# ---- design 1 ----
design_1/wires.png
Two of the layers only.
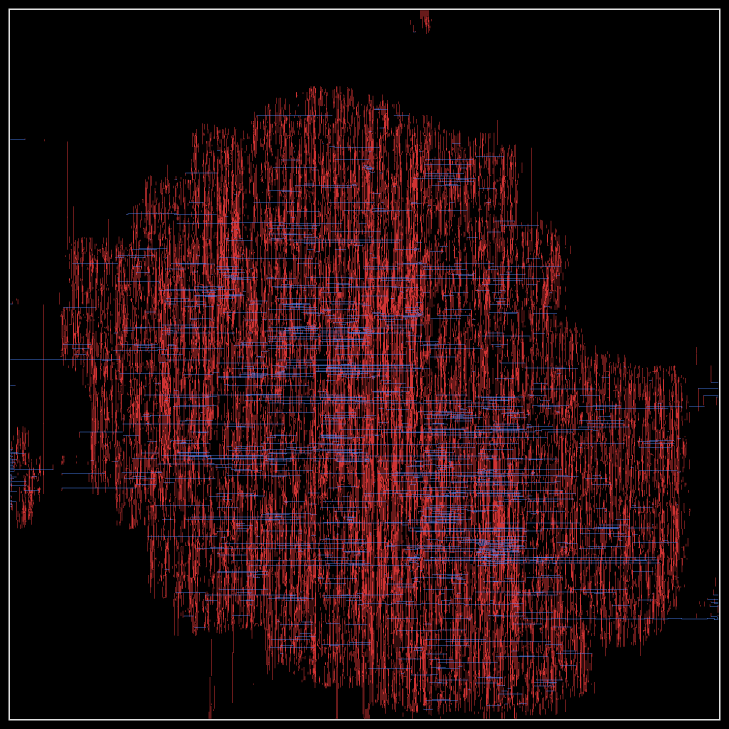

[config.mk]
export PLATFORM = sky130hd
export DESIGN_NAME = blocpu_imem_loader
export DESIGN_NICKNAME = d
export VERILOG_FILES = /design/src/rtl/blocpu_imem_loader.sv
export SDC_FILE = /design/constraint.sdc
export NUM_CORES = 2
export LEC_CHECK = 0
export CAP_MARGIN = 20
export CORE_MARGIN = 2
export CORE_UTILIZATION = 30
export CTS_CLUSTER_DIAMETER = 150
export CTS_CLUSTER_SIZE = 28
export DETAILED_ROUTE_END_ITERATION = 16
export PLACE_DENSITY = 0.55
export SLEW_MARGIN = 20
export SYNTH_ARGS = -nofsm -noshare
export SYNTH_HDL_FRONTEND = slang
export SYNTH_SLANG_ARGS = --single-unit
[constraint.sdc]
create_clock -name in_clock -period 2.7 [get_ports in_clock]
set_input_delay 0.27 -clock in_clock [delete_from_list [all_inputs] [get_ports in_clock]]
set_output_delay 0.27 -clock in_clock [all_outputs]
set_load 0.03 [all_outputs]
[src/rtl/blocpu_imem_loader.sv]
// Instruction memory loader for blocpu: host write port, core fetch port,
// and the LOAD/START/RUN/HALTED run-control sequencer.
module blocpu_imem_loader #(
  parameter int ADDR_WIDTH  = 8,
  parameter int INSTR_WIDTH = 12
) (
  input  logic                   in_clock,
  input  logic                   in_reset_n,
  input  logic [INSTR_WIDTH-1:0] in_instruction,
  input  logic [15:0]            in_instruction_address,
  input  logic                   in_instruction_write,
  input  logic                   in_running,
  input  logic                   in_halt,
  input  logic [15:0]            in_fetch_address,
  output logic [INSTR_WIDTH-1:0] out_fetch_instruction,
  output logic                   out_fetch_valid,
  output logic                   out_reset,
  output logic                   out_running,
  output logic [15:0]            out_write_count,
  output logic                   out_error
);

  localparam int DEPTH = 2 ** ADDR_WIDTH;

  typedef enum logic [1:0] {
    S_LOAD,
    S_START,
    S_RUN,
    S_HALTED
  } state_t;

  state_t r_state;
  state_t w_next;

  logic r_wr_s1;
  logic r_wr_s2;
  logic r_wr_d;
  logic r_run_s1;
  logic r_run_s2;

  logic [INSTR_WIDTH-1:0] r_mem [DEPTH];
  logic [DEPTH-1:0]       r_valid;
  logic [INSTR_WIDTH-1:0] r_fdata;
  logic                   r_fvalid;
  logic [15:0]            r_count;
  logic                   r_err;

  logic                  w_wr_edge;
  logic                  w_wr_range;
  logic                  w_wr_ok;
  logic [ADDR_WIDTH-1:0] w_wr_idx;
  logic                  w_f_range;
  logic [ADDR_WIDTH-1:0] w_f_idx;

  assign w_wr_edge  = r_wr_s2 & ~r_wr_d;
  assign w_wr_range = (in_instruction_address[15:ADDR_WIDTH] == '0);
  assign w_wr_idx   = in_instruction_address[ADDR_WIDTH-1:0];
  assign w_wr_ok    = w_wr_edge && w_wr_range && (r_state == S_LOAD);
  assign w_f_range  = (in_fetch_address[15:ADDR_WIDTH] == '0);
  assign w_f_idx    = in_fetch_address[ADDR_WIDTH-1:0];

  // Both host-side levels are asynchronous to in_clock.
  always_ff @(posedge in_clock or negedge in_reset_n) begin
    if (!in_reset_n) begin
      r_wr_s1  <= 1'b0;
      r_wr_s2  <= 1'b0;
      r_wr_d   <= 1'b0;
      r_run_s1 <= 1'b0;
      r_run_s2 <= 1'b0;
    end else begin
      r_wr_s1  <= in_instruction_write;
      r_wr_s2  <= r_wr_s1;
      r_wr_d   <= r_wr_s2;
      r_run_s1 <= in_running;
      r_run_s2 <= r_run_s1;
    end
  end

  always_ff @(posedge in_clock) begin
    if (w_wr_ok) begin
      r_mem[w_wr_idx] <= in_instruction;
    end
  end

  always_ff @(posedge in_clock or negedge in_reset_n) begin
    if (!in_reset_n) begin
      r_valid <= '0;
    end else if (w_wr_ok) begin
      r_valid[w_wr_idx] <= 1'b1;
    end
  end

  // Reads see the pre-write contents on a same-cycle collision.
  always_ff @(posedge in_clock or negedge in_reset_n) begin
    if (!in_reset_n) begin
      r_fdata  <= '1;
      r_fvalid <= 1'b0;
    end else if (w_f_range && r_valid[w_f_idx]) begin
      r_fdata  <= r_mem[w_f_idx];
      r_fvalid <= 1'b1;
    end else begin
      r_fdata  <= '1;
      r_fvalid <= 1'b0;
    end
  end

  always_ff @(posedge in_clock or negedge in_reset_n) begin
    if (!in_reset_n) begin
      r_count <= '0;
      r_err   <= 1'b0;
    end else if (w_wr_edge) begin
      if (w_wr_ok) begin
        if (r_count != 16'hFFFF) begin
          r_count <= r_count + 16'd1;
        end
      end else begin
        r_err <= 1'b1;
      end
    end
  end

  always_ff @(posedge in_clock or negedge in_reset_n) begin
    if (!in_reset_n) begin
      r_state <= S_LOAD;
    end else begin
      r_state <= w_next;
    end
  end

  // Abort (run request dropped) takes priority over halt in RUN.
  always_comb begin
    w_next      = r_state;
    out_reset   = 1'b1;
    out_running = 1'b0;
    unique case (r_state)
      S_LOAD: begin
        if (r_run_s2) begin
          w_next = S_START;
        end
      end
      S_START: begin
        out_reset = 1'b0;
        w_next    = S_RUN;
      end
      S_RUN: begin
        out_reset   = 1'b0;
        out_running = 1'b1;
        if (!r_run_s2) begin
          w_next = S_LOAD;
        end else if (in_halt) begin
          w_next = S_HALTED;
        end
      end
      S_HALTED: begin
        out_reset = 1'b0;
        if (!r_run_s2) begin
          w_next = S_LOAD;
        end
      end
      default: begin
        w_next = S_LOAD;
      end
    endcase
  end

  assign out_fetch_instruction = r_fdata;
  assign out_fetch_valid       = r_fvalid;
  assign out_write_count       = r_count;
  assign out_error             = r_err;

endmodule

# ---- design 2 ----
File: config.mk
export PLATFORM = sky130hd
export DESIGN_NAME = fc_layer_sequencer_flat
export DESIGN_NICKNAME = d
export VERILOG_FILES = /design/src/rtl/fc_layer_sequencer_if.sv /design/src/rtl/fc_layer_sequencer.sv /design/src/flat_wrapper.sv
export SDC_FILE = /design/constraint.sdc
export NUM_CORES = 1
export LEC_CHECK = 0
export ABC_CLOCK_PERIOD_IN_PS = 11700
export CAP_MARGIN = 20
export CORE_AREA = 5 5 253 255
export DETAILED_ROUTE_END_ITERATION = 10
export DIE_AREA = 0 0 258 260
export PLACE_DENSITY_LB_ADDON = 0.25
export SKIP_LAST_GASP = 1
export SLEW_MARGIN = 40
export SYNTH_ARGS = -nofsm -noshare
export SYNTH_HDL_FRONTEND = slang
export SYNTH_SLANG_ARGS = --single-unit
File: constraint.sdc
create_clock -name clock -period 11.7 [get_ports clock]
set_input_delay 2.925 -clock clock [delete_from_list [all_inputs] [get_ports clock]]
set_output_delay 2.925 -clock clock [all_outputs]
set_load 0.02 [all_outputs]
File: src/rtl/fc_layer_sequencer_if.sv
// Result stream from the fully-connected layer sequencer to its consumer.
//   res_valid : result available (held until accepted)
//   res_ready : consumer accepts the result this cycle
//   res_data  : signed 32-bit neuron result
//   res_idx   : output neuron index of res_data
interface fc_layer_sequencer_if #(
  parameter int CH_W = 10
);
  logic                   res_valid;
  logic                   res_ready;
  logic signed [31:0]     res_data;
  logic        [CH_W-1:0] res_idx;

  modport master (output res_valid, output res_data, output res_idx, input res_ready);
  modport slave  (input res_valid, input res_data, input res_idx, output res_ready);
endinterface

File: src/rtl/fc_layer_sequencer.sv
// Runs a fully-connected layer on the pointwise 1x1 engine, one output neuron
// at a time: clear/start the engine, stream in_ch/NUM_MACS activation/weight
// batches from the on-chip buffers, wait (with a watchdog) for the engine
// result, and hand it downstream over res_if.
//   clock, reset_n          : clock, asynchronous active-low reset
//   cfg_in_ch/out_ch, start : job request and configuration
//   busy, done, error       : job status (done/error are single-cycle pulses)
//   act_rd_* / wt_rd_*      : activation / weight buffer reads (1-cycle latency)
//   pw_*                    : pointwise engine control and data
//   res_if (master)         : result stream (valid/ready, data, neuron index)
module fc_layer_sequencer #(
  parameter int NUM_MACS    = 16,
  parameter int CH_W        = 10,
  parameter int ADDR_W      = 12,
  parameter int LOAD_GAP    = 2,
  parameter int TIMEOUT_CYC = 1024
) (
  input  logic                       clock,
  input  logic                       reset_n,
  input  logic [CH_W-1:0]            cfg_in_ch,
  input  logic [CH_W-1:0]            cfg_out_ch,
  input  logic                       start,
  output logic                       busy,
  output logic                       done,
  output logic                       error,
  output logic                       act_rd_en,
  output logic [ADDR_W-1:0]          act_rd_addr,
  input  logic [NUM_MACS*8-1:0]      act_rd_data,
  output logic                       wt_rd_en,
  output logic [ADDR_W-1:0]          wt_rd_addr,
  input  logic [NUM_MACS*8-1:0]      wt_rd_data,
  output logic [CH_W-1:0]            pw_in_ch,
  output logic [CH_W-1:0]            pw_out_ch,
  output logic [NUM_MACS*8-1:0]      pw_act,
  output logic [NUM_MACS*8-1:0]      pw_wt,
  output logic                       pw_clear,
  output logic                       pw_start,
  output logic                       pw_load,
  input  logic signed [31:0]         pw_result,
  input  logic                       pw_valid,
  fc_layer_sequencer_if.master       res_if
);

  localparam int DW    = NUM_MACS * 8;
  localparam int WD_W  = $clog2(TIMEOUT_CYC + 1);
  localparam int GAP_W = (LOAD_GAP > 1) ? $clog2(LOAD_GAP) : 1;

  typedef enum logic [2:0] {
    S_IDLE, S_CLEAR, S_START, S_FETCH, S_LOAD, S_GAP, S_WAIT_RES, S_OUTPUT
  } state_t;

  state_t                    state_q, state_d;
  logic [CH_W-1:0]           in_ch_q, in_ch_d, out_ch_q, out_ch_d, nb_q, nb_d;
  logic [CH_W-1:0]           b_q, b_d, o_q, o_d;
  logic [ADDR_W-1:0]         wt_base_q, wt_base_d;
  logic [GAP_W-1:0]          gap_q, gap_d;
  logic [WD_W-1:0]           wd_q, wd_d;
  logic [DW-1:0]             act_q, act_d, wt_q, wt_d;
  logic signed [31:0]        res_data_q, res_data_d;
  logic [CH_W-1:0]           res_idx_q, res_idx_d;
  logic                      res_valid_q, res_valid_d;
  logic                      done_q, done_d, error_q, error_d;
  logic                      clear_q, clear_d, pstart_q, pstart_d, load_q, load_d;
  logic                      rd_en_q, rd_en_d;
  logic [ADDR_W-1:0]         act_addr_q, act_addr_d, wt_addr_q, wt_addr_d;
  logic [CH_W-1:0]           pw_in_ch_q, pw_in_ch_d, pw_out_ch_q, pw_out_ch_d;

  // Job configuration check on the raw request inputs.
  logic [CH_W-1:0] cfg_nb;
  logic [31:0]     cfg_span;
  logic            cfg_bad;
  logic            batch_end;

  always_comb begin
    cfg_nb   = cfg_in_ch / CH_W'(NUM_MACS);
    cfg_span = 32'(cfg_out_ch) * 32'(cfg_nb);
    cfg_bad  = (cfg_in_ch == '0) || (cfg_out_ch == '0) ||
               ((cfg_in_ch % CH_W'(NUM_MACS)) != '0) ||
               (cfg_span > 32'(1 << ADDR_W));
  end

  always_comb begin
    state_d     = state_q;
    in_ch_d     = in_ch_q;
    out_ch_d    = out_ch_q;
    nb_d        = nb_q;
    b_d         = b_q;
    o_d         = o_q;
    wt_base_d   = wt_base_q;
    gap_d       = gap_q;
    wd_d        = wd_q;
    res_data_d  = res_data_q;
    res_idx_d   = res_idx_q;
    res_valid_d = res_valid_q;
    done_d      = 1'b0;
    error_d     = 1'b0;
    batch_end   = 1'b0;

    case (state_q)
      S_IDLE: begin
        if (start) begin
          if (cfg_bad) begin
            error_d = 1'b1;
          end else begin
            in_ch_d   = cfg_in_ch;
            out_ch_d  = cfg_out_ch;
            nb_d      = cfg_nb;
            o_d       = '0;
            wt_base_d = '0;
            state_d   = S_CLEAR;
          end
        end
      end
      S_CLEAR: state_d = S_START;
      S_START: begin
        b_d     = '0;
        state_d = S_FETCH;
      end
      S_FETCH: state_d = S_LOAD;
      S_LOAD: begin
        if (LOAD_GAP == 0) begin
          batch_end = 1'b1;
        end else begin
          gap_d   = '0;
          state_d = S_GAP;
        end
      end
      S_GAP: begin
        if (gap_q == GAP_W'(LOAD_GAP - 1)) batch_end = 1'b1;
        else                                gap_d     = gap_q + 1'b1;
      end
      S_WAIT_RES: begin
        // A result arriving on the last watchdog cycle still wins.
        if (pw_valid) begin
          res_data_d  = pw_result;
          res_idx_d   = o_q;
          res_valid_d = 1'b1;
          state_d     = S_OUTPUT;
        end else if (wd_q == WD_W'(TIMEOUT_CYC - 1)) begin
          error_d = 1'b1;
          state_d = S_IDLE;
        end else begin
          wd_d = wd_q + 1'b1;
        end
      end
      S_OUTPUT: begin
        if (res_if.res_ready) begin
          res_valid_d = 1'b0;
          if (o_q == out_ch_q - 1'b1) begin
            done_d  = 1'b1;
            state_d = S_IDLE;
          end else begin
            o_d       = o_q + 1'b1;
            wt_base_d = wt_base_q + ADDR_W'(nb_q);
            state_d   = S_CLEAR;
          end
        end
      end
      default: state_d = S_IDLE;
    endcase

    if (batch_end) begin
      if (b_q == nb_q - 1'b1) begin
        wd_d    = '0;
        state_d = S_WAIT_RES;
      end else begin
        b_d     = b_q + 1'b1;
        state_d = S_FETCH;
      end
    end

    // Strobes are decoded from the next state so they are flop outputs that
    // line up exactly with the state they belong to.
    clear_d     = (state_d == S_CLEAR);
    pstart_d    = (state_d == S_START);
    rd_en_d     = (state_d == S_FETCH);
    load_d      = (state_d == S_LOAD);
    act_addr_d  = rd_en_d ? ADDR_W'(b_d) : act_addr_q;
    wt_addr_d   = rd_en_d ? (wt_base_d + ADDR_W'(b_d)) : wt_addr_q;
    pw_in_ch_d  = (state_d != S_IDLE) ? in_ch_d : '0;
    pw_out_ch_d = (state_d != S_IDLE) ? CH_W'(1) : '0;

    // Read data is only valid during LOAD; pass it straight to the engine in
    // that cycle and keep it registered until the next LOAD.
    act_d = load_q ? act_rd_data : act_q;
    wt_d  = load_q ? wt_rd_data  : wt_q;
  end

  always_ff @(posedge clock or negedge reset_n) begin
    if (!reset_n) begin
      state_q     <= S_IDLE;
      in_ch_q     <= '0;
      out_ch_q    <= '0;
      nb_q        <= '0;
      b_q         <= '0;
      o_q         <= '0;
      wt_base_q   <= '0;
      gap_q       <= '0;
      wd_q        <= '0;
      act_q       <= '0;
      wt_q        <= '0;
      res_data_q  <= '0;
      res_idx_q   <= '0;
      res_valid_q <= 1'b0;
      done_q      <= 1'b0;
      error_q     <= 1'b0;
      clear_q     <= 1'b0;
      pstart_q    <= 1'b0;
      load_q      <= 1'b0;
      rd_en_q     <= 1'b0;
      act_addr_q  <= '0;
      wt_addr_q   <= '0;
      pw_in_ch_q  <= '0;
      pw_out_ch_q <= '0;
    end else begin
      state_q     <= state_d;
      in_ch_q     <= in_ch_d;
      out_ch_q    <= out_ch_d;
      nb_q        <= nb_d;
      b_q         <= b_d;
      o_q         <= o_d;
      wt_base_q   <= wt_base_d;
      gap_q       <= gap_d;
      wd_q        <= wd_d;
      act_q       <= act_d;
      wt_q        <= wt_d;
      res_data_q  <= res_data_d;
      res_idx_q   <= res_idx_d;
      res_valid_q <= res_valid_d;
      done_q      <= done_d;
      error_q     <= error_d;
      clear_q     <= clear_d;
      pstart_q    <= pstart_d;
      load_q      <= load_d;
      rd_en_q     <= rd_en_d;
      act_addr_q  <= act_addr_d;
      wt_addr_q   <= wt_addr_d;
      pw_in_ch_q  <= pw_in_ch_d;
      pw_out_ch_q <= pw_out_ch_d;
    end
  end

  assign busy             = (state_q != S_IDLE);
  assign done             = done_q;
  assign error            = error_q;
  assign act_rd_en        = rd_en_q;
  assign wt_rd_en         = rd_en_q;
  assign act_rd_addr      = act_addr_q;
  assign wt_rd_addr       = wt_addr_q;
  assign pw_in_ch         = pw_in_ch_q;
  assign pw_out_ch        = pw_out_ch_q;
  assign pw_act           = act_d;
  assign pw_wt            = wt_d;
  assign pw_clear         = clear_q;
  assign pw_start         = pstart_q;
  assign pw_load          = load_q;
  assign res_if.res_valid = res_valid_q;
  assign res_if.res_data  = res_data_q;
  assign res_if.res_idx   = res_idx_q;

endmodule

File: src/flat_wrapper.sv
// flat-port wrapper written by rule: the top's interface ports become plain ports
module fc_layer_sequencer_flat 
#(
  parameter int NUM_MACS    = 16,
  parameter int CH_W        = 10,
  parameter int ADDR_W      = 12,
  parameter int LOAD_GAP    = 2,
  parameter int TIMEOUT_CYC = 1024
)
  (clock, reset_n, cfg_in_ch, cfg_out_ch, start, busy, done, error, act_rd_en, act_rd_addr, act_rd_data, wt_rd_en, wt_rd_addr, wt_rd_data, pw_in_ch, pw_out_ch, pw_act, pw_wt, pw_clear, pw_start, pw_load, pw_result, pw_valid, res_if_res_valid, res_if_res_data, res_if_res_idx, res_if_res_ready);
  fc_layer_sequencer_if #(.CH_W(CH_W)) res_if_i ();
  input  logic clock;
  input  logic reset_n;
  input  logic [CH_W-1:0] cfg_in_ch;
  input  logic [CH_W-1:0] cfg_out_ch;
  input  logic start;
  output logic busy;
  output logic done;
  output logic error;
  output logic act_rd_en;
  output logic [ADDR_W-1:0] act_rd_addr;
  input  logic [NUM_MACS*8-1:0] act_rd_data;
  output logic wt_rd_en;
  output logic [ADDR_W-1:0] wt_rd_addr;
  input  logic [NUM_MACS*8-1:0] wt_rd_data;
  output logic [CH_W-1:0] pw_in_ch;
  output logic [CH_W-1:0] pw_out_ch;
  output logic [NUM_MACS*8-1:0] pw_act;
  output logic [NUM_MACS*8-1:0] pw_wt;
  output logic pw_clear;
  output logic pw_start;
  output logic pw_load;
  input  logic signed [31:0] pw_result;
  input  logic pw_valid;
  output wire logic [$bits(res_if_i.res_valid)-1:0] res_if_res_valid;
  output wire logic [$bits(res_if_i.res_data)-1:0] res_if_res_data;
  output wire logic [$bits(res_if_i.res_idx)-1:0] res_if_res_idx;
  input wire logic [$bits(res_if_i.res_ready)-1:0] res_if_res_ready;
  assign res_if_res_valid = res_if_i.res_valid;
  assign res_if_res_data = res_if_i.res_data;
  assign res_if_res_idx = res_if_i.res_idx;
  assign res_if_i.res_ready = res_if_res_ready;
  fc_layer_sequencer #(.NUM_MACS(NUM_MACS), .CH_W(CH_W), .ADDR_W(ADDR_W), .LOAD_GAP(LOAD_GAP), .TIMEOUT_CYC(TIMEOUT_CYC)) u_core (.clock(clock), .reset_n(reset_n), .cfg_in_ch(cfg_in_ch), .cfg_out_ch(cfg_out_ch), .start(start), .busy(busy), .done(done), .error(error), .act_rd_en(act_rd_en), .act_rd_addr(act_rd_addr), .act_rd_data(act_rd_data), .wt_rd_en(wt_rd_en), .wt_rd_addr(wt_rd_addr), .wt_rd_data(wt_rd_data), .pw_in_ch(pw_in_ch), .pw_out_ch(pw_out_ch), .pw_act(pw_act), .pw_wt(pw_wt), .pw_clear(pw_clear), .pw_start(pw_start), .pw_load(pw_load), .pw_result(pw_result), .pw_valid(pw_valid), .res_if(res_if_i));
endmodule
# ---- design 3 ----
--- src/rtl/fxp_accumulator.sv ---
// Saturating Q7.8 product accumulator: IDLE -> ACCUM -> DONE with valid/ready on both sides.
// Optional macro FXP_ACC_GUARD_BITS_EN widens the accumulator by 8 guard bits and saturates once at the end.
module fxp_accumulator #(
    parameter int DATA_WIDTH = 16,
    parameter int LEN_WIDTH  = 8
) (
    input  logic                  clk,
    input  logic                  rst,
    input  logic                  start,
    input  logic [LEN_WIDTH-1:0]  length,
    input  logic                  in_valid,
    output logic                  in_ready,
    input  logic [DATA_WIDTH-1:0] product,
    input  logic                  prod_v,
    output logic                  out_valid,
    input  logic                  out_ready,
    output logic [DATA_WIDTH-1:0] acc_out,
    output logic                  N,
    output logic                  V,
    output logic                  Z,
    output logic [1:0]            o_state
);

    // Handshakes: a product transfers on a cycle with in_valid && in_ready,
    // a result transfers on a cycle with out_valid && out_ready.
`ifdef FXP_ACC_GUARD_BITS_EN
    localparam int ACC_W = DATA_WIDTH + 8;
`else
    localparam int ACC_W = DATA_WIDTH;
`endif
    localparam int EXT_W = ACC_W + 1 - DATA_WIDTH;

    localparam logic [ACC_W-1:0]      ACC_MAX = {1'b0, {(ACC_W-1){1'b1}}};
    localparam logic [ACC_W-1:0]      ACC_MIN = {1'b1, {(ACC_W-1){1'b0}}};
    localparam logic [DATA_WIDTH-1:0] Q_MAX   = {1'b0, {(DATA_WIDTH-1){1'b1}}};
    localparam logic [DATA_WIDTH-1:0] Q_MIN   = {1'b1, {(DATA_WIDTH-1){1'b0}}};

    typedef enum logic [1:0] {
        IDLE  = 2'd0,
        ACCUM = 2'd1,
        DONE  = 2'd2
    } state_t;

    state_t                r_state;
    logic [LEN_WIDTH-1:0]  r_len;
    logic [LEN_WIDTH-1:0]  r_cnt;
    logic [ACC_W-1:0]      r_acc;
    logic [DATA_WIDTH-1:0] r_acc_out;
    logic                  r_v;
    logic                  r_in_ready;
    logic                  r_out_valid;

    logic [ACC_W:0]          w_sum_ext;
    logic                    w_step_sat;
    logic [ACC_W-1:0]        w_acc_next;
    logic [ACC_W-DATA_WIDTH:0] w_hi;
    logic                    w_fits;
    logic                    w_final_sat;
    logic [DATA_WIDTH-1:0]   w_result;
    logic                    w_last;

    // One extra bit detects overflow; without guard bits this is the per-add
    // saturation, with guard bits it is a range clamp that cannot trigger for 255 terms.
    assign w_sum_ext  = {r_acc[ACC_W-1], r_acc} + {{EXT_W{product[DATA_WIDTH-1]}}, product};
    assign w_step_sat = w_sum_ext[ACC_W] != w_sum_ext[ACC_W-1];
    assign w_acc_next = !w_step_sat ? w_sum_ext[ACC_W-1:0]
                      : (w_sum_ext[ACC_W] ? ACC_MIN : ACC_MAX);

    // Final narrowing to Q7.8: the value fits when all bits above the Q7.8 sign agree with it.
    assign w_hi        = w_acc_next[ACC_W-1:DATA_WIDTH-1];
    assign w_fits      = (&w_hi) | ~(|w_hi);
    assign w_final_sat = ~w_fits;
    assign w_result    = w_fits ? w_acc_next[DATA_WIDTH-1:0]
                       : (w_acc_next[ACC_W-1] ? Q_MIN : Q_MAX);
    assign w_last      = (r_cnt + LEN_WIDTH'(1)) == r_len;

    always_ff @(posedge clk) begin
        if (rst) begin
            r_state     <= IDLE;
            r_len       <= '0;
            r_cnt       <= '0;
            r_acc       <= '0;
            r_acc_out   <= '0;
            r_v         <= 1'b0;
            r_in_ready  <= 1'b0;
            r_out_valid <= 1'b0;
        end else begin
            case (r_state)
                IDLE: begin
                    if (start) begin
                        r_len     <= length;
                        r_cnt     <= '0;
                        r_acc     <= '0;
                        r_acc_out <= '0;
                        r_v       <= 1'b0;
                        if (length == '0) begin
                            r_state     <= DONE;
                            r_out_valid <= 1'b1;
                        end else begin
                            r_state    <= ACCUM;
                            r_in_ready <= 1'b1;
                        end
                    end
                end
                ACCUM: begin
                    if (in_valid) begin
                        r_acc <= w_acc_next;
                        r_cnt <= r_cnt + LEN_WIDTH'(1);
                        r_v   <= r_v | prod_v | w_step_sat | (w_last & w_final_sat);
                        if (w_last) begin
                            r_acc_out   <= w_result;
                            r_state     <= DONE;
                            r_in_ready  <= 1'b0;
                            r_out_valid <= 1'b1;
                        end
                    end
                end
                DONE: begin
                    if (out_ready) begin
                        r_state     <= IDLE;
                        r_out_valid <= 1'b0;
                    end
                end
                default: begin
                    r_state     <= IDLE;
                    r_in_ready  <= 1'b0;
                    r_out_valid <= 1'b0;
                end
            endcase
        end
    end

    assign in_ready  = r_in_ready;
    assign out_valid = r_out_valid;
    assign acc_out   = r_acc_out;
    assign N         = r_acc_out[DATA_WIDTH-1];
    assign V         = r_v;
    assign Z         = (r_acc_out == '0);
    assign o_state   = r_state;

endmodule

--- config.mk ---
export PLATFORM = sky130hd
export DESIGN_NAME = fxp_accumulator
export DESIGN_NICKNAME = d
export VERILOG_FILES = /design/src/rtl/fxp_accumulator.sv
export SDC_FILE = /design/constraint.sdc
export NUM_CORES = 1
export LEC_CHECK = 0
export CAP_MARGIN = 40
export CORE_ASPECT_RATIO = 1.75
export CORE_MARGIN = 4
export CORE_UTILIZATION = 48
export DETAILED_ROUTE_END_ITERATION = 16
export PLACE_DENSITY = 0.76
export SLEW_MARGIN = 15
export SYNTH_ARGS = -nofsm -noshare
export SYNTH_HDL_FRONTEND = slang
export SYNTH_SLANG_ARGS = --single-unit
--- constraint.sdc ---
create_clock -name clk -period 3.2 [get_ports clk]
set_input_delay 0.96 -clock clk [delete_from_list [all_inputs] [get_ports clk]]
set_output_delay 0.96 -clock clk [all_outputs]
set_load 0.01 [all_outputs]
# ---- design 4 ----
==> src/rtl/display_scan_ctrl.sv <==
// Four-digit seven-segment scan controller: time-multiplexes one shared BCD encoder,
// double-buffers display values and commits them only at frame boundaries.
module display_scan_ctrl #(
  parameter int DIV       = 50000,
  parameter int BLANK_CYC = 2
) (
  input  logic        clk,
  input  logic        reset_n,
  input  logic        en,
  input  logic        load,
  input  logic [15:0] digits_in,
  input  logic        blank_lz,
  output logic [3:0]  bcd,
  output logic        Vs,
  output logic [3:0]  digit_sel,
  output logic        ack
);

  localparam int MAXC = (DIV > BLANK_CYC) ? DIV : BLANK_CYC;
  localparam int CW   = $clog2(MAXC) + 1;
  localparam logic [CW-1:0] ON_LAST  = CW'(DIV - 1);
  localparam logic [CW-1:0] BLK_LAST = CW'(BLANK_CYC - 1);

  typedef enum logic [1:0] {IDLE, ON, BLANK} state_t;

  state_t        state_q, state_d;
  logic [CW-1:0] cnt_q, cnt_d;
  logic [1:0]    idx_q, idx_d;
  logic [15:0]   shadow_q, shadow_d;
  logic [15:0]   stage_q, stage_d;
  logic          pending_q, pending_d;
  logic [3:0]    bcd_q, bcd_d;
  logic          vs_q, vs_d;
  logic [3:0]    sel_q, sel_d;
  logic          ack_q, ack_d;

  logic          commit_pt;
  logic [15:0]   upper;
  logic          lz_blank;

  always_ff @(posedge clk or negedge reset_n) begin
    if (!reset_n) begin
      state_q   <= IDLE;
      cnt_q     <= '0;
      idx_q     <= 2'd0;
      shadow_q  <= 16'h0000;
      stage_q   <= 16'h0000;
      pending_q <= 1'b0;
      bcd_q     <= 4'h0;
      vs_q      <= 1'b0;
      sel_q     <= 4'b1111;
      ack_q     <= 1'b0;
    end else begin
      state_q   <= state_d;
      cnt_q     <= cnt_d;
      idx_q     <= idx_d;
      shadow_q  <= shadow_d;
      stage_q   <= stage_d;
      pending_q <= pending_d;
      bcd_q     <= bcd_d;
      vs_q      <= vs_d;
      sel_q     <= sel_d;
      ack_q     <= ack_d;
    end
  end

  always_comb begin
    state_d = state_q;
    cnt_d   = cnt_q;
    idx_d   = idx_q;
    if (!en) begin
      state_d = IDLE;
      cnt_d   = '0;
      idx_d   = 2'd0;
    end else begin
      case (state_q)
        IDLE: begin
          state_d = ON;
          cnt_d   = '0;
          idx_d   = 2'd0;
        end
        ON: begin
          if (cnt_q == ON_LAST) begin
            state_d = BLANK;
            cnt_d   = '0;
          end else begin
            cnt_d = cnt_q + 1'b1;
          end
        end
        BLANK: begin
          if (cnt_q == BLK_LAST) begin
            state_d = ON;
            cnt_d   = '0;
            idx_d   = idx_q + 2'd1;
          end else begin
            cnt_d = cnt_q + 1'b1;
          end
        end
        default: begin
          state_d = IDLE;
          cnt_d   = '0;
          idx_d   = 2'd0;
        end
      endcase
    end
  end

  // A load landing on a commit point bypasses staging so only one ack is issued.
  assign commit_pt = (state_q == IDLE) ||
                     ((state_q == BLANK) && (idx_q == 2'd3) && (cnt_q == BLK_LAST));

  always_comb begin
    shadow_d  = shadow_q;
    stage_d   = stage_q;
    pending_d = pending_q;
    ack_d     = 1'b0;
    if (commit_pt) begin
      if (load) begin
        shadow_d  = digits_in;
        stage_d   = digits_in;
        pending_d = 1'b0;
        ack_d     = 1'b1;
      end else if (pending_q) begin
        shadow_d  = stage_q;
        pending_d = 1'b0;
        ack_d     = 1'b1;
      end
    end else if (load) begin
      stage_d   = digits_in;
      pending_d = 1'b1;
    end
  end

  // Digit idx and everything above it shifted down; all-zero means a leading zero.
  assign upper    = shadow_q >> {idx_q, 2'b00};
  assign lz_blank = blank_lz && (idx_q != 2'd0) && (upper == 16'h0000);

  always_comb begin
    bcd_d = upper[3:0];
    sel_d = 4'b1111;
    vs_d  = 1'b0;
    if ((state_q == ON) && !lz_blank) begin
      sel_d = ~(4'b0001 << idx_q);
      vs_d  = 1'b1;
    end
  end

  assign bcd       = bcd_q;
  assign Vs        = vs_q;
  assign digit_sel = sel_q;
  assign ack       = ack_q;

endmodule

==> config.mk <==
export PLATFORM = sky130hd
export DESIGN_NAME = display_scan_ctrl
export DESIGN_NICKNAME = d
export VERILOG_FILES = /design/src/rtl/display_scan_ctrl.sv
export SDC_FILE = /design/constraint.sdc
export NUM_CORES = 1
export LEC_CHECK = 0
export CORE_MARGIN = 5
export CORE_UTILIZATION = 30
export DETAILED_ROUTE_END_ITERATION = 7
export PLACE_DENSITY = 0.46
export REMOVE_ABC_BUFFERS = 1
export SLEW_MARGIN = 20
export SYNTH_ARGS = -nofsm -noshare
export SYNTH_HDL_FRONTEND = slang
export SYNTH_SLANG_ARGS = --single-unit
==> constraint.sdc <==
create_clock -name clk -period 2.9 [get_ports clk]
set_clock_uncertainty 0.05 [all_clocks]
set_input_delay 0.87 -clock clk [delete_from_list [all_inputs] [get_ports clk]]
set_output_delay 0.87 -clock clk [all_outputs]
set_load 0.02 [all_outputs]
design_2/wires.png
Two of the layers only.
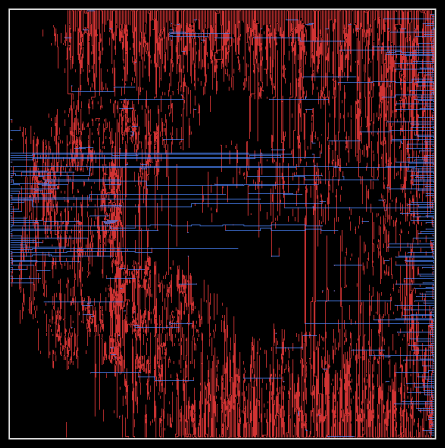
Key: red = metal 2 [wire length 34.8 mm]; blue = metal 3 [wire length 6,310 um]

design_2/metal_density.png
26 x 26 tiles, from dark purple (low) to yellow (high), scaled to the fullest tile. Values are wire area over tile area, all layers added.
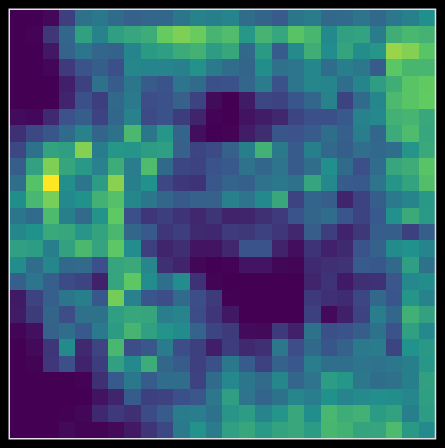
23% of the tiles are over half the peak. The fullest tile reaches 0.52. The mean over all tiles is 0.17. 9.5% of the tiles are nearly empty.

==> flow_results.org, design 2 <==
* Implementation run

** Run status
- The run finished with clean final reports.

** Final layout
- Commonest cells after routing, fill and taps aside :: clkdlybuf4s50_1, dfrtp_1, mux2_2
- The layout report lists the combined flip-flop and latch area as 10,300 um2.

** Floorplanning
- Measured along the y axis, the die boundary spans 260 um.
- The floorplan step defined a die boundary enclosing between 60,000 and 70,000 um2.

** STA
- Worst slew margin :: 47.0%
- Transition time of the tightest slew-check pin :: 0.794 ns

** Global routing
- Via count of the first global-routing pass :: 14,735
- Global-route wire length before repair :: 103 mm
- Routing resource usage on met3 recorded by global route was under 10%.

** Drt
- The script logs the mean routed wire length per placed instance as 24.1 um.

** Clock network
- TritonCTS built the clock tree.

** Hold path
- Hold EP :: u_core.in_ch_q[3]

** Critical path
- Critical Path Start :: cfg_in_ch[9]
- Launching element type of the critical path :: input port
- Critical path peak fanout :: 21
- The number of buffers and inverters on the critical path is 4.

** Run
- The number of maximum-capacitance violations recorded for the run is 0.

** Logic synthesis
- Summing the sequential cell areas from Yosys gives 54.6% of the chip area.
design_4/metal_density.png
22 x 22 tiles, from dark purple (low) to yellow (high), scaled to the fullest tile. Values are wire area over tile area, all layers added.
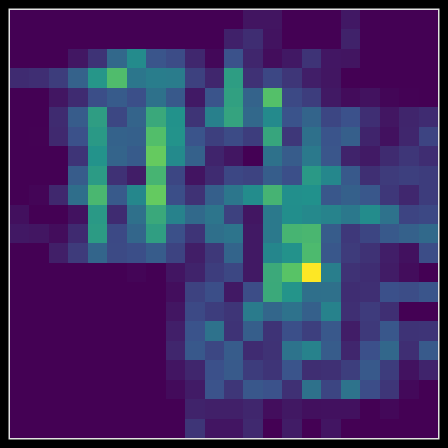
The emptiest ninth of the die: lower left. The fullest tile reaches 0.43. 33% of the tiles are nearly empty. 7.2% of the tiles are over half the peak. The mean over all tiles is 0.073.

==> flow_results.org, design 4 <==
* Implementation run

** Floorplanning
- From bottom edge to top edge, the die measures 109 um.
- DIE WIDTH :: between 100 and 150 um

** Pwr
- Largest voltage drop on the vdd net :: roughly 0.26 mV
- Static Leak :: 0.00150 uW
- The switching component of the power was reported as approximately 640 uW.
- Looking at the group totals, the largest power group turns out to be the clock network.

** Final layout
- After routing the design area is 3720 um2.
- 0 antenna diodes ended up in the layout.
- Portion of the layout cell area used by non-clock buffers :: 8.88%
- The post-route utilization of the core is recorded as approximately two fifths.
- Multi-Input Combinational :: 150
- Number of flip-flops in the largest register :: 17
- Number of clock buffers in the layout :: 11
- Final-layout fill cell count :: 965

** STA
- Transition time of the tightest slew-check pin :: 0.520 ns
- Final hold slack :: 0.446 ns

** Logic synthesis
- Counting distinct cell types in the post-synthesis netlist gives 38.
- Cell area leaders :: dfrtp_1, mux2_2, mux2_4
- Number of cell instances after yosys synthesis :: around 230
- Fraction of registers with async set/reset :: 100%

** Hold path
- Hold depth :: 1
- Kind of path behind the tightest hold check :: flip-flop to flip-flop
- In the hold report, the worst path ends at stage_q[2].

** Critical path
- Worst endpoint required time :: 1.98 ns
- STA classifies the critical path endpoint as a primary output.
- Logic depth of the worst setup path including buffers :: 1
- Critical Path Start :: digit_sel[3]
- Cell with the biggest individual delay on the critical path :: clkdlybuf4s50_1

** Place
- Detailed Place HPWL :: 3.93 mm
- Per the post-place timing report, worst setup slack is 0.512 ns.

** Drt
- Number of iterations in the first detailed-routing pass :: 4

** Run status
- Outcome :: complete, no violations

** Global routing
- Looking at the global route congestion table, the highest-usage layer is met2.

** Clock network
- CTS saw 64 sinks.
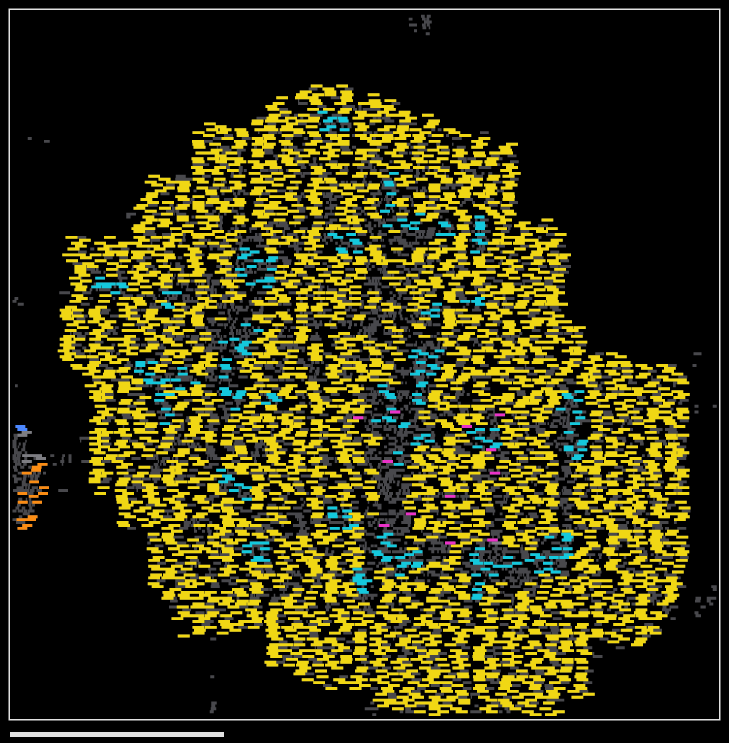
design_1/flops_by_reg.png
Bar = 200 um.
Key: magenta = out_fetch_instruction [placed flops 12]; orange = out_write_count [placed flops 16]; yellow = r_mem [placed flops 3,072, where all over the die]; cyan = r_valid [placed flops 256]; blue = r_state [placed flops 2]
Another 7 sequential cells are not colored.

design_1/metal_density.png
33 x 33 tiles, from dark purple (low) to yellow (high), scaled to the fullest tile. Values are wire area over tile area, all layers added.
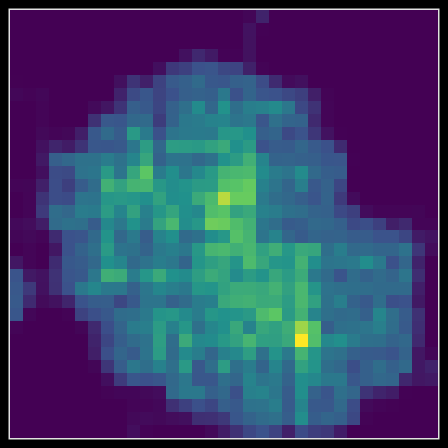
14% of the tiles are over half the peak. The densest ninth of the die: center. The mean over all tiles is 0.13.
total routing resource utilization after global routing: 16.3%
post-DR wirelength/cell: 29.1 um
vias: 64,512
aggregate routed wire length: 368 mm

## Picture notes: design_1/wires.png
Key: blue = metal 3 [wire length 24.6 mm]; red = metal 2 [wire length 176 mm]

==> flow_results.org, design 1 <==
* Implementation run

** Logic synthesis
- Dominant cell type by area after synthesis :: edfxtp_1
- Fraction of the yosys area taken by sequential cells :: 76.5%
- In this run, synthesis inferred around 3,000 flip-flops with an integrated enable.
- Yosys warning total :: 0
- For this run, the chip area from Yosys synthesis comes to 130,000 um2.
- The synthesized netlist devotes 3.37% of its cell area to simple gates.

** Pwr
- The clock network accounts for roughly 30% of the total power.
- NetSw :: 19,800 uW
- Dividing total power by cell area gives a power density of 588 nW/um2.

** Place
- The wire-length estimate of the detail-placed layout is about 240 mm.
- Tally of buffers added on design ports :: 80

** Floorplanning
- The vertical die dimension reported for this design is approximately 660 um.
- The report lists the number of standard-cell rows as 241.

** Run status
- Outcome :: finished with violations
- The final reports fail on setup timing.

** Critical path
- Type of element capturing the critical path :: flip-flop
- Worst endpoint required time :: approximately 3.5 ns
- Worst Path Class, Setup :: flip-flop to flip-flop
- Largest incremental delay on the critical path :: 0.46 ns
- In this run the critical path is formed by mux4_2 > mux2i_1 > o22ai_1 > nor4_1 > buf_4 > a32oi_1 > buf_4 > a31o_1.
- Cell with the biggest individual delay on the critical path :: mux4_2
- In this run the register-to-register setup slack is -0.004 ns.

** Global routing
- Via count of the first global-routing pass :: 65,336
- GR met3 Demand/Resource :: 2.38%

** Final layout
- Final-layout fill cell count :: 39,552
- Of all the cell area in the finished design, the clock network holds 2.77%.
- Leaving out buffers and inverters, the combinational logic in the layout accounts for about 29,000 um2.
- Multi-input logic portion of the cell area :: 19.0%
- Number of flip-flops in the largest register :: 3,072

** Drt
- The count of nets left with antenna violations once routing finished came out at 0.
- The detailed router finished its first iteration with 7,876 violations.
- Number of iterations in the first detailed-routing pass :: 5

** Clock network
- Post-cts hold-fix buffer tally :: 16
- Clock-pin slew was measured on the worst setup and hold paths at 0.11 ns.
- The longest clock path from root to sink contains 4 buffers.

** STA
- The final report lists the setup-violating endpoint count as 1.
- Final hold slack :: a little under 0.08 ns
- Final critical-path setup slack :: -0.00378 ns
- For the pin with the worst max-slew slack, the measured transition is 1.11 ns.
design_3/clocks.png
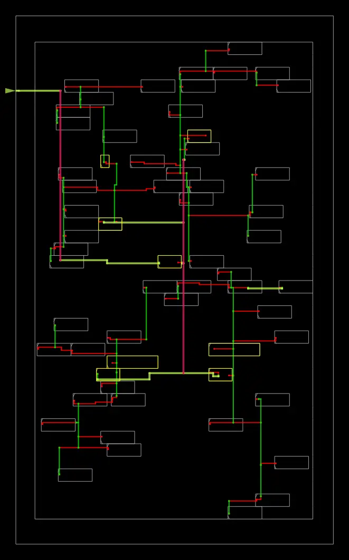
TritonCTS buffer count: 5
sequential cell count of the final layout: 53
insertion delay of the later-clocked pin in the worst-skew pair: 0.32 ns

==> flow_results.org, design 3 <==
* Implementation run

** Run status
- Outcome :: complete, no violations

** Logic synthesis
- Yosys reports a chip area of 3110 um2.
- The cell-mix breakdown from Yosys lists the compound-gate area share as roughly a quarter.
- Synth Net Count :: 429
- Mux area share :: 0.322%
- Yosys reports that the leading cell type by area covers 34.1% of the netlist area.
- Fraction of registers with async set/reset :: 0%
- The gate-level netlist out of Yosys references 58 unique cell types.

** Critical path
- Type of element capturing the critical path :: flip-flop
- Per the OpenROAD timing report, the critical path contains 9 cells.

** Pwr
- Power spread over the standard cell area amounts to 406 nW/um2.
- Registers are responsible for about two fifths of the overall power.
- Static Leak :: 0.00181 uW
- NetSw :: around 540 uW

** Drt
- Summed over all nets, wire length on met3 after detailed routing comes to 369 um.
- Detailed Route Iter0 Violations :: 193
- In this run the top signal layer used is met4.
- After detailed routing, the average wire length per cell comes to roughly 16 um.

** Clock network
- Clock edge transition at the registers on the reported setup and hold paths :: around 0.1 ns
- After clock tree synthesis, the setup repair step added 2 buffers.
- CTS tree :: built

** Floorplanning
- Die span in y :: 114 um

** Final layout
- Count of buffers not belonging to the clock network in the layout :: 105
- Multi-Input Combinational :: 302
- Registers take 1060 um2.
- Signal inverters :: 12
- Dominant class by area :: combinational gates
- Final cell utilization of the core :: 71.5%

** Hold path
- Hold EP :: r_acc[15]

** Run
- Count of maximum capacitance violations :: 0

** Global routing
- Via count of the first global-routing pass :: 3,359

# ---- design 5 ----
--- src/rtl/serial_compare_driver_if.sv ---
// Handshake bundle between the serial comparator driver and its client.
//
// Start channel : start_valid / start_ready carry one operand pair (a, b).
// Result channel: result_valid / result_ready carry greater/less/equal/conflict.
//
// Modports:
//   master - the client: drives operands and result_ready, observes the rest.
//   slave  - the driver block: accepts operands and returns the result.
interface serial_compare_driver_if #(
    parameter int unsigned WIDTH = 8
);
    logic             start_valid;
    logic             start_ready;
    logic [WIDTH-1:0] a;
    logic [WIDTH-1:0] b;
    logic             result_valid;
    logic             result_ready;
    logic             greater;
    logic             less;
    logic             equal;
    logic             conflict;

    modport master (
        output start_valid,
        output a,
        output b,
        output result_ready,
        input  start_ready,
        input  result_valid,
        input  greater,
        input  less,
        input  equal,
        input  conflict
    );

    modport slave (
        input  start_valid,
        input  a,
        input  b,
        input  result_ready,
        output start_ready,
        output result_valid,
        output greater,
        output less,
        output equal,
        output conflict
    );
endinterface

--- src/rtl/serial_compare_driver.sv ---
// Upstream feeder for a bit-serial magnitude comparator.
//
// Accepts an operand pair on the start channel, clears the comparator for one
// cycle, shifts both operands into it MSB-first (one bit per clock), lets it
// settle for one cycle, then returns its greater/less flags as a registered
// result on the result channel.
//
// Ports:
//   clk        - system clock, rising edge.
//   reset      - synchronous active-low reset.
//   bus        - start/result handshakes (slave side of serial_compare_driver_if).
//   x_bit      - serial bit of operand a to the comparator x input.
//   y_bit      - serial bit of operand b to the comparator y input.
//   cmp_reset  - active-high clear to the comparator.
//   cmp_gt     - comparator greater-than flag.
//   cmp_lt     - comparator less-than flag.
module serial_compare_driver #(
    parameter int unsigned WIDTH = 8
) (
    input  logic                    clk,
    input  logic                    reset,
    serial_compare_driver_if.slave  bus,
    output logic                    x_bit,
    output logic                    y_bit,
    output logic                    cmp_reset,
    input  logic                    cmp_gt,
    input  logic                    cmp_lt
);

    localparam int unsigned CntW = $clog2(WIDTH + 1);

    typedef enum logic [2:0] {
        StIdle,
        StClear,
        StShift,
        StSettle,
        StDone
    } state_e;

    state_e           state_q, state_d;
    logic [WIDTH-1:0] sh_a_q, sh_a_d;
    logic [WIDTH-1:0] sh_b_q, sh_b_d;
    logic [CntW-1:0]  cnt_q, cnt_d;

    logic start_ready_q, start_ready_d;
    logic cmp_reset_q, cmp_reset_d;
    logic x_bit_q, x_bit_d;
    logic y_bit_q, y_bit_d;
    logic result_valid_q, result_valid_d;
    logic greater_q, greater_d;
    logic less_q, less_d;
    logic equal_q, equal_d;
    logic conflict_q, conflict_d;

    always_comb begin
        state_d    = state_q;
        sh_a_d     = sh_a_q;
        sh_b_d     = sh_b_q;
        cnt_d      = cnt_q;
        greater_d  = greater_q;
        less_d     = less_q;
        equal_d    = equal_q;
        conflict_d = conflict_q;

        unique case (state_q)
            StIdle: begin
                if (bus.start_valid && start_ready_q) begin
                    sh_a_d  = bus.a;
                    sh_b_d  = bus.b;
                    cnt_d   = CntW'(WIDTH);
                    state_d = StClear;
                end
            end
            StClear: begin
                state_d = StShift;
            end
            StShift: begin
                sh_a_d = sh_a_q << 1;
                sh_b_d = sh_b_q << 1;
                cnt_d  = cnt_q - CntW'(1);
                if (cnt_q == CntW'(1)) begin
                    state_d = StSettle;
                end
            end
            StSettle: begin
                greater_d  = cmp_gt;
                less_d     = cmp_lt;
                equal_d    = ~cmp_gt & ~cmp_lt;
                conflict_d = cmp_gt & cmp_lt;
                state_d    = StDone;
            end
            StDone: begin
                if (bus.result_ready) begin
                    state_d = StIdle;
                end
            end
            default: begin
                state_d = StIdle;
            end
        endcase

        // Outputs are registered, so they are decoded from the next state and
        // the next shift-register contents: the MSB of sh_*_d is exactly the
        // bit that must be on the wire during the upcoming SHIFT cycle.
        start_ready_d  = (state_d == StIdle);
        cmp_reset_d    = (state_d == StIdle) || (state_d == StClear);
        x_bit_d        = (state_d == StShift) && sh_a_d[WIDTH-1];
        y_bit_d        = (state_d == StShift) && sh_b_d[WIDTH-1];
        result_valid_d = (state_d == StDone);
    end

    always_ff @(posedge clk) begin
        if (!reset) begin
            state_q        <= StIdle;
            sh_a_q         <= '0;
            sh_b_q         <= '0;
            cnt_q          <= '0;
            start_ready_q  <= 1'b1;
            cmp_reset_q    <= 1'b1;
            x_bit_q        <= 1'b0;
            y_bit_q        <= 1'b0;
            result_valid_q <= 1'b0;
            greater_q      <= 1'b0;
            less_q         <= 1'b0;
            equal_q        <= 1'b0;
            conflict_q     <= 1'b0;
        end else begin
            state_q        <= state_d;
            sh_a_q         <= sh_a_d;
            sh_b_q         <= sh_b_d;
            cnt_q          <= cnt_d;
            start_ready_q  <= start_ready_d;
            cmp_reset_q    <= cmp_reset_d;
            x_bit_q        <= x_bit_d;
            y_bit_q        <= y_bit_d;
            result_valid_q <= result_valid_d;
            greater_q      <= greater_d;
            less_q         <= less_d;
            equal_q        <= equal_d;
            conflict_q     <= conflict_d;
        end
    end

    assign bus.start_ready  = start_ready_q;
    assign bus.result_valid = result_valid_q;
    assign bus.greater      = greater_q;
    assign bus.less         = less_q;
    assign bus.equal        = equal_q;
    assign bus.conflict     = conflict_q;
    assign x_bit            = x_bit_q;
    assign y_bit            = y_bit_q;
    assign cmp_reset        = cmp_reset_q;

endmodule

--- src/flat_wrapper.sv ---
// flat-port wrapper written by rule: the top's interface ports become plain ports
module serial_compare_driver_flat 
#(
    parameter int unsigned WIDTH = 8
)
  (clk, reset, x_bit, y_bit, cmp_reset, cmp_gt, cmp_lt, bus_start_valid, bus_a, bus_b, bus_result_ready, bus_start_ready, bus_result_valid, bus_greater, bus_less, bus_equal, bus_conflict);
  serial_compare_driver_if #(.WIDTH(WIDTH)) bus_i ();
  input  logic clk;
  input  logic reset;
  output logic x_bit;
  output logic y_bit;
  output logic cmp_reset;
  input  logic cmp_gt;
  input  logic cmp_lt;
  input wire logic [$bits(bus_i.start_valid)-1:0] bus_start_valid;
  input wire logic [$bits(bus_i.a)-1:0] bus_a;
  input wire logic [$bits(bus_i.b)-1:0] bus_b;
  input wire logic [$bits(bus_i.result_ready)-1:0] bus_result_ready;
  output wire logic [$bits(bus_i.start_ready)-1:0] bus_start_ready;
  output wire logic [$bits(bus_i.result_valid)-1:0] bus_result_valid;
  output wire logic [$bits(bus_i.greater)-1:0] bus_greater;
  output wire logic [$bits(bus_i.less)-1:0] bus_less;
  output wire logic [$bits(bus_i.equal)-1:0] bus_equal;
  output wire logic [$bits(bus_i.conflict)-1:0] bus_conflict;
  assign bus_i.start_valid = bus_start_valid;
  assign bus_i.a = bus_a;
  assign bus_i.b = bus_b;
  assign bus_i.result_ready = bus_result_ready;
  assign bus_start_ready = bus_i.start_ready;
  assign bus_result_valid = bus_i.result_valid;
  assign bus_greater = bus_i.greater;
  assign bus_less = bus_i.less;
  assign bus_equal = bus_i.equal;
  assign bus_conflict = bus_i.conflict;
  serial_compare_driver #(.WIDTH(WIDTH)) u_core (.clk(clk), .reset(reset), .bus(bus_i), .x_bit(x_bit), .y_bit(y_bit), .cmp_reset(cmp_reset), .cmp_gt(cmp_gt), .cmp_lt(cmp_lt));
endmodule
--- config.mk ---
export PLATFORM = sky130hd
export DESIGN_NAME = serial_compare_driver_flat
export DESIGN_NICKNAME = d
export VERILOG_FILES = /design/src/rtl/serial_compare_driver_if.sv /design/src/rtl/serial_compare_driver.sv /design/src/flat_wrapper.sv
export SDC_FILE = /design/constraint.sdc
export NUM_CORES = 1
export LEC_CHECK = 0
export ABC_AREA = 1
export CORE_ASPECT_RATIO = 1.1
export CORE_MARGIN = 3
export CORE_UTILIZATION = 54
export CTS_CLUSTER_DIAMETER = 30
export DETAILED_ROUTE_END_ITERATION = 6
export PLACE_DENSITY = 0.8
export SYNTH_ARGS = -nofsm -noshare
export SYNTH_HDL_FRONTEND = slang
export SYNTH_SLANG_ARGS = --single-unit
--- constraint.sdc ---
create_clock -name clk -period 2.9 [get_ports clk]
set_clock_uncertainty 0.15 [all_clocks]
set_input_delay 0.725 -clock clk [delete_from_list [all_inputs] [get_ports clk]]
set_output_delay 0.725 -clock clk [all_outputs]
set_load 0.02 [all_outputs]
# ---- design 6 ----
--- src/rtl/uart_tx_buffered.sv ---
// Buffered 8N1 UART transmitter: byte FIFO feeding a serializer, zero-gap back-to-back frames.
// Optional even parity bit (8E1) when UART_TX_PARITY_EN is defined.
module uart_tx_buffered #(
    parameter int unsigned CLOCK_FREQ = 90_000_000,
    parameter int unsigned BAUD_RATE  = 115_200,
    parameter int unsigned FIFO_DEPTH = 8
) (
    input  logic                          clk,
    input  logic                          rst,
    input  logic [7:0]                    data_in,
    input  logic                          data_in_valid,
    output logic                          data_in_ready,
    output logic                          serial_out,
    output logic                          tx_busy,
    output logic [$clog2(FIFO_DEPTH):0]   fifo_count
);

    localparam int unsigned SYMBOL_EDGE_TIME = CLOCK_FREQ / BAUD_RATE;
    localparam int unsigned CW = (SYMBOL_EDGE_TIME > 1) ? $clog2(SYMBOL_EDGE_TIME) : 1;
    localparam int unsigned PW = $clog2(FIFO_DEPTH);
    localparam int unsigned NW = PW + 1;

    typedef enum logic [2:0] {
        IDLE,
        START,
        DATA,
`ifdef UART_TX_PARITY_EN
        PARITY,
`endif
        STOP
    } state_t;

    state_t          state_q, state_d;
    logic [CW-1:0]   cnt_q, cnt_d;
    logic [2:0]      bit_q, bit_d;
    logic [7:0]      shift_q, shift_d;
    logic            serial_q, serial_d;
    logic            busy_q, busy_d;
    logic            ready_q, ready_d;
    logic [NW-1:0]   count_q, count_d;
    logic [PW-1:0]   wr_ptr_q, wr_ptr_d;
    logic [PW-1:0]   rd_ptr_q, rd_ptr_d;
`ifdef UART_TX_PARITY_EN
    logic            parity_q, parity_d;
`endif
    logic [7:0]      mem_q [FIFO_DEPTH];

    logic            push;
    logic            pop;
    logic            load;
    logic            empty;
    logic            cnt_last;
    logic [7:0]      head;

    assign push     = data_in_valid && ready_q;
    assign empty    = (count_q == '0);
    assign cnt_last = (cnt_q == CW'(SYMBOL_EDGE_TIME - 1));
    assign head     = mem_q[rd_ptr_q];

    // Next-state, FIFO bookkeeping and registered-output values
    always_comb begin
        state_d  = state_q;
        cnt_d    = cnt_q;
        bit_d    = bit_q;
        shift_d  = shift_q;
        serial_d = serial_q;
`ifdef UART_TX_PARITY_EN
        parity_d = parity_q;
`endif
        load     = 1'b0;
        pop      = 1'b0;

        case (state_q)
            IDLE: begin
                serial_d = 1'b1;
                load     = !empty;
            end
            START: begin
                if (cnt_last) begin
                    cnt_d    = '0;
                    state_d  = DATA;
                    serial_d = shift_q[0];
                end else begin
                    cnt_d = cnt_q + CW'(1);
                end
            end
            DATA: begin
                if (cnt_last) begin
                    cnt_d = '0;
                    if (bit_q == 3'd7) begin
`ifdef UART_TX_PARITY_EN
                        state_d  = PARITY;
                        serial_d = parity_q;
`else
                        state_d  = STOP;
                        serial_d = 1'b1;
`endif
                    end else begin
                        bit_d    = bit_q + 3'd1;
                        shift_d  = {1'b0, shift_q[7:1]};
                        serial_d = shift_q[1];
                    end
                end else begin
                    cnt_d = cnt_q + CW'(1);
                end
            end
`ifdef UART_TX_PARITY_EN
            PARITY: begin
                if (cnt_last) begin
                    cnt_d    = '0;
                    state_d  = STOP;
                    serial_d = 1'b1;
                end else begin
                    cnt_d = cnt_q + CW'(1);
                end
            end
`endif
            STOP: begin
                if (cnt_last) begin
                    cnt_d    = '0;
                    state_d  = IDLE;
                    serial_d = 1'b1;
                    load     = !empty;
                end else begin
                    cnt_d = cnt_q + CW'(1);
                end
            end
            default: begin
                state_d  = IDLE;
                serial_d = 1'b1;
            end
        endcase

        // Pop the head straight into the start bit so frames run back-to-back
        if (load) begin
            pop      = 1'b1;
            shift_d  = head;
            cnt_d    = '0;
            bit_d    = '0;
            state_d  = START;
            serial_d = 1'b0;
`ifdef UART_TX_PARITY_EN
            parity_d = ^head;
`endif
        end

        wr_ptr_d = wr_ptr_q + PW'(push);
        rd_ptr_d = rd_ptr_q + PW'(pop);
        count_d  = count_q + NW'(push) - NW'(pop);
        ready_d  = (count_d != NW'(FIFO_DEPTH));
        busy_d   = (state_d != IDLE) || (count_d != '0);
    end

    always_ff @(posedge clk) begin
        if (rst) begin
            state_q  <= IDLE;
            cnt_q    <= '0;
            bit_q    <= '0;
            shift_q  <= '0;
            serial_q <= 1'b1;
            busy_q   <= 1'b0;
            ready_q  <= 1'b1;
            count_q  <= '0;
            wr_ptr_q <= '0;
            rd_ptr_q <= '0;
`ifdef UART_TX_PARITY_EN
            parity_q <= 1'b0;
`endif
        end else begin
            state_q  <= state_d;
            cnt_q    <= cnt_d;
            bit_q    <= bit_d;
            shift_q  <= shift_d;
            serial_q <= serial_d;
            busy_q   <= busy_d;
            ready_q  <= ready_d;
            count_q  <= count_d;
            wr_ptr_q <= wr_ptr_d;
            rd_ptr_q <= rd_ptr_d;
`ifdef UART_TX_PARITY_EN
            parity_q <= parity_d;
`endif
        end
    end

    // Storage needs no reset: pointers define which entries are live
    always_ff @(posedge clk) begin
        if (push) begin
            mem_q[wr_ptr_q] <= data_in;
        end
    end

    assign data_in_ready = ready_q;
    assign serial_out    = serial_q;
    assign tx_busy       = busy_q;
    assign fifo_count    = count_q;

endmodule

--- config.mk ---
export PLATFORM = sky130hd
export DESIGN_NAME = uart_tx_buffered
export DESIGN_NICKNAME = d
export VERILOG_FILES = /design/src/rtl/uart_tx_buffered.sv
export SDC_FILE = /design/constraint.sdc
export NUM_CORES = 1
export LEC_CHECK = 0
export ABC_CLOCK_PERIOD_IN_PS = 3200
export CORE_MARGIN = 3
export CORE_UTILIZATION = 45
export CTS_CLUSTER_DIAMETER = 150
export CTS_CLUSTER_SIZE = 10
export DETAILED_ROUTE_END_ITERATION = 8
export SKIP_CTS_REPAIR_TIMING = 1
export SYNTH_ARGS = -nofsm -noshare
export SYNTH_HDL_FRONTEND = slang
export SYNTH_SLANG_ARGS = --single-unit
--- constraint.sdc ---
create_clock -name clk -period 3.2 [get_ports clk]
set_input_delay 0.48 -clock clk [delete_from_list [all_inputs] [get_ports clk]]
set_output_delay 0.48 -clock clk [all_outputs]
set_load 0.05 [all_outputs]
design_6/flops_by_reg.png
Bar = 20 um.
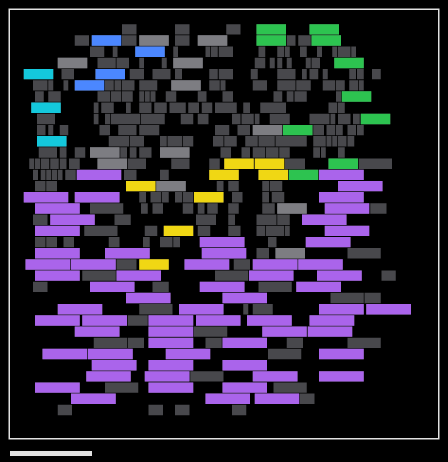
Key: blue = fifo_count [placed flops 4, where upper left]; green = cnt_q [placed flops 10, where upper right]; yellow = shift_q [placed flops 8, where center]; purple = mem_q [placed flops 64]; cyan = wr_ptr_q [placed flops 3]

design_6/cell_density.png
Bar = 20 um. 10 x 10 tiles, from dark purple (low) to yellow (high), 0 to 100% covered.
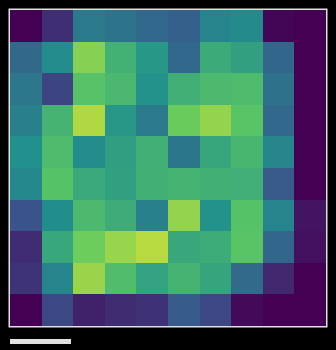
The emptiest ninth of the die: lower right. The mean over all tiles is 44%. 12% of the tiles are nearly empty. The fullest tile reaches 89%. 9.0% of the tiles are over 75% full.
final cell utilization of the core: 52.9%
FP Core Util: 46.5%
Floorplan Core Area: 9280 um2

==> flow_results.org, design 6 <==
* Implementation run

** Final layout
- The finished layout holds 471 standard cells, fillers aside.
- The layout has 10 clock buffers.
- Of the total standard cell area in the layout, the multi-input combinational portion is a little under a third.
- Clock distribution area overhead in the final layout :: 3.70%
- In the final layout, excluding clock buffers the buffer count is 35.
- The repair_antennas step left the layout with diodes totalling 0.
- The layout report gives the register share of total cell area as 54.2%.

** Clock network
- Maximum buffer depth of the clock tree :: 2
- TritonCTS built the clock tree.
- Per the skew report, the later register of the worst-skew pair sees a clock latency of 0.36 ns.
- CTS root buffer :: clkbuf_8
- TritonCTS buffer count :: 9

** Pwr
- The dominant power group in this design is sequential cells.
- Tot Pwr :: 3390 uW
- Net switching share of the total power :: 31.7%
- The power report lists the sequential group at 1620 uW.
- Per report_power, the Clock row totals roughly 750 uW.

** Run status
- The flow ran to the end, and the final reports show no timing, DRC or antenna violations.

** Logic synthesis
- Most frequent cell after synthesis :: edfxtp_1
- After Yosys synthesis, and, or, nand and nor cells account for 10.4% of the synthesized area.
- Synth Net Count :: 328
- Among the non-sequential cells, multiplexers take the most area.
- The chip area line in the Yosys stat output reads 4320 um2.
- Flip-flop and latch count after synthesis :: a little over 100
- Post-synth tally of flip-flops with integrated enable :: about 64
- Unique cell type count in the Yosys netlist :: 55

** STA
- Once routing completed, OpenROAD measured the worst setup slack at roughly 0.16 ns.

** Critical path
- Data on the critical path arrives at its endpoint at 3.28 ns.

** Drt
- Per-cell via count in the routed design :: 5.39
- Met2 wire length :: 3.75 mm

** Floorplanning
- DIE WIDTH :: 104 um

** Place
- During placement, the flow inserted port buffers numbering 17.
design_5/cell_density.png
Bar = 20 um. 6 x 6 tiles, from dark purple (low) to yellow (high), 0 to 100% covered.
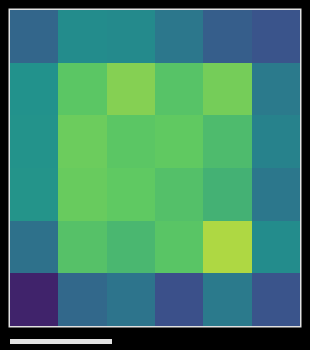
The mean over all tiles is 54%. The emptiest ninth of the die: lower left. 19% of the tiles are over 75% full. The fullest tile reaches 88%.
final cell utilization of the core: 74.6%
FP Core Util: 58.9%

design_5/flops_by_reg.png
Bar = 20 um.
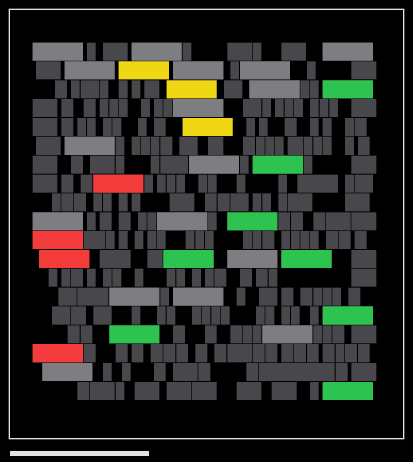
Key: yellow = u_core.state_q [placed flops 3]; green = u_core.sh_b_q [placed flops 8]; red = u_core.cnt_q [placed flops 4, where middle left]

==> flow_results.org, design 5 <==
* Implementation run

** Global routing
- Total global-route track usage over all layers is about 20%.
- The first global-routing pass estimated 5.38 mm of wire.

** STA
- Time the worst path needs with I/O delays and setup :: 2.38 ns
- Derived from the worst setup path, the maximum achievable clock frequency is 421 MHz.
- Setup_tns :: 0 ns

** Drt
- The script logs the mean routed wire length per placed instance as 11.2 um.
- Met1 wire length :: 1.48 mm

** Critical path
- Launching element type of the critical path :: flip-flop
- Among cell families on the critical path, the largest total delay comes from buffers and inverters.

** Final layout
- Total Nets Final :: 287
- Commonest cells after routing, fill and taps aside :: nor2_1, nand3_1, nand2_1
- Sequential cell count of the final layout :: 32

** Run status
- Outcome :: complete, no violations

** Logic synthesis
- In the post-synthesis netlist, the cell with the most instances is nor2_1.
- Summing all multiplexer cells gives an area fraction of 0%.

** Pwr
- For this design the total switching power over the nets is 353 uW.

** Place
- Pre-CTS setup slack :: ~0.66 ns

==> screenshots <==
Wiring heat map.
shot_01.png
11 x 12 tiles, from dark purple (low) to yellow (high), scaled to the fullest tile. Values are wire area over tile area, all layers added.
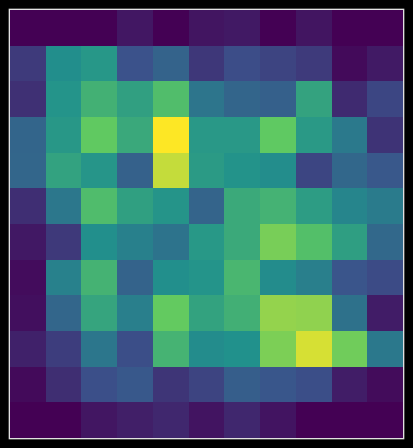
shot_02.png
21 x 21 tiles, from dark purple (low) to yellow (high), scaled to the fullest tile. Values are wire area over tile area, all layers added.
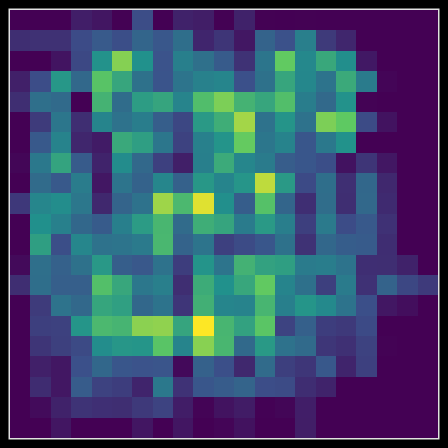
shot_01.png is design 5.
shot_02.png is design 6.

Key to shot_02.png:
The mean over all tiles is 0.11. The fullest tile reaches 0.41. 23% of the tiles are nearly empty. The densest ninth of the die: center. 18% of the tiles are over half the peak. The emptiest ninth of the die: lower right.


# ---- design 7 ----
## src/rtl/full_subtractor_pipe_pkg.sv

```systemverilog
// Shared constants for the registered full subtractor datapath.
package full_subtractor_pipe_pkg;

  localparam logic RstValid   = 1'b0;
  localparam logic RstBout    = 1'b0;
  localparam logic RstDiffBit = 1'b0;

endpackage

```

## src/rtl/full_subtractor_cell.sv

```systemverilog
// One-bit combinational full subtractor cell: d = a ^ b ^ bin, borrow-out per ripple rule.
module full_subtractor_cell (
  input  logic a_i,
  input  logic b_i,
  input  logic bin_i,
  output logic d_o,
  output logic bout_o
);

  logic axb;

  always_comb begin
    axb    = a_i ^ b_i;
    d_o    = axb ^ bin_i;
    bout_o = (~a_i & b_i) | (~axb & bin_i);
  end

endmodule

```

## src/rtl/full_subtractor_pipe.sv

```systemverilog
// Registered WIDTH-bit ripple-borrow subtractor: a - b - bin, result one clock later.
module full_subtractor_pipe
  import full_subtractor_pipe_pkg::*;
#(
  parameter int unsigned WIDTH = 1
) (
  input  logic             clk,
  input  logic             rst,
  input  logic             in_valid,
  input  logic [WIDTH-1:0] a,
  input  logic [WIDTH-1:0] b,
  input  logic             bin,
  output logic             out_valid,
  output logic [WIDTH-1:0] difference,
  output logic             bout
);

  logic [WIDTH:0]   br;
  logic [WIDTH-1:0] diff_d, diff_q;
  logic             bout_d, bout_q;
  logic             valid_q;

  assign br[0] = bin;

  for (genvar i = 0; i < WIDTH; i++) begin : g_cell
    full_subtractor_cell u_cell (
      .a_i    (a[i]),
      .b_i    (b[i]),
      .bin_i  (br[i]),
      .d_o    (diff_d[i]),
      .bout_o (br[i+1])
    );
  end

  assign bout_d = br[WIDTH];

  // Result registers load only on valid, so junk inputs while idle never reach them.
  always_ff @(posedge clk) begin
    if (rst) begin
      valid_q <= RstValid;
      diff_q  <= {WIDTH{RstDiffBit}};
      bout_q  <= RstBout;
    end else begin
      valid_q <= in_valid;
      if (in_valid) begin
        diff_q <= diff_d;
        bout_q <= bout_d;
      end
    end
  end

  assign out_valid  = valid_q;
  assign difference = diff_q;
  assign bout       = bout_q;

endmodule

```

## config.mk

```make
export PLATFORM = sky130hd
export DESIGN_NAME = full_subtractor_pipe
export DESIGN_NICKNAME = d
export VERILOG_FILES = /design/src/rtl/full_subtractor_pipe_pkg.sv /design/src/rtl/full_subtractor_cell.sv /design/src/rtl/full_subtractor_pipe.sv
export SDC_FILE = /design/constraint.sdc
export NUM_CORES = 1
export LEC_CHECK = 0
export ABC_CLOCK_PERIOD_IN_PS = 2800
export CORE_AREA = 2 2 39 41
export DETAILED_ROUTE_END_ITERATION = 10
export DIE_AREA = 0 0 41 43
export HOLD_SLACK_MARGIN = 0.08
export PLACE_DENSITY = 0.3
export SLEW_MARGIN = 20
export SYNTH_ARGS = -nofsm -noshare
export SYNTH_HDL_FRONTEND = slang
export SYNTH_HIERARCHICAL = 1
export SYNTH_SLANG_ARGS = --single-unit
```

## constraint.sdc

```tcl
create_clock -name clk -period 2.8 [get_ports clk]
set_clock_uncertainty 0.2 [all_clocks]
set_input_delay 0.56 -clock clk [delete_from_list [all_inputs] [get_ports clk]]
set_output_delay 0.56 -clock clk [all_outputs]
set_load 0.03 [all_outputs]
```

# ---- design 8 ----
===== src/rtl/sc_fifo_reader_pkg.sv =====
// Shared types and helpers for the show-ahead FIFO burst reader: FSM state
// encoding, burst-length width and the burst-length clamp.
package sc_fifo_reader_pkg;

  typedef enum logic [1:0] {
    ST_IDLE  = 2'd0,
    ST_BURST = 2'd1,
    ST_DRAIN = 2'd2
  } state_t;

  // Bits needed to hold a word count from 0 up to and including burst.
  function automatic int len_width(input int burst);
    return $clog2(burst + 1);
  endfunction

  function automatic int min_len(input int usedw, input int burst);
    return (usedw < burst) ? usedw : burst;
  endfunction

endpackage


===== src/rtl/sc_fifo_reader_timer.sv =====
// Saturating idle counter for the burst reader: counts while run is high,
// holds at TIMEOUT and flags expired; clear (or sclr) returns it to zero.
module sc_fifo_reader_timer #(
  parameter int TIMEOUT = 15
) (
  input  logic clock,
  input  logic sclr,
  input  logic clear,
  input  logic run,
  output logic expired
);

  localparam int TW = $clog2(TIMEOUT + 1);
  localparam logic [TW-1:0] LIMIT = TW'(TIMEOUT);

  logic [TW-1:0] count;

  always_ff @(posedge clock) begin
    if (sclr || clear) begin
      count <= '0;
    end else if (run && (count != LIMIT)) begin
      count <= count + 1'b1;
    end
  end

  assign expired = (count == LIMIT);

endmodule


===== src/rtl/sc_fifo_burst_reader.sv =====
// Drain-side burst controller for a show-ahead single-clock FIFO. Optional
// partial-burst timeout is built when SC_FIFO_READER_TIMEOUT_EN is defined.
module sc_fifo_burst_reader
  import sc_fifo_reader_pkg::*;
#(
  parameter int LPM_WIDTH  = 16,
  parameter int LPM_WIDTHU = 4,
  parameter int BURST      = 4,
  parameter int TIMEOUT    = 15
) (
  input  logic                           clock,
  input  logic                           sclr,
  input  logic [LPM_WIDTH-1:0]           fifo_q,
  input  logic                           fifo_empty,
  input  logic [LPM_WIDTHU-1:0]          fifo_usedw,
  output logic                           fifo_rdreq,
  input  logic                           flush,
  output logic [LPM_WIDTH-1:0]           out_data,
  output logic                           out_valid,
  input  logic                           out_ready,
  output logic                           out_first,
  output logic                           out_last,
  output logic [len_width(BURST)-1:0]    out_len,
  output logic                           busy
);

  localparam int LW = len_width(BURST);
  localparam int CW = (LW > LPM_WIDTHU) ? LW : LPM_WIDTHU;
  localparam logic [CW-1:0] BURST_C = CW'(BURST);
  localparam logic [LW-1:0] ONE_L   = LW'(1);

  state_t        state;
  state_t        state_next;
  logic [LW-1:0] remain;
  logic [LW-1:0] start_len;
  logic [CW-1:0] usedw_c;
  logic          has_data;
  logic          full;
  logic          part_req;
  logic          flush_pend;
  logic          first_pend;
  logic          timer_hit;
  logic          start;
  logic          pop;

  assign usedw_c   = CW'(fifo_usedw);
  assign has_data  = (usedw_c != '0);
  assign full      = (usedw_c >= BURST_C);
  assign start_len = LW'(min_len(int'(usedw_c), BURST));
  assign part_req  = flush_pend | flush | timer_hit;

`ifdef SC_FIFO_READER_TIMEOUT_EN
  logic timer_run;

  // Timer only runs while a partial burst is sitting in the FIFO.
  assign timer_run = (state == ST_IDLE) && has_data && !full;

  sc_fifo_reader_timer #(
    .TIMEOUT (TIMEOUT)
  ) u_timer (
    .clock   (clock),
    .sclr    (sclr),
    .clear   (~timer_run),
    .run     (timer_run),
    .expired (timer_hit)
  );
`else
  // No timer in this build; the expression is constant false.
  assign timer_hit = (TIMEOUT < 0);
`endif

  always_comb begin
    state_next = state;
    start      = 1'b0;
    pop        = 1'b0;
    case (state)
      ST_IDLE: begin
        if (full || (has_data && part_req)) begin
          start      = 1'b1;
          state_next = ST_BURST;
        end
      end
      ST_BURST: begin
        pop = (~out_valid | out_ready) & ~fifo_empty & (remain != '0);
        if (pop && (remain == ONE_L)) begin
          state_next = ST_DRAIN;
        end
      end
      ST_DRAIN: begin
        if (out_valid && out_ready && out_last) begin
          state_next = ST_IDLE;
        end
      end
      default: state_next = ST_IDLE;
    endcase
  end

  assign fifo_rdreq = pop & ~sclr;
  assign busy       = (state != ST_IDLE);

  always_ff @(posedge clock) begin
    if (sclr) begin
      state      <= ST_IDLE;
      remain     <= '0;
      out_len    <= '0;
      first_pend <= 1'b0;
      flush_pend <= 1'b0;
      out_valid  <= 1'b0;
      out_first  <= 1'b0;
      out_last   <= 1'b0;
      out_data   <= '0;
    end else begin
      state <= state_next;

      // Partial-start requests are only remembered while idle.
      if (state == ST_IDLE) begin
        flush_pend <= start ? 1'b0 : (flush_pend | flush | timer_hit);
      end

      if (start) begin
        out_len    <= start_len;
        remain     <= start_len;
        first_pend <= 1'b1;
      end else if (pop) begin
        remain     <= remain - ONE_L;
        first_pend <= 1'b0;
      end

      if (pop) begin
        out_data  <= fifo_q;
        out_valid <= 1'b1;
        out_first <= first_pend;
        out_last  <= (remain == ONE_L);
      end else if (out_ready) begin
        out_valid <= 1'b0;
        out_first <= 1'b0;
        out_last  <= 1'b0;
      end
    end
  end

endmodule


===== config.mk =====
export PLATFORM = sky130hd
export DESIGN_NAME = sc_fifo_burst_reader
export DESIGN_NICKNAME = d
export VERILOG_FILES = /design/src/rtl/sc_fifo_reader_pkg.sv /design/src/rtl/sc_fifo_reader_timer.sv /design/src/rtl/sc_fifo_burst_reader.sv
export SDC_FILE = /design/constraint.sdc
export NUM_CORES = 1
export LEC_CHECK = 0
export ABC_AREA = 1
export CORE_ASPECT_RATIO = 0.5
export CORE_MARGIN = 4
export CORE_UTILIZATION = 42
export CTS_CLUSTER_DIAMETER = 120
export DETAILED_ROUTE_END_ITERATION = 16
export PLACE_DENSITY = 0.79
export RECOVER_POWER = 25
export SLEW_MARGIN = 40
export SYNTH_ARGS = -nofsm -noshare
export SYNTH_HDL_FRONTEND = slang
export SYNTH_HIERARCHICAL = 1
export SYNTH_SLANG_ARGS = --single-unit

===== constraint.sdc =====
create_clock -name clock -period 2.05 [get_ports clock]
set_input_delay 0.41 -clock clock [delete_from_list [all_inputs] [get_ports clock]]
set_output_delay 0.41 -clock clock [all_outputs]
set_load 0.005 [all_outputs]

# ---- design 9 ----
<file path="config.mk">
export PLATFORM = sky130hd
export DESIGN_NAME = tick_scheduler_flat
export DESIGN_NICKNAME = d
export VERILOG_FILES = /design/src/rtl/tick_scheduler_pkg.sv /design/src/rtl/tick_scheduler_if.sv /design/src/rtl/tick_sync_edge.sv /design/src/rtl/tick_scheduler.sv /design/src/flat_wrapper.sv
export SDC_FILE = /design/constraint.sdc
export NUM_CORES = 1
export LEC_CHECK = 0
export ABC_CLOCK_PERIOD_IN_PS = 9950
export CORE_MARGIN = 3
export CORE_UTILIZATION = 30
export CTS_CLUSTER_SIZE = 16
export DETAILED_ROUTE_END_ITERATION = 10
export SYNTH_ARGS = -nofsm -noshare
export SYNTH_HDL_FRONTEND = slang
export SYNTH_SLANG_ARGS = --single-unit
</file>
<file path="constraint.sdc">
create_clock -name clk -period 9.95 [get_ports clk]
set_clock_uncertainty 0.2 [all_clocks]
set_input_delay 1.99 -clock clk [delete_from_list [all_inputs] [get_ports clk]]
set_output_delay 1.99 -clock clk [all_outputs]
set_load 0.03 [all_outputs]
</file>
<file path="src/rtl/tick_scheduler_pkg.sv">
// Shared constants for tick_scheduler: register map, bit positions and scan FSM encoding.
package tick_scheduler_pkg;

    localparam int unsigned AW = 4;
    localparam int unsigned DW = 8;
    localparam int unsigned IW = 3;

    localparam logic [AW-1:0] ADR_CTRL     = 4'h0;
    localparam logic [AW-1:0] ADR_STATUS   = 4'h1;
    localparam logic [AW-1:0] ADR_CHSEL    = 4'h2;
    localparam logic [AW-1:0] ADR_CHCFG    = 4'h3;
    localparam logic [AW-1:0] ADR_RELOAD_L = 4'h4;
    localparam logic [AW-1:0] ADR_RELOAD_H = 4'h5;
    localparam logic [AW-1:0] ADR_COUNT_L  = 4'h6;
    localparam logic [AW-1:0] ADR_COUNT_H  = 4'h7;

    localparam int unsigned CTRL_EN      = 7;
    localparam int unsigned CTRL_OVR_CLR = 0;
    localparam int unsigned STAT_OVR     = 7;
    localparam int unsigned CFG_CEN      = 0;
    localparam int unsigned CFG_PER      = 1;
    localparam int unsigned CFG_IEN      = 2;

    localparam logic [0:0] S_IDLE = 1'b0;
    localparam logic [0:0] S_SCAN = 1'b1;

endpackage

</file>
<file path="src/rtl/tick_scheduler_if.sv">
// 8-bit Wishbone peripheral bus bundle for tick_scheduler.
interface tick_scheduler_if;
    logic [3:0] WB_ADRi;
    logic [7:0] WB_DATi;
    logic [7:0] WB_DATo;
    logic       WB_WEi;
    logic       WB_CYCi;
    logic       WB_STBi;
    logic       WB_ACKo;

    modport master (output WB_ADRi, WB_DATi, WB_WEi, WB_CYCi, WB_STBi,
                    input  WB_DATo, WB_ACKo);
    modport slave  (input  WB_ADRi, WB_DATi, WB_WEi, WB_CYCi, WB_STBi,
                    output WB_DATo, WB_ACKo);
endinterface

</file>
<file path="src/rtl/tick_sync_edge.sv">
// Two-flop synchronizer followed by a registered rising-edge detector; pulse is one clk wide.
module tick_sync_edge (
    input  logic clk,
    input  logic rst,
    input  logic async_in,
    output logic pulse
);
    logic sync1, sync2, sync2_d;

    always_ff @(posedge clk) begin
        if (rst) begin
            sync1   <= 1'b0;
            sync2   <= 1'b0;
            sync2_d <= 1'b0;
            pulse   <= 1'b0;
        end else begin
            sync1   <= async_in;
            sync2   <= sync1;
            sync2_d <= sync2;
            pulse   <= sync2 & ~sync2_d;
        end
    end
endmodule

</file>
<file path="src/rtl/tick_scheduler.sv">
// Time-shares one decrementer across NCH software-timer channels, scanning all channels once per tick.
module tick_scheduler
    import tick_scheduler_pkg::*;
#(
    parameter int unsigned NCH = 4,
    parameter int unsigned CW  = 16
) (
    input  logic clk,
    input  logic rst,
    input  logic tick_in,
    output logic SCHED_INT,
    tick_scheduler_if.slave wb
);
    localparam logic [7:0] CH_MASK = 8'((9'd1 << NCH) - 9'd1);

    logic          tick_evt;
    logic [0:0]    state_q, state_d;
    logic [IW-1:0] idx_q, idx_d;
    logic          ovr_set;

    logic          en_q, ovr_q;
    logic [7:0]    pend_q, cen_q, per_q, ien_q;
    logic [IW-1:0] chsel_q;
    logic [7:0]    stage_q;
    logic [CW-1:0] reload_q [8];
    logic [CW-1:0] count_q  [8];

    logic          bus_act, wr, sel_ok, ch_wr, scan_act, expire;
    logic [7:0]    w1c, pend_set, rd;

    tick_sync_edge u_sync (.clk(clk), .rst(rst), .async_in(tick_in), .pulse(tick_evt));

    assign bus_act     = wb.WB_CYCi & wb.WB_STBi;
    assign wr          = bus_act & wb.WB_WEi;
    assign wb.WB_ACKo  = bus_act;
    assign sel_ok      = (4'(chsel_q) < 4'(NCH));
    assign ch_wr       = wr && sel_ok &&
                         (wb.WB_ADRi == ADR_CHCFG   || wb.WB_ADRi == ADR_RELOAD_H ||
                          wb.WB_ADRi == ADR_COUNT_L || wb.WB_ADRi == ADR_COUNT_H);
    // A software write to the channel being scanned wins; its step is skipped this tick.
    assign scan_act    = (state_q == S_SCAN) && cen_q[idx_q] && !(ch_wr && (chsel_q == idx_q));
    assign expire      = (count_q[idx_q] <= CW'(1));
    assign pend_set    = (scan_act && expire) ? 8'(8'd1 << idx_q) : 8'h00;
    assign w1c         = (wr && wb.WB_ADRi == ADR_STATUS) ? (wb.WB_DATi & CH_MASK) : 8'h00;

    always_ff @(posedge clk) begin
        if (rst) begin
            state_q <= S_IDLE;
            idx_q   <= '0;
        end else begin
            state_q <= state_d;
            idx_q   <= idx_d;
        end
    end

    always_comb begin
        state_d = state_q;
        idx_d   = idx_q;
        ovr_set = 1'b0;
        case (state_q)
            S_IDLE: begin
                if (tick_evt && en_q) begin
                    state_d = S_SCAN;
                    idx_d   = '0;
                end
            end
            S_SCAN: begin
                if (tick_evt && en_q) ovr_set = 1'b1;
                if (idx_q == IW'(NCH - 1)) begin
                    state_d = S_IDLE;
                    idx_d   = '0;
                end else begin
                    idx_d = IW'(idx_q + 3'd1);
                end
            end
            default: state_d = S_IDLE;
        endcase
    end

    always_ff @(posedge clk) begin
        if (rst) begin
            en_q      <= 1'b0;
            ovr_q     <= 1'b0;
            pend_q    <= '0;
            cen_q     <= '0;
            per_q     <= '0;
            ien_q     <= '0;
            chsel_q   <= '0;
            stage_q   <= '0;
            SCHED_INT <= 1'b0;
            for (int i = 0; i < 8; i++) begin
                reload_q[i] <= '0;
                count_q[i]  <= '0;
            end
        end else begin
            if (wr && wb.WB_ADRi == ADR_CTRL) en_q <= wb.WB_DATi[CTRL_EN];
            ovr_q     <= ovr_set | (ovr_q & ~(wr && wb.WB_ADRi == ADR_CTRL && wb.WB_DATi[CTRL_OVR_CLR]));
            pend_q    <= (pend_q & ~w1c) | pend_set;
            SCHED_INT <= |(pend_q & ien_q & CH_MASK);
            if (wr && wb.WB_ADRi == ADR_CHSEL) chsel_q <= wb.WB_DATi[IW-1:0];
            if (wr && sel_ok && wb.WB_ADRi == ADR_RELOAD_L) stage_q <= wb.WB_DATi;

            if (scan_act) begin
                if (expire) begin
                    count_q[idx_q] <= (reload_q[idx_q] == '0) ? CW'(1) : reload_q[idx_q];
                    if (!per_q[idx_q]) cen_q[idx_q] <= 1'b0;
                end else begin
                    count_q[idx_q] <= count_q[idx_q] - CW'(1);
                end
            end

            if (wr && sel_ok && wb.WB_ADRi == ADR_CHCFG) begin
                cen_q[chsel_q] <= wb.WB_DATi[CFG_CEN];
                per_q[chsel_q] <= wb.WB_DATi[CFG_PER];
                ien_q[chsel_q] <= wb.WB_DATi[CFG_IEN];
            end
            if (wr && sel_ok && wb.WB_ADRi == ADR_RELOAD_H) begin
                reload_q[chsel_q] <= CW'({wb.WB_DATi, stage_q});
                count_q[chsel_q]  <= CW'({wb.WB_DATi, stage_q});
            end
        end
    end

    // Read mux; channel windows return 0 when CHSEL is out of range.
    always_comb begin
        rd = 8'h00;
        case (wb.WB_ADRi)
            ADR_CTRL:     rd[CTRL_EN] = en_q;
            ADR_STATUS: begin
                rd           = pend_q & CH_MASK;
                rd[STAT_OVR] = ovr_q;
            end
            ADR_CHSEL:    rd = 8'(chsel_q);
            ADR_CHCFG:    if (sel_ok) rd = {5'b0, ien_q[chsel_q], per_q[chsel_q], cen_q[chsel_q]};
            ADR_RELOAD_L: if (sel_ok) rd = reload_q[chsel_q][7:0];
            ADR_RELOAD_H: if (sel_ok) rd = reload_q[chsel_q][15:8];
            ADR_COUNT_L:  if (sel_ok) rd = count_q[chsel_q][7:0];
            ADR_COUNT_H:  if (sel_ok) rd = count_q[chsel_q][15:8];
            default:      rd = 8'h00;
        endcase
    end

    assign wb.WB_DATo = rd;

endmodule

</file>
<file path="src/flat_wrapper.sv">
// flat-port wrapper written by rule: the top's interface ports become plain ports
module tick_scheduler_flat import tick_scheduler_pkg::*;
#(
    parameter int unsigned NCH = 4,
    parameter int unsigned CW  = 16
)
  (clk, rst, tick_in, SCHED_INT, wb_WB_ADRi, wb_WB_DATi, wb_WB_WEi, wb_WB_CYCi, wb_WB_STBi, wb_WB_DATo, wb_WB_ACKo);
  tick_scheduler_if wb_i ();
  input  logic clk;
  input  logic rst;
  input  logic tick_in;
  output logic SCHED_INT;
  input wire logic [$bits(wb_i.WB_ADRi)-1:0] wb_WB_ADRi;
  input wire logic [$bits(wb_i.WB_DATi)-1:0] wb_WB_DATi;
  input wire logic [$bits(wb_i.WB_WEi)-1:0] wb_WB_WEi;
  input wire logic [$bits(wb_i.WB_CYCi)-1:0] wb_WB_CYCi;
  input wire logic [$bits(wb_i.WB_STBi)-1:0] wb_WB_STBi;
  output wire logic [$bits(wb_i.WB_DATo)-1:0] wb_WB_DATo;
  output wire logic [$bits(wb_i.WB_ACKo)-1:0] wb_WB_ACKo;
  assign wb_i.WB_ADRi = wb_WB_ADRi;
  assign wb_i.WB_DATi = wb_WB_DATi;
  assign wb_i.WB_WEi = wb_WB_WEi;
  assign wb_i.WB_CYCi = wb_WB_CYCi;
  assign wb_i.WB_STBi = wb_WB_STBi;
  assign wb_WB_DATo = wb_i.WB_DATo;
  assign wb_WB_ACKo = wb_i.WB_ACKo;
  tick_scheduler #(.NCH(NCH), .CW(CW)) u_core (.clk(clk), .rst(rst), .tick_in(tick_in), .SCHED_INT(SCHED_INT), .wb(wb_i));
endmodule
</file>
# ---- design 10 ----
File: src/rtl/usr_nbit_shift_if.sv
// Bus bundle for usr_nbit_shift: control, serial/parallel data in, stage outputs.
interface usr_nbit_shift_if #(
    parameter int unsigned W = 1,
    parameter int unsigned N = 4
);
    logic           clr_in;
    logic [1:0]     mode_in;
    logic [W-1:0]   d_in;
    logic           rot_in;
    logic [W*N-1:0] par_in;
    logic [W*N-1:0] par_out;
    logic [W-1:0]   q_fwd_out;
    logic [W-1:0]   q_rev_out;
    logic           valid_out;

    modport master (
        output clr_in, mode_in, d_in, rot_in, par_in,
        input  par_out, q_fwd_out, q_rev_out, valid_out
    );

    modport slave (
        input  clr_in, mode_in, d_in, rot_in, par_in,
        output par_out, q_fwd_out, q_rev_out, valid_out
    );
endinterface

File: src/rtl/usr_nbit_shift.sv
// Universal N-stage, W-bit shift register with hold/forward/reverse/load and a saturating fill count.
// Optional recirculation (rot_in) is built only when USR_ROTATE_EN is defined.
module usr_nbit_shift #(
    parameter int unsigned W = 1,
    parameter int unsigned N = 4
) (
    input logic              clk,
    input logic              reset_ah_in,
    usr_nbit_shift_if.slave  bus
);
    localparam int unsigned FW = $clog2(N + 1);
    localparam logic [FW-1:0] FULL = FW'(N);

    typedef enum logic [1:0] {
        MODE_HOLD = 2'b00,
        MODE_FWD  = 2'b01,
        MODE_REV  = 2'b10,
        MODE_LOAD = 2'b11
    } mode_e;

    logic [N-1:0][W-1:0] stage_q, stage_d;
    logic [FW-1:0]       fill_q, fill_d;
    logic [FW-1:0]       fill_inc;
    logic [W-1:0]        fwd_in, rev_in;
    mode_e               mode;

    assign mode     = mode_e'(bus.mode_in);
    assign fill_inc = (fill_q == FULL) ? fill_q : fill_q + 1'b1;

`ifdef USR_ROTATE_EN
    assign fwd_in = bus.rot_in ? stage_q[N-1] : bus.d_in;
    assign rev_in = bus.rot_in ? stage_q[0]   : bus.d_in;
`else
    logic unused_rot;
    assign unused_rot = bus.rot_in;
    assign fwd_in     = bus.d_in;
    assign rev_in     = bus.d_in;
`endif

    always_comb begin
        stage_d = stage_q;
        fill_d  = fill_q;
        if (bus.clr_in) begin
            stage_d = '0;
            fill_d  = '0;
        end else begin
            case (mode)
                MODE_HOLD: ;
                MODE_FWD: begin
                    for (int unsigned k = 1; k < N; k++) stage_d[k] = stage_q[k-1];
                    stage_d[0] = fwd_in;
                    fill_d     = fill_inc;
                end
                MODE_REV: begin
                    for (int unsigned k = 0; k < N - 1; k++) stage_d[k] = stage_q[k+1];
                    stage_d[N-1] = rev_in;
                    fill_d       = fill_inc;
                end
                MODE_LOAD: begin
                    stage_d = bus.par_in;
                    fill_d  = FULL;
                end
            endcase
        end
    end

    always_ff @(posedge clk or posedge reset_ah_in) begin
        if (reset_ah_in) begin
            stage_q <= '0;
            fill_q  <= '0;
        end else begin
            stage_q <= stage_d;
            fill_q  <= fill_d;
        end
    end

    // Packed stage array already matches the par_in/par_out lane layout.
    assign bus.par_out   = stage_q;
    assign bus.q_fwd_out = stage_q[N-1];
    assign bus.q_rev_out = stage_q[0];
    assign bus.valid_out = (fill_q == FULL);
endmodule

File: src/flat_wrapper.sv
// flat-port wrapper written by rule: the top's interface ports become plain ports
module usr_nbit_shift_flat 
#(
    parameter int unsigned W = 1,
    parameter int unsigned N = 4
)
  (clk, reset_ah_in, bus_clr_in, bus_mode_in, bus_d_in, bus_rot_in, bus_par_in, bus_par_out, bus_q_fwd_out, bus_q_rev_out, bus_valid_out);
  usr_nbit_shift_if #(.W(W), .N(N)) bus_i ();
  input logic clk;
  input logic reset_ah_in;
  input wire logic [$bits(bus_i.clr_in)-1:0] bus_clr_in;
  input wire logic [$bits(bus_i.mode_in)-1:0] bus_mode_in;
  input wire logic [$bits(bus_i.d_in)-1:0] bus_d_in;
  input wire logic [$bits(bus_i.rot_in)-1:0] bus_rot_in;
  input wire logic [$bits(bus_i.par_in)-1:0] bus_par_in;
  output wire logic [$bits(bus_i.par_out)-1:0] bus_par_out;
  output wire logic [$bits(bus_i.q_fwd_out)-1:0] bus_q_fwd_out;
  output wire logic [$bits(bus_i.q_rev_out)-1:0] bus_q_rev_out;
  output wire logic [$bits(bus_i.valid_out)-1:0] bus_valid_out;
  assign bus_i.clr_in = bus_clr_in;
  assign bus_i.mode_in = bus_mode_in;
  assign bus_i.d_in = bus_d_in;
  assign bus_i.rot_in = bus_rot_in;
  assign bus_i.par_in = bus_par_in;
  assign bus_par_out = bus_i.par_out;
  assign bus_q_fwd_out = bus_i.q_fwd_out;
  assign bus_q_rev_out = bus_i.q_rev_out;
  assign bus_valid_out = bus_i.valid_out;
  usr_nbit_shift #(.W(W), .N(N)) u_core (.clk(clk), .reset_ah_in(reset_ah_in), .bus(bus_i));
endmodule
File: config.mk
export PLATFORM = sky130hd
export DESIGN_NAME = usr_nbit_shift_flat
export DESIGN_NICKNAME = d
export VERILOG_FILES = /design/src/rtl/usr_nbit_shift_if.sv /design/src/rtl/usr_nbit_shift.sv /design/src/flat_wrapper.sv
export SDC_FILE = /design/constraint.sdc
export NUM_CORES = 1
export LEC_CHECK = 0
export CORE_AREA = 3 3 40 42
export CTS_BUF_LIST = sky130_fd_sc_hd__clkbuf_16
export DETAILED_ROUTE_END_ITERATION = 7
export DIE_AREA = 0 0 43 45
export GPL_TIMING_DRIVEN = 1
export PLACE_DENSITY = 0.74
export SETUP_SLACK_MARGIN = 0.3
export SLEW_MARGIN = 40
export SYNTH_ARGS = -nofsm -noshare
export SYNTH_HDL_FRONTEND = slang
export SYNTH_SLANG_ARGS = --single-unit
File: constraint.sdc
create_clock -name clk -period 2.01 [get_ports clk]
set_clock_uncertainty 0.15 [all_clocks]
set_input_delay 0.402 -clock clk [delete_from_list [all_inputs] [get_ports clk]]
set_output_delay 0.402 -clock clk [all_outputs]
set_load 0.005 [all_outputs]
design_7/placement_by_type.png
Bar = 10 um.
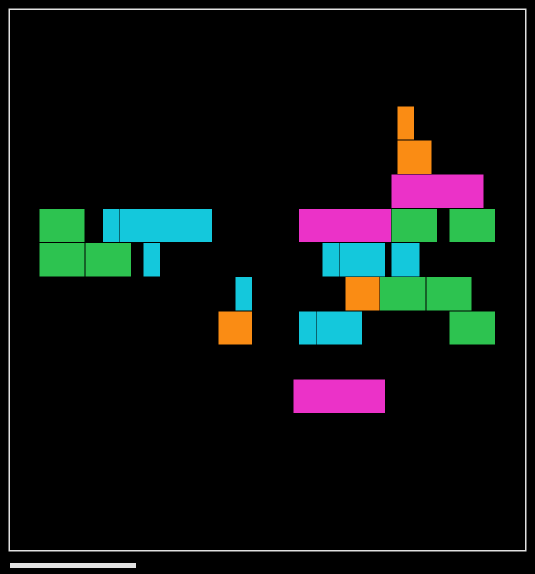
Key: green = other buffers and delay cells [cells 8, share of their area 35%]; orange = clock drivers and dummy loads [cells 4, share of their area 11%]; magenta = flops [cells 3, share of their area 26%]; cyan = combinational and other logic [cells 9, share of their area 28%]
sequential cell area share: 23.9%
final cell utilization of the core: 18.2%
site row count: 14
cell area after layout: 251 um2

==> flow_results.org, design 7 <==
* Implementation run

** Run status
- The run finished with clean final reports.

** Drt
- Signal routing reaches up to met3.
- Summed over all layers, the routed wires come to about 260 um.
- Post-DR wirelength/cell :: 6.40 um
- Detailed Route Iter0 Violations :: 0
- Vias :: 117

** Run
- Max-cap violations in this run came to 0.

** Final layout
- Portion of the layout cell area used by non-clock buffers :: a little under a third
- After layout, the clock buffer instance count stands at 4.
- Of the cells placed in the final design, the portion with a size suffix greater than 1 is between 10% and 20%.

** Clock network
- Post-cts hold-fix buffer tally :: 0
- Number of buffers inserted to repair setup after CTS :: 0
- TritonCTS built the clock tree.
- H-tree levels :: 1

** STA
- Setup slack closes at 0.812 ns.
- The final critical path takes up just over 70% of the cycle.
- Adding up every negative setup slack in the final design gives 0 ns.
- Derived from the worst setup path, the maximum achievable clock frequency is between 500 and 600 MHz.

** Pwr
- Power dissipated in sequential cells :: approximately 47 uW
- The switching portion of total power comes to 23.8%.
- Power Clock :: 75.1 uW

** Floorplanning
- The die is 41 um wide.

** Critical path
- For reference, the critical path is launched at bout.
- STA reports a reg2reg setup slack of 2.02 ns.
- The required time at the worst endpoint is listed as 2.04 ns.

** Logic synthesis
- Cell area leaders :: dfxtp_1, fa_1, mux2i_1
- Gate count after technology mapping :: 12
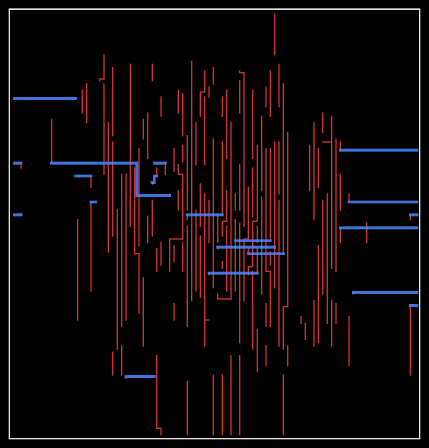
design_10/wires.png
Two of the layers only.
Key: blue = metal 3 [wire length 84.1 um]; red = metal 2 [wire length 829 um]

==> flow_results.org, design 10 <==
* Implementation run

** Logic synthesis
- Aoi share :: 21.6%
- After synthesis, the largest area contributor takes up about 32% of total cell area.
- Dominant cell type by area after synthesis :: dfrtp_1
- Unique cell type count in the Yosys netlist :: 20
- Yosys warning total :: 0

** Floorplanning
- Total I/O pin count :: 18
- Before placement the cells fill 42.0% of the core.

** Critical path
- Critical Path Start :: u_core.bus.q_rev_out
- The critical path in this run is classified as flip-flop to primary output.
- Cells along the critical path :: clkdlybuf4s50_1
- Worst r2r path cells :: 5
- Together, buffers and inverters on the worst path number 1.

** Pwr
- Static Leak :: 0.000483 uW
- Ranked by power, first place goes to the clock network.
- Power attributed to sequential cells is 171 uW.
- In this run the power density over the cells is 725 nW/um2.

** Final layout
- Number of flip-flops in the largest register :: 3
- The layout has 3 clock buffers.
- Dominant class by area :: combinational gates
- In the layout the commonest cells are buf_4, clkdlybuf4s50_1, dfrtp_1.
- Per the final layout report, the fraction of cells sized above drive strength 1 comes to 45.5%.
- Sequential cell count of the final layout :: 7

** STA
- Final critical-path setup slack :: approximately 0.32 ns
- Dividing the final minimum period by the clock period gives between 80 and 90%.

** Run status
- The run finished with clean final reports.

** Drt
- Met2 wire length :: 828 um
- In the post-route report, total wirelength is listed as around 1.6 mm.
- Post-DR wirelength/cell :: 15.9 um
- The post-route report lists met1 wire length as 688 um.

** Clock network
- Post-cts hold-fix buffer tally :: 0
- The timing report gives the clock slew at the launch and capture registers of the worst setup and hold paths as approximately 0.04 ns.
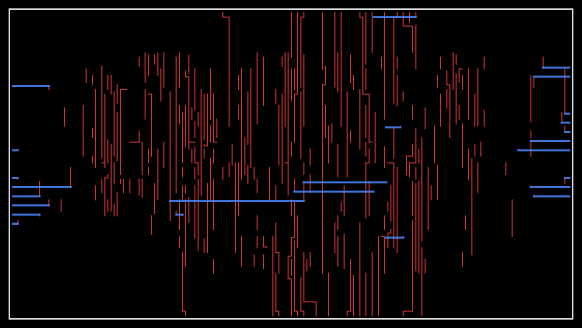
design_8/wires.png
Two of the layers only.
Key: red = metal 2 [wire length 1,440 um]; blue = metal 3 [wire length 121 um]

==> flow_results.org, design 8 <==
* Implementation run

** Critical path
- The largest individual stage delay along the critical path comes from the cell dfxtp_2.
- Type of element capturing the critical path :: primary output

** Logic synthesis
- Looking at area per cell type in the netlist, the leader is dfxtp_1.
- In this run the cell area of the synthesized design comes to 1190 um2.
- XORs/XNORs by Area :: 0%
- The synthesis report names the predominant flop master as dfxtp_1.
- Fraction of the yosys area taken by sequential cells :: 48.9%
- Counting flops with an async set or reset pin after synthesis yields a share of 0%.
- The synthesis run shows the most used standard cells to be nor2_1, dfxtp_1, o21ai_0, nand2_1, a21oi_1.
- Per the post-synthesis report, the number of cells in the design is 151.

** Run
- Per the run summary, max-cap violations total 0.

** Pwr
- The power report attributes to the combinational group a share of between 20% and 30%.
- The script computed a power per unit cell area of 821 nW/um2.
- Summed over all cells, the static leakage comes to 0.000753 uW.

** Drt
- Detailed Route Iter0 Violations :: 31
- Met1 wire length :: 1.26 mm

** Clock network
- Number of buffers inserted to repair setup after CTS :: 0
- Clock tree synthesis inserted a total of 5 buffers.
- The H-tree was split into 2 levels.

** Global routing
- Global routing used 16.9% of the available met1 tracks.
- The initial antenna violation count is 0.
- Global routing used 4.69% of the available met3 tracks.
- Across every metal layer, demand over resource in global routing totals 15.5%.

** Floorplanning
- The die is 45.6 um tall.
- ~49 I/O pins were placed.
- The floorplan report lists the tap cell count as 37.
- Total Die Area :: 3790 um2

** Hold path
- Hold depth :: 2

** Run status
- Outcome :: complete, no violations

** STA
- Final hold slack :: 0.477 ns
- Final tally of hold violations :: 0
- Setup repair after global routing left no endpoint under its margin.
- Time the worst path needs with I/O delays and setup :: 1.91 ns
- Final critical-path setup slack :: 0.142 ns

** Final layout
- Commonest cells after routing, fill and taps aside :: nor2_1, clkdlybuf4s50_1, dfxtp_1
- Final cell utilization of the core :: 68.6%
- Sequential cell count of the final layout :: 29
- Area growth from synthesis to layout :: 53.4%
design_9/cell_density.png
Bar = 50 um. 24 x 24 tiles, from dark purple (low) to yellow (high), 0 to 100% covered.
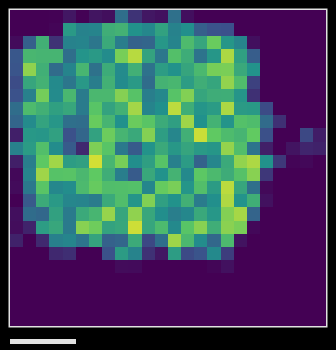
39% of the tiles are nearly empty. 8.3% of the tiles are over 75% full. The mean over all tiles is 31%. The densest ninth of the die: center.
FP Core Util: 30.5%
final cell utilization of the core: 35.0%
Floorplan Core Area: 52,900 um2

design_9/clocks.png
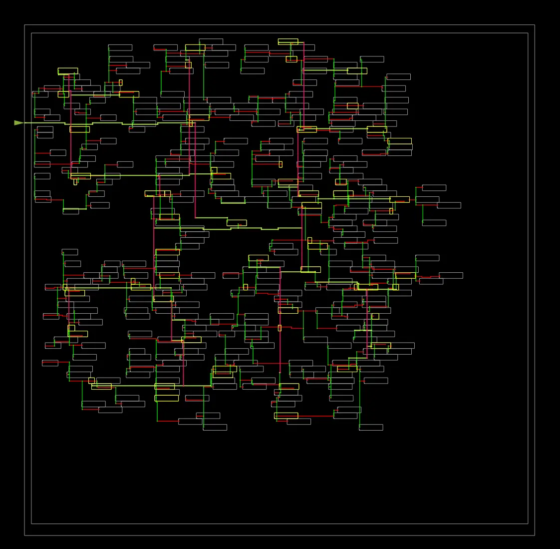
number of clock buffers in the layout: 49
insertion delay of the later-clocked pin in the worst-skew pair: 0.51 ns

==> flow_results.org, design 9 <==
* Implementation run

** Final layout
- Final Instance Count excl. Fillers :: 1,876
- After filler insertion, the fill cell instance count of the layout stands at 5,016.
- Multi-input logic portion of the cell area :: between 30 and 40%
- Sequential cell count of the final layout :: 308
- Leaving out the clock tree, the finished layout contains a buffer count of 43.

** Logic synthesis
- Sorting the synthesized cells by how often they occur yields edfxtp_1, mux4_2, nor2_1, mux2i_1, and2_1.

** Hold path
- The endpoint of the worst hold path is reported as u_core.u_sync.pulse.

** Critical path
- Worst r2r path cells :: 9
- STA lists the endpoint of the worst register-to-register path as u_core.count_q[0][0].
- The timing report lists the critical path depth as 7 cells.
- Of all nets on the critical path, the largest fanout is 17.
- In this run the worst setup path terminates at wb_WB_DATo[3].
- Among all stages on the critical path, the largest delay is contributed by clkdlybuf4s50_1.

** Drt
- Met3 WL post-DR :: 3.44 mm
- The iteration count recorded for the first detailed-route pass is 5.
- The first routing iteration left 957 violations.

** STA
- Hold timing on the final database bottoms out at a slack of 0.182 ns.
- Setup_tns :: 0 ns
- Final critical-path setup slack :: 2.87 ns

** Clock network
- H-tree levels :: 2

** Run status
- Outcome :: complete, no violations

## Gallery

Wiring heat map.
Plate I
9 x 9 tiles, from dark purple (low) to yellow (high), scaled to the fullest tile. Values are wire area over tile area, all layers added.
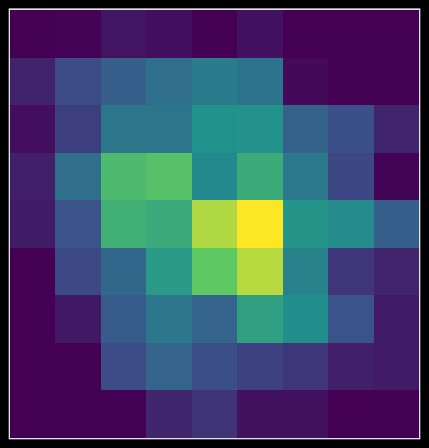
Plate II
8 x 9 tiles, from dark purple (low) to yellow (high), scaled to the fullest tile. Values are wire area over tile area, all layers added.
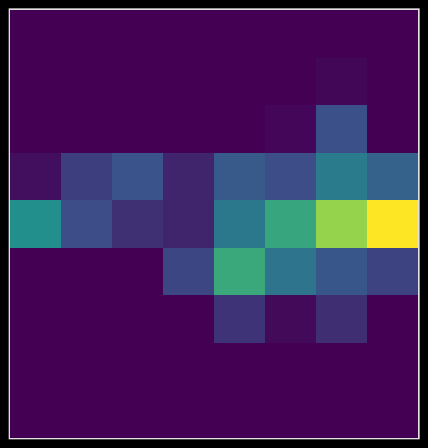
Plate III
17 x 9 tiles, from dark purple (low) to yellow (high), scaled to the fullest tile. Values are wire area over tile area, all layers added.
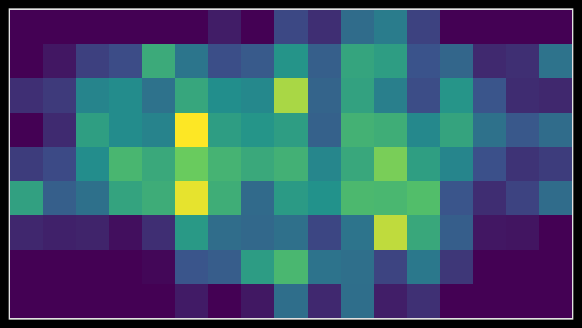
Plate IV
24 x 24 tiles, from dark purple (low) to yellow (high), scaled to the fullest tile. Values are wire area over tile area, all layers added.
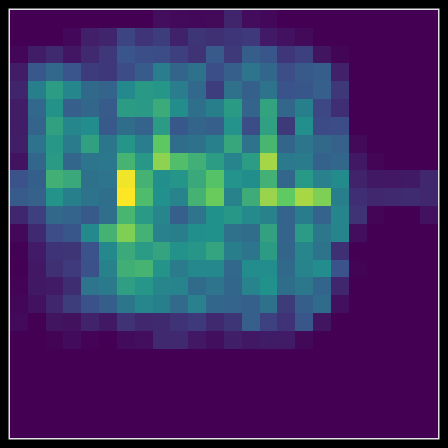
| picture | from |
|---|---|
| Plate II | design 7 |
| Plate III | design 8 |
| Plate I | design 10 |
| Plate IV | design 9 |


# ---- design 11 ----
design_11/clocks.png
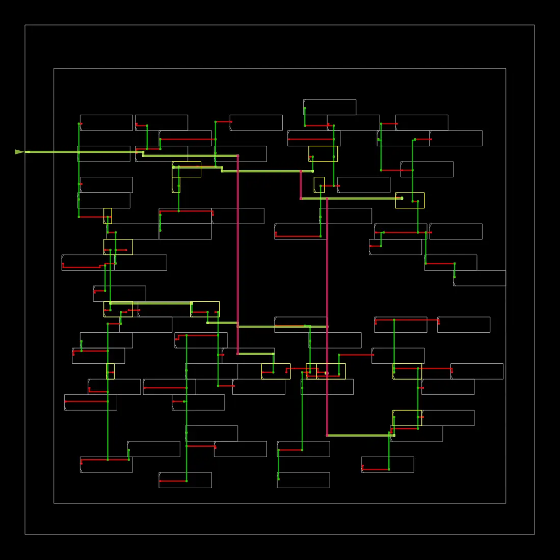

File: src/rtl/addsub_pkg.sv
// Shared types and constants for the multi-cycle add/subtract sequencer.
package addsub_pkg;

  typedef enum logic [1:0] {
    IDLE = 2'd0,
    RUN  = 2'd1,
    DONE = 2'd2
  } state_t;

  // Bit positions inside the {z,n,v,c} condition-code nibble.
  localparam int CC_Z = 3;
  localparam int CC_N = 2;
  localparam int CC_V = 1;
  localparam int CC_C = 0;

  // Width of the shared adder slice.
  localparam int NIB_W = 4;

endpackage

File: src/rtl/cla4_slice.sv
// 4-bit carry-lookahead adder slice. b arrives already inverted for
// subtraction; cin is kept separate so one slice can be reused per nibble.
module cla4_slice (
  input  logic [3:0] a,
  input  logic [3:0] b,
  input  logic       cin,
  output logic [3:0] sum,
  output logic       cout,
  output logic       c3
);

  logic [3:0] w_p;
  logic [3:0] w_g;
  logic [4:0] w_c;

  assign w_p = a ^ b;
  assign w_g = a & b;

  // Flat lookahead equations: every carry depends only on p, g and cin.
  always_comb begin
    w_c[0] = cin;
    w_c[1] = w_g[0] | (w_p[0] & cin);
    w_c[2] = w_g[1] | (w_p[1] & w_g[0]) | (w_p[1] & w_p[0] & cin);
    w_c[3] = w_g[2] | (w_p[2] & w_g[1]) | (w_p[2] & w_p[1] & w_g[0])
           | (w_p[2] & w_p[1] & w_p[0] & cin);
    w_c[4] = w_g[3] | (w_p[3] & w_g[2]) | (w_p[3] & w_p[2] & w_g[1])
           | (w_p[3] & w_p[2] & w_p[1] & w_g[0])
           | (w_p[3] & w_p[2] & w_p[1] & w_p[0] & cin);
  end

  assign sum  = w_p ^ w_c[3:0];
  assign cout = w_c[4];
  assign c3   = w_c[3];

endmodule

File: src/rtl/addsub_seq_ctrl.sv
// Multi-cycle add/subtract sequencer: one 4-bit lookahead slice is stepped
// LSB-first over WIDTH/4 cycles to build a WIDTH-bit result plus {z,n,v,c}.
//
//   state | meaning
//   ------+---------------------------------------------------------
//   IDLE  | in_ready=1, waiting for in_valid
//   RUN   | one nibble per cycle, r_idx selects the nibble
//   DONE  | out_valid=1, result/cc held until out_ready or abort
//
// WIDTH must be a multiple of 4 and at least 8.
module addsub_seq_ctrl
  import addsub_pkg::*;
#(
  parameter int WIDTH = 16
) (
  input  logic             clk,
  input  logic             rst_n,
  input  logic             in_valid,
  output logic             in_ready,
  input  logic [WIDTH-1:0] a,
  input  logic [WIDTH-1:0] b,
  input  logic             sub,
  input  logic             abort,
  output logic             out_valid,
  input  logic             out_ready,
  output logic [WIDTH-1:0] result,
  output logic [3:0]       cc,
  output logic             busy
);

  localparam int NIB_CNT = WIDTH / NIB_W;
  localparam int IDXW    = (NIB_CNT > 1) ? $clog2(NIB_CNT) : 1;
  localparam logic [IDXW-1:0] IDX_LAST = IDXW'(NIB_CNT - 1);

  state_t           r_state;
  logic [WIDTH-1:0] r_a;
  logic [WIDTH-1:0] r_b;
  logic             r_sub;
  logic [IDXW-1:0]  r_idx;
  logic             r_carry;
  logic             r_zacc;
  logic [WIDTH-1:0] r_result;
  logic [3:0]       r_cc;
  logic             r_out_valid;
  logic             r_busy;

  logic [NIB_W-1:0] w_a_nib;
  logic [NIB_W-1:0] w_b_nib;
  logic [NIB_W-1:0] w_sum;
  logic             w_cout;
  logic             w_c3;
  logic             w_sum_zero;

  // Operand nibble select; b is inverted here so the slice stays a pure adder.
  assign w_a_nib    = r_a[r_idx*NIB_W +: NIB_W];
  assign w_b_nib    = r_b[r_idx*NIB_W +: NIB_W] ^ {NIB_W{r_sub}};
  assign w_sum_zero = (w_sum == '0);

  cla4_slice u_slice (
    .a    (w_a_nib),
    .b    (w_b_nib),
    .cin  (r_carry),
    .sum  (w_sum),
    .cout (w_cout),
    .c3   (w_c3)
  );

  // Sequencer FSM with registered outputs; abort outranks out_ready in DONE.
  always_ff @(posedge clk or negedge rst_n) begin
    if (!rst_n) begin
      r_state     <= IDLE;
      r_a         <= '0;
      r_b         <= '0;
      r_sub       <= 1'b0;
      r_idx       <= '0;
      r_carry     <= 1'b0;
      r_zacc      <= 1'b0;
      r_result    <= '0;
      r_cc        <= 4'b0000;
      r_out_valid <= 1'b0;
      r_busy      <= 1'b0;
    end else begin
      case (r_state)
        IDLE: begin
          if (in_valid) begin
            r_a     <= a;
            r_b     <= b;
            r_sub   <= sub;
            r_idx   <= '0;
            r_carry <= sub;
            r_zacc  <= 1'b1;
            r_busy  <= 1'b1;
            r_state <= RUN;
          end
        end
        RUN: begin
          if (abort) begin
            r_idx   <= '0;
            r_busy  <= 1'b0;
            r_state <= IDLE;
          end else begin
            r_result[r_idx*NIB_W +: NIB_W] <= w_sum;
            r_carry <= w_cout;
            r_zacc  <= r_zacc & w_sum_zero;
            if (r_idx == IDX_LAST) begin
              r_cc[CC_C]  <= w_cout;
              r_cc[CC_V]  <= w_cout ^ w_c3;
              r_cc[CC_N]  <= w_sum[NIB_W-1];
              r_cc[CC_Z]  <= r_zacc & w_sum_zero;
              r_idx       <= '0;
              r_out_valid <= 1'b1;
              r_state     <= DONE;
            end else begin
              r_idx <= r_idx + 1'b1;
            end
          end
        end
        DONE: begin
          if (abort || out_ready) begin
            r_out_valid <= 1'b0;
            r_busy      <= 1'b0;
            r_state     <= IDLE;
          end
        end
        default: begin
          r_out_valid <= 1'b0;
          r_busy      <= 1'b0;
          r_state     <= IDLE;
        end
      endcase
    end
  end

  // in_ready decodes state only, so out_ready never reaches it combinationally.
  assign in_ready  = (r_state == IDLE);
  assign out_valid = r_out_valid;
  assign busy      = r_busy;
  assign result    = r_result;
  assign cc        = r_cc;

endmodule

File: config.mk
export PLATFORM = sky130hd
export DESIGN_NAME = addsub_seq_ctrl
export DESIGN_NICKNAME = d
export VERILOG_FILES = /design/src/rtl/addsub_pkg.sv /design/src/rtl/cla4_slice.sv /design/src/rtl/addsub_seq_ctrl.sv
export SDC_FILE = /design/constraint.sdc
export NUM_CORES = 1
export LEC_CHECK = 0
export CAP_MARGIN = 10
export CORE_MARGIN = 5
export CORE_UTILIZATION = 46
export DETAILED_ROUTE_END_ITERATION = 6
export GPL_TIMING_DRIVEN = 0
export PLACE_DENSITY = 0.75
export SLEW_MARGIN = 20
export SYNTH_ARGS = -nofsm -noshare
export SYNTH_HDL_FRONTEND = slang
export SYNTH_SLANG_ARGS = --single-unit
File: constraint.sdc
create_clock -name clk -period 2.7 [get_ports clk]
set_input_delay 0.54 -clock clk [delete_from_list [all_inputs] [get_ports clk]]
set_output_delay 0.54 -clock clk [all_outputs]
set_load 0.03 [all_outputs]
# ---- design 12 ----
### src/rtl/rom_port_arbiter.sv
// Two-port round-robin arbiter in front of a synchronous single-port ROM.
// One read is issued per cycle, and its data returns to the issuing port one cycle later.
module rom_port_arbiter #(
    parameter int ADDR_BITS  = 10,
    parameter int DATA_WIDTH = 16
) (
    input  logic                  clk,
    input  logic                  reset,
    input  logic                  req_a,
    input  logic [ADDR_BITS-1:0]  addr_a,
    output logic                  grant_a,
    output logic                  valid_a,
    output logic [DATA_WIDTH-1:0] rdata_a,
    input  logic                  req_b,
    input  logic [ADDR_BITS-1:0]  addr_b,
    output logic                  grant_b,
    output logic                  valid_b,
    output logic [DATA_WIDTH-1:0] rdata_b,
    input  logic                  lock_a,
    output logic                  rom_en,
    output logic [ADDR_BITS-1:0]  rom_addr,
    input  logic [DATA_WIDTH-1:0] rom_data
);

    // state  | meaning
    // IDLE   | no read in flight; rom_data is not owed to anyone
    // RESP_A | read issued last cycle for port A; rom_data belongs to A
    // RESP_B | read issued last cycle for port B; rom_data belongs to B
    typedef enum logic [1:0] {
        IDLE   = 2'd0,
        RESP_A = 2'd1,
        RESP_B = 2'd2
    } state_t;

    state_t                state;
    state_t                state_next;
    logic                  last_b;
    logic                  last_b_next;
    logic [DATA_WIDTH-1:0] hold_a;
    logic [DATA_WIDTH-1:0] hold_b;

    // Grant selection; on contention the port that did not win last time goes first.
    always_comb begin
        grant_a = 1'b0;
        grant_b = 1'b0;
        if (!reset) begin
            if (req_a && req_b) begin
                if (lock_a || last_b) grant_a = 1'b1;
                else                  grant_b = 1'b1;
            end else if (req_a) begin
                grant_a = 1'b1;
            end else if (req_b && !lock_a) begin
                grant_b = 1'b1;
            end
        end
    end

    always_ff @(posedge clk) begin
        if (reset) begin
            state  <= IDLE;
            last_b <= 1'b1;
            hold_a <= '0;
            hold_b <= '0;
        end else begin
            state  <= state_next;
            last_b <= last_b_next;
            if (valid_a) hold_a <= rom_data;
            if (valid_b) hold_b <= rom_data;
        end
    end

    always_comb begin
        state_next  = IDLE;
        last_b_next = last_b;
        if (grant_a) begin
            state_next  = RESP_A;
            last_b_next = 1'b0;
        end else if (grant_b) begin
            state_next  = RESP_B;
            last_b_next = 1'b1;
        end
    end

    // Reset squashes a response that was already in flight.
    always_comb begin
        valid_a  = (state == RESP_A) && !reset;
        valid_b  = (state == RESP_B) && !reset;
        rdata_a  = valid_a ? rom_data : hold_a;
        rdata_b  = valid_b ? rom_data : hold_b;
        rom_en   = grant_a | grant_b;
        rom_addr = grant_b ? addr_b : addr_a;
    end

endmodule

### config.mk
export PLATFORM = sky130hd
export DESIGN_NAME = rom_port_arbiter
export DESIGN_NICKNAME = d
export VERILOG_FILES = /design/src/rtl/rom_port_arbiter.sv
export SDC_FILE = /design/constraint.sdc
export NUM_CORES = 1
export LEC_CHECK = 0
export CAP_MARGIN = 20
export CORE_ASPECT_RATIO = 1.75
export CORE_UTILIZATION = 35
export DETAILED_ROUTE_END_ITERATION = 12
export MAX_ROUTING_LAYER = met4
export PLACE_DENSITY = 0.76
export SYNTH_ARGS = -nofsm -noshare
export SYNTH_HDL_FRONTEND = slang
export SYNTH_SLANG_ARGS = --single-unit
### constraint.sdc
create_clock -name clk -period 1.6 [get_ports clk]
set_input_delay 0.32 -clock clk [delete_from_list [all_inputs] [get_ports clk]]
set_output_delay 0.32 -clock clk [all_outputs]
set_load 0.005 [all_outputs]
# ---- design 13 ----
## src/rtl/sram_port_arbiter.sv

```systemverilog
// Two-port arbiter/sequencer in front of the single-request-port 32-bit SRAM controller.
// Optional build macro SRAM_ARB_RR_EN selects round-robin tie-breaking; default is fixed priority (port 0 first).
module sram_port_arbiter #(
  parameter int unsigned ADDR_W      = 18,
  parameter int unsigned TIMEOUT_CYC = 64
) (
  input  logic              i_clk,
  input  logic              i_rst_n,
  input  logic              i_rden0,
  input  logic              i_wren0,
  input  logic [ADDR_W-1:0] i_addr0,
  input  logic [31:0]       i_wdata0,
  input  logic [3:0]        i_bmask0,
  output logic [31:0]       o_rdata0,
  output logic              o_ack0,
  input  logic              i_rden1,
  input  logic              i_wren1,
  input  logic [ADDR_W-1:0] i_addr1,
  input  logic [31:0]       i_wdata1,
  input  logic [3:0]        i_bmask1,
  output logic [31:0]       o_rdata1,
  output logic              o_ack1,
  output logic [ADDR_W-1:0] o_m_addr,
  output logic [31:0]       o_m_wdata,
  output logic [3:0]        o_m_bmask,
  output logic              o_m_rden,
  output logic              o_m_wren,
  input  logic [31:0]       i_m_rdata,
  input  logic              i_m_ack,
  output logic              o_busy,
  output logic              o_owner,
  output logic              o_timeout
);

  localparam int unsigned DATA_W = 32;
  localparam int unsigned MASK_W = 4;
  localparam int unsigned CNT_W  = (TIMEOUT_CYC > 1) ? $clog2(TIMEOUT_CYC) : 1;
  localparam bit          TO_EN  = (TIMEOUT_CYC != 0);
  localparam logic [CNT_W-1:0] CNT_LAST =
    CNT_W'((TIMEOUT_CYC > 0) ? (TIMEOUT_CYC - 1) : 32'd0);

  typedef enum logic [1:0] {
    ST_IDLE = 2'd0,
    ST_BUSY = 2'd1,
    ST_DONE = 2'd2
  } state_e;

  state_e              state_q, state_d;
  logic [ADDR_W-1:0]   addr_q, addr_d;
  logic [DATA_W-1:0]   wdata_q, wdata_d;
  logic [MASK_W-1:0]   bmask_q, bmask_d;
  logic                wr_q, wr_d;
  logic                owner_q, owner_d;
  logic                m_rden_q, m_rden_d;
  logic                m_wren_q, m_wren_d;
  logic                busy_q, busy_d;
  logic                ack0_q, ack0_d;
  logic                ack1_q, ack1_d;
  logic [DATA_W-1:0]   rdata0_q, rdata0_d;
  logic [DATA_W-1:0]   rdata1_q, rdata1_d;
  logic                timeout_q, timeout_d;
  logic [CNT_W-1:0]    cnt_q, cnt_d;

  logic                req0;
  logic                req1;
  logic                gnt;
  logic                end_txn;
  logic [ADDR_W-1:0]   sel_addr;
  logic [DATA_W-1:0]   sel_wdata;
  logic [MASK_W-1:0]   sel_bmask;
  logic                sel_wr;

  assign req0 = i_rden0 | i_wren0;
  assign req1 = i_rden1 | i_wren1;

  // Winner selection; only consulted in IDLE when at least one port requests.
  always_comb begin
`ifdef SRAM_ARB_RR_EN
    if (req0 && req1) begin
      gnt = ~owner_q;
    end else begin
      gnt = req1;
    end
`else
    gnt = ~req0;
`endif
  end

  // Payload of the winning port; a simultaneous rden+wren counts as a write.
  always_comb begin
    sel_addr  = gnt ? i_addr1  : i_addr0;
    sel_wdata = gnt ? i_wdata1 : i_wdata0;
    sel_bmask = gnt ? i_bmask1 : i_bmask0;
    sel_wr    = gnt ? i_wren1  : i_wren0;
  end

  // Next-state and registered-output logic.
  always_comb begin
    state_d   = state_q;
    addr_d    = addr_q;
    wdata_d   = wdata_q;
    bmask_d   = bmask_q;
    wr_d      = wr_q;
    owner_d   = owner_q;
    m_rden_d  = m_rden_q;
    m_wren_d  = m_wren_q;
    busy_d    = busy_q;
    ack0_d    = 1'b0;
    ack1_d    = 1'b0;
    rdata0_d  = rdata0_q;
    rdata1_d  = rdata1_q;
    timeout_d = timeout_q;
    cnt_d     = cnt_q;
    end_txn   = 1'b0;

    unique case (state_q)
      ST_IDLE: begin
        if (req0 || req1) begin
          addr_d   = sel_addr;
          wdata_d  = sel_wdata;
          bmask_d  = sel_bmask;
          wr_d     = sel_wr;
          owner_d  = gnt;
          m_rden_d = ~sel_wr;
          m_wren_d = sel_wr;
          busy_d   = 1'b1;
          cnt_d    = '0;
          state_d  = ST_BUSY;
        end
      end
      ST_BUSY: begin
        cnt_d = cnt_q + CNT_W'(1);
        if (i_m_ack) begin
          if (!wr_q) begin
            if (owner_q) begin
              rdata1_d = i_m_rdata;
            end else begin
              rdata0_d = i_m_rdata;
            end
          end
          end_txn = 1'b1;
        end else if (TO_EN && (cnt_q == CNT_LAST)) begin
          // Watchdog abort: owner gets zero data and a normal completion pulse.
          timeout_d = 1'b1;
          if (owner_q) begin
            rdata1_d = '0;
          end else begin
            rdata0_d = '0;
          end
          end_txn = 1'b1;
        end
      end
      ST_DONE: begin
        state_d = ST_IDLE;
      end
      default: begin
        state_d = ST_IDLE;
      end
    endcase

    if (end_txn) begin
      state_d  = ST_DONE;
      m_rden_d = 1'b0;
      m_wren_d = 1'b0;
      busy_d   = 1'b0;
      ack0_d   = ~owner_q;
      ack1_d   = owner_q;
    end
  end

  // State register; reset drops any in-flight transaction immediately.
  always_ff @(posedge i_clk or negedge i_rst_n) begin
    if (!i_rst_n) begin
      state_q   <= ST_IDLE;
      addr_q    <= '0;
      wdata_q   <= '0;
      bmask_q   <= '0;
      wr_q      <= 1'b0;
      owner_q   <= 1'b0;
      m_rden_q  <= 1'b0;
      m_wren_q  <= 1'b0;
      busy_q    <= 1'b0;
      ack0_q    <= 1'b0;
      ack1_q    <= 1'b0;
      rdata0_q  <= '0;
      rdata1_q  <= '0;
      timeout_q <= 1'b0;
      cnt_q     <= '0;
    end else begin
      state_q   <= state_d;
      addr_q    <= addr_d;
      wdata_q   <= wdata_d;
      bmask_q   <= bmask_d;
      wr_q      <= wr_d;
      owner_q   <= owner_d;
      m_rden_q  <= m_rden_d;
      m_wren_q  <= m_wren_d;
      busy_q    <= busy_d;
      ack0_q    <= ack0_d;
      ack1_q    <= ack1_d;
      rdata0_q  <= rdata0_d;
      rdata1_q  <= rdata1_d;
      timeout_q <= timeout_d;
      cnt_q     <= cnt_d;
    end
  end

  assign o_m_addr  = addr_q;
  assign o_m_wdata = wdata_q;
  assign o_m_bmask = bmask_q;
  assign o_m_rden  = m_rden_q;
  assign o_m_wren  = m_wren_q;
  assign o_busy    = busy_q;
  assign o_owner   = owner_q;
  assign o_timeout = timeout_q;
  assign o_ack0    = ack0_q;
  assign o_ack1    = ack1_q;
  assign o_rdata0  = rdata0_q;
  assign o_rdata1  = rdata1_q;

endmodule

```

## config.mk

```make
export PLATFORM = sky130hd
export DESIGN_NAME = sram_port_arbiter
export DESIGN_NICKNAME = d
export VERILOG_FILES = /design/src/rtl/sram_port_arbiter.sv
export SDC_FILE = /design/constraint.sdc
export NUM_CORES = 1
export LEC_CHECK = 0
export CORE_AREA = 2 2 146 148
export DETAILED_ROUTE_END_ITERATION = 12
export DIE_AREA = 0 0 148 150
export PLACE_DENSITY = 0.7
export SYNTH_ARGS = -nofsm -noshare
export SYNTH_HDL_FRONTEND = slang
export SYNTH_SLANG_ARGS = --single-unit
```

## constraint.sdc

```tcl
create_clock -name i_clk -period 2 [get_ports i_clk]
set_input_delay 0.4 -clock i_clk [delete_from_list [all_inputs] [get_ports i_clk]]
set_output_delay 0.4 -clock i_clk [all_outputs]
set_load 0.01 [all_outputs]
```

# ---- design 14 ----
File: src/rtl/dice_roller_multi.sv
// dice_roller_multi: NUM_DICE x SIDES dice from LFSR rejection sampling,
// debounced roll button, timed rolling phase and multiplexed SSD scan.
module dice_roller_multi #(
  parameter int NUM_DICE        = 2,
  parameter int SIDES           = 6,
  parameter int DEBOUNCE_CYCLES = 1250000,
  parameter int ROLL_CYCLES     = 31250000,
  parameter int REFRESH_CYCLES  = 65536,
  parameter int SUM_W           = 5
) (
  input  logic                clk,
  input  logic                rst_n,
  input  logic                roll,
  input  logic                mode,
  output logic [6:0]          seg,
  output logic [NUM_DICE-1:0] an,
  output logic [SUM_W-1:0]    sum,
  output logic                busy,
  output logic                done
);

  localparam int DW  = (NUM_DICE > 1) ? $clog2(NUM_DICE) : 1;
  localparam int DBW = $clog2(DEBOUNCE_CYCLES + 1);
  localparam int RCW = $clog2(ROLL_CYCLES + 1);
  localparam int RFW = $clog2(REFRESH_CYCLES + 1);

  localparam logic [DBW-1:0] DB_LAST = DBW'(DEBOUNCE_CYCLES - 1);
  localparam logic [RCW-1:0] RC_LAST = RCW'(ROLL_CYCLES - 1);
  localparam logic [RFW-1:0] RF_LAST = RFW'(REFRESH_CYCLES - 1);
  localparam logic [DW-1:0]  D_LAST  = DW'(NUM_DICE - 1);
  localparam logic [3:0]     SIDES_V = 4'(SIDES);
  localparam logic [6:0]     DASH    = 7'b1000000;

  typedef enum logic [1:0] {
    IDLE,
    ROLL,
    COMMIT
  } state_t;

  state_t           state_q, state_d;
  logic             sync1_q, sync2_q;
  logic             db_q, db_d;
  logic [DBW-1:0]   db_cnt_q, db_cnt_d;
  logic             roll_pulse;
  logic [15:0]      lfsr_q, lfsr_d;
  logic             mode_q, mode_d;
  logic [DW-1:0]    ptr_q, ptr_d;
  logic [DW-1:0]    idx_q, idx_d;
  logic [DW-1:0]    last_tgt;
  logic [RCW-1:0]   rc_q, rc_d;
  logic [3:0]       dice_q [NUM_DICE];
  logic [3:0]       dice_d [NUM_DICE];
  logic [SUM_W-1:0] sum_q, sum_d;
  logic             done_q, done_d;
  logic [RFW-1:0]   ref_q, ref_d;
  logic [DW-1:0]    dig_q, dig_d;
  logic [3:0]       samp;
  logic             accept;
  logic [3:0]       face;
  logic [3:0]       cur;
  logic             dash;
  logic [6:0]       glyph;

  // Debounce: flip only after DEBOUNCE_CYCLES straight disagreeing cycles
  always_comb begin
    db_d     = db_q;
    db_cnt_d = '0;
    if (sync2_q != db_q) begin
      if (db_cnt_q == DB_LAST) begin
        db_d = sync2_q;
      end else begin
        db_cnt_d = db_cnt_q + DBW'(1);
      end
    end
  end

  assign roll_pulse = db_d & ~db_q;

  assign lfsr_d = {1'b0, lfsr_q[15:1]} ^ (lfsr_q[0] ? 16'hB400 : 16'h0000);

  assign samp   = {1'b0, lfsr_q[2:0]};
  assign accept = samp < SIDES_V;
  assign face   = samp + 4'd1;

  assign last_tgt = mode_q ? D_LAST : ptr_q;

  always_comb begin
    state_d = state_q;
    mode_d  = mode_q;
    ptr_d   = ptr_q;
    idx_d   = idx_q;
    rc_d    = rc_q;
    dice_d  = dice_q;
    sum_d   = sum_q;
    done_d  = 1'b0;
    unique case (state_q)
      IDLE: begin
        if (roll_pulse) begin
          state_d = ROLL;
          mode_d  = mode;
          rc_d    = '0;
        end
      end
      ROLL: begin
        if (rc_q == RC_LAST) begin
          state_d = COMMIT;
          idx_d   = mode_q ? '0 : ptr_q;
        end else begin
          rc_d = rc_q + RCW'(1);
        end
      end
      COMMIT: begin
        if (accept) begin
          dice_d[idx_q] = face;
          if (idx_q == last_tgt) begin
            state_d = IDLE;
            done_d  = 1'b1;
            if (!mode_q) begin
              ptr_d = (ptr_q == D_LAST) ? '0 : ptr_q + DW'(1);
            end
          end else begin
            idx_d = idx_q + DW'(1);
          end
        end
      end
      default: state_d = IDLE;
    endcase
    // Total is published only once the whole target set is written
    if (done_d) begin
      sum_d = '0;
      for (int i = 0; i < NUM_DICE; i++) begin
        sum_d = sum_d + SUM_W'(dice_d[i]);
      end
    end
  end

  always_comb begin
    ref_d = ref_q + RFW'(1);
    dig_d = dig_q;
    if (ref_q == RF_LAST) begin
      ref_d = '0;
      dig_d = (dig_q == D_LAST) ? '0 : dig_q + DW'(1);
    end
  end

  always_ff @(posedge clk or negedge rst_n) begin
    if (!rst_n) begin
      sync1_q  <= 1'b0;
      sync2_q  <= 1'b0;
      db_q     <= 1'b0;
      db_cnt_q <= '0;
      lfsr_q   <= 16'hACE1;
      state_q  <= IDLE;
      mode_q   <= 1'b0;
      ptr_q    <= '0;
      idx_q    <= '0;
      rc_q     <= '0;
      dice_q   <= '{default: '0};
      sum_q    <= '0;
      done_q   <= 1'b0;
      ref_q    <= '0;
      dig_q    <= '0;
    end else begin
      sync1_q  <= roll;
      sync2_q  <= sync1_q;
      db_q     <= db_d;
      db_cnt_q <= db_cnt_d;
      lfsr_q   <= lfsr_d;
      state_q  <= state_d;
      mode_q   <= mode_d;
      ptr_q    <= ptr_d;
      idx_q    <= idx_d;
      rc_q     <= rc_d;
      dice_q   <= dice_d;
      sum_q    <= sum_d;
      done_q   <= done_d;
      ref_q    <= ref_d;
      dig_q    <= dig_d;
    end
  end

  always_comb begin
    cur  = dice_q[dig_q];
    dash = (state_q == ROLL) && (mode_q || (dig_q == ptr_q));
    unique case (cur)
      4'd1:    glyph = 7'b0000110;
      4'd2:    glyph = 7'b1011011;
      4'd3:    glyph = 7'b1001111;
      4'd4:    glyph = 7'b1100110;
      4'd5:    glyph = 7'b1101101;
      4'd6:    glyph = 7'b1111101;
      4'd7:    glyph = 7'b0000111;
      4'd8:    glyph = 7'b1111111;
      default: glyph = 7'b0000000;
    endcase
    seg = dash ? DASH : glyph;
  end

  assign an   = NUM_DICE'(1) << dig_q;
  assign sum  = sum_q;
  assign busy = (state_q != IDLE);
  assign done = done_q;

endmodule

File: config.mk
export PLATFORM = sky130hd
export DESIGN_NAME = dice_roller_multi
export DESIGN_NICKNAME = d
export VERILOG_FILES = /design/src/rtl/dice_roller_multi.sv
export SDC_FILE = /design/constraint.sdc
export NUM_CORES = 1
export LEC_CHECK = 0
export CAP_MARGIN = 20
export CORE_ASPECT_RATIO = 0.9
export CORE_MARGIN = 3
export CORE_UTILIZATION = 34
export CTS_CLUSTER_DIAMETER = 40
export DETAILED_ROUTE_END_ITERATION = 16
export HOLD_SLACK_MARGIN = 0.15
export SKIP_CTS_REPAIR_TIMING = 1
export SYNTH_ARGS = -nofsm -noshare
export SYNTH_HDL_FRONTEND = slang
export SYNTH_SLANG_ARGS = --single-unit
File: constraint.sdc
create_clock -name clk -period 3 [get_ports clk]
set_input_delay 0.75 -clock clk [delete_from_list [all_inputs] [get_ports clk]]
set_output_delay 0.75 -clock clk [all_outputs]
set_load 0.01 [all_outputs]

==> layout pictures side by side <==
Clock wiring as the flow saved it.
image #1
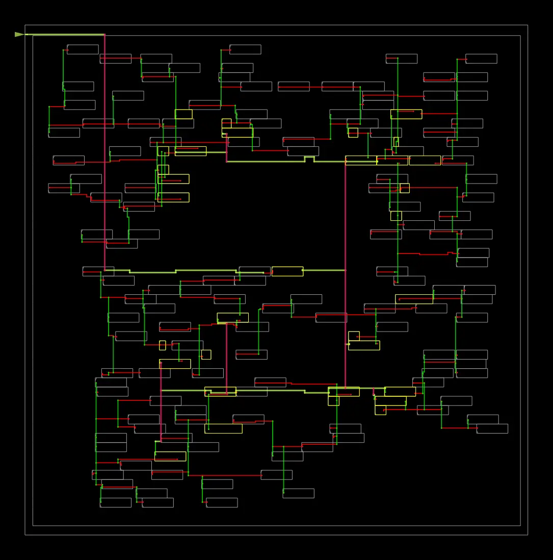
image #2
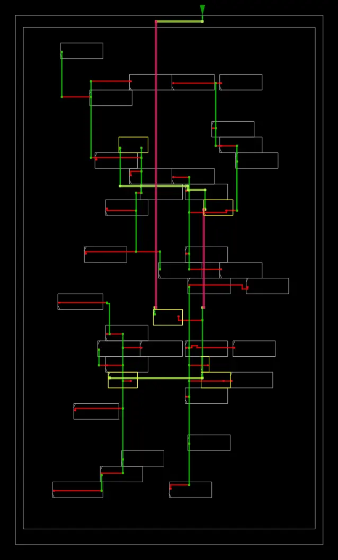
image #3
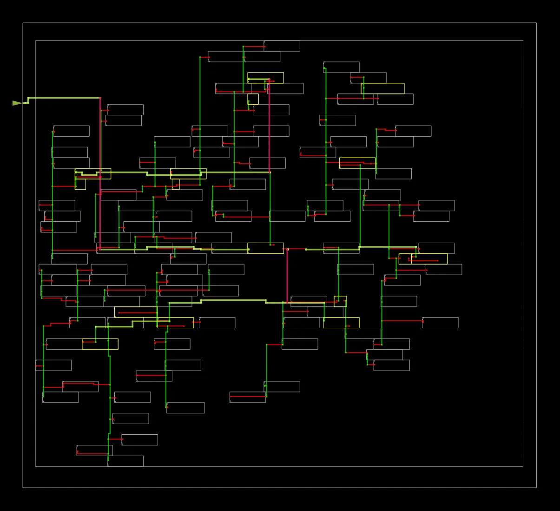
For design 13, see image #1.
For design 12, see image #2.
For design 14, see image #3.
The one with the fewest sequential cells is image #2.

design_14/metal_density.png
26 x 24 tiles, from dark purple (low) to yellow (high), scaled to the fullest tile. Values are wire area over tile area, all layers added.
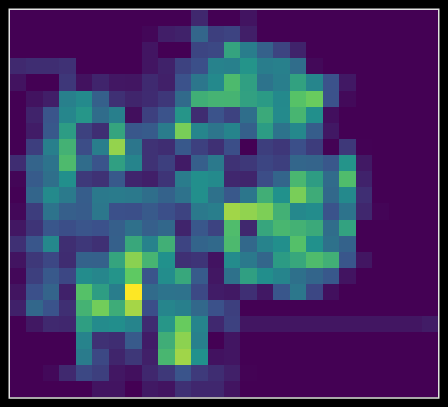
12% of the tiles are over half the peak. The mean over all tiles is 0.090. 37% of the tiles are nearly empty. The emptiest ninth of the die: lower right. The fullest tile reaches 0.45. The densest ninth of the die: center.

design_14/flops_by_reg.png
Bar = 50 um.
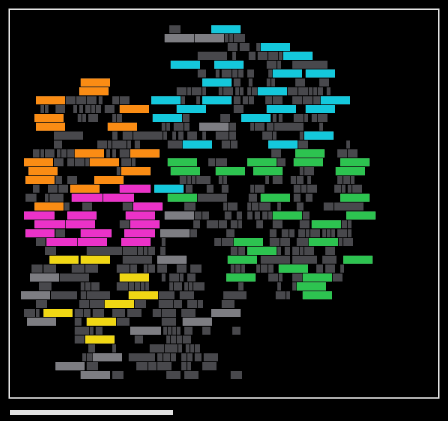
Key: yellow = dice_q [placed flops 8, where lower left]; cyan = db_cnt_q [placed flops 21]; magenta = lfsr_q [placed flops 16, where middle left]; orange = ref_q [placed flops 17]; green = rc_q [placed flops 25]
Another 15 sequential cells are not colored.

==> flow_results.org, design 14 <==
* Implementation run

** Run status
- The flow ran to the end, and the final reports show no timing, DRC or antenna violations.

** Final layout
- Sequential cell count of the final layout :: ~100
- The largest registers in the layout are rc_q (25), db_cnt_q (21), ref_q (17).
- Multi-input logic portion of the cell area :: 38.0%
- The multi-input combinational cells in the finished layout cover a total of 2130 um2.
- Dominant class by area :: flip-flops and latches

** Logic synthesis
- Synthesized cell area :: approximately 4800 um2
- Per the synthesis report, the AND-OR/OR-AND share of the synthesized area is 3.72%.
- Per the synthesis report, the single largest cell type by area occupies 48.9% of cell area.
- Simple-Gate Area Share :: roughly a fifth
- Cell area leaders :: dfrtp_1, xor2_1, nor2_1
- The cell type that accounts for the most area after synthesis is dfrtp_1.
- The portion of synthesized area spent on multiplexers is 4.43%.
- Counting every instance in the synthesized netlist gives approximately 450.
- The post-synth count of flops with an enable pin is 0.

** STA
- The highest clock rate this design can be run at is 371 MHz.
- For the pin with the worst max-slew slack, the measured transition is 0.794 ns.
- Subtracting the final worst setup slack from the clock period gives 2.70 ns.
- Max-slew violations :: 0

** Critical path
- The worst setup path is of the flip-flop to primary output kind.
- Setup slack of the worst register-to-register path :: 0.53 ns
- The startpoint identified for the worst register-to-register timing path is state_q[0].
- Cell with the biggest individual delay on the critical path :: dfrtp_2

** Place
- Pre-CTS setup slack :: 0.165 ns

** Floorplanning
- After floorplanning, the die was sized to cover approximately 16,000 um2.
- Per the OpenROAD floorplan log, the height of the die is 119 um.

** Global routing
- Global-route wire length before repair :: 15.4 mm
- The initial antenna violation count was 0.
- Met1 track demand over resource :: 16.3%
- The global route stage reports its total congestion overflow as 0.

** Clock network
- In this run the clock root is driven by a clkbuf_16.
- Clock edge transition at the registers on the reported setup and hold paths :: 0.07 ns

** Drt
- Across all layers, the routed design uses 3,253 vias.
- Met1 wire length :: between 4 and 5 mm
- Met3 WL post-DR :: 308 um
- Nets still carrying antenna violations after routing amount to 0.

** Pwr
- Pwr per Cell Area :: around 480 nW/um2
design_11/wires.png
Two of the layers only.
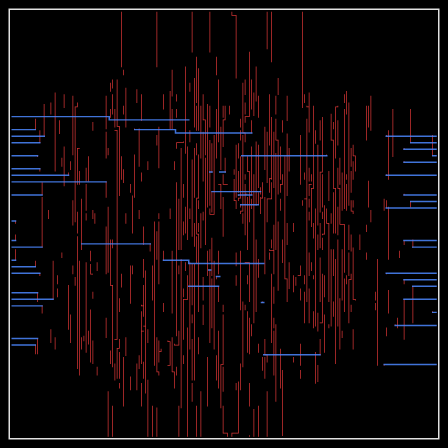
Key: red = metal 2 [wire length 3,090 um]; blue = metal 3 [wire length 390 um]

design_11/flops_by_reg.png
Bar = 20 um.
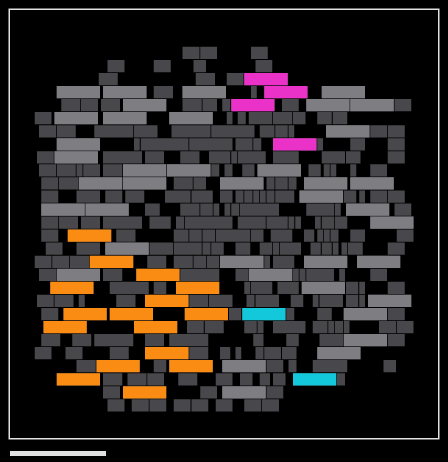
Key: magenta = cc [placed flops 4]; orange = r_a [placed flops 16]; cyan = r_state [placed flops 2]
Another 39 sequential cells are not colored.

## Picture notes: design_11/clocks.png
TritonCTS sink count: 61
insertion delay of the later-clocked pin in the worst-skew pair: 0.33 ns
Power Clock: 668 uW
sequential cell count of the final layout: 61
number of clock buffers in the layout: 13

==> flow_results.org, design 11 <==
* Implementation run

** Critical path
- Destination of the critical timing path :: cc[3]
- Reg-to-reg startpoint :: r_idx[0]
- STA classifies the critical path startpoint as a flip-flop.
- Type of element capturing the critical path :: flip-flop
- For flop-to-flop paths, the worst setup slack is 0.005 ns.

** STA
- The highest clock rate this design can be run at is 371 MHz.
- Transition time of the tightest slew-check pin :: roughly 0.43 ns
- The final critical path takes up 99.8% of the cycle.
- Final setup violation count :: 0
- Hold-check failures listed in the final report amount to 0.
- Setup repair after global routing missed its margin :: yes
- Summed over all failing endpoints, the final setup total negative slack is 0 ns.

** Final layout
- The repair_antennas step left the layout with diodes totalling 0.
- Non-clock inverters in the final layout number 7.
- After filler insertion, the fill cell instance count of the layout stands at 451.
- Final Instance Count excl. Fillers :: approximately 380
- Area growth from synthesis to layout :: 38.9%
- The layout summary lists the proportion of cells stronger than drive strength 1 as 31.7%.
- The post-route utilization of the core is recorded as 66.5%.
- Count of buffers not belonging to the clock network in the layout :: between 80 and 90
- Total Nets Final :: 355

** Drt
- Once iteration 0 of detailed routing completed, the report listed approximately 85 DRC markers.
- Met3 WL post-DR :: 390 um
- The detail route stage leaves a number of antenna-violating nets equal to 0.
- The routed layout has just over 2,000 vias.

** Pwr
- Logic power comb :: 2250 uW
- Sequential fraction of design power :: 30.0%
- Internal power component :: 2640 uW

** Logic synthesis
- Fraction of registers with async set/reset :: 100%
- Summed over its instances, the top area cell type makes up 52.9% of the synthesized netlist area.
- For reference, the top cells by area after synthesis are dfrtp_1, mux2_2, mux4_2.
- Mux area share :: roughly a fifth
- Synth Net Count :: 269
- The synthesized design spends more area on one cell type than any other, namely dfrtp_1.

** Run status
- The flow ran to the end, and the final reports show no timing, DRC or antenna violations.

** Global routing
- Grt peak-use layer :: met2
- The initial antenna violation count was 0.
- Global-route wire length before repair :: 9.94 mm
- After global routing the overflow that remains totals 0.

** Clock network
- Per the repair_timing log after CTS, setup buffers inserted total 7.
- Cell resize tally after clock tree synthesis :: 13
- TritonCTS built the clock tree.

** Place
- Pre-CTS setup slack :: -0.450 ns

** Run
- Number of warning messages in the logs :: 33

** Floorplanning
- Tap cells :: 75
design_13/cell_density.png
Bar = 50 um. 15 x 15 tiles, from dark purple (low) to yellow (high), 0 to 100% covered.
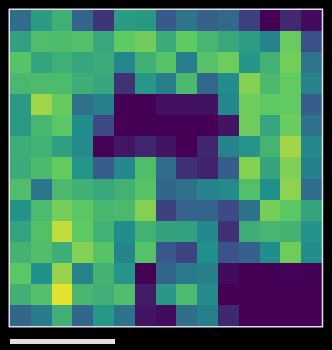
11% of the tiles are nearly empty. The fullest tile reaches 96%. The mean over all tiles is 47%. The densest ninth of the die: lower left. The emptiest ninth of the die: lower right. 12% of the tiles are over 75% full.
final cell utilization of the core: 51.6%
Floorplan Core Area: 20,700 um2
FP Core Util: 33.2%

==> flow_results.org, design 13 <==
* Implementation run

** Run status
- The flow ran to the end, and the final reports show no timing, DRC or antenna violations.

** Final layout
- Sequential cell area share :: around a third
- Area growth from synthesis to layout :: 55.4%
- The fraction of cell area in multi-input combinational cells is reported as 28.6%.
- Per the layout report, the design carries 19 clock buffers.
- The final layout contains around 1,000 nets.

** Critical path
- Cell family with the largest share of critical-path delay :: buffers and inverters
- Arrival time of data at the critical path endpoint :: 1.48 ns
- Bufs and invs on worst path :: 1

** Clock network
- Cell resize tally after clock tree synthesis :: 0
- Clock edge transition at the registers on the reported setup and hold paths :: 0.06 ns
- The tree is rooted in a clkbuf_16.

** STA
- For reference, the final report shows the hold violation count at 0.
- Time the worst path needs with I/O delays and setup :: around 1.9 ns

** Pwr
- Power attributed to combinational cells is 8160 uW.

** Run
- Across the run, the number of max-cap violations was 0.

** Logic synthesis
- The cell-mix breakdown from Yosys lists the simple-gate area share as 7.11%.

** Drt
- Once iteration 0 of detailed routing completed, the report listed 153 DRC markers.
design_12/wires.png
Two of the layers only.
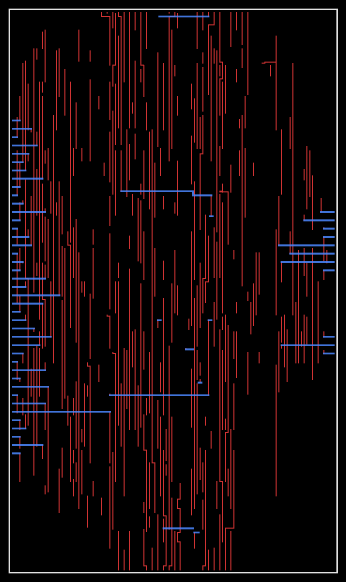
Key: red = metal 2 [wire length 2,840 um]; blue = metal 3 [wire length 218 um]
total routing resource utilization after global routing: 21.9%
post-DR wirelength/cell: 15.6 um
vias: 1,406

design_12/metal_density.png
11 x 18 tiles, from dark purple (low) to yellow (high), scaled to the fullest tile. Values are wire area over tile area, all layers added.
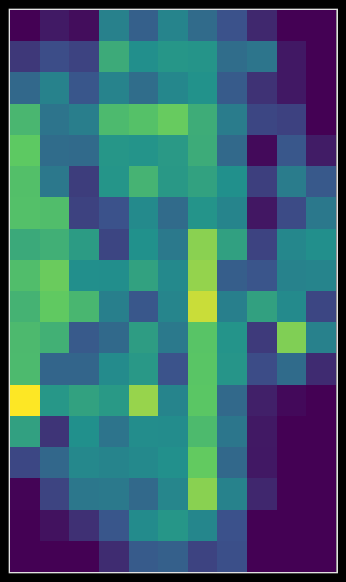
12% of the tiles are nearly empty. 29% of the tiles are over half the peak. The mean over all tiles is 0.15.

==> flow_results.org, design 12 <==
* Implementation run

** Clock network
- The number of setup buffers added after CTS is 27.
- Clock edge transition at the registers on the reported setup and hold paths :: 0.06 ns

** Logic synthesis
- Synth Net Count :: approximately 170
- Of all cell types, the one taking the most synthesized area is dfxtp_1.
- Area share of the leading cell type in the synthesized netlist :: 43.4%
- Aoi share :: 1.40%

** Place
- The detailed placer reported the number of placed instances as 271.
- After detailed placement, the total cell area comes to between 2000 and 3000 um2.

** STA
- Setup_tns :: -11.97 ns
- For this run, the final setup violation count is recorded as 43.
- Measured against its own limit, the worst slew margin works out to a little over four fifths.
- The critical path in the final layout is reported with a setup slack of -0.353 ns.

** Critical path
- Destination of the critical timing path :: rdata_b[12]
- All stages included, the depth of the critical timing path comes to 6.
- Critical path peak fanout :: 4
- The worst setup path is of the flip-flop to primary output kind.

** Final layout
- Of the cells placed in the final design, the portion with a size suffix greater than 1 is about 55%.
- Most numerous logic cell after layout :: buf_6
- Multi-input logic gates represent a cell area share of 31.2%.
- Total Nets Final :: 292
- From synthesis to final layout, the design area changed by 89.9%.
- Portion of the layout cell area used by non-clock buffers :: about two fifths

** Drt
- Dividing the detail-routed via count by the number of cells gives 4.67.
- Detailed Route Iter0 Violations :: 18

** Pwr
- Largest voltage drop on the vdd net :: 0.515 mV

** Floorplanning
- The flow inserted ~51 tap cells.

** Run status
- Violations in the final reports :: setup timing
- The run finished, with violations left.


==> layout pictures side by side <==
Register map, names as in the netlist.
panel A
Bar = 50 um.
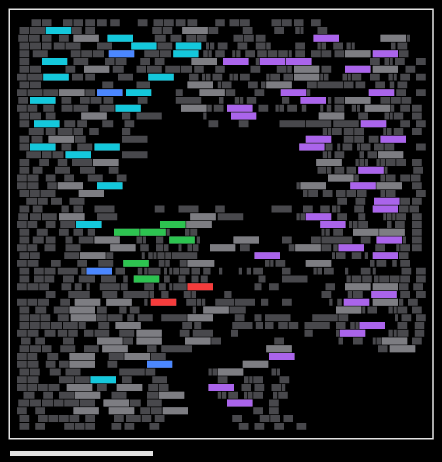
panel B
Bar = 20 um.
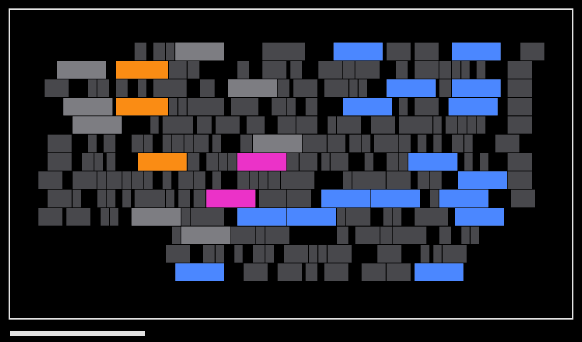
panel C
Bar = 20 um.
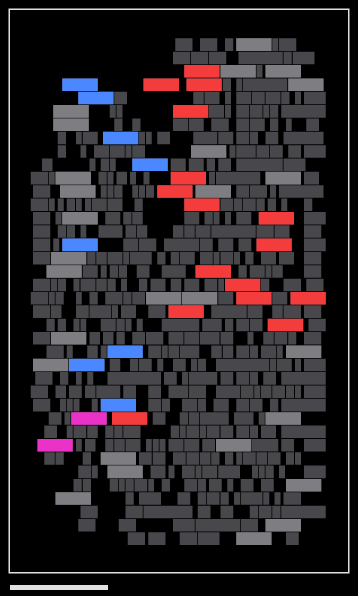
panel D
Bar = 50 um.
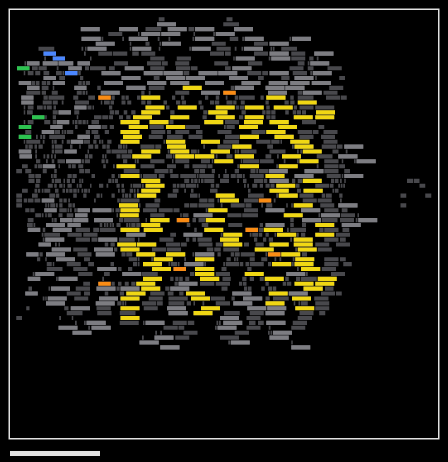
panel E
Bar = 10 um.
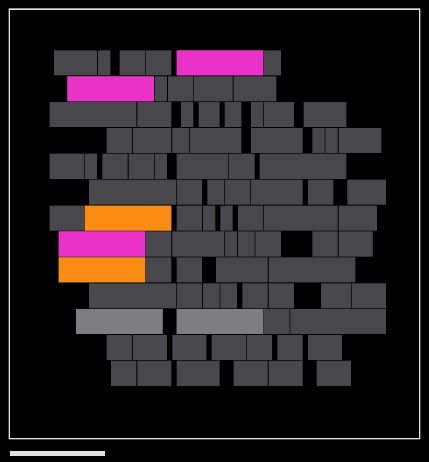
panel F
Bar = 20 um.
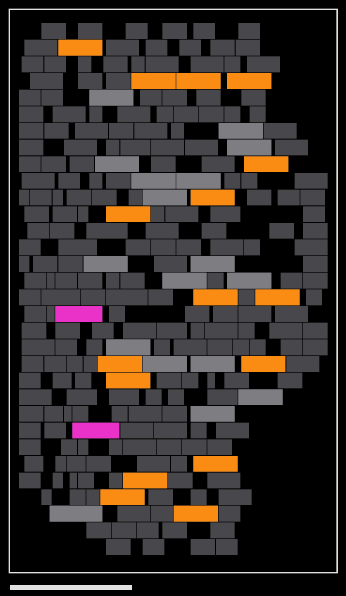
Panel D comes from design 9.
Panel F comes from design 12.
Panel E comes from design 10.
Panel C comes from design 3.
Panel B comes from design 8.
Panel A comes from design 13.


==> notes/layouts.md <==
Pictures saved along the way, in no particular order.

Wiring heat map.
(a)
30 x 30 tiles, from dark purple (low) to yellow (high), scaled to the fullest tile. Values are wire area over tile area, all layers added.
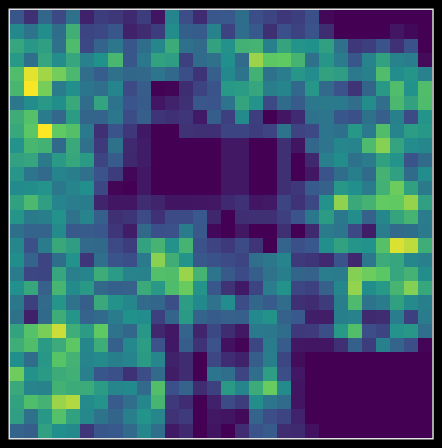
(b)
14 x 23 tiles, from dark purple (low) to yellow (high), scaled to the fullest tile. Values are wire area over tile area, all layers added.
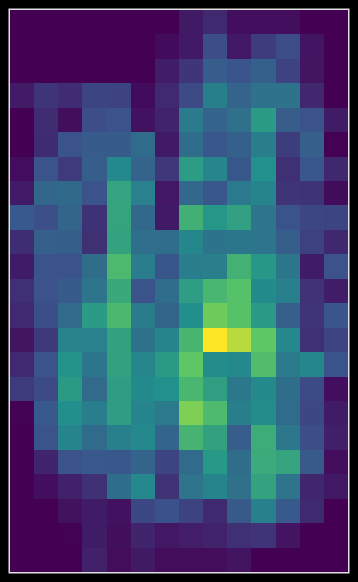
(c)
18 x 18 tiles, from dark purple (low) to yellow (high), scaled to the fullest tile. Values are wire area over tile area, all layers added.
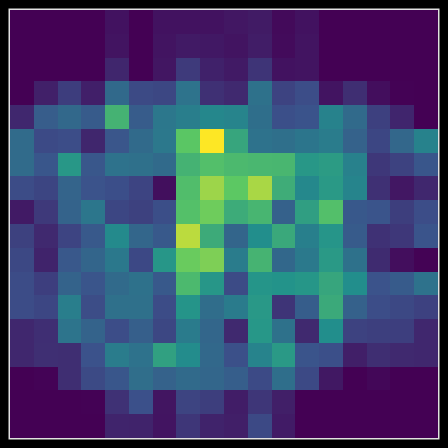
For design 13, see (a).
For design 11, see (c).
For design 3, see (b).

No activity file was given, so power comes from the tool's default toggle rates.
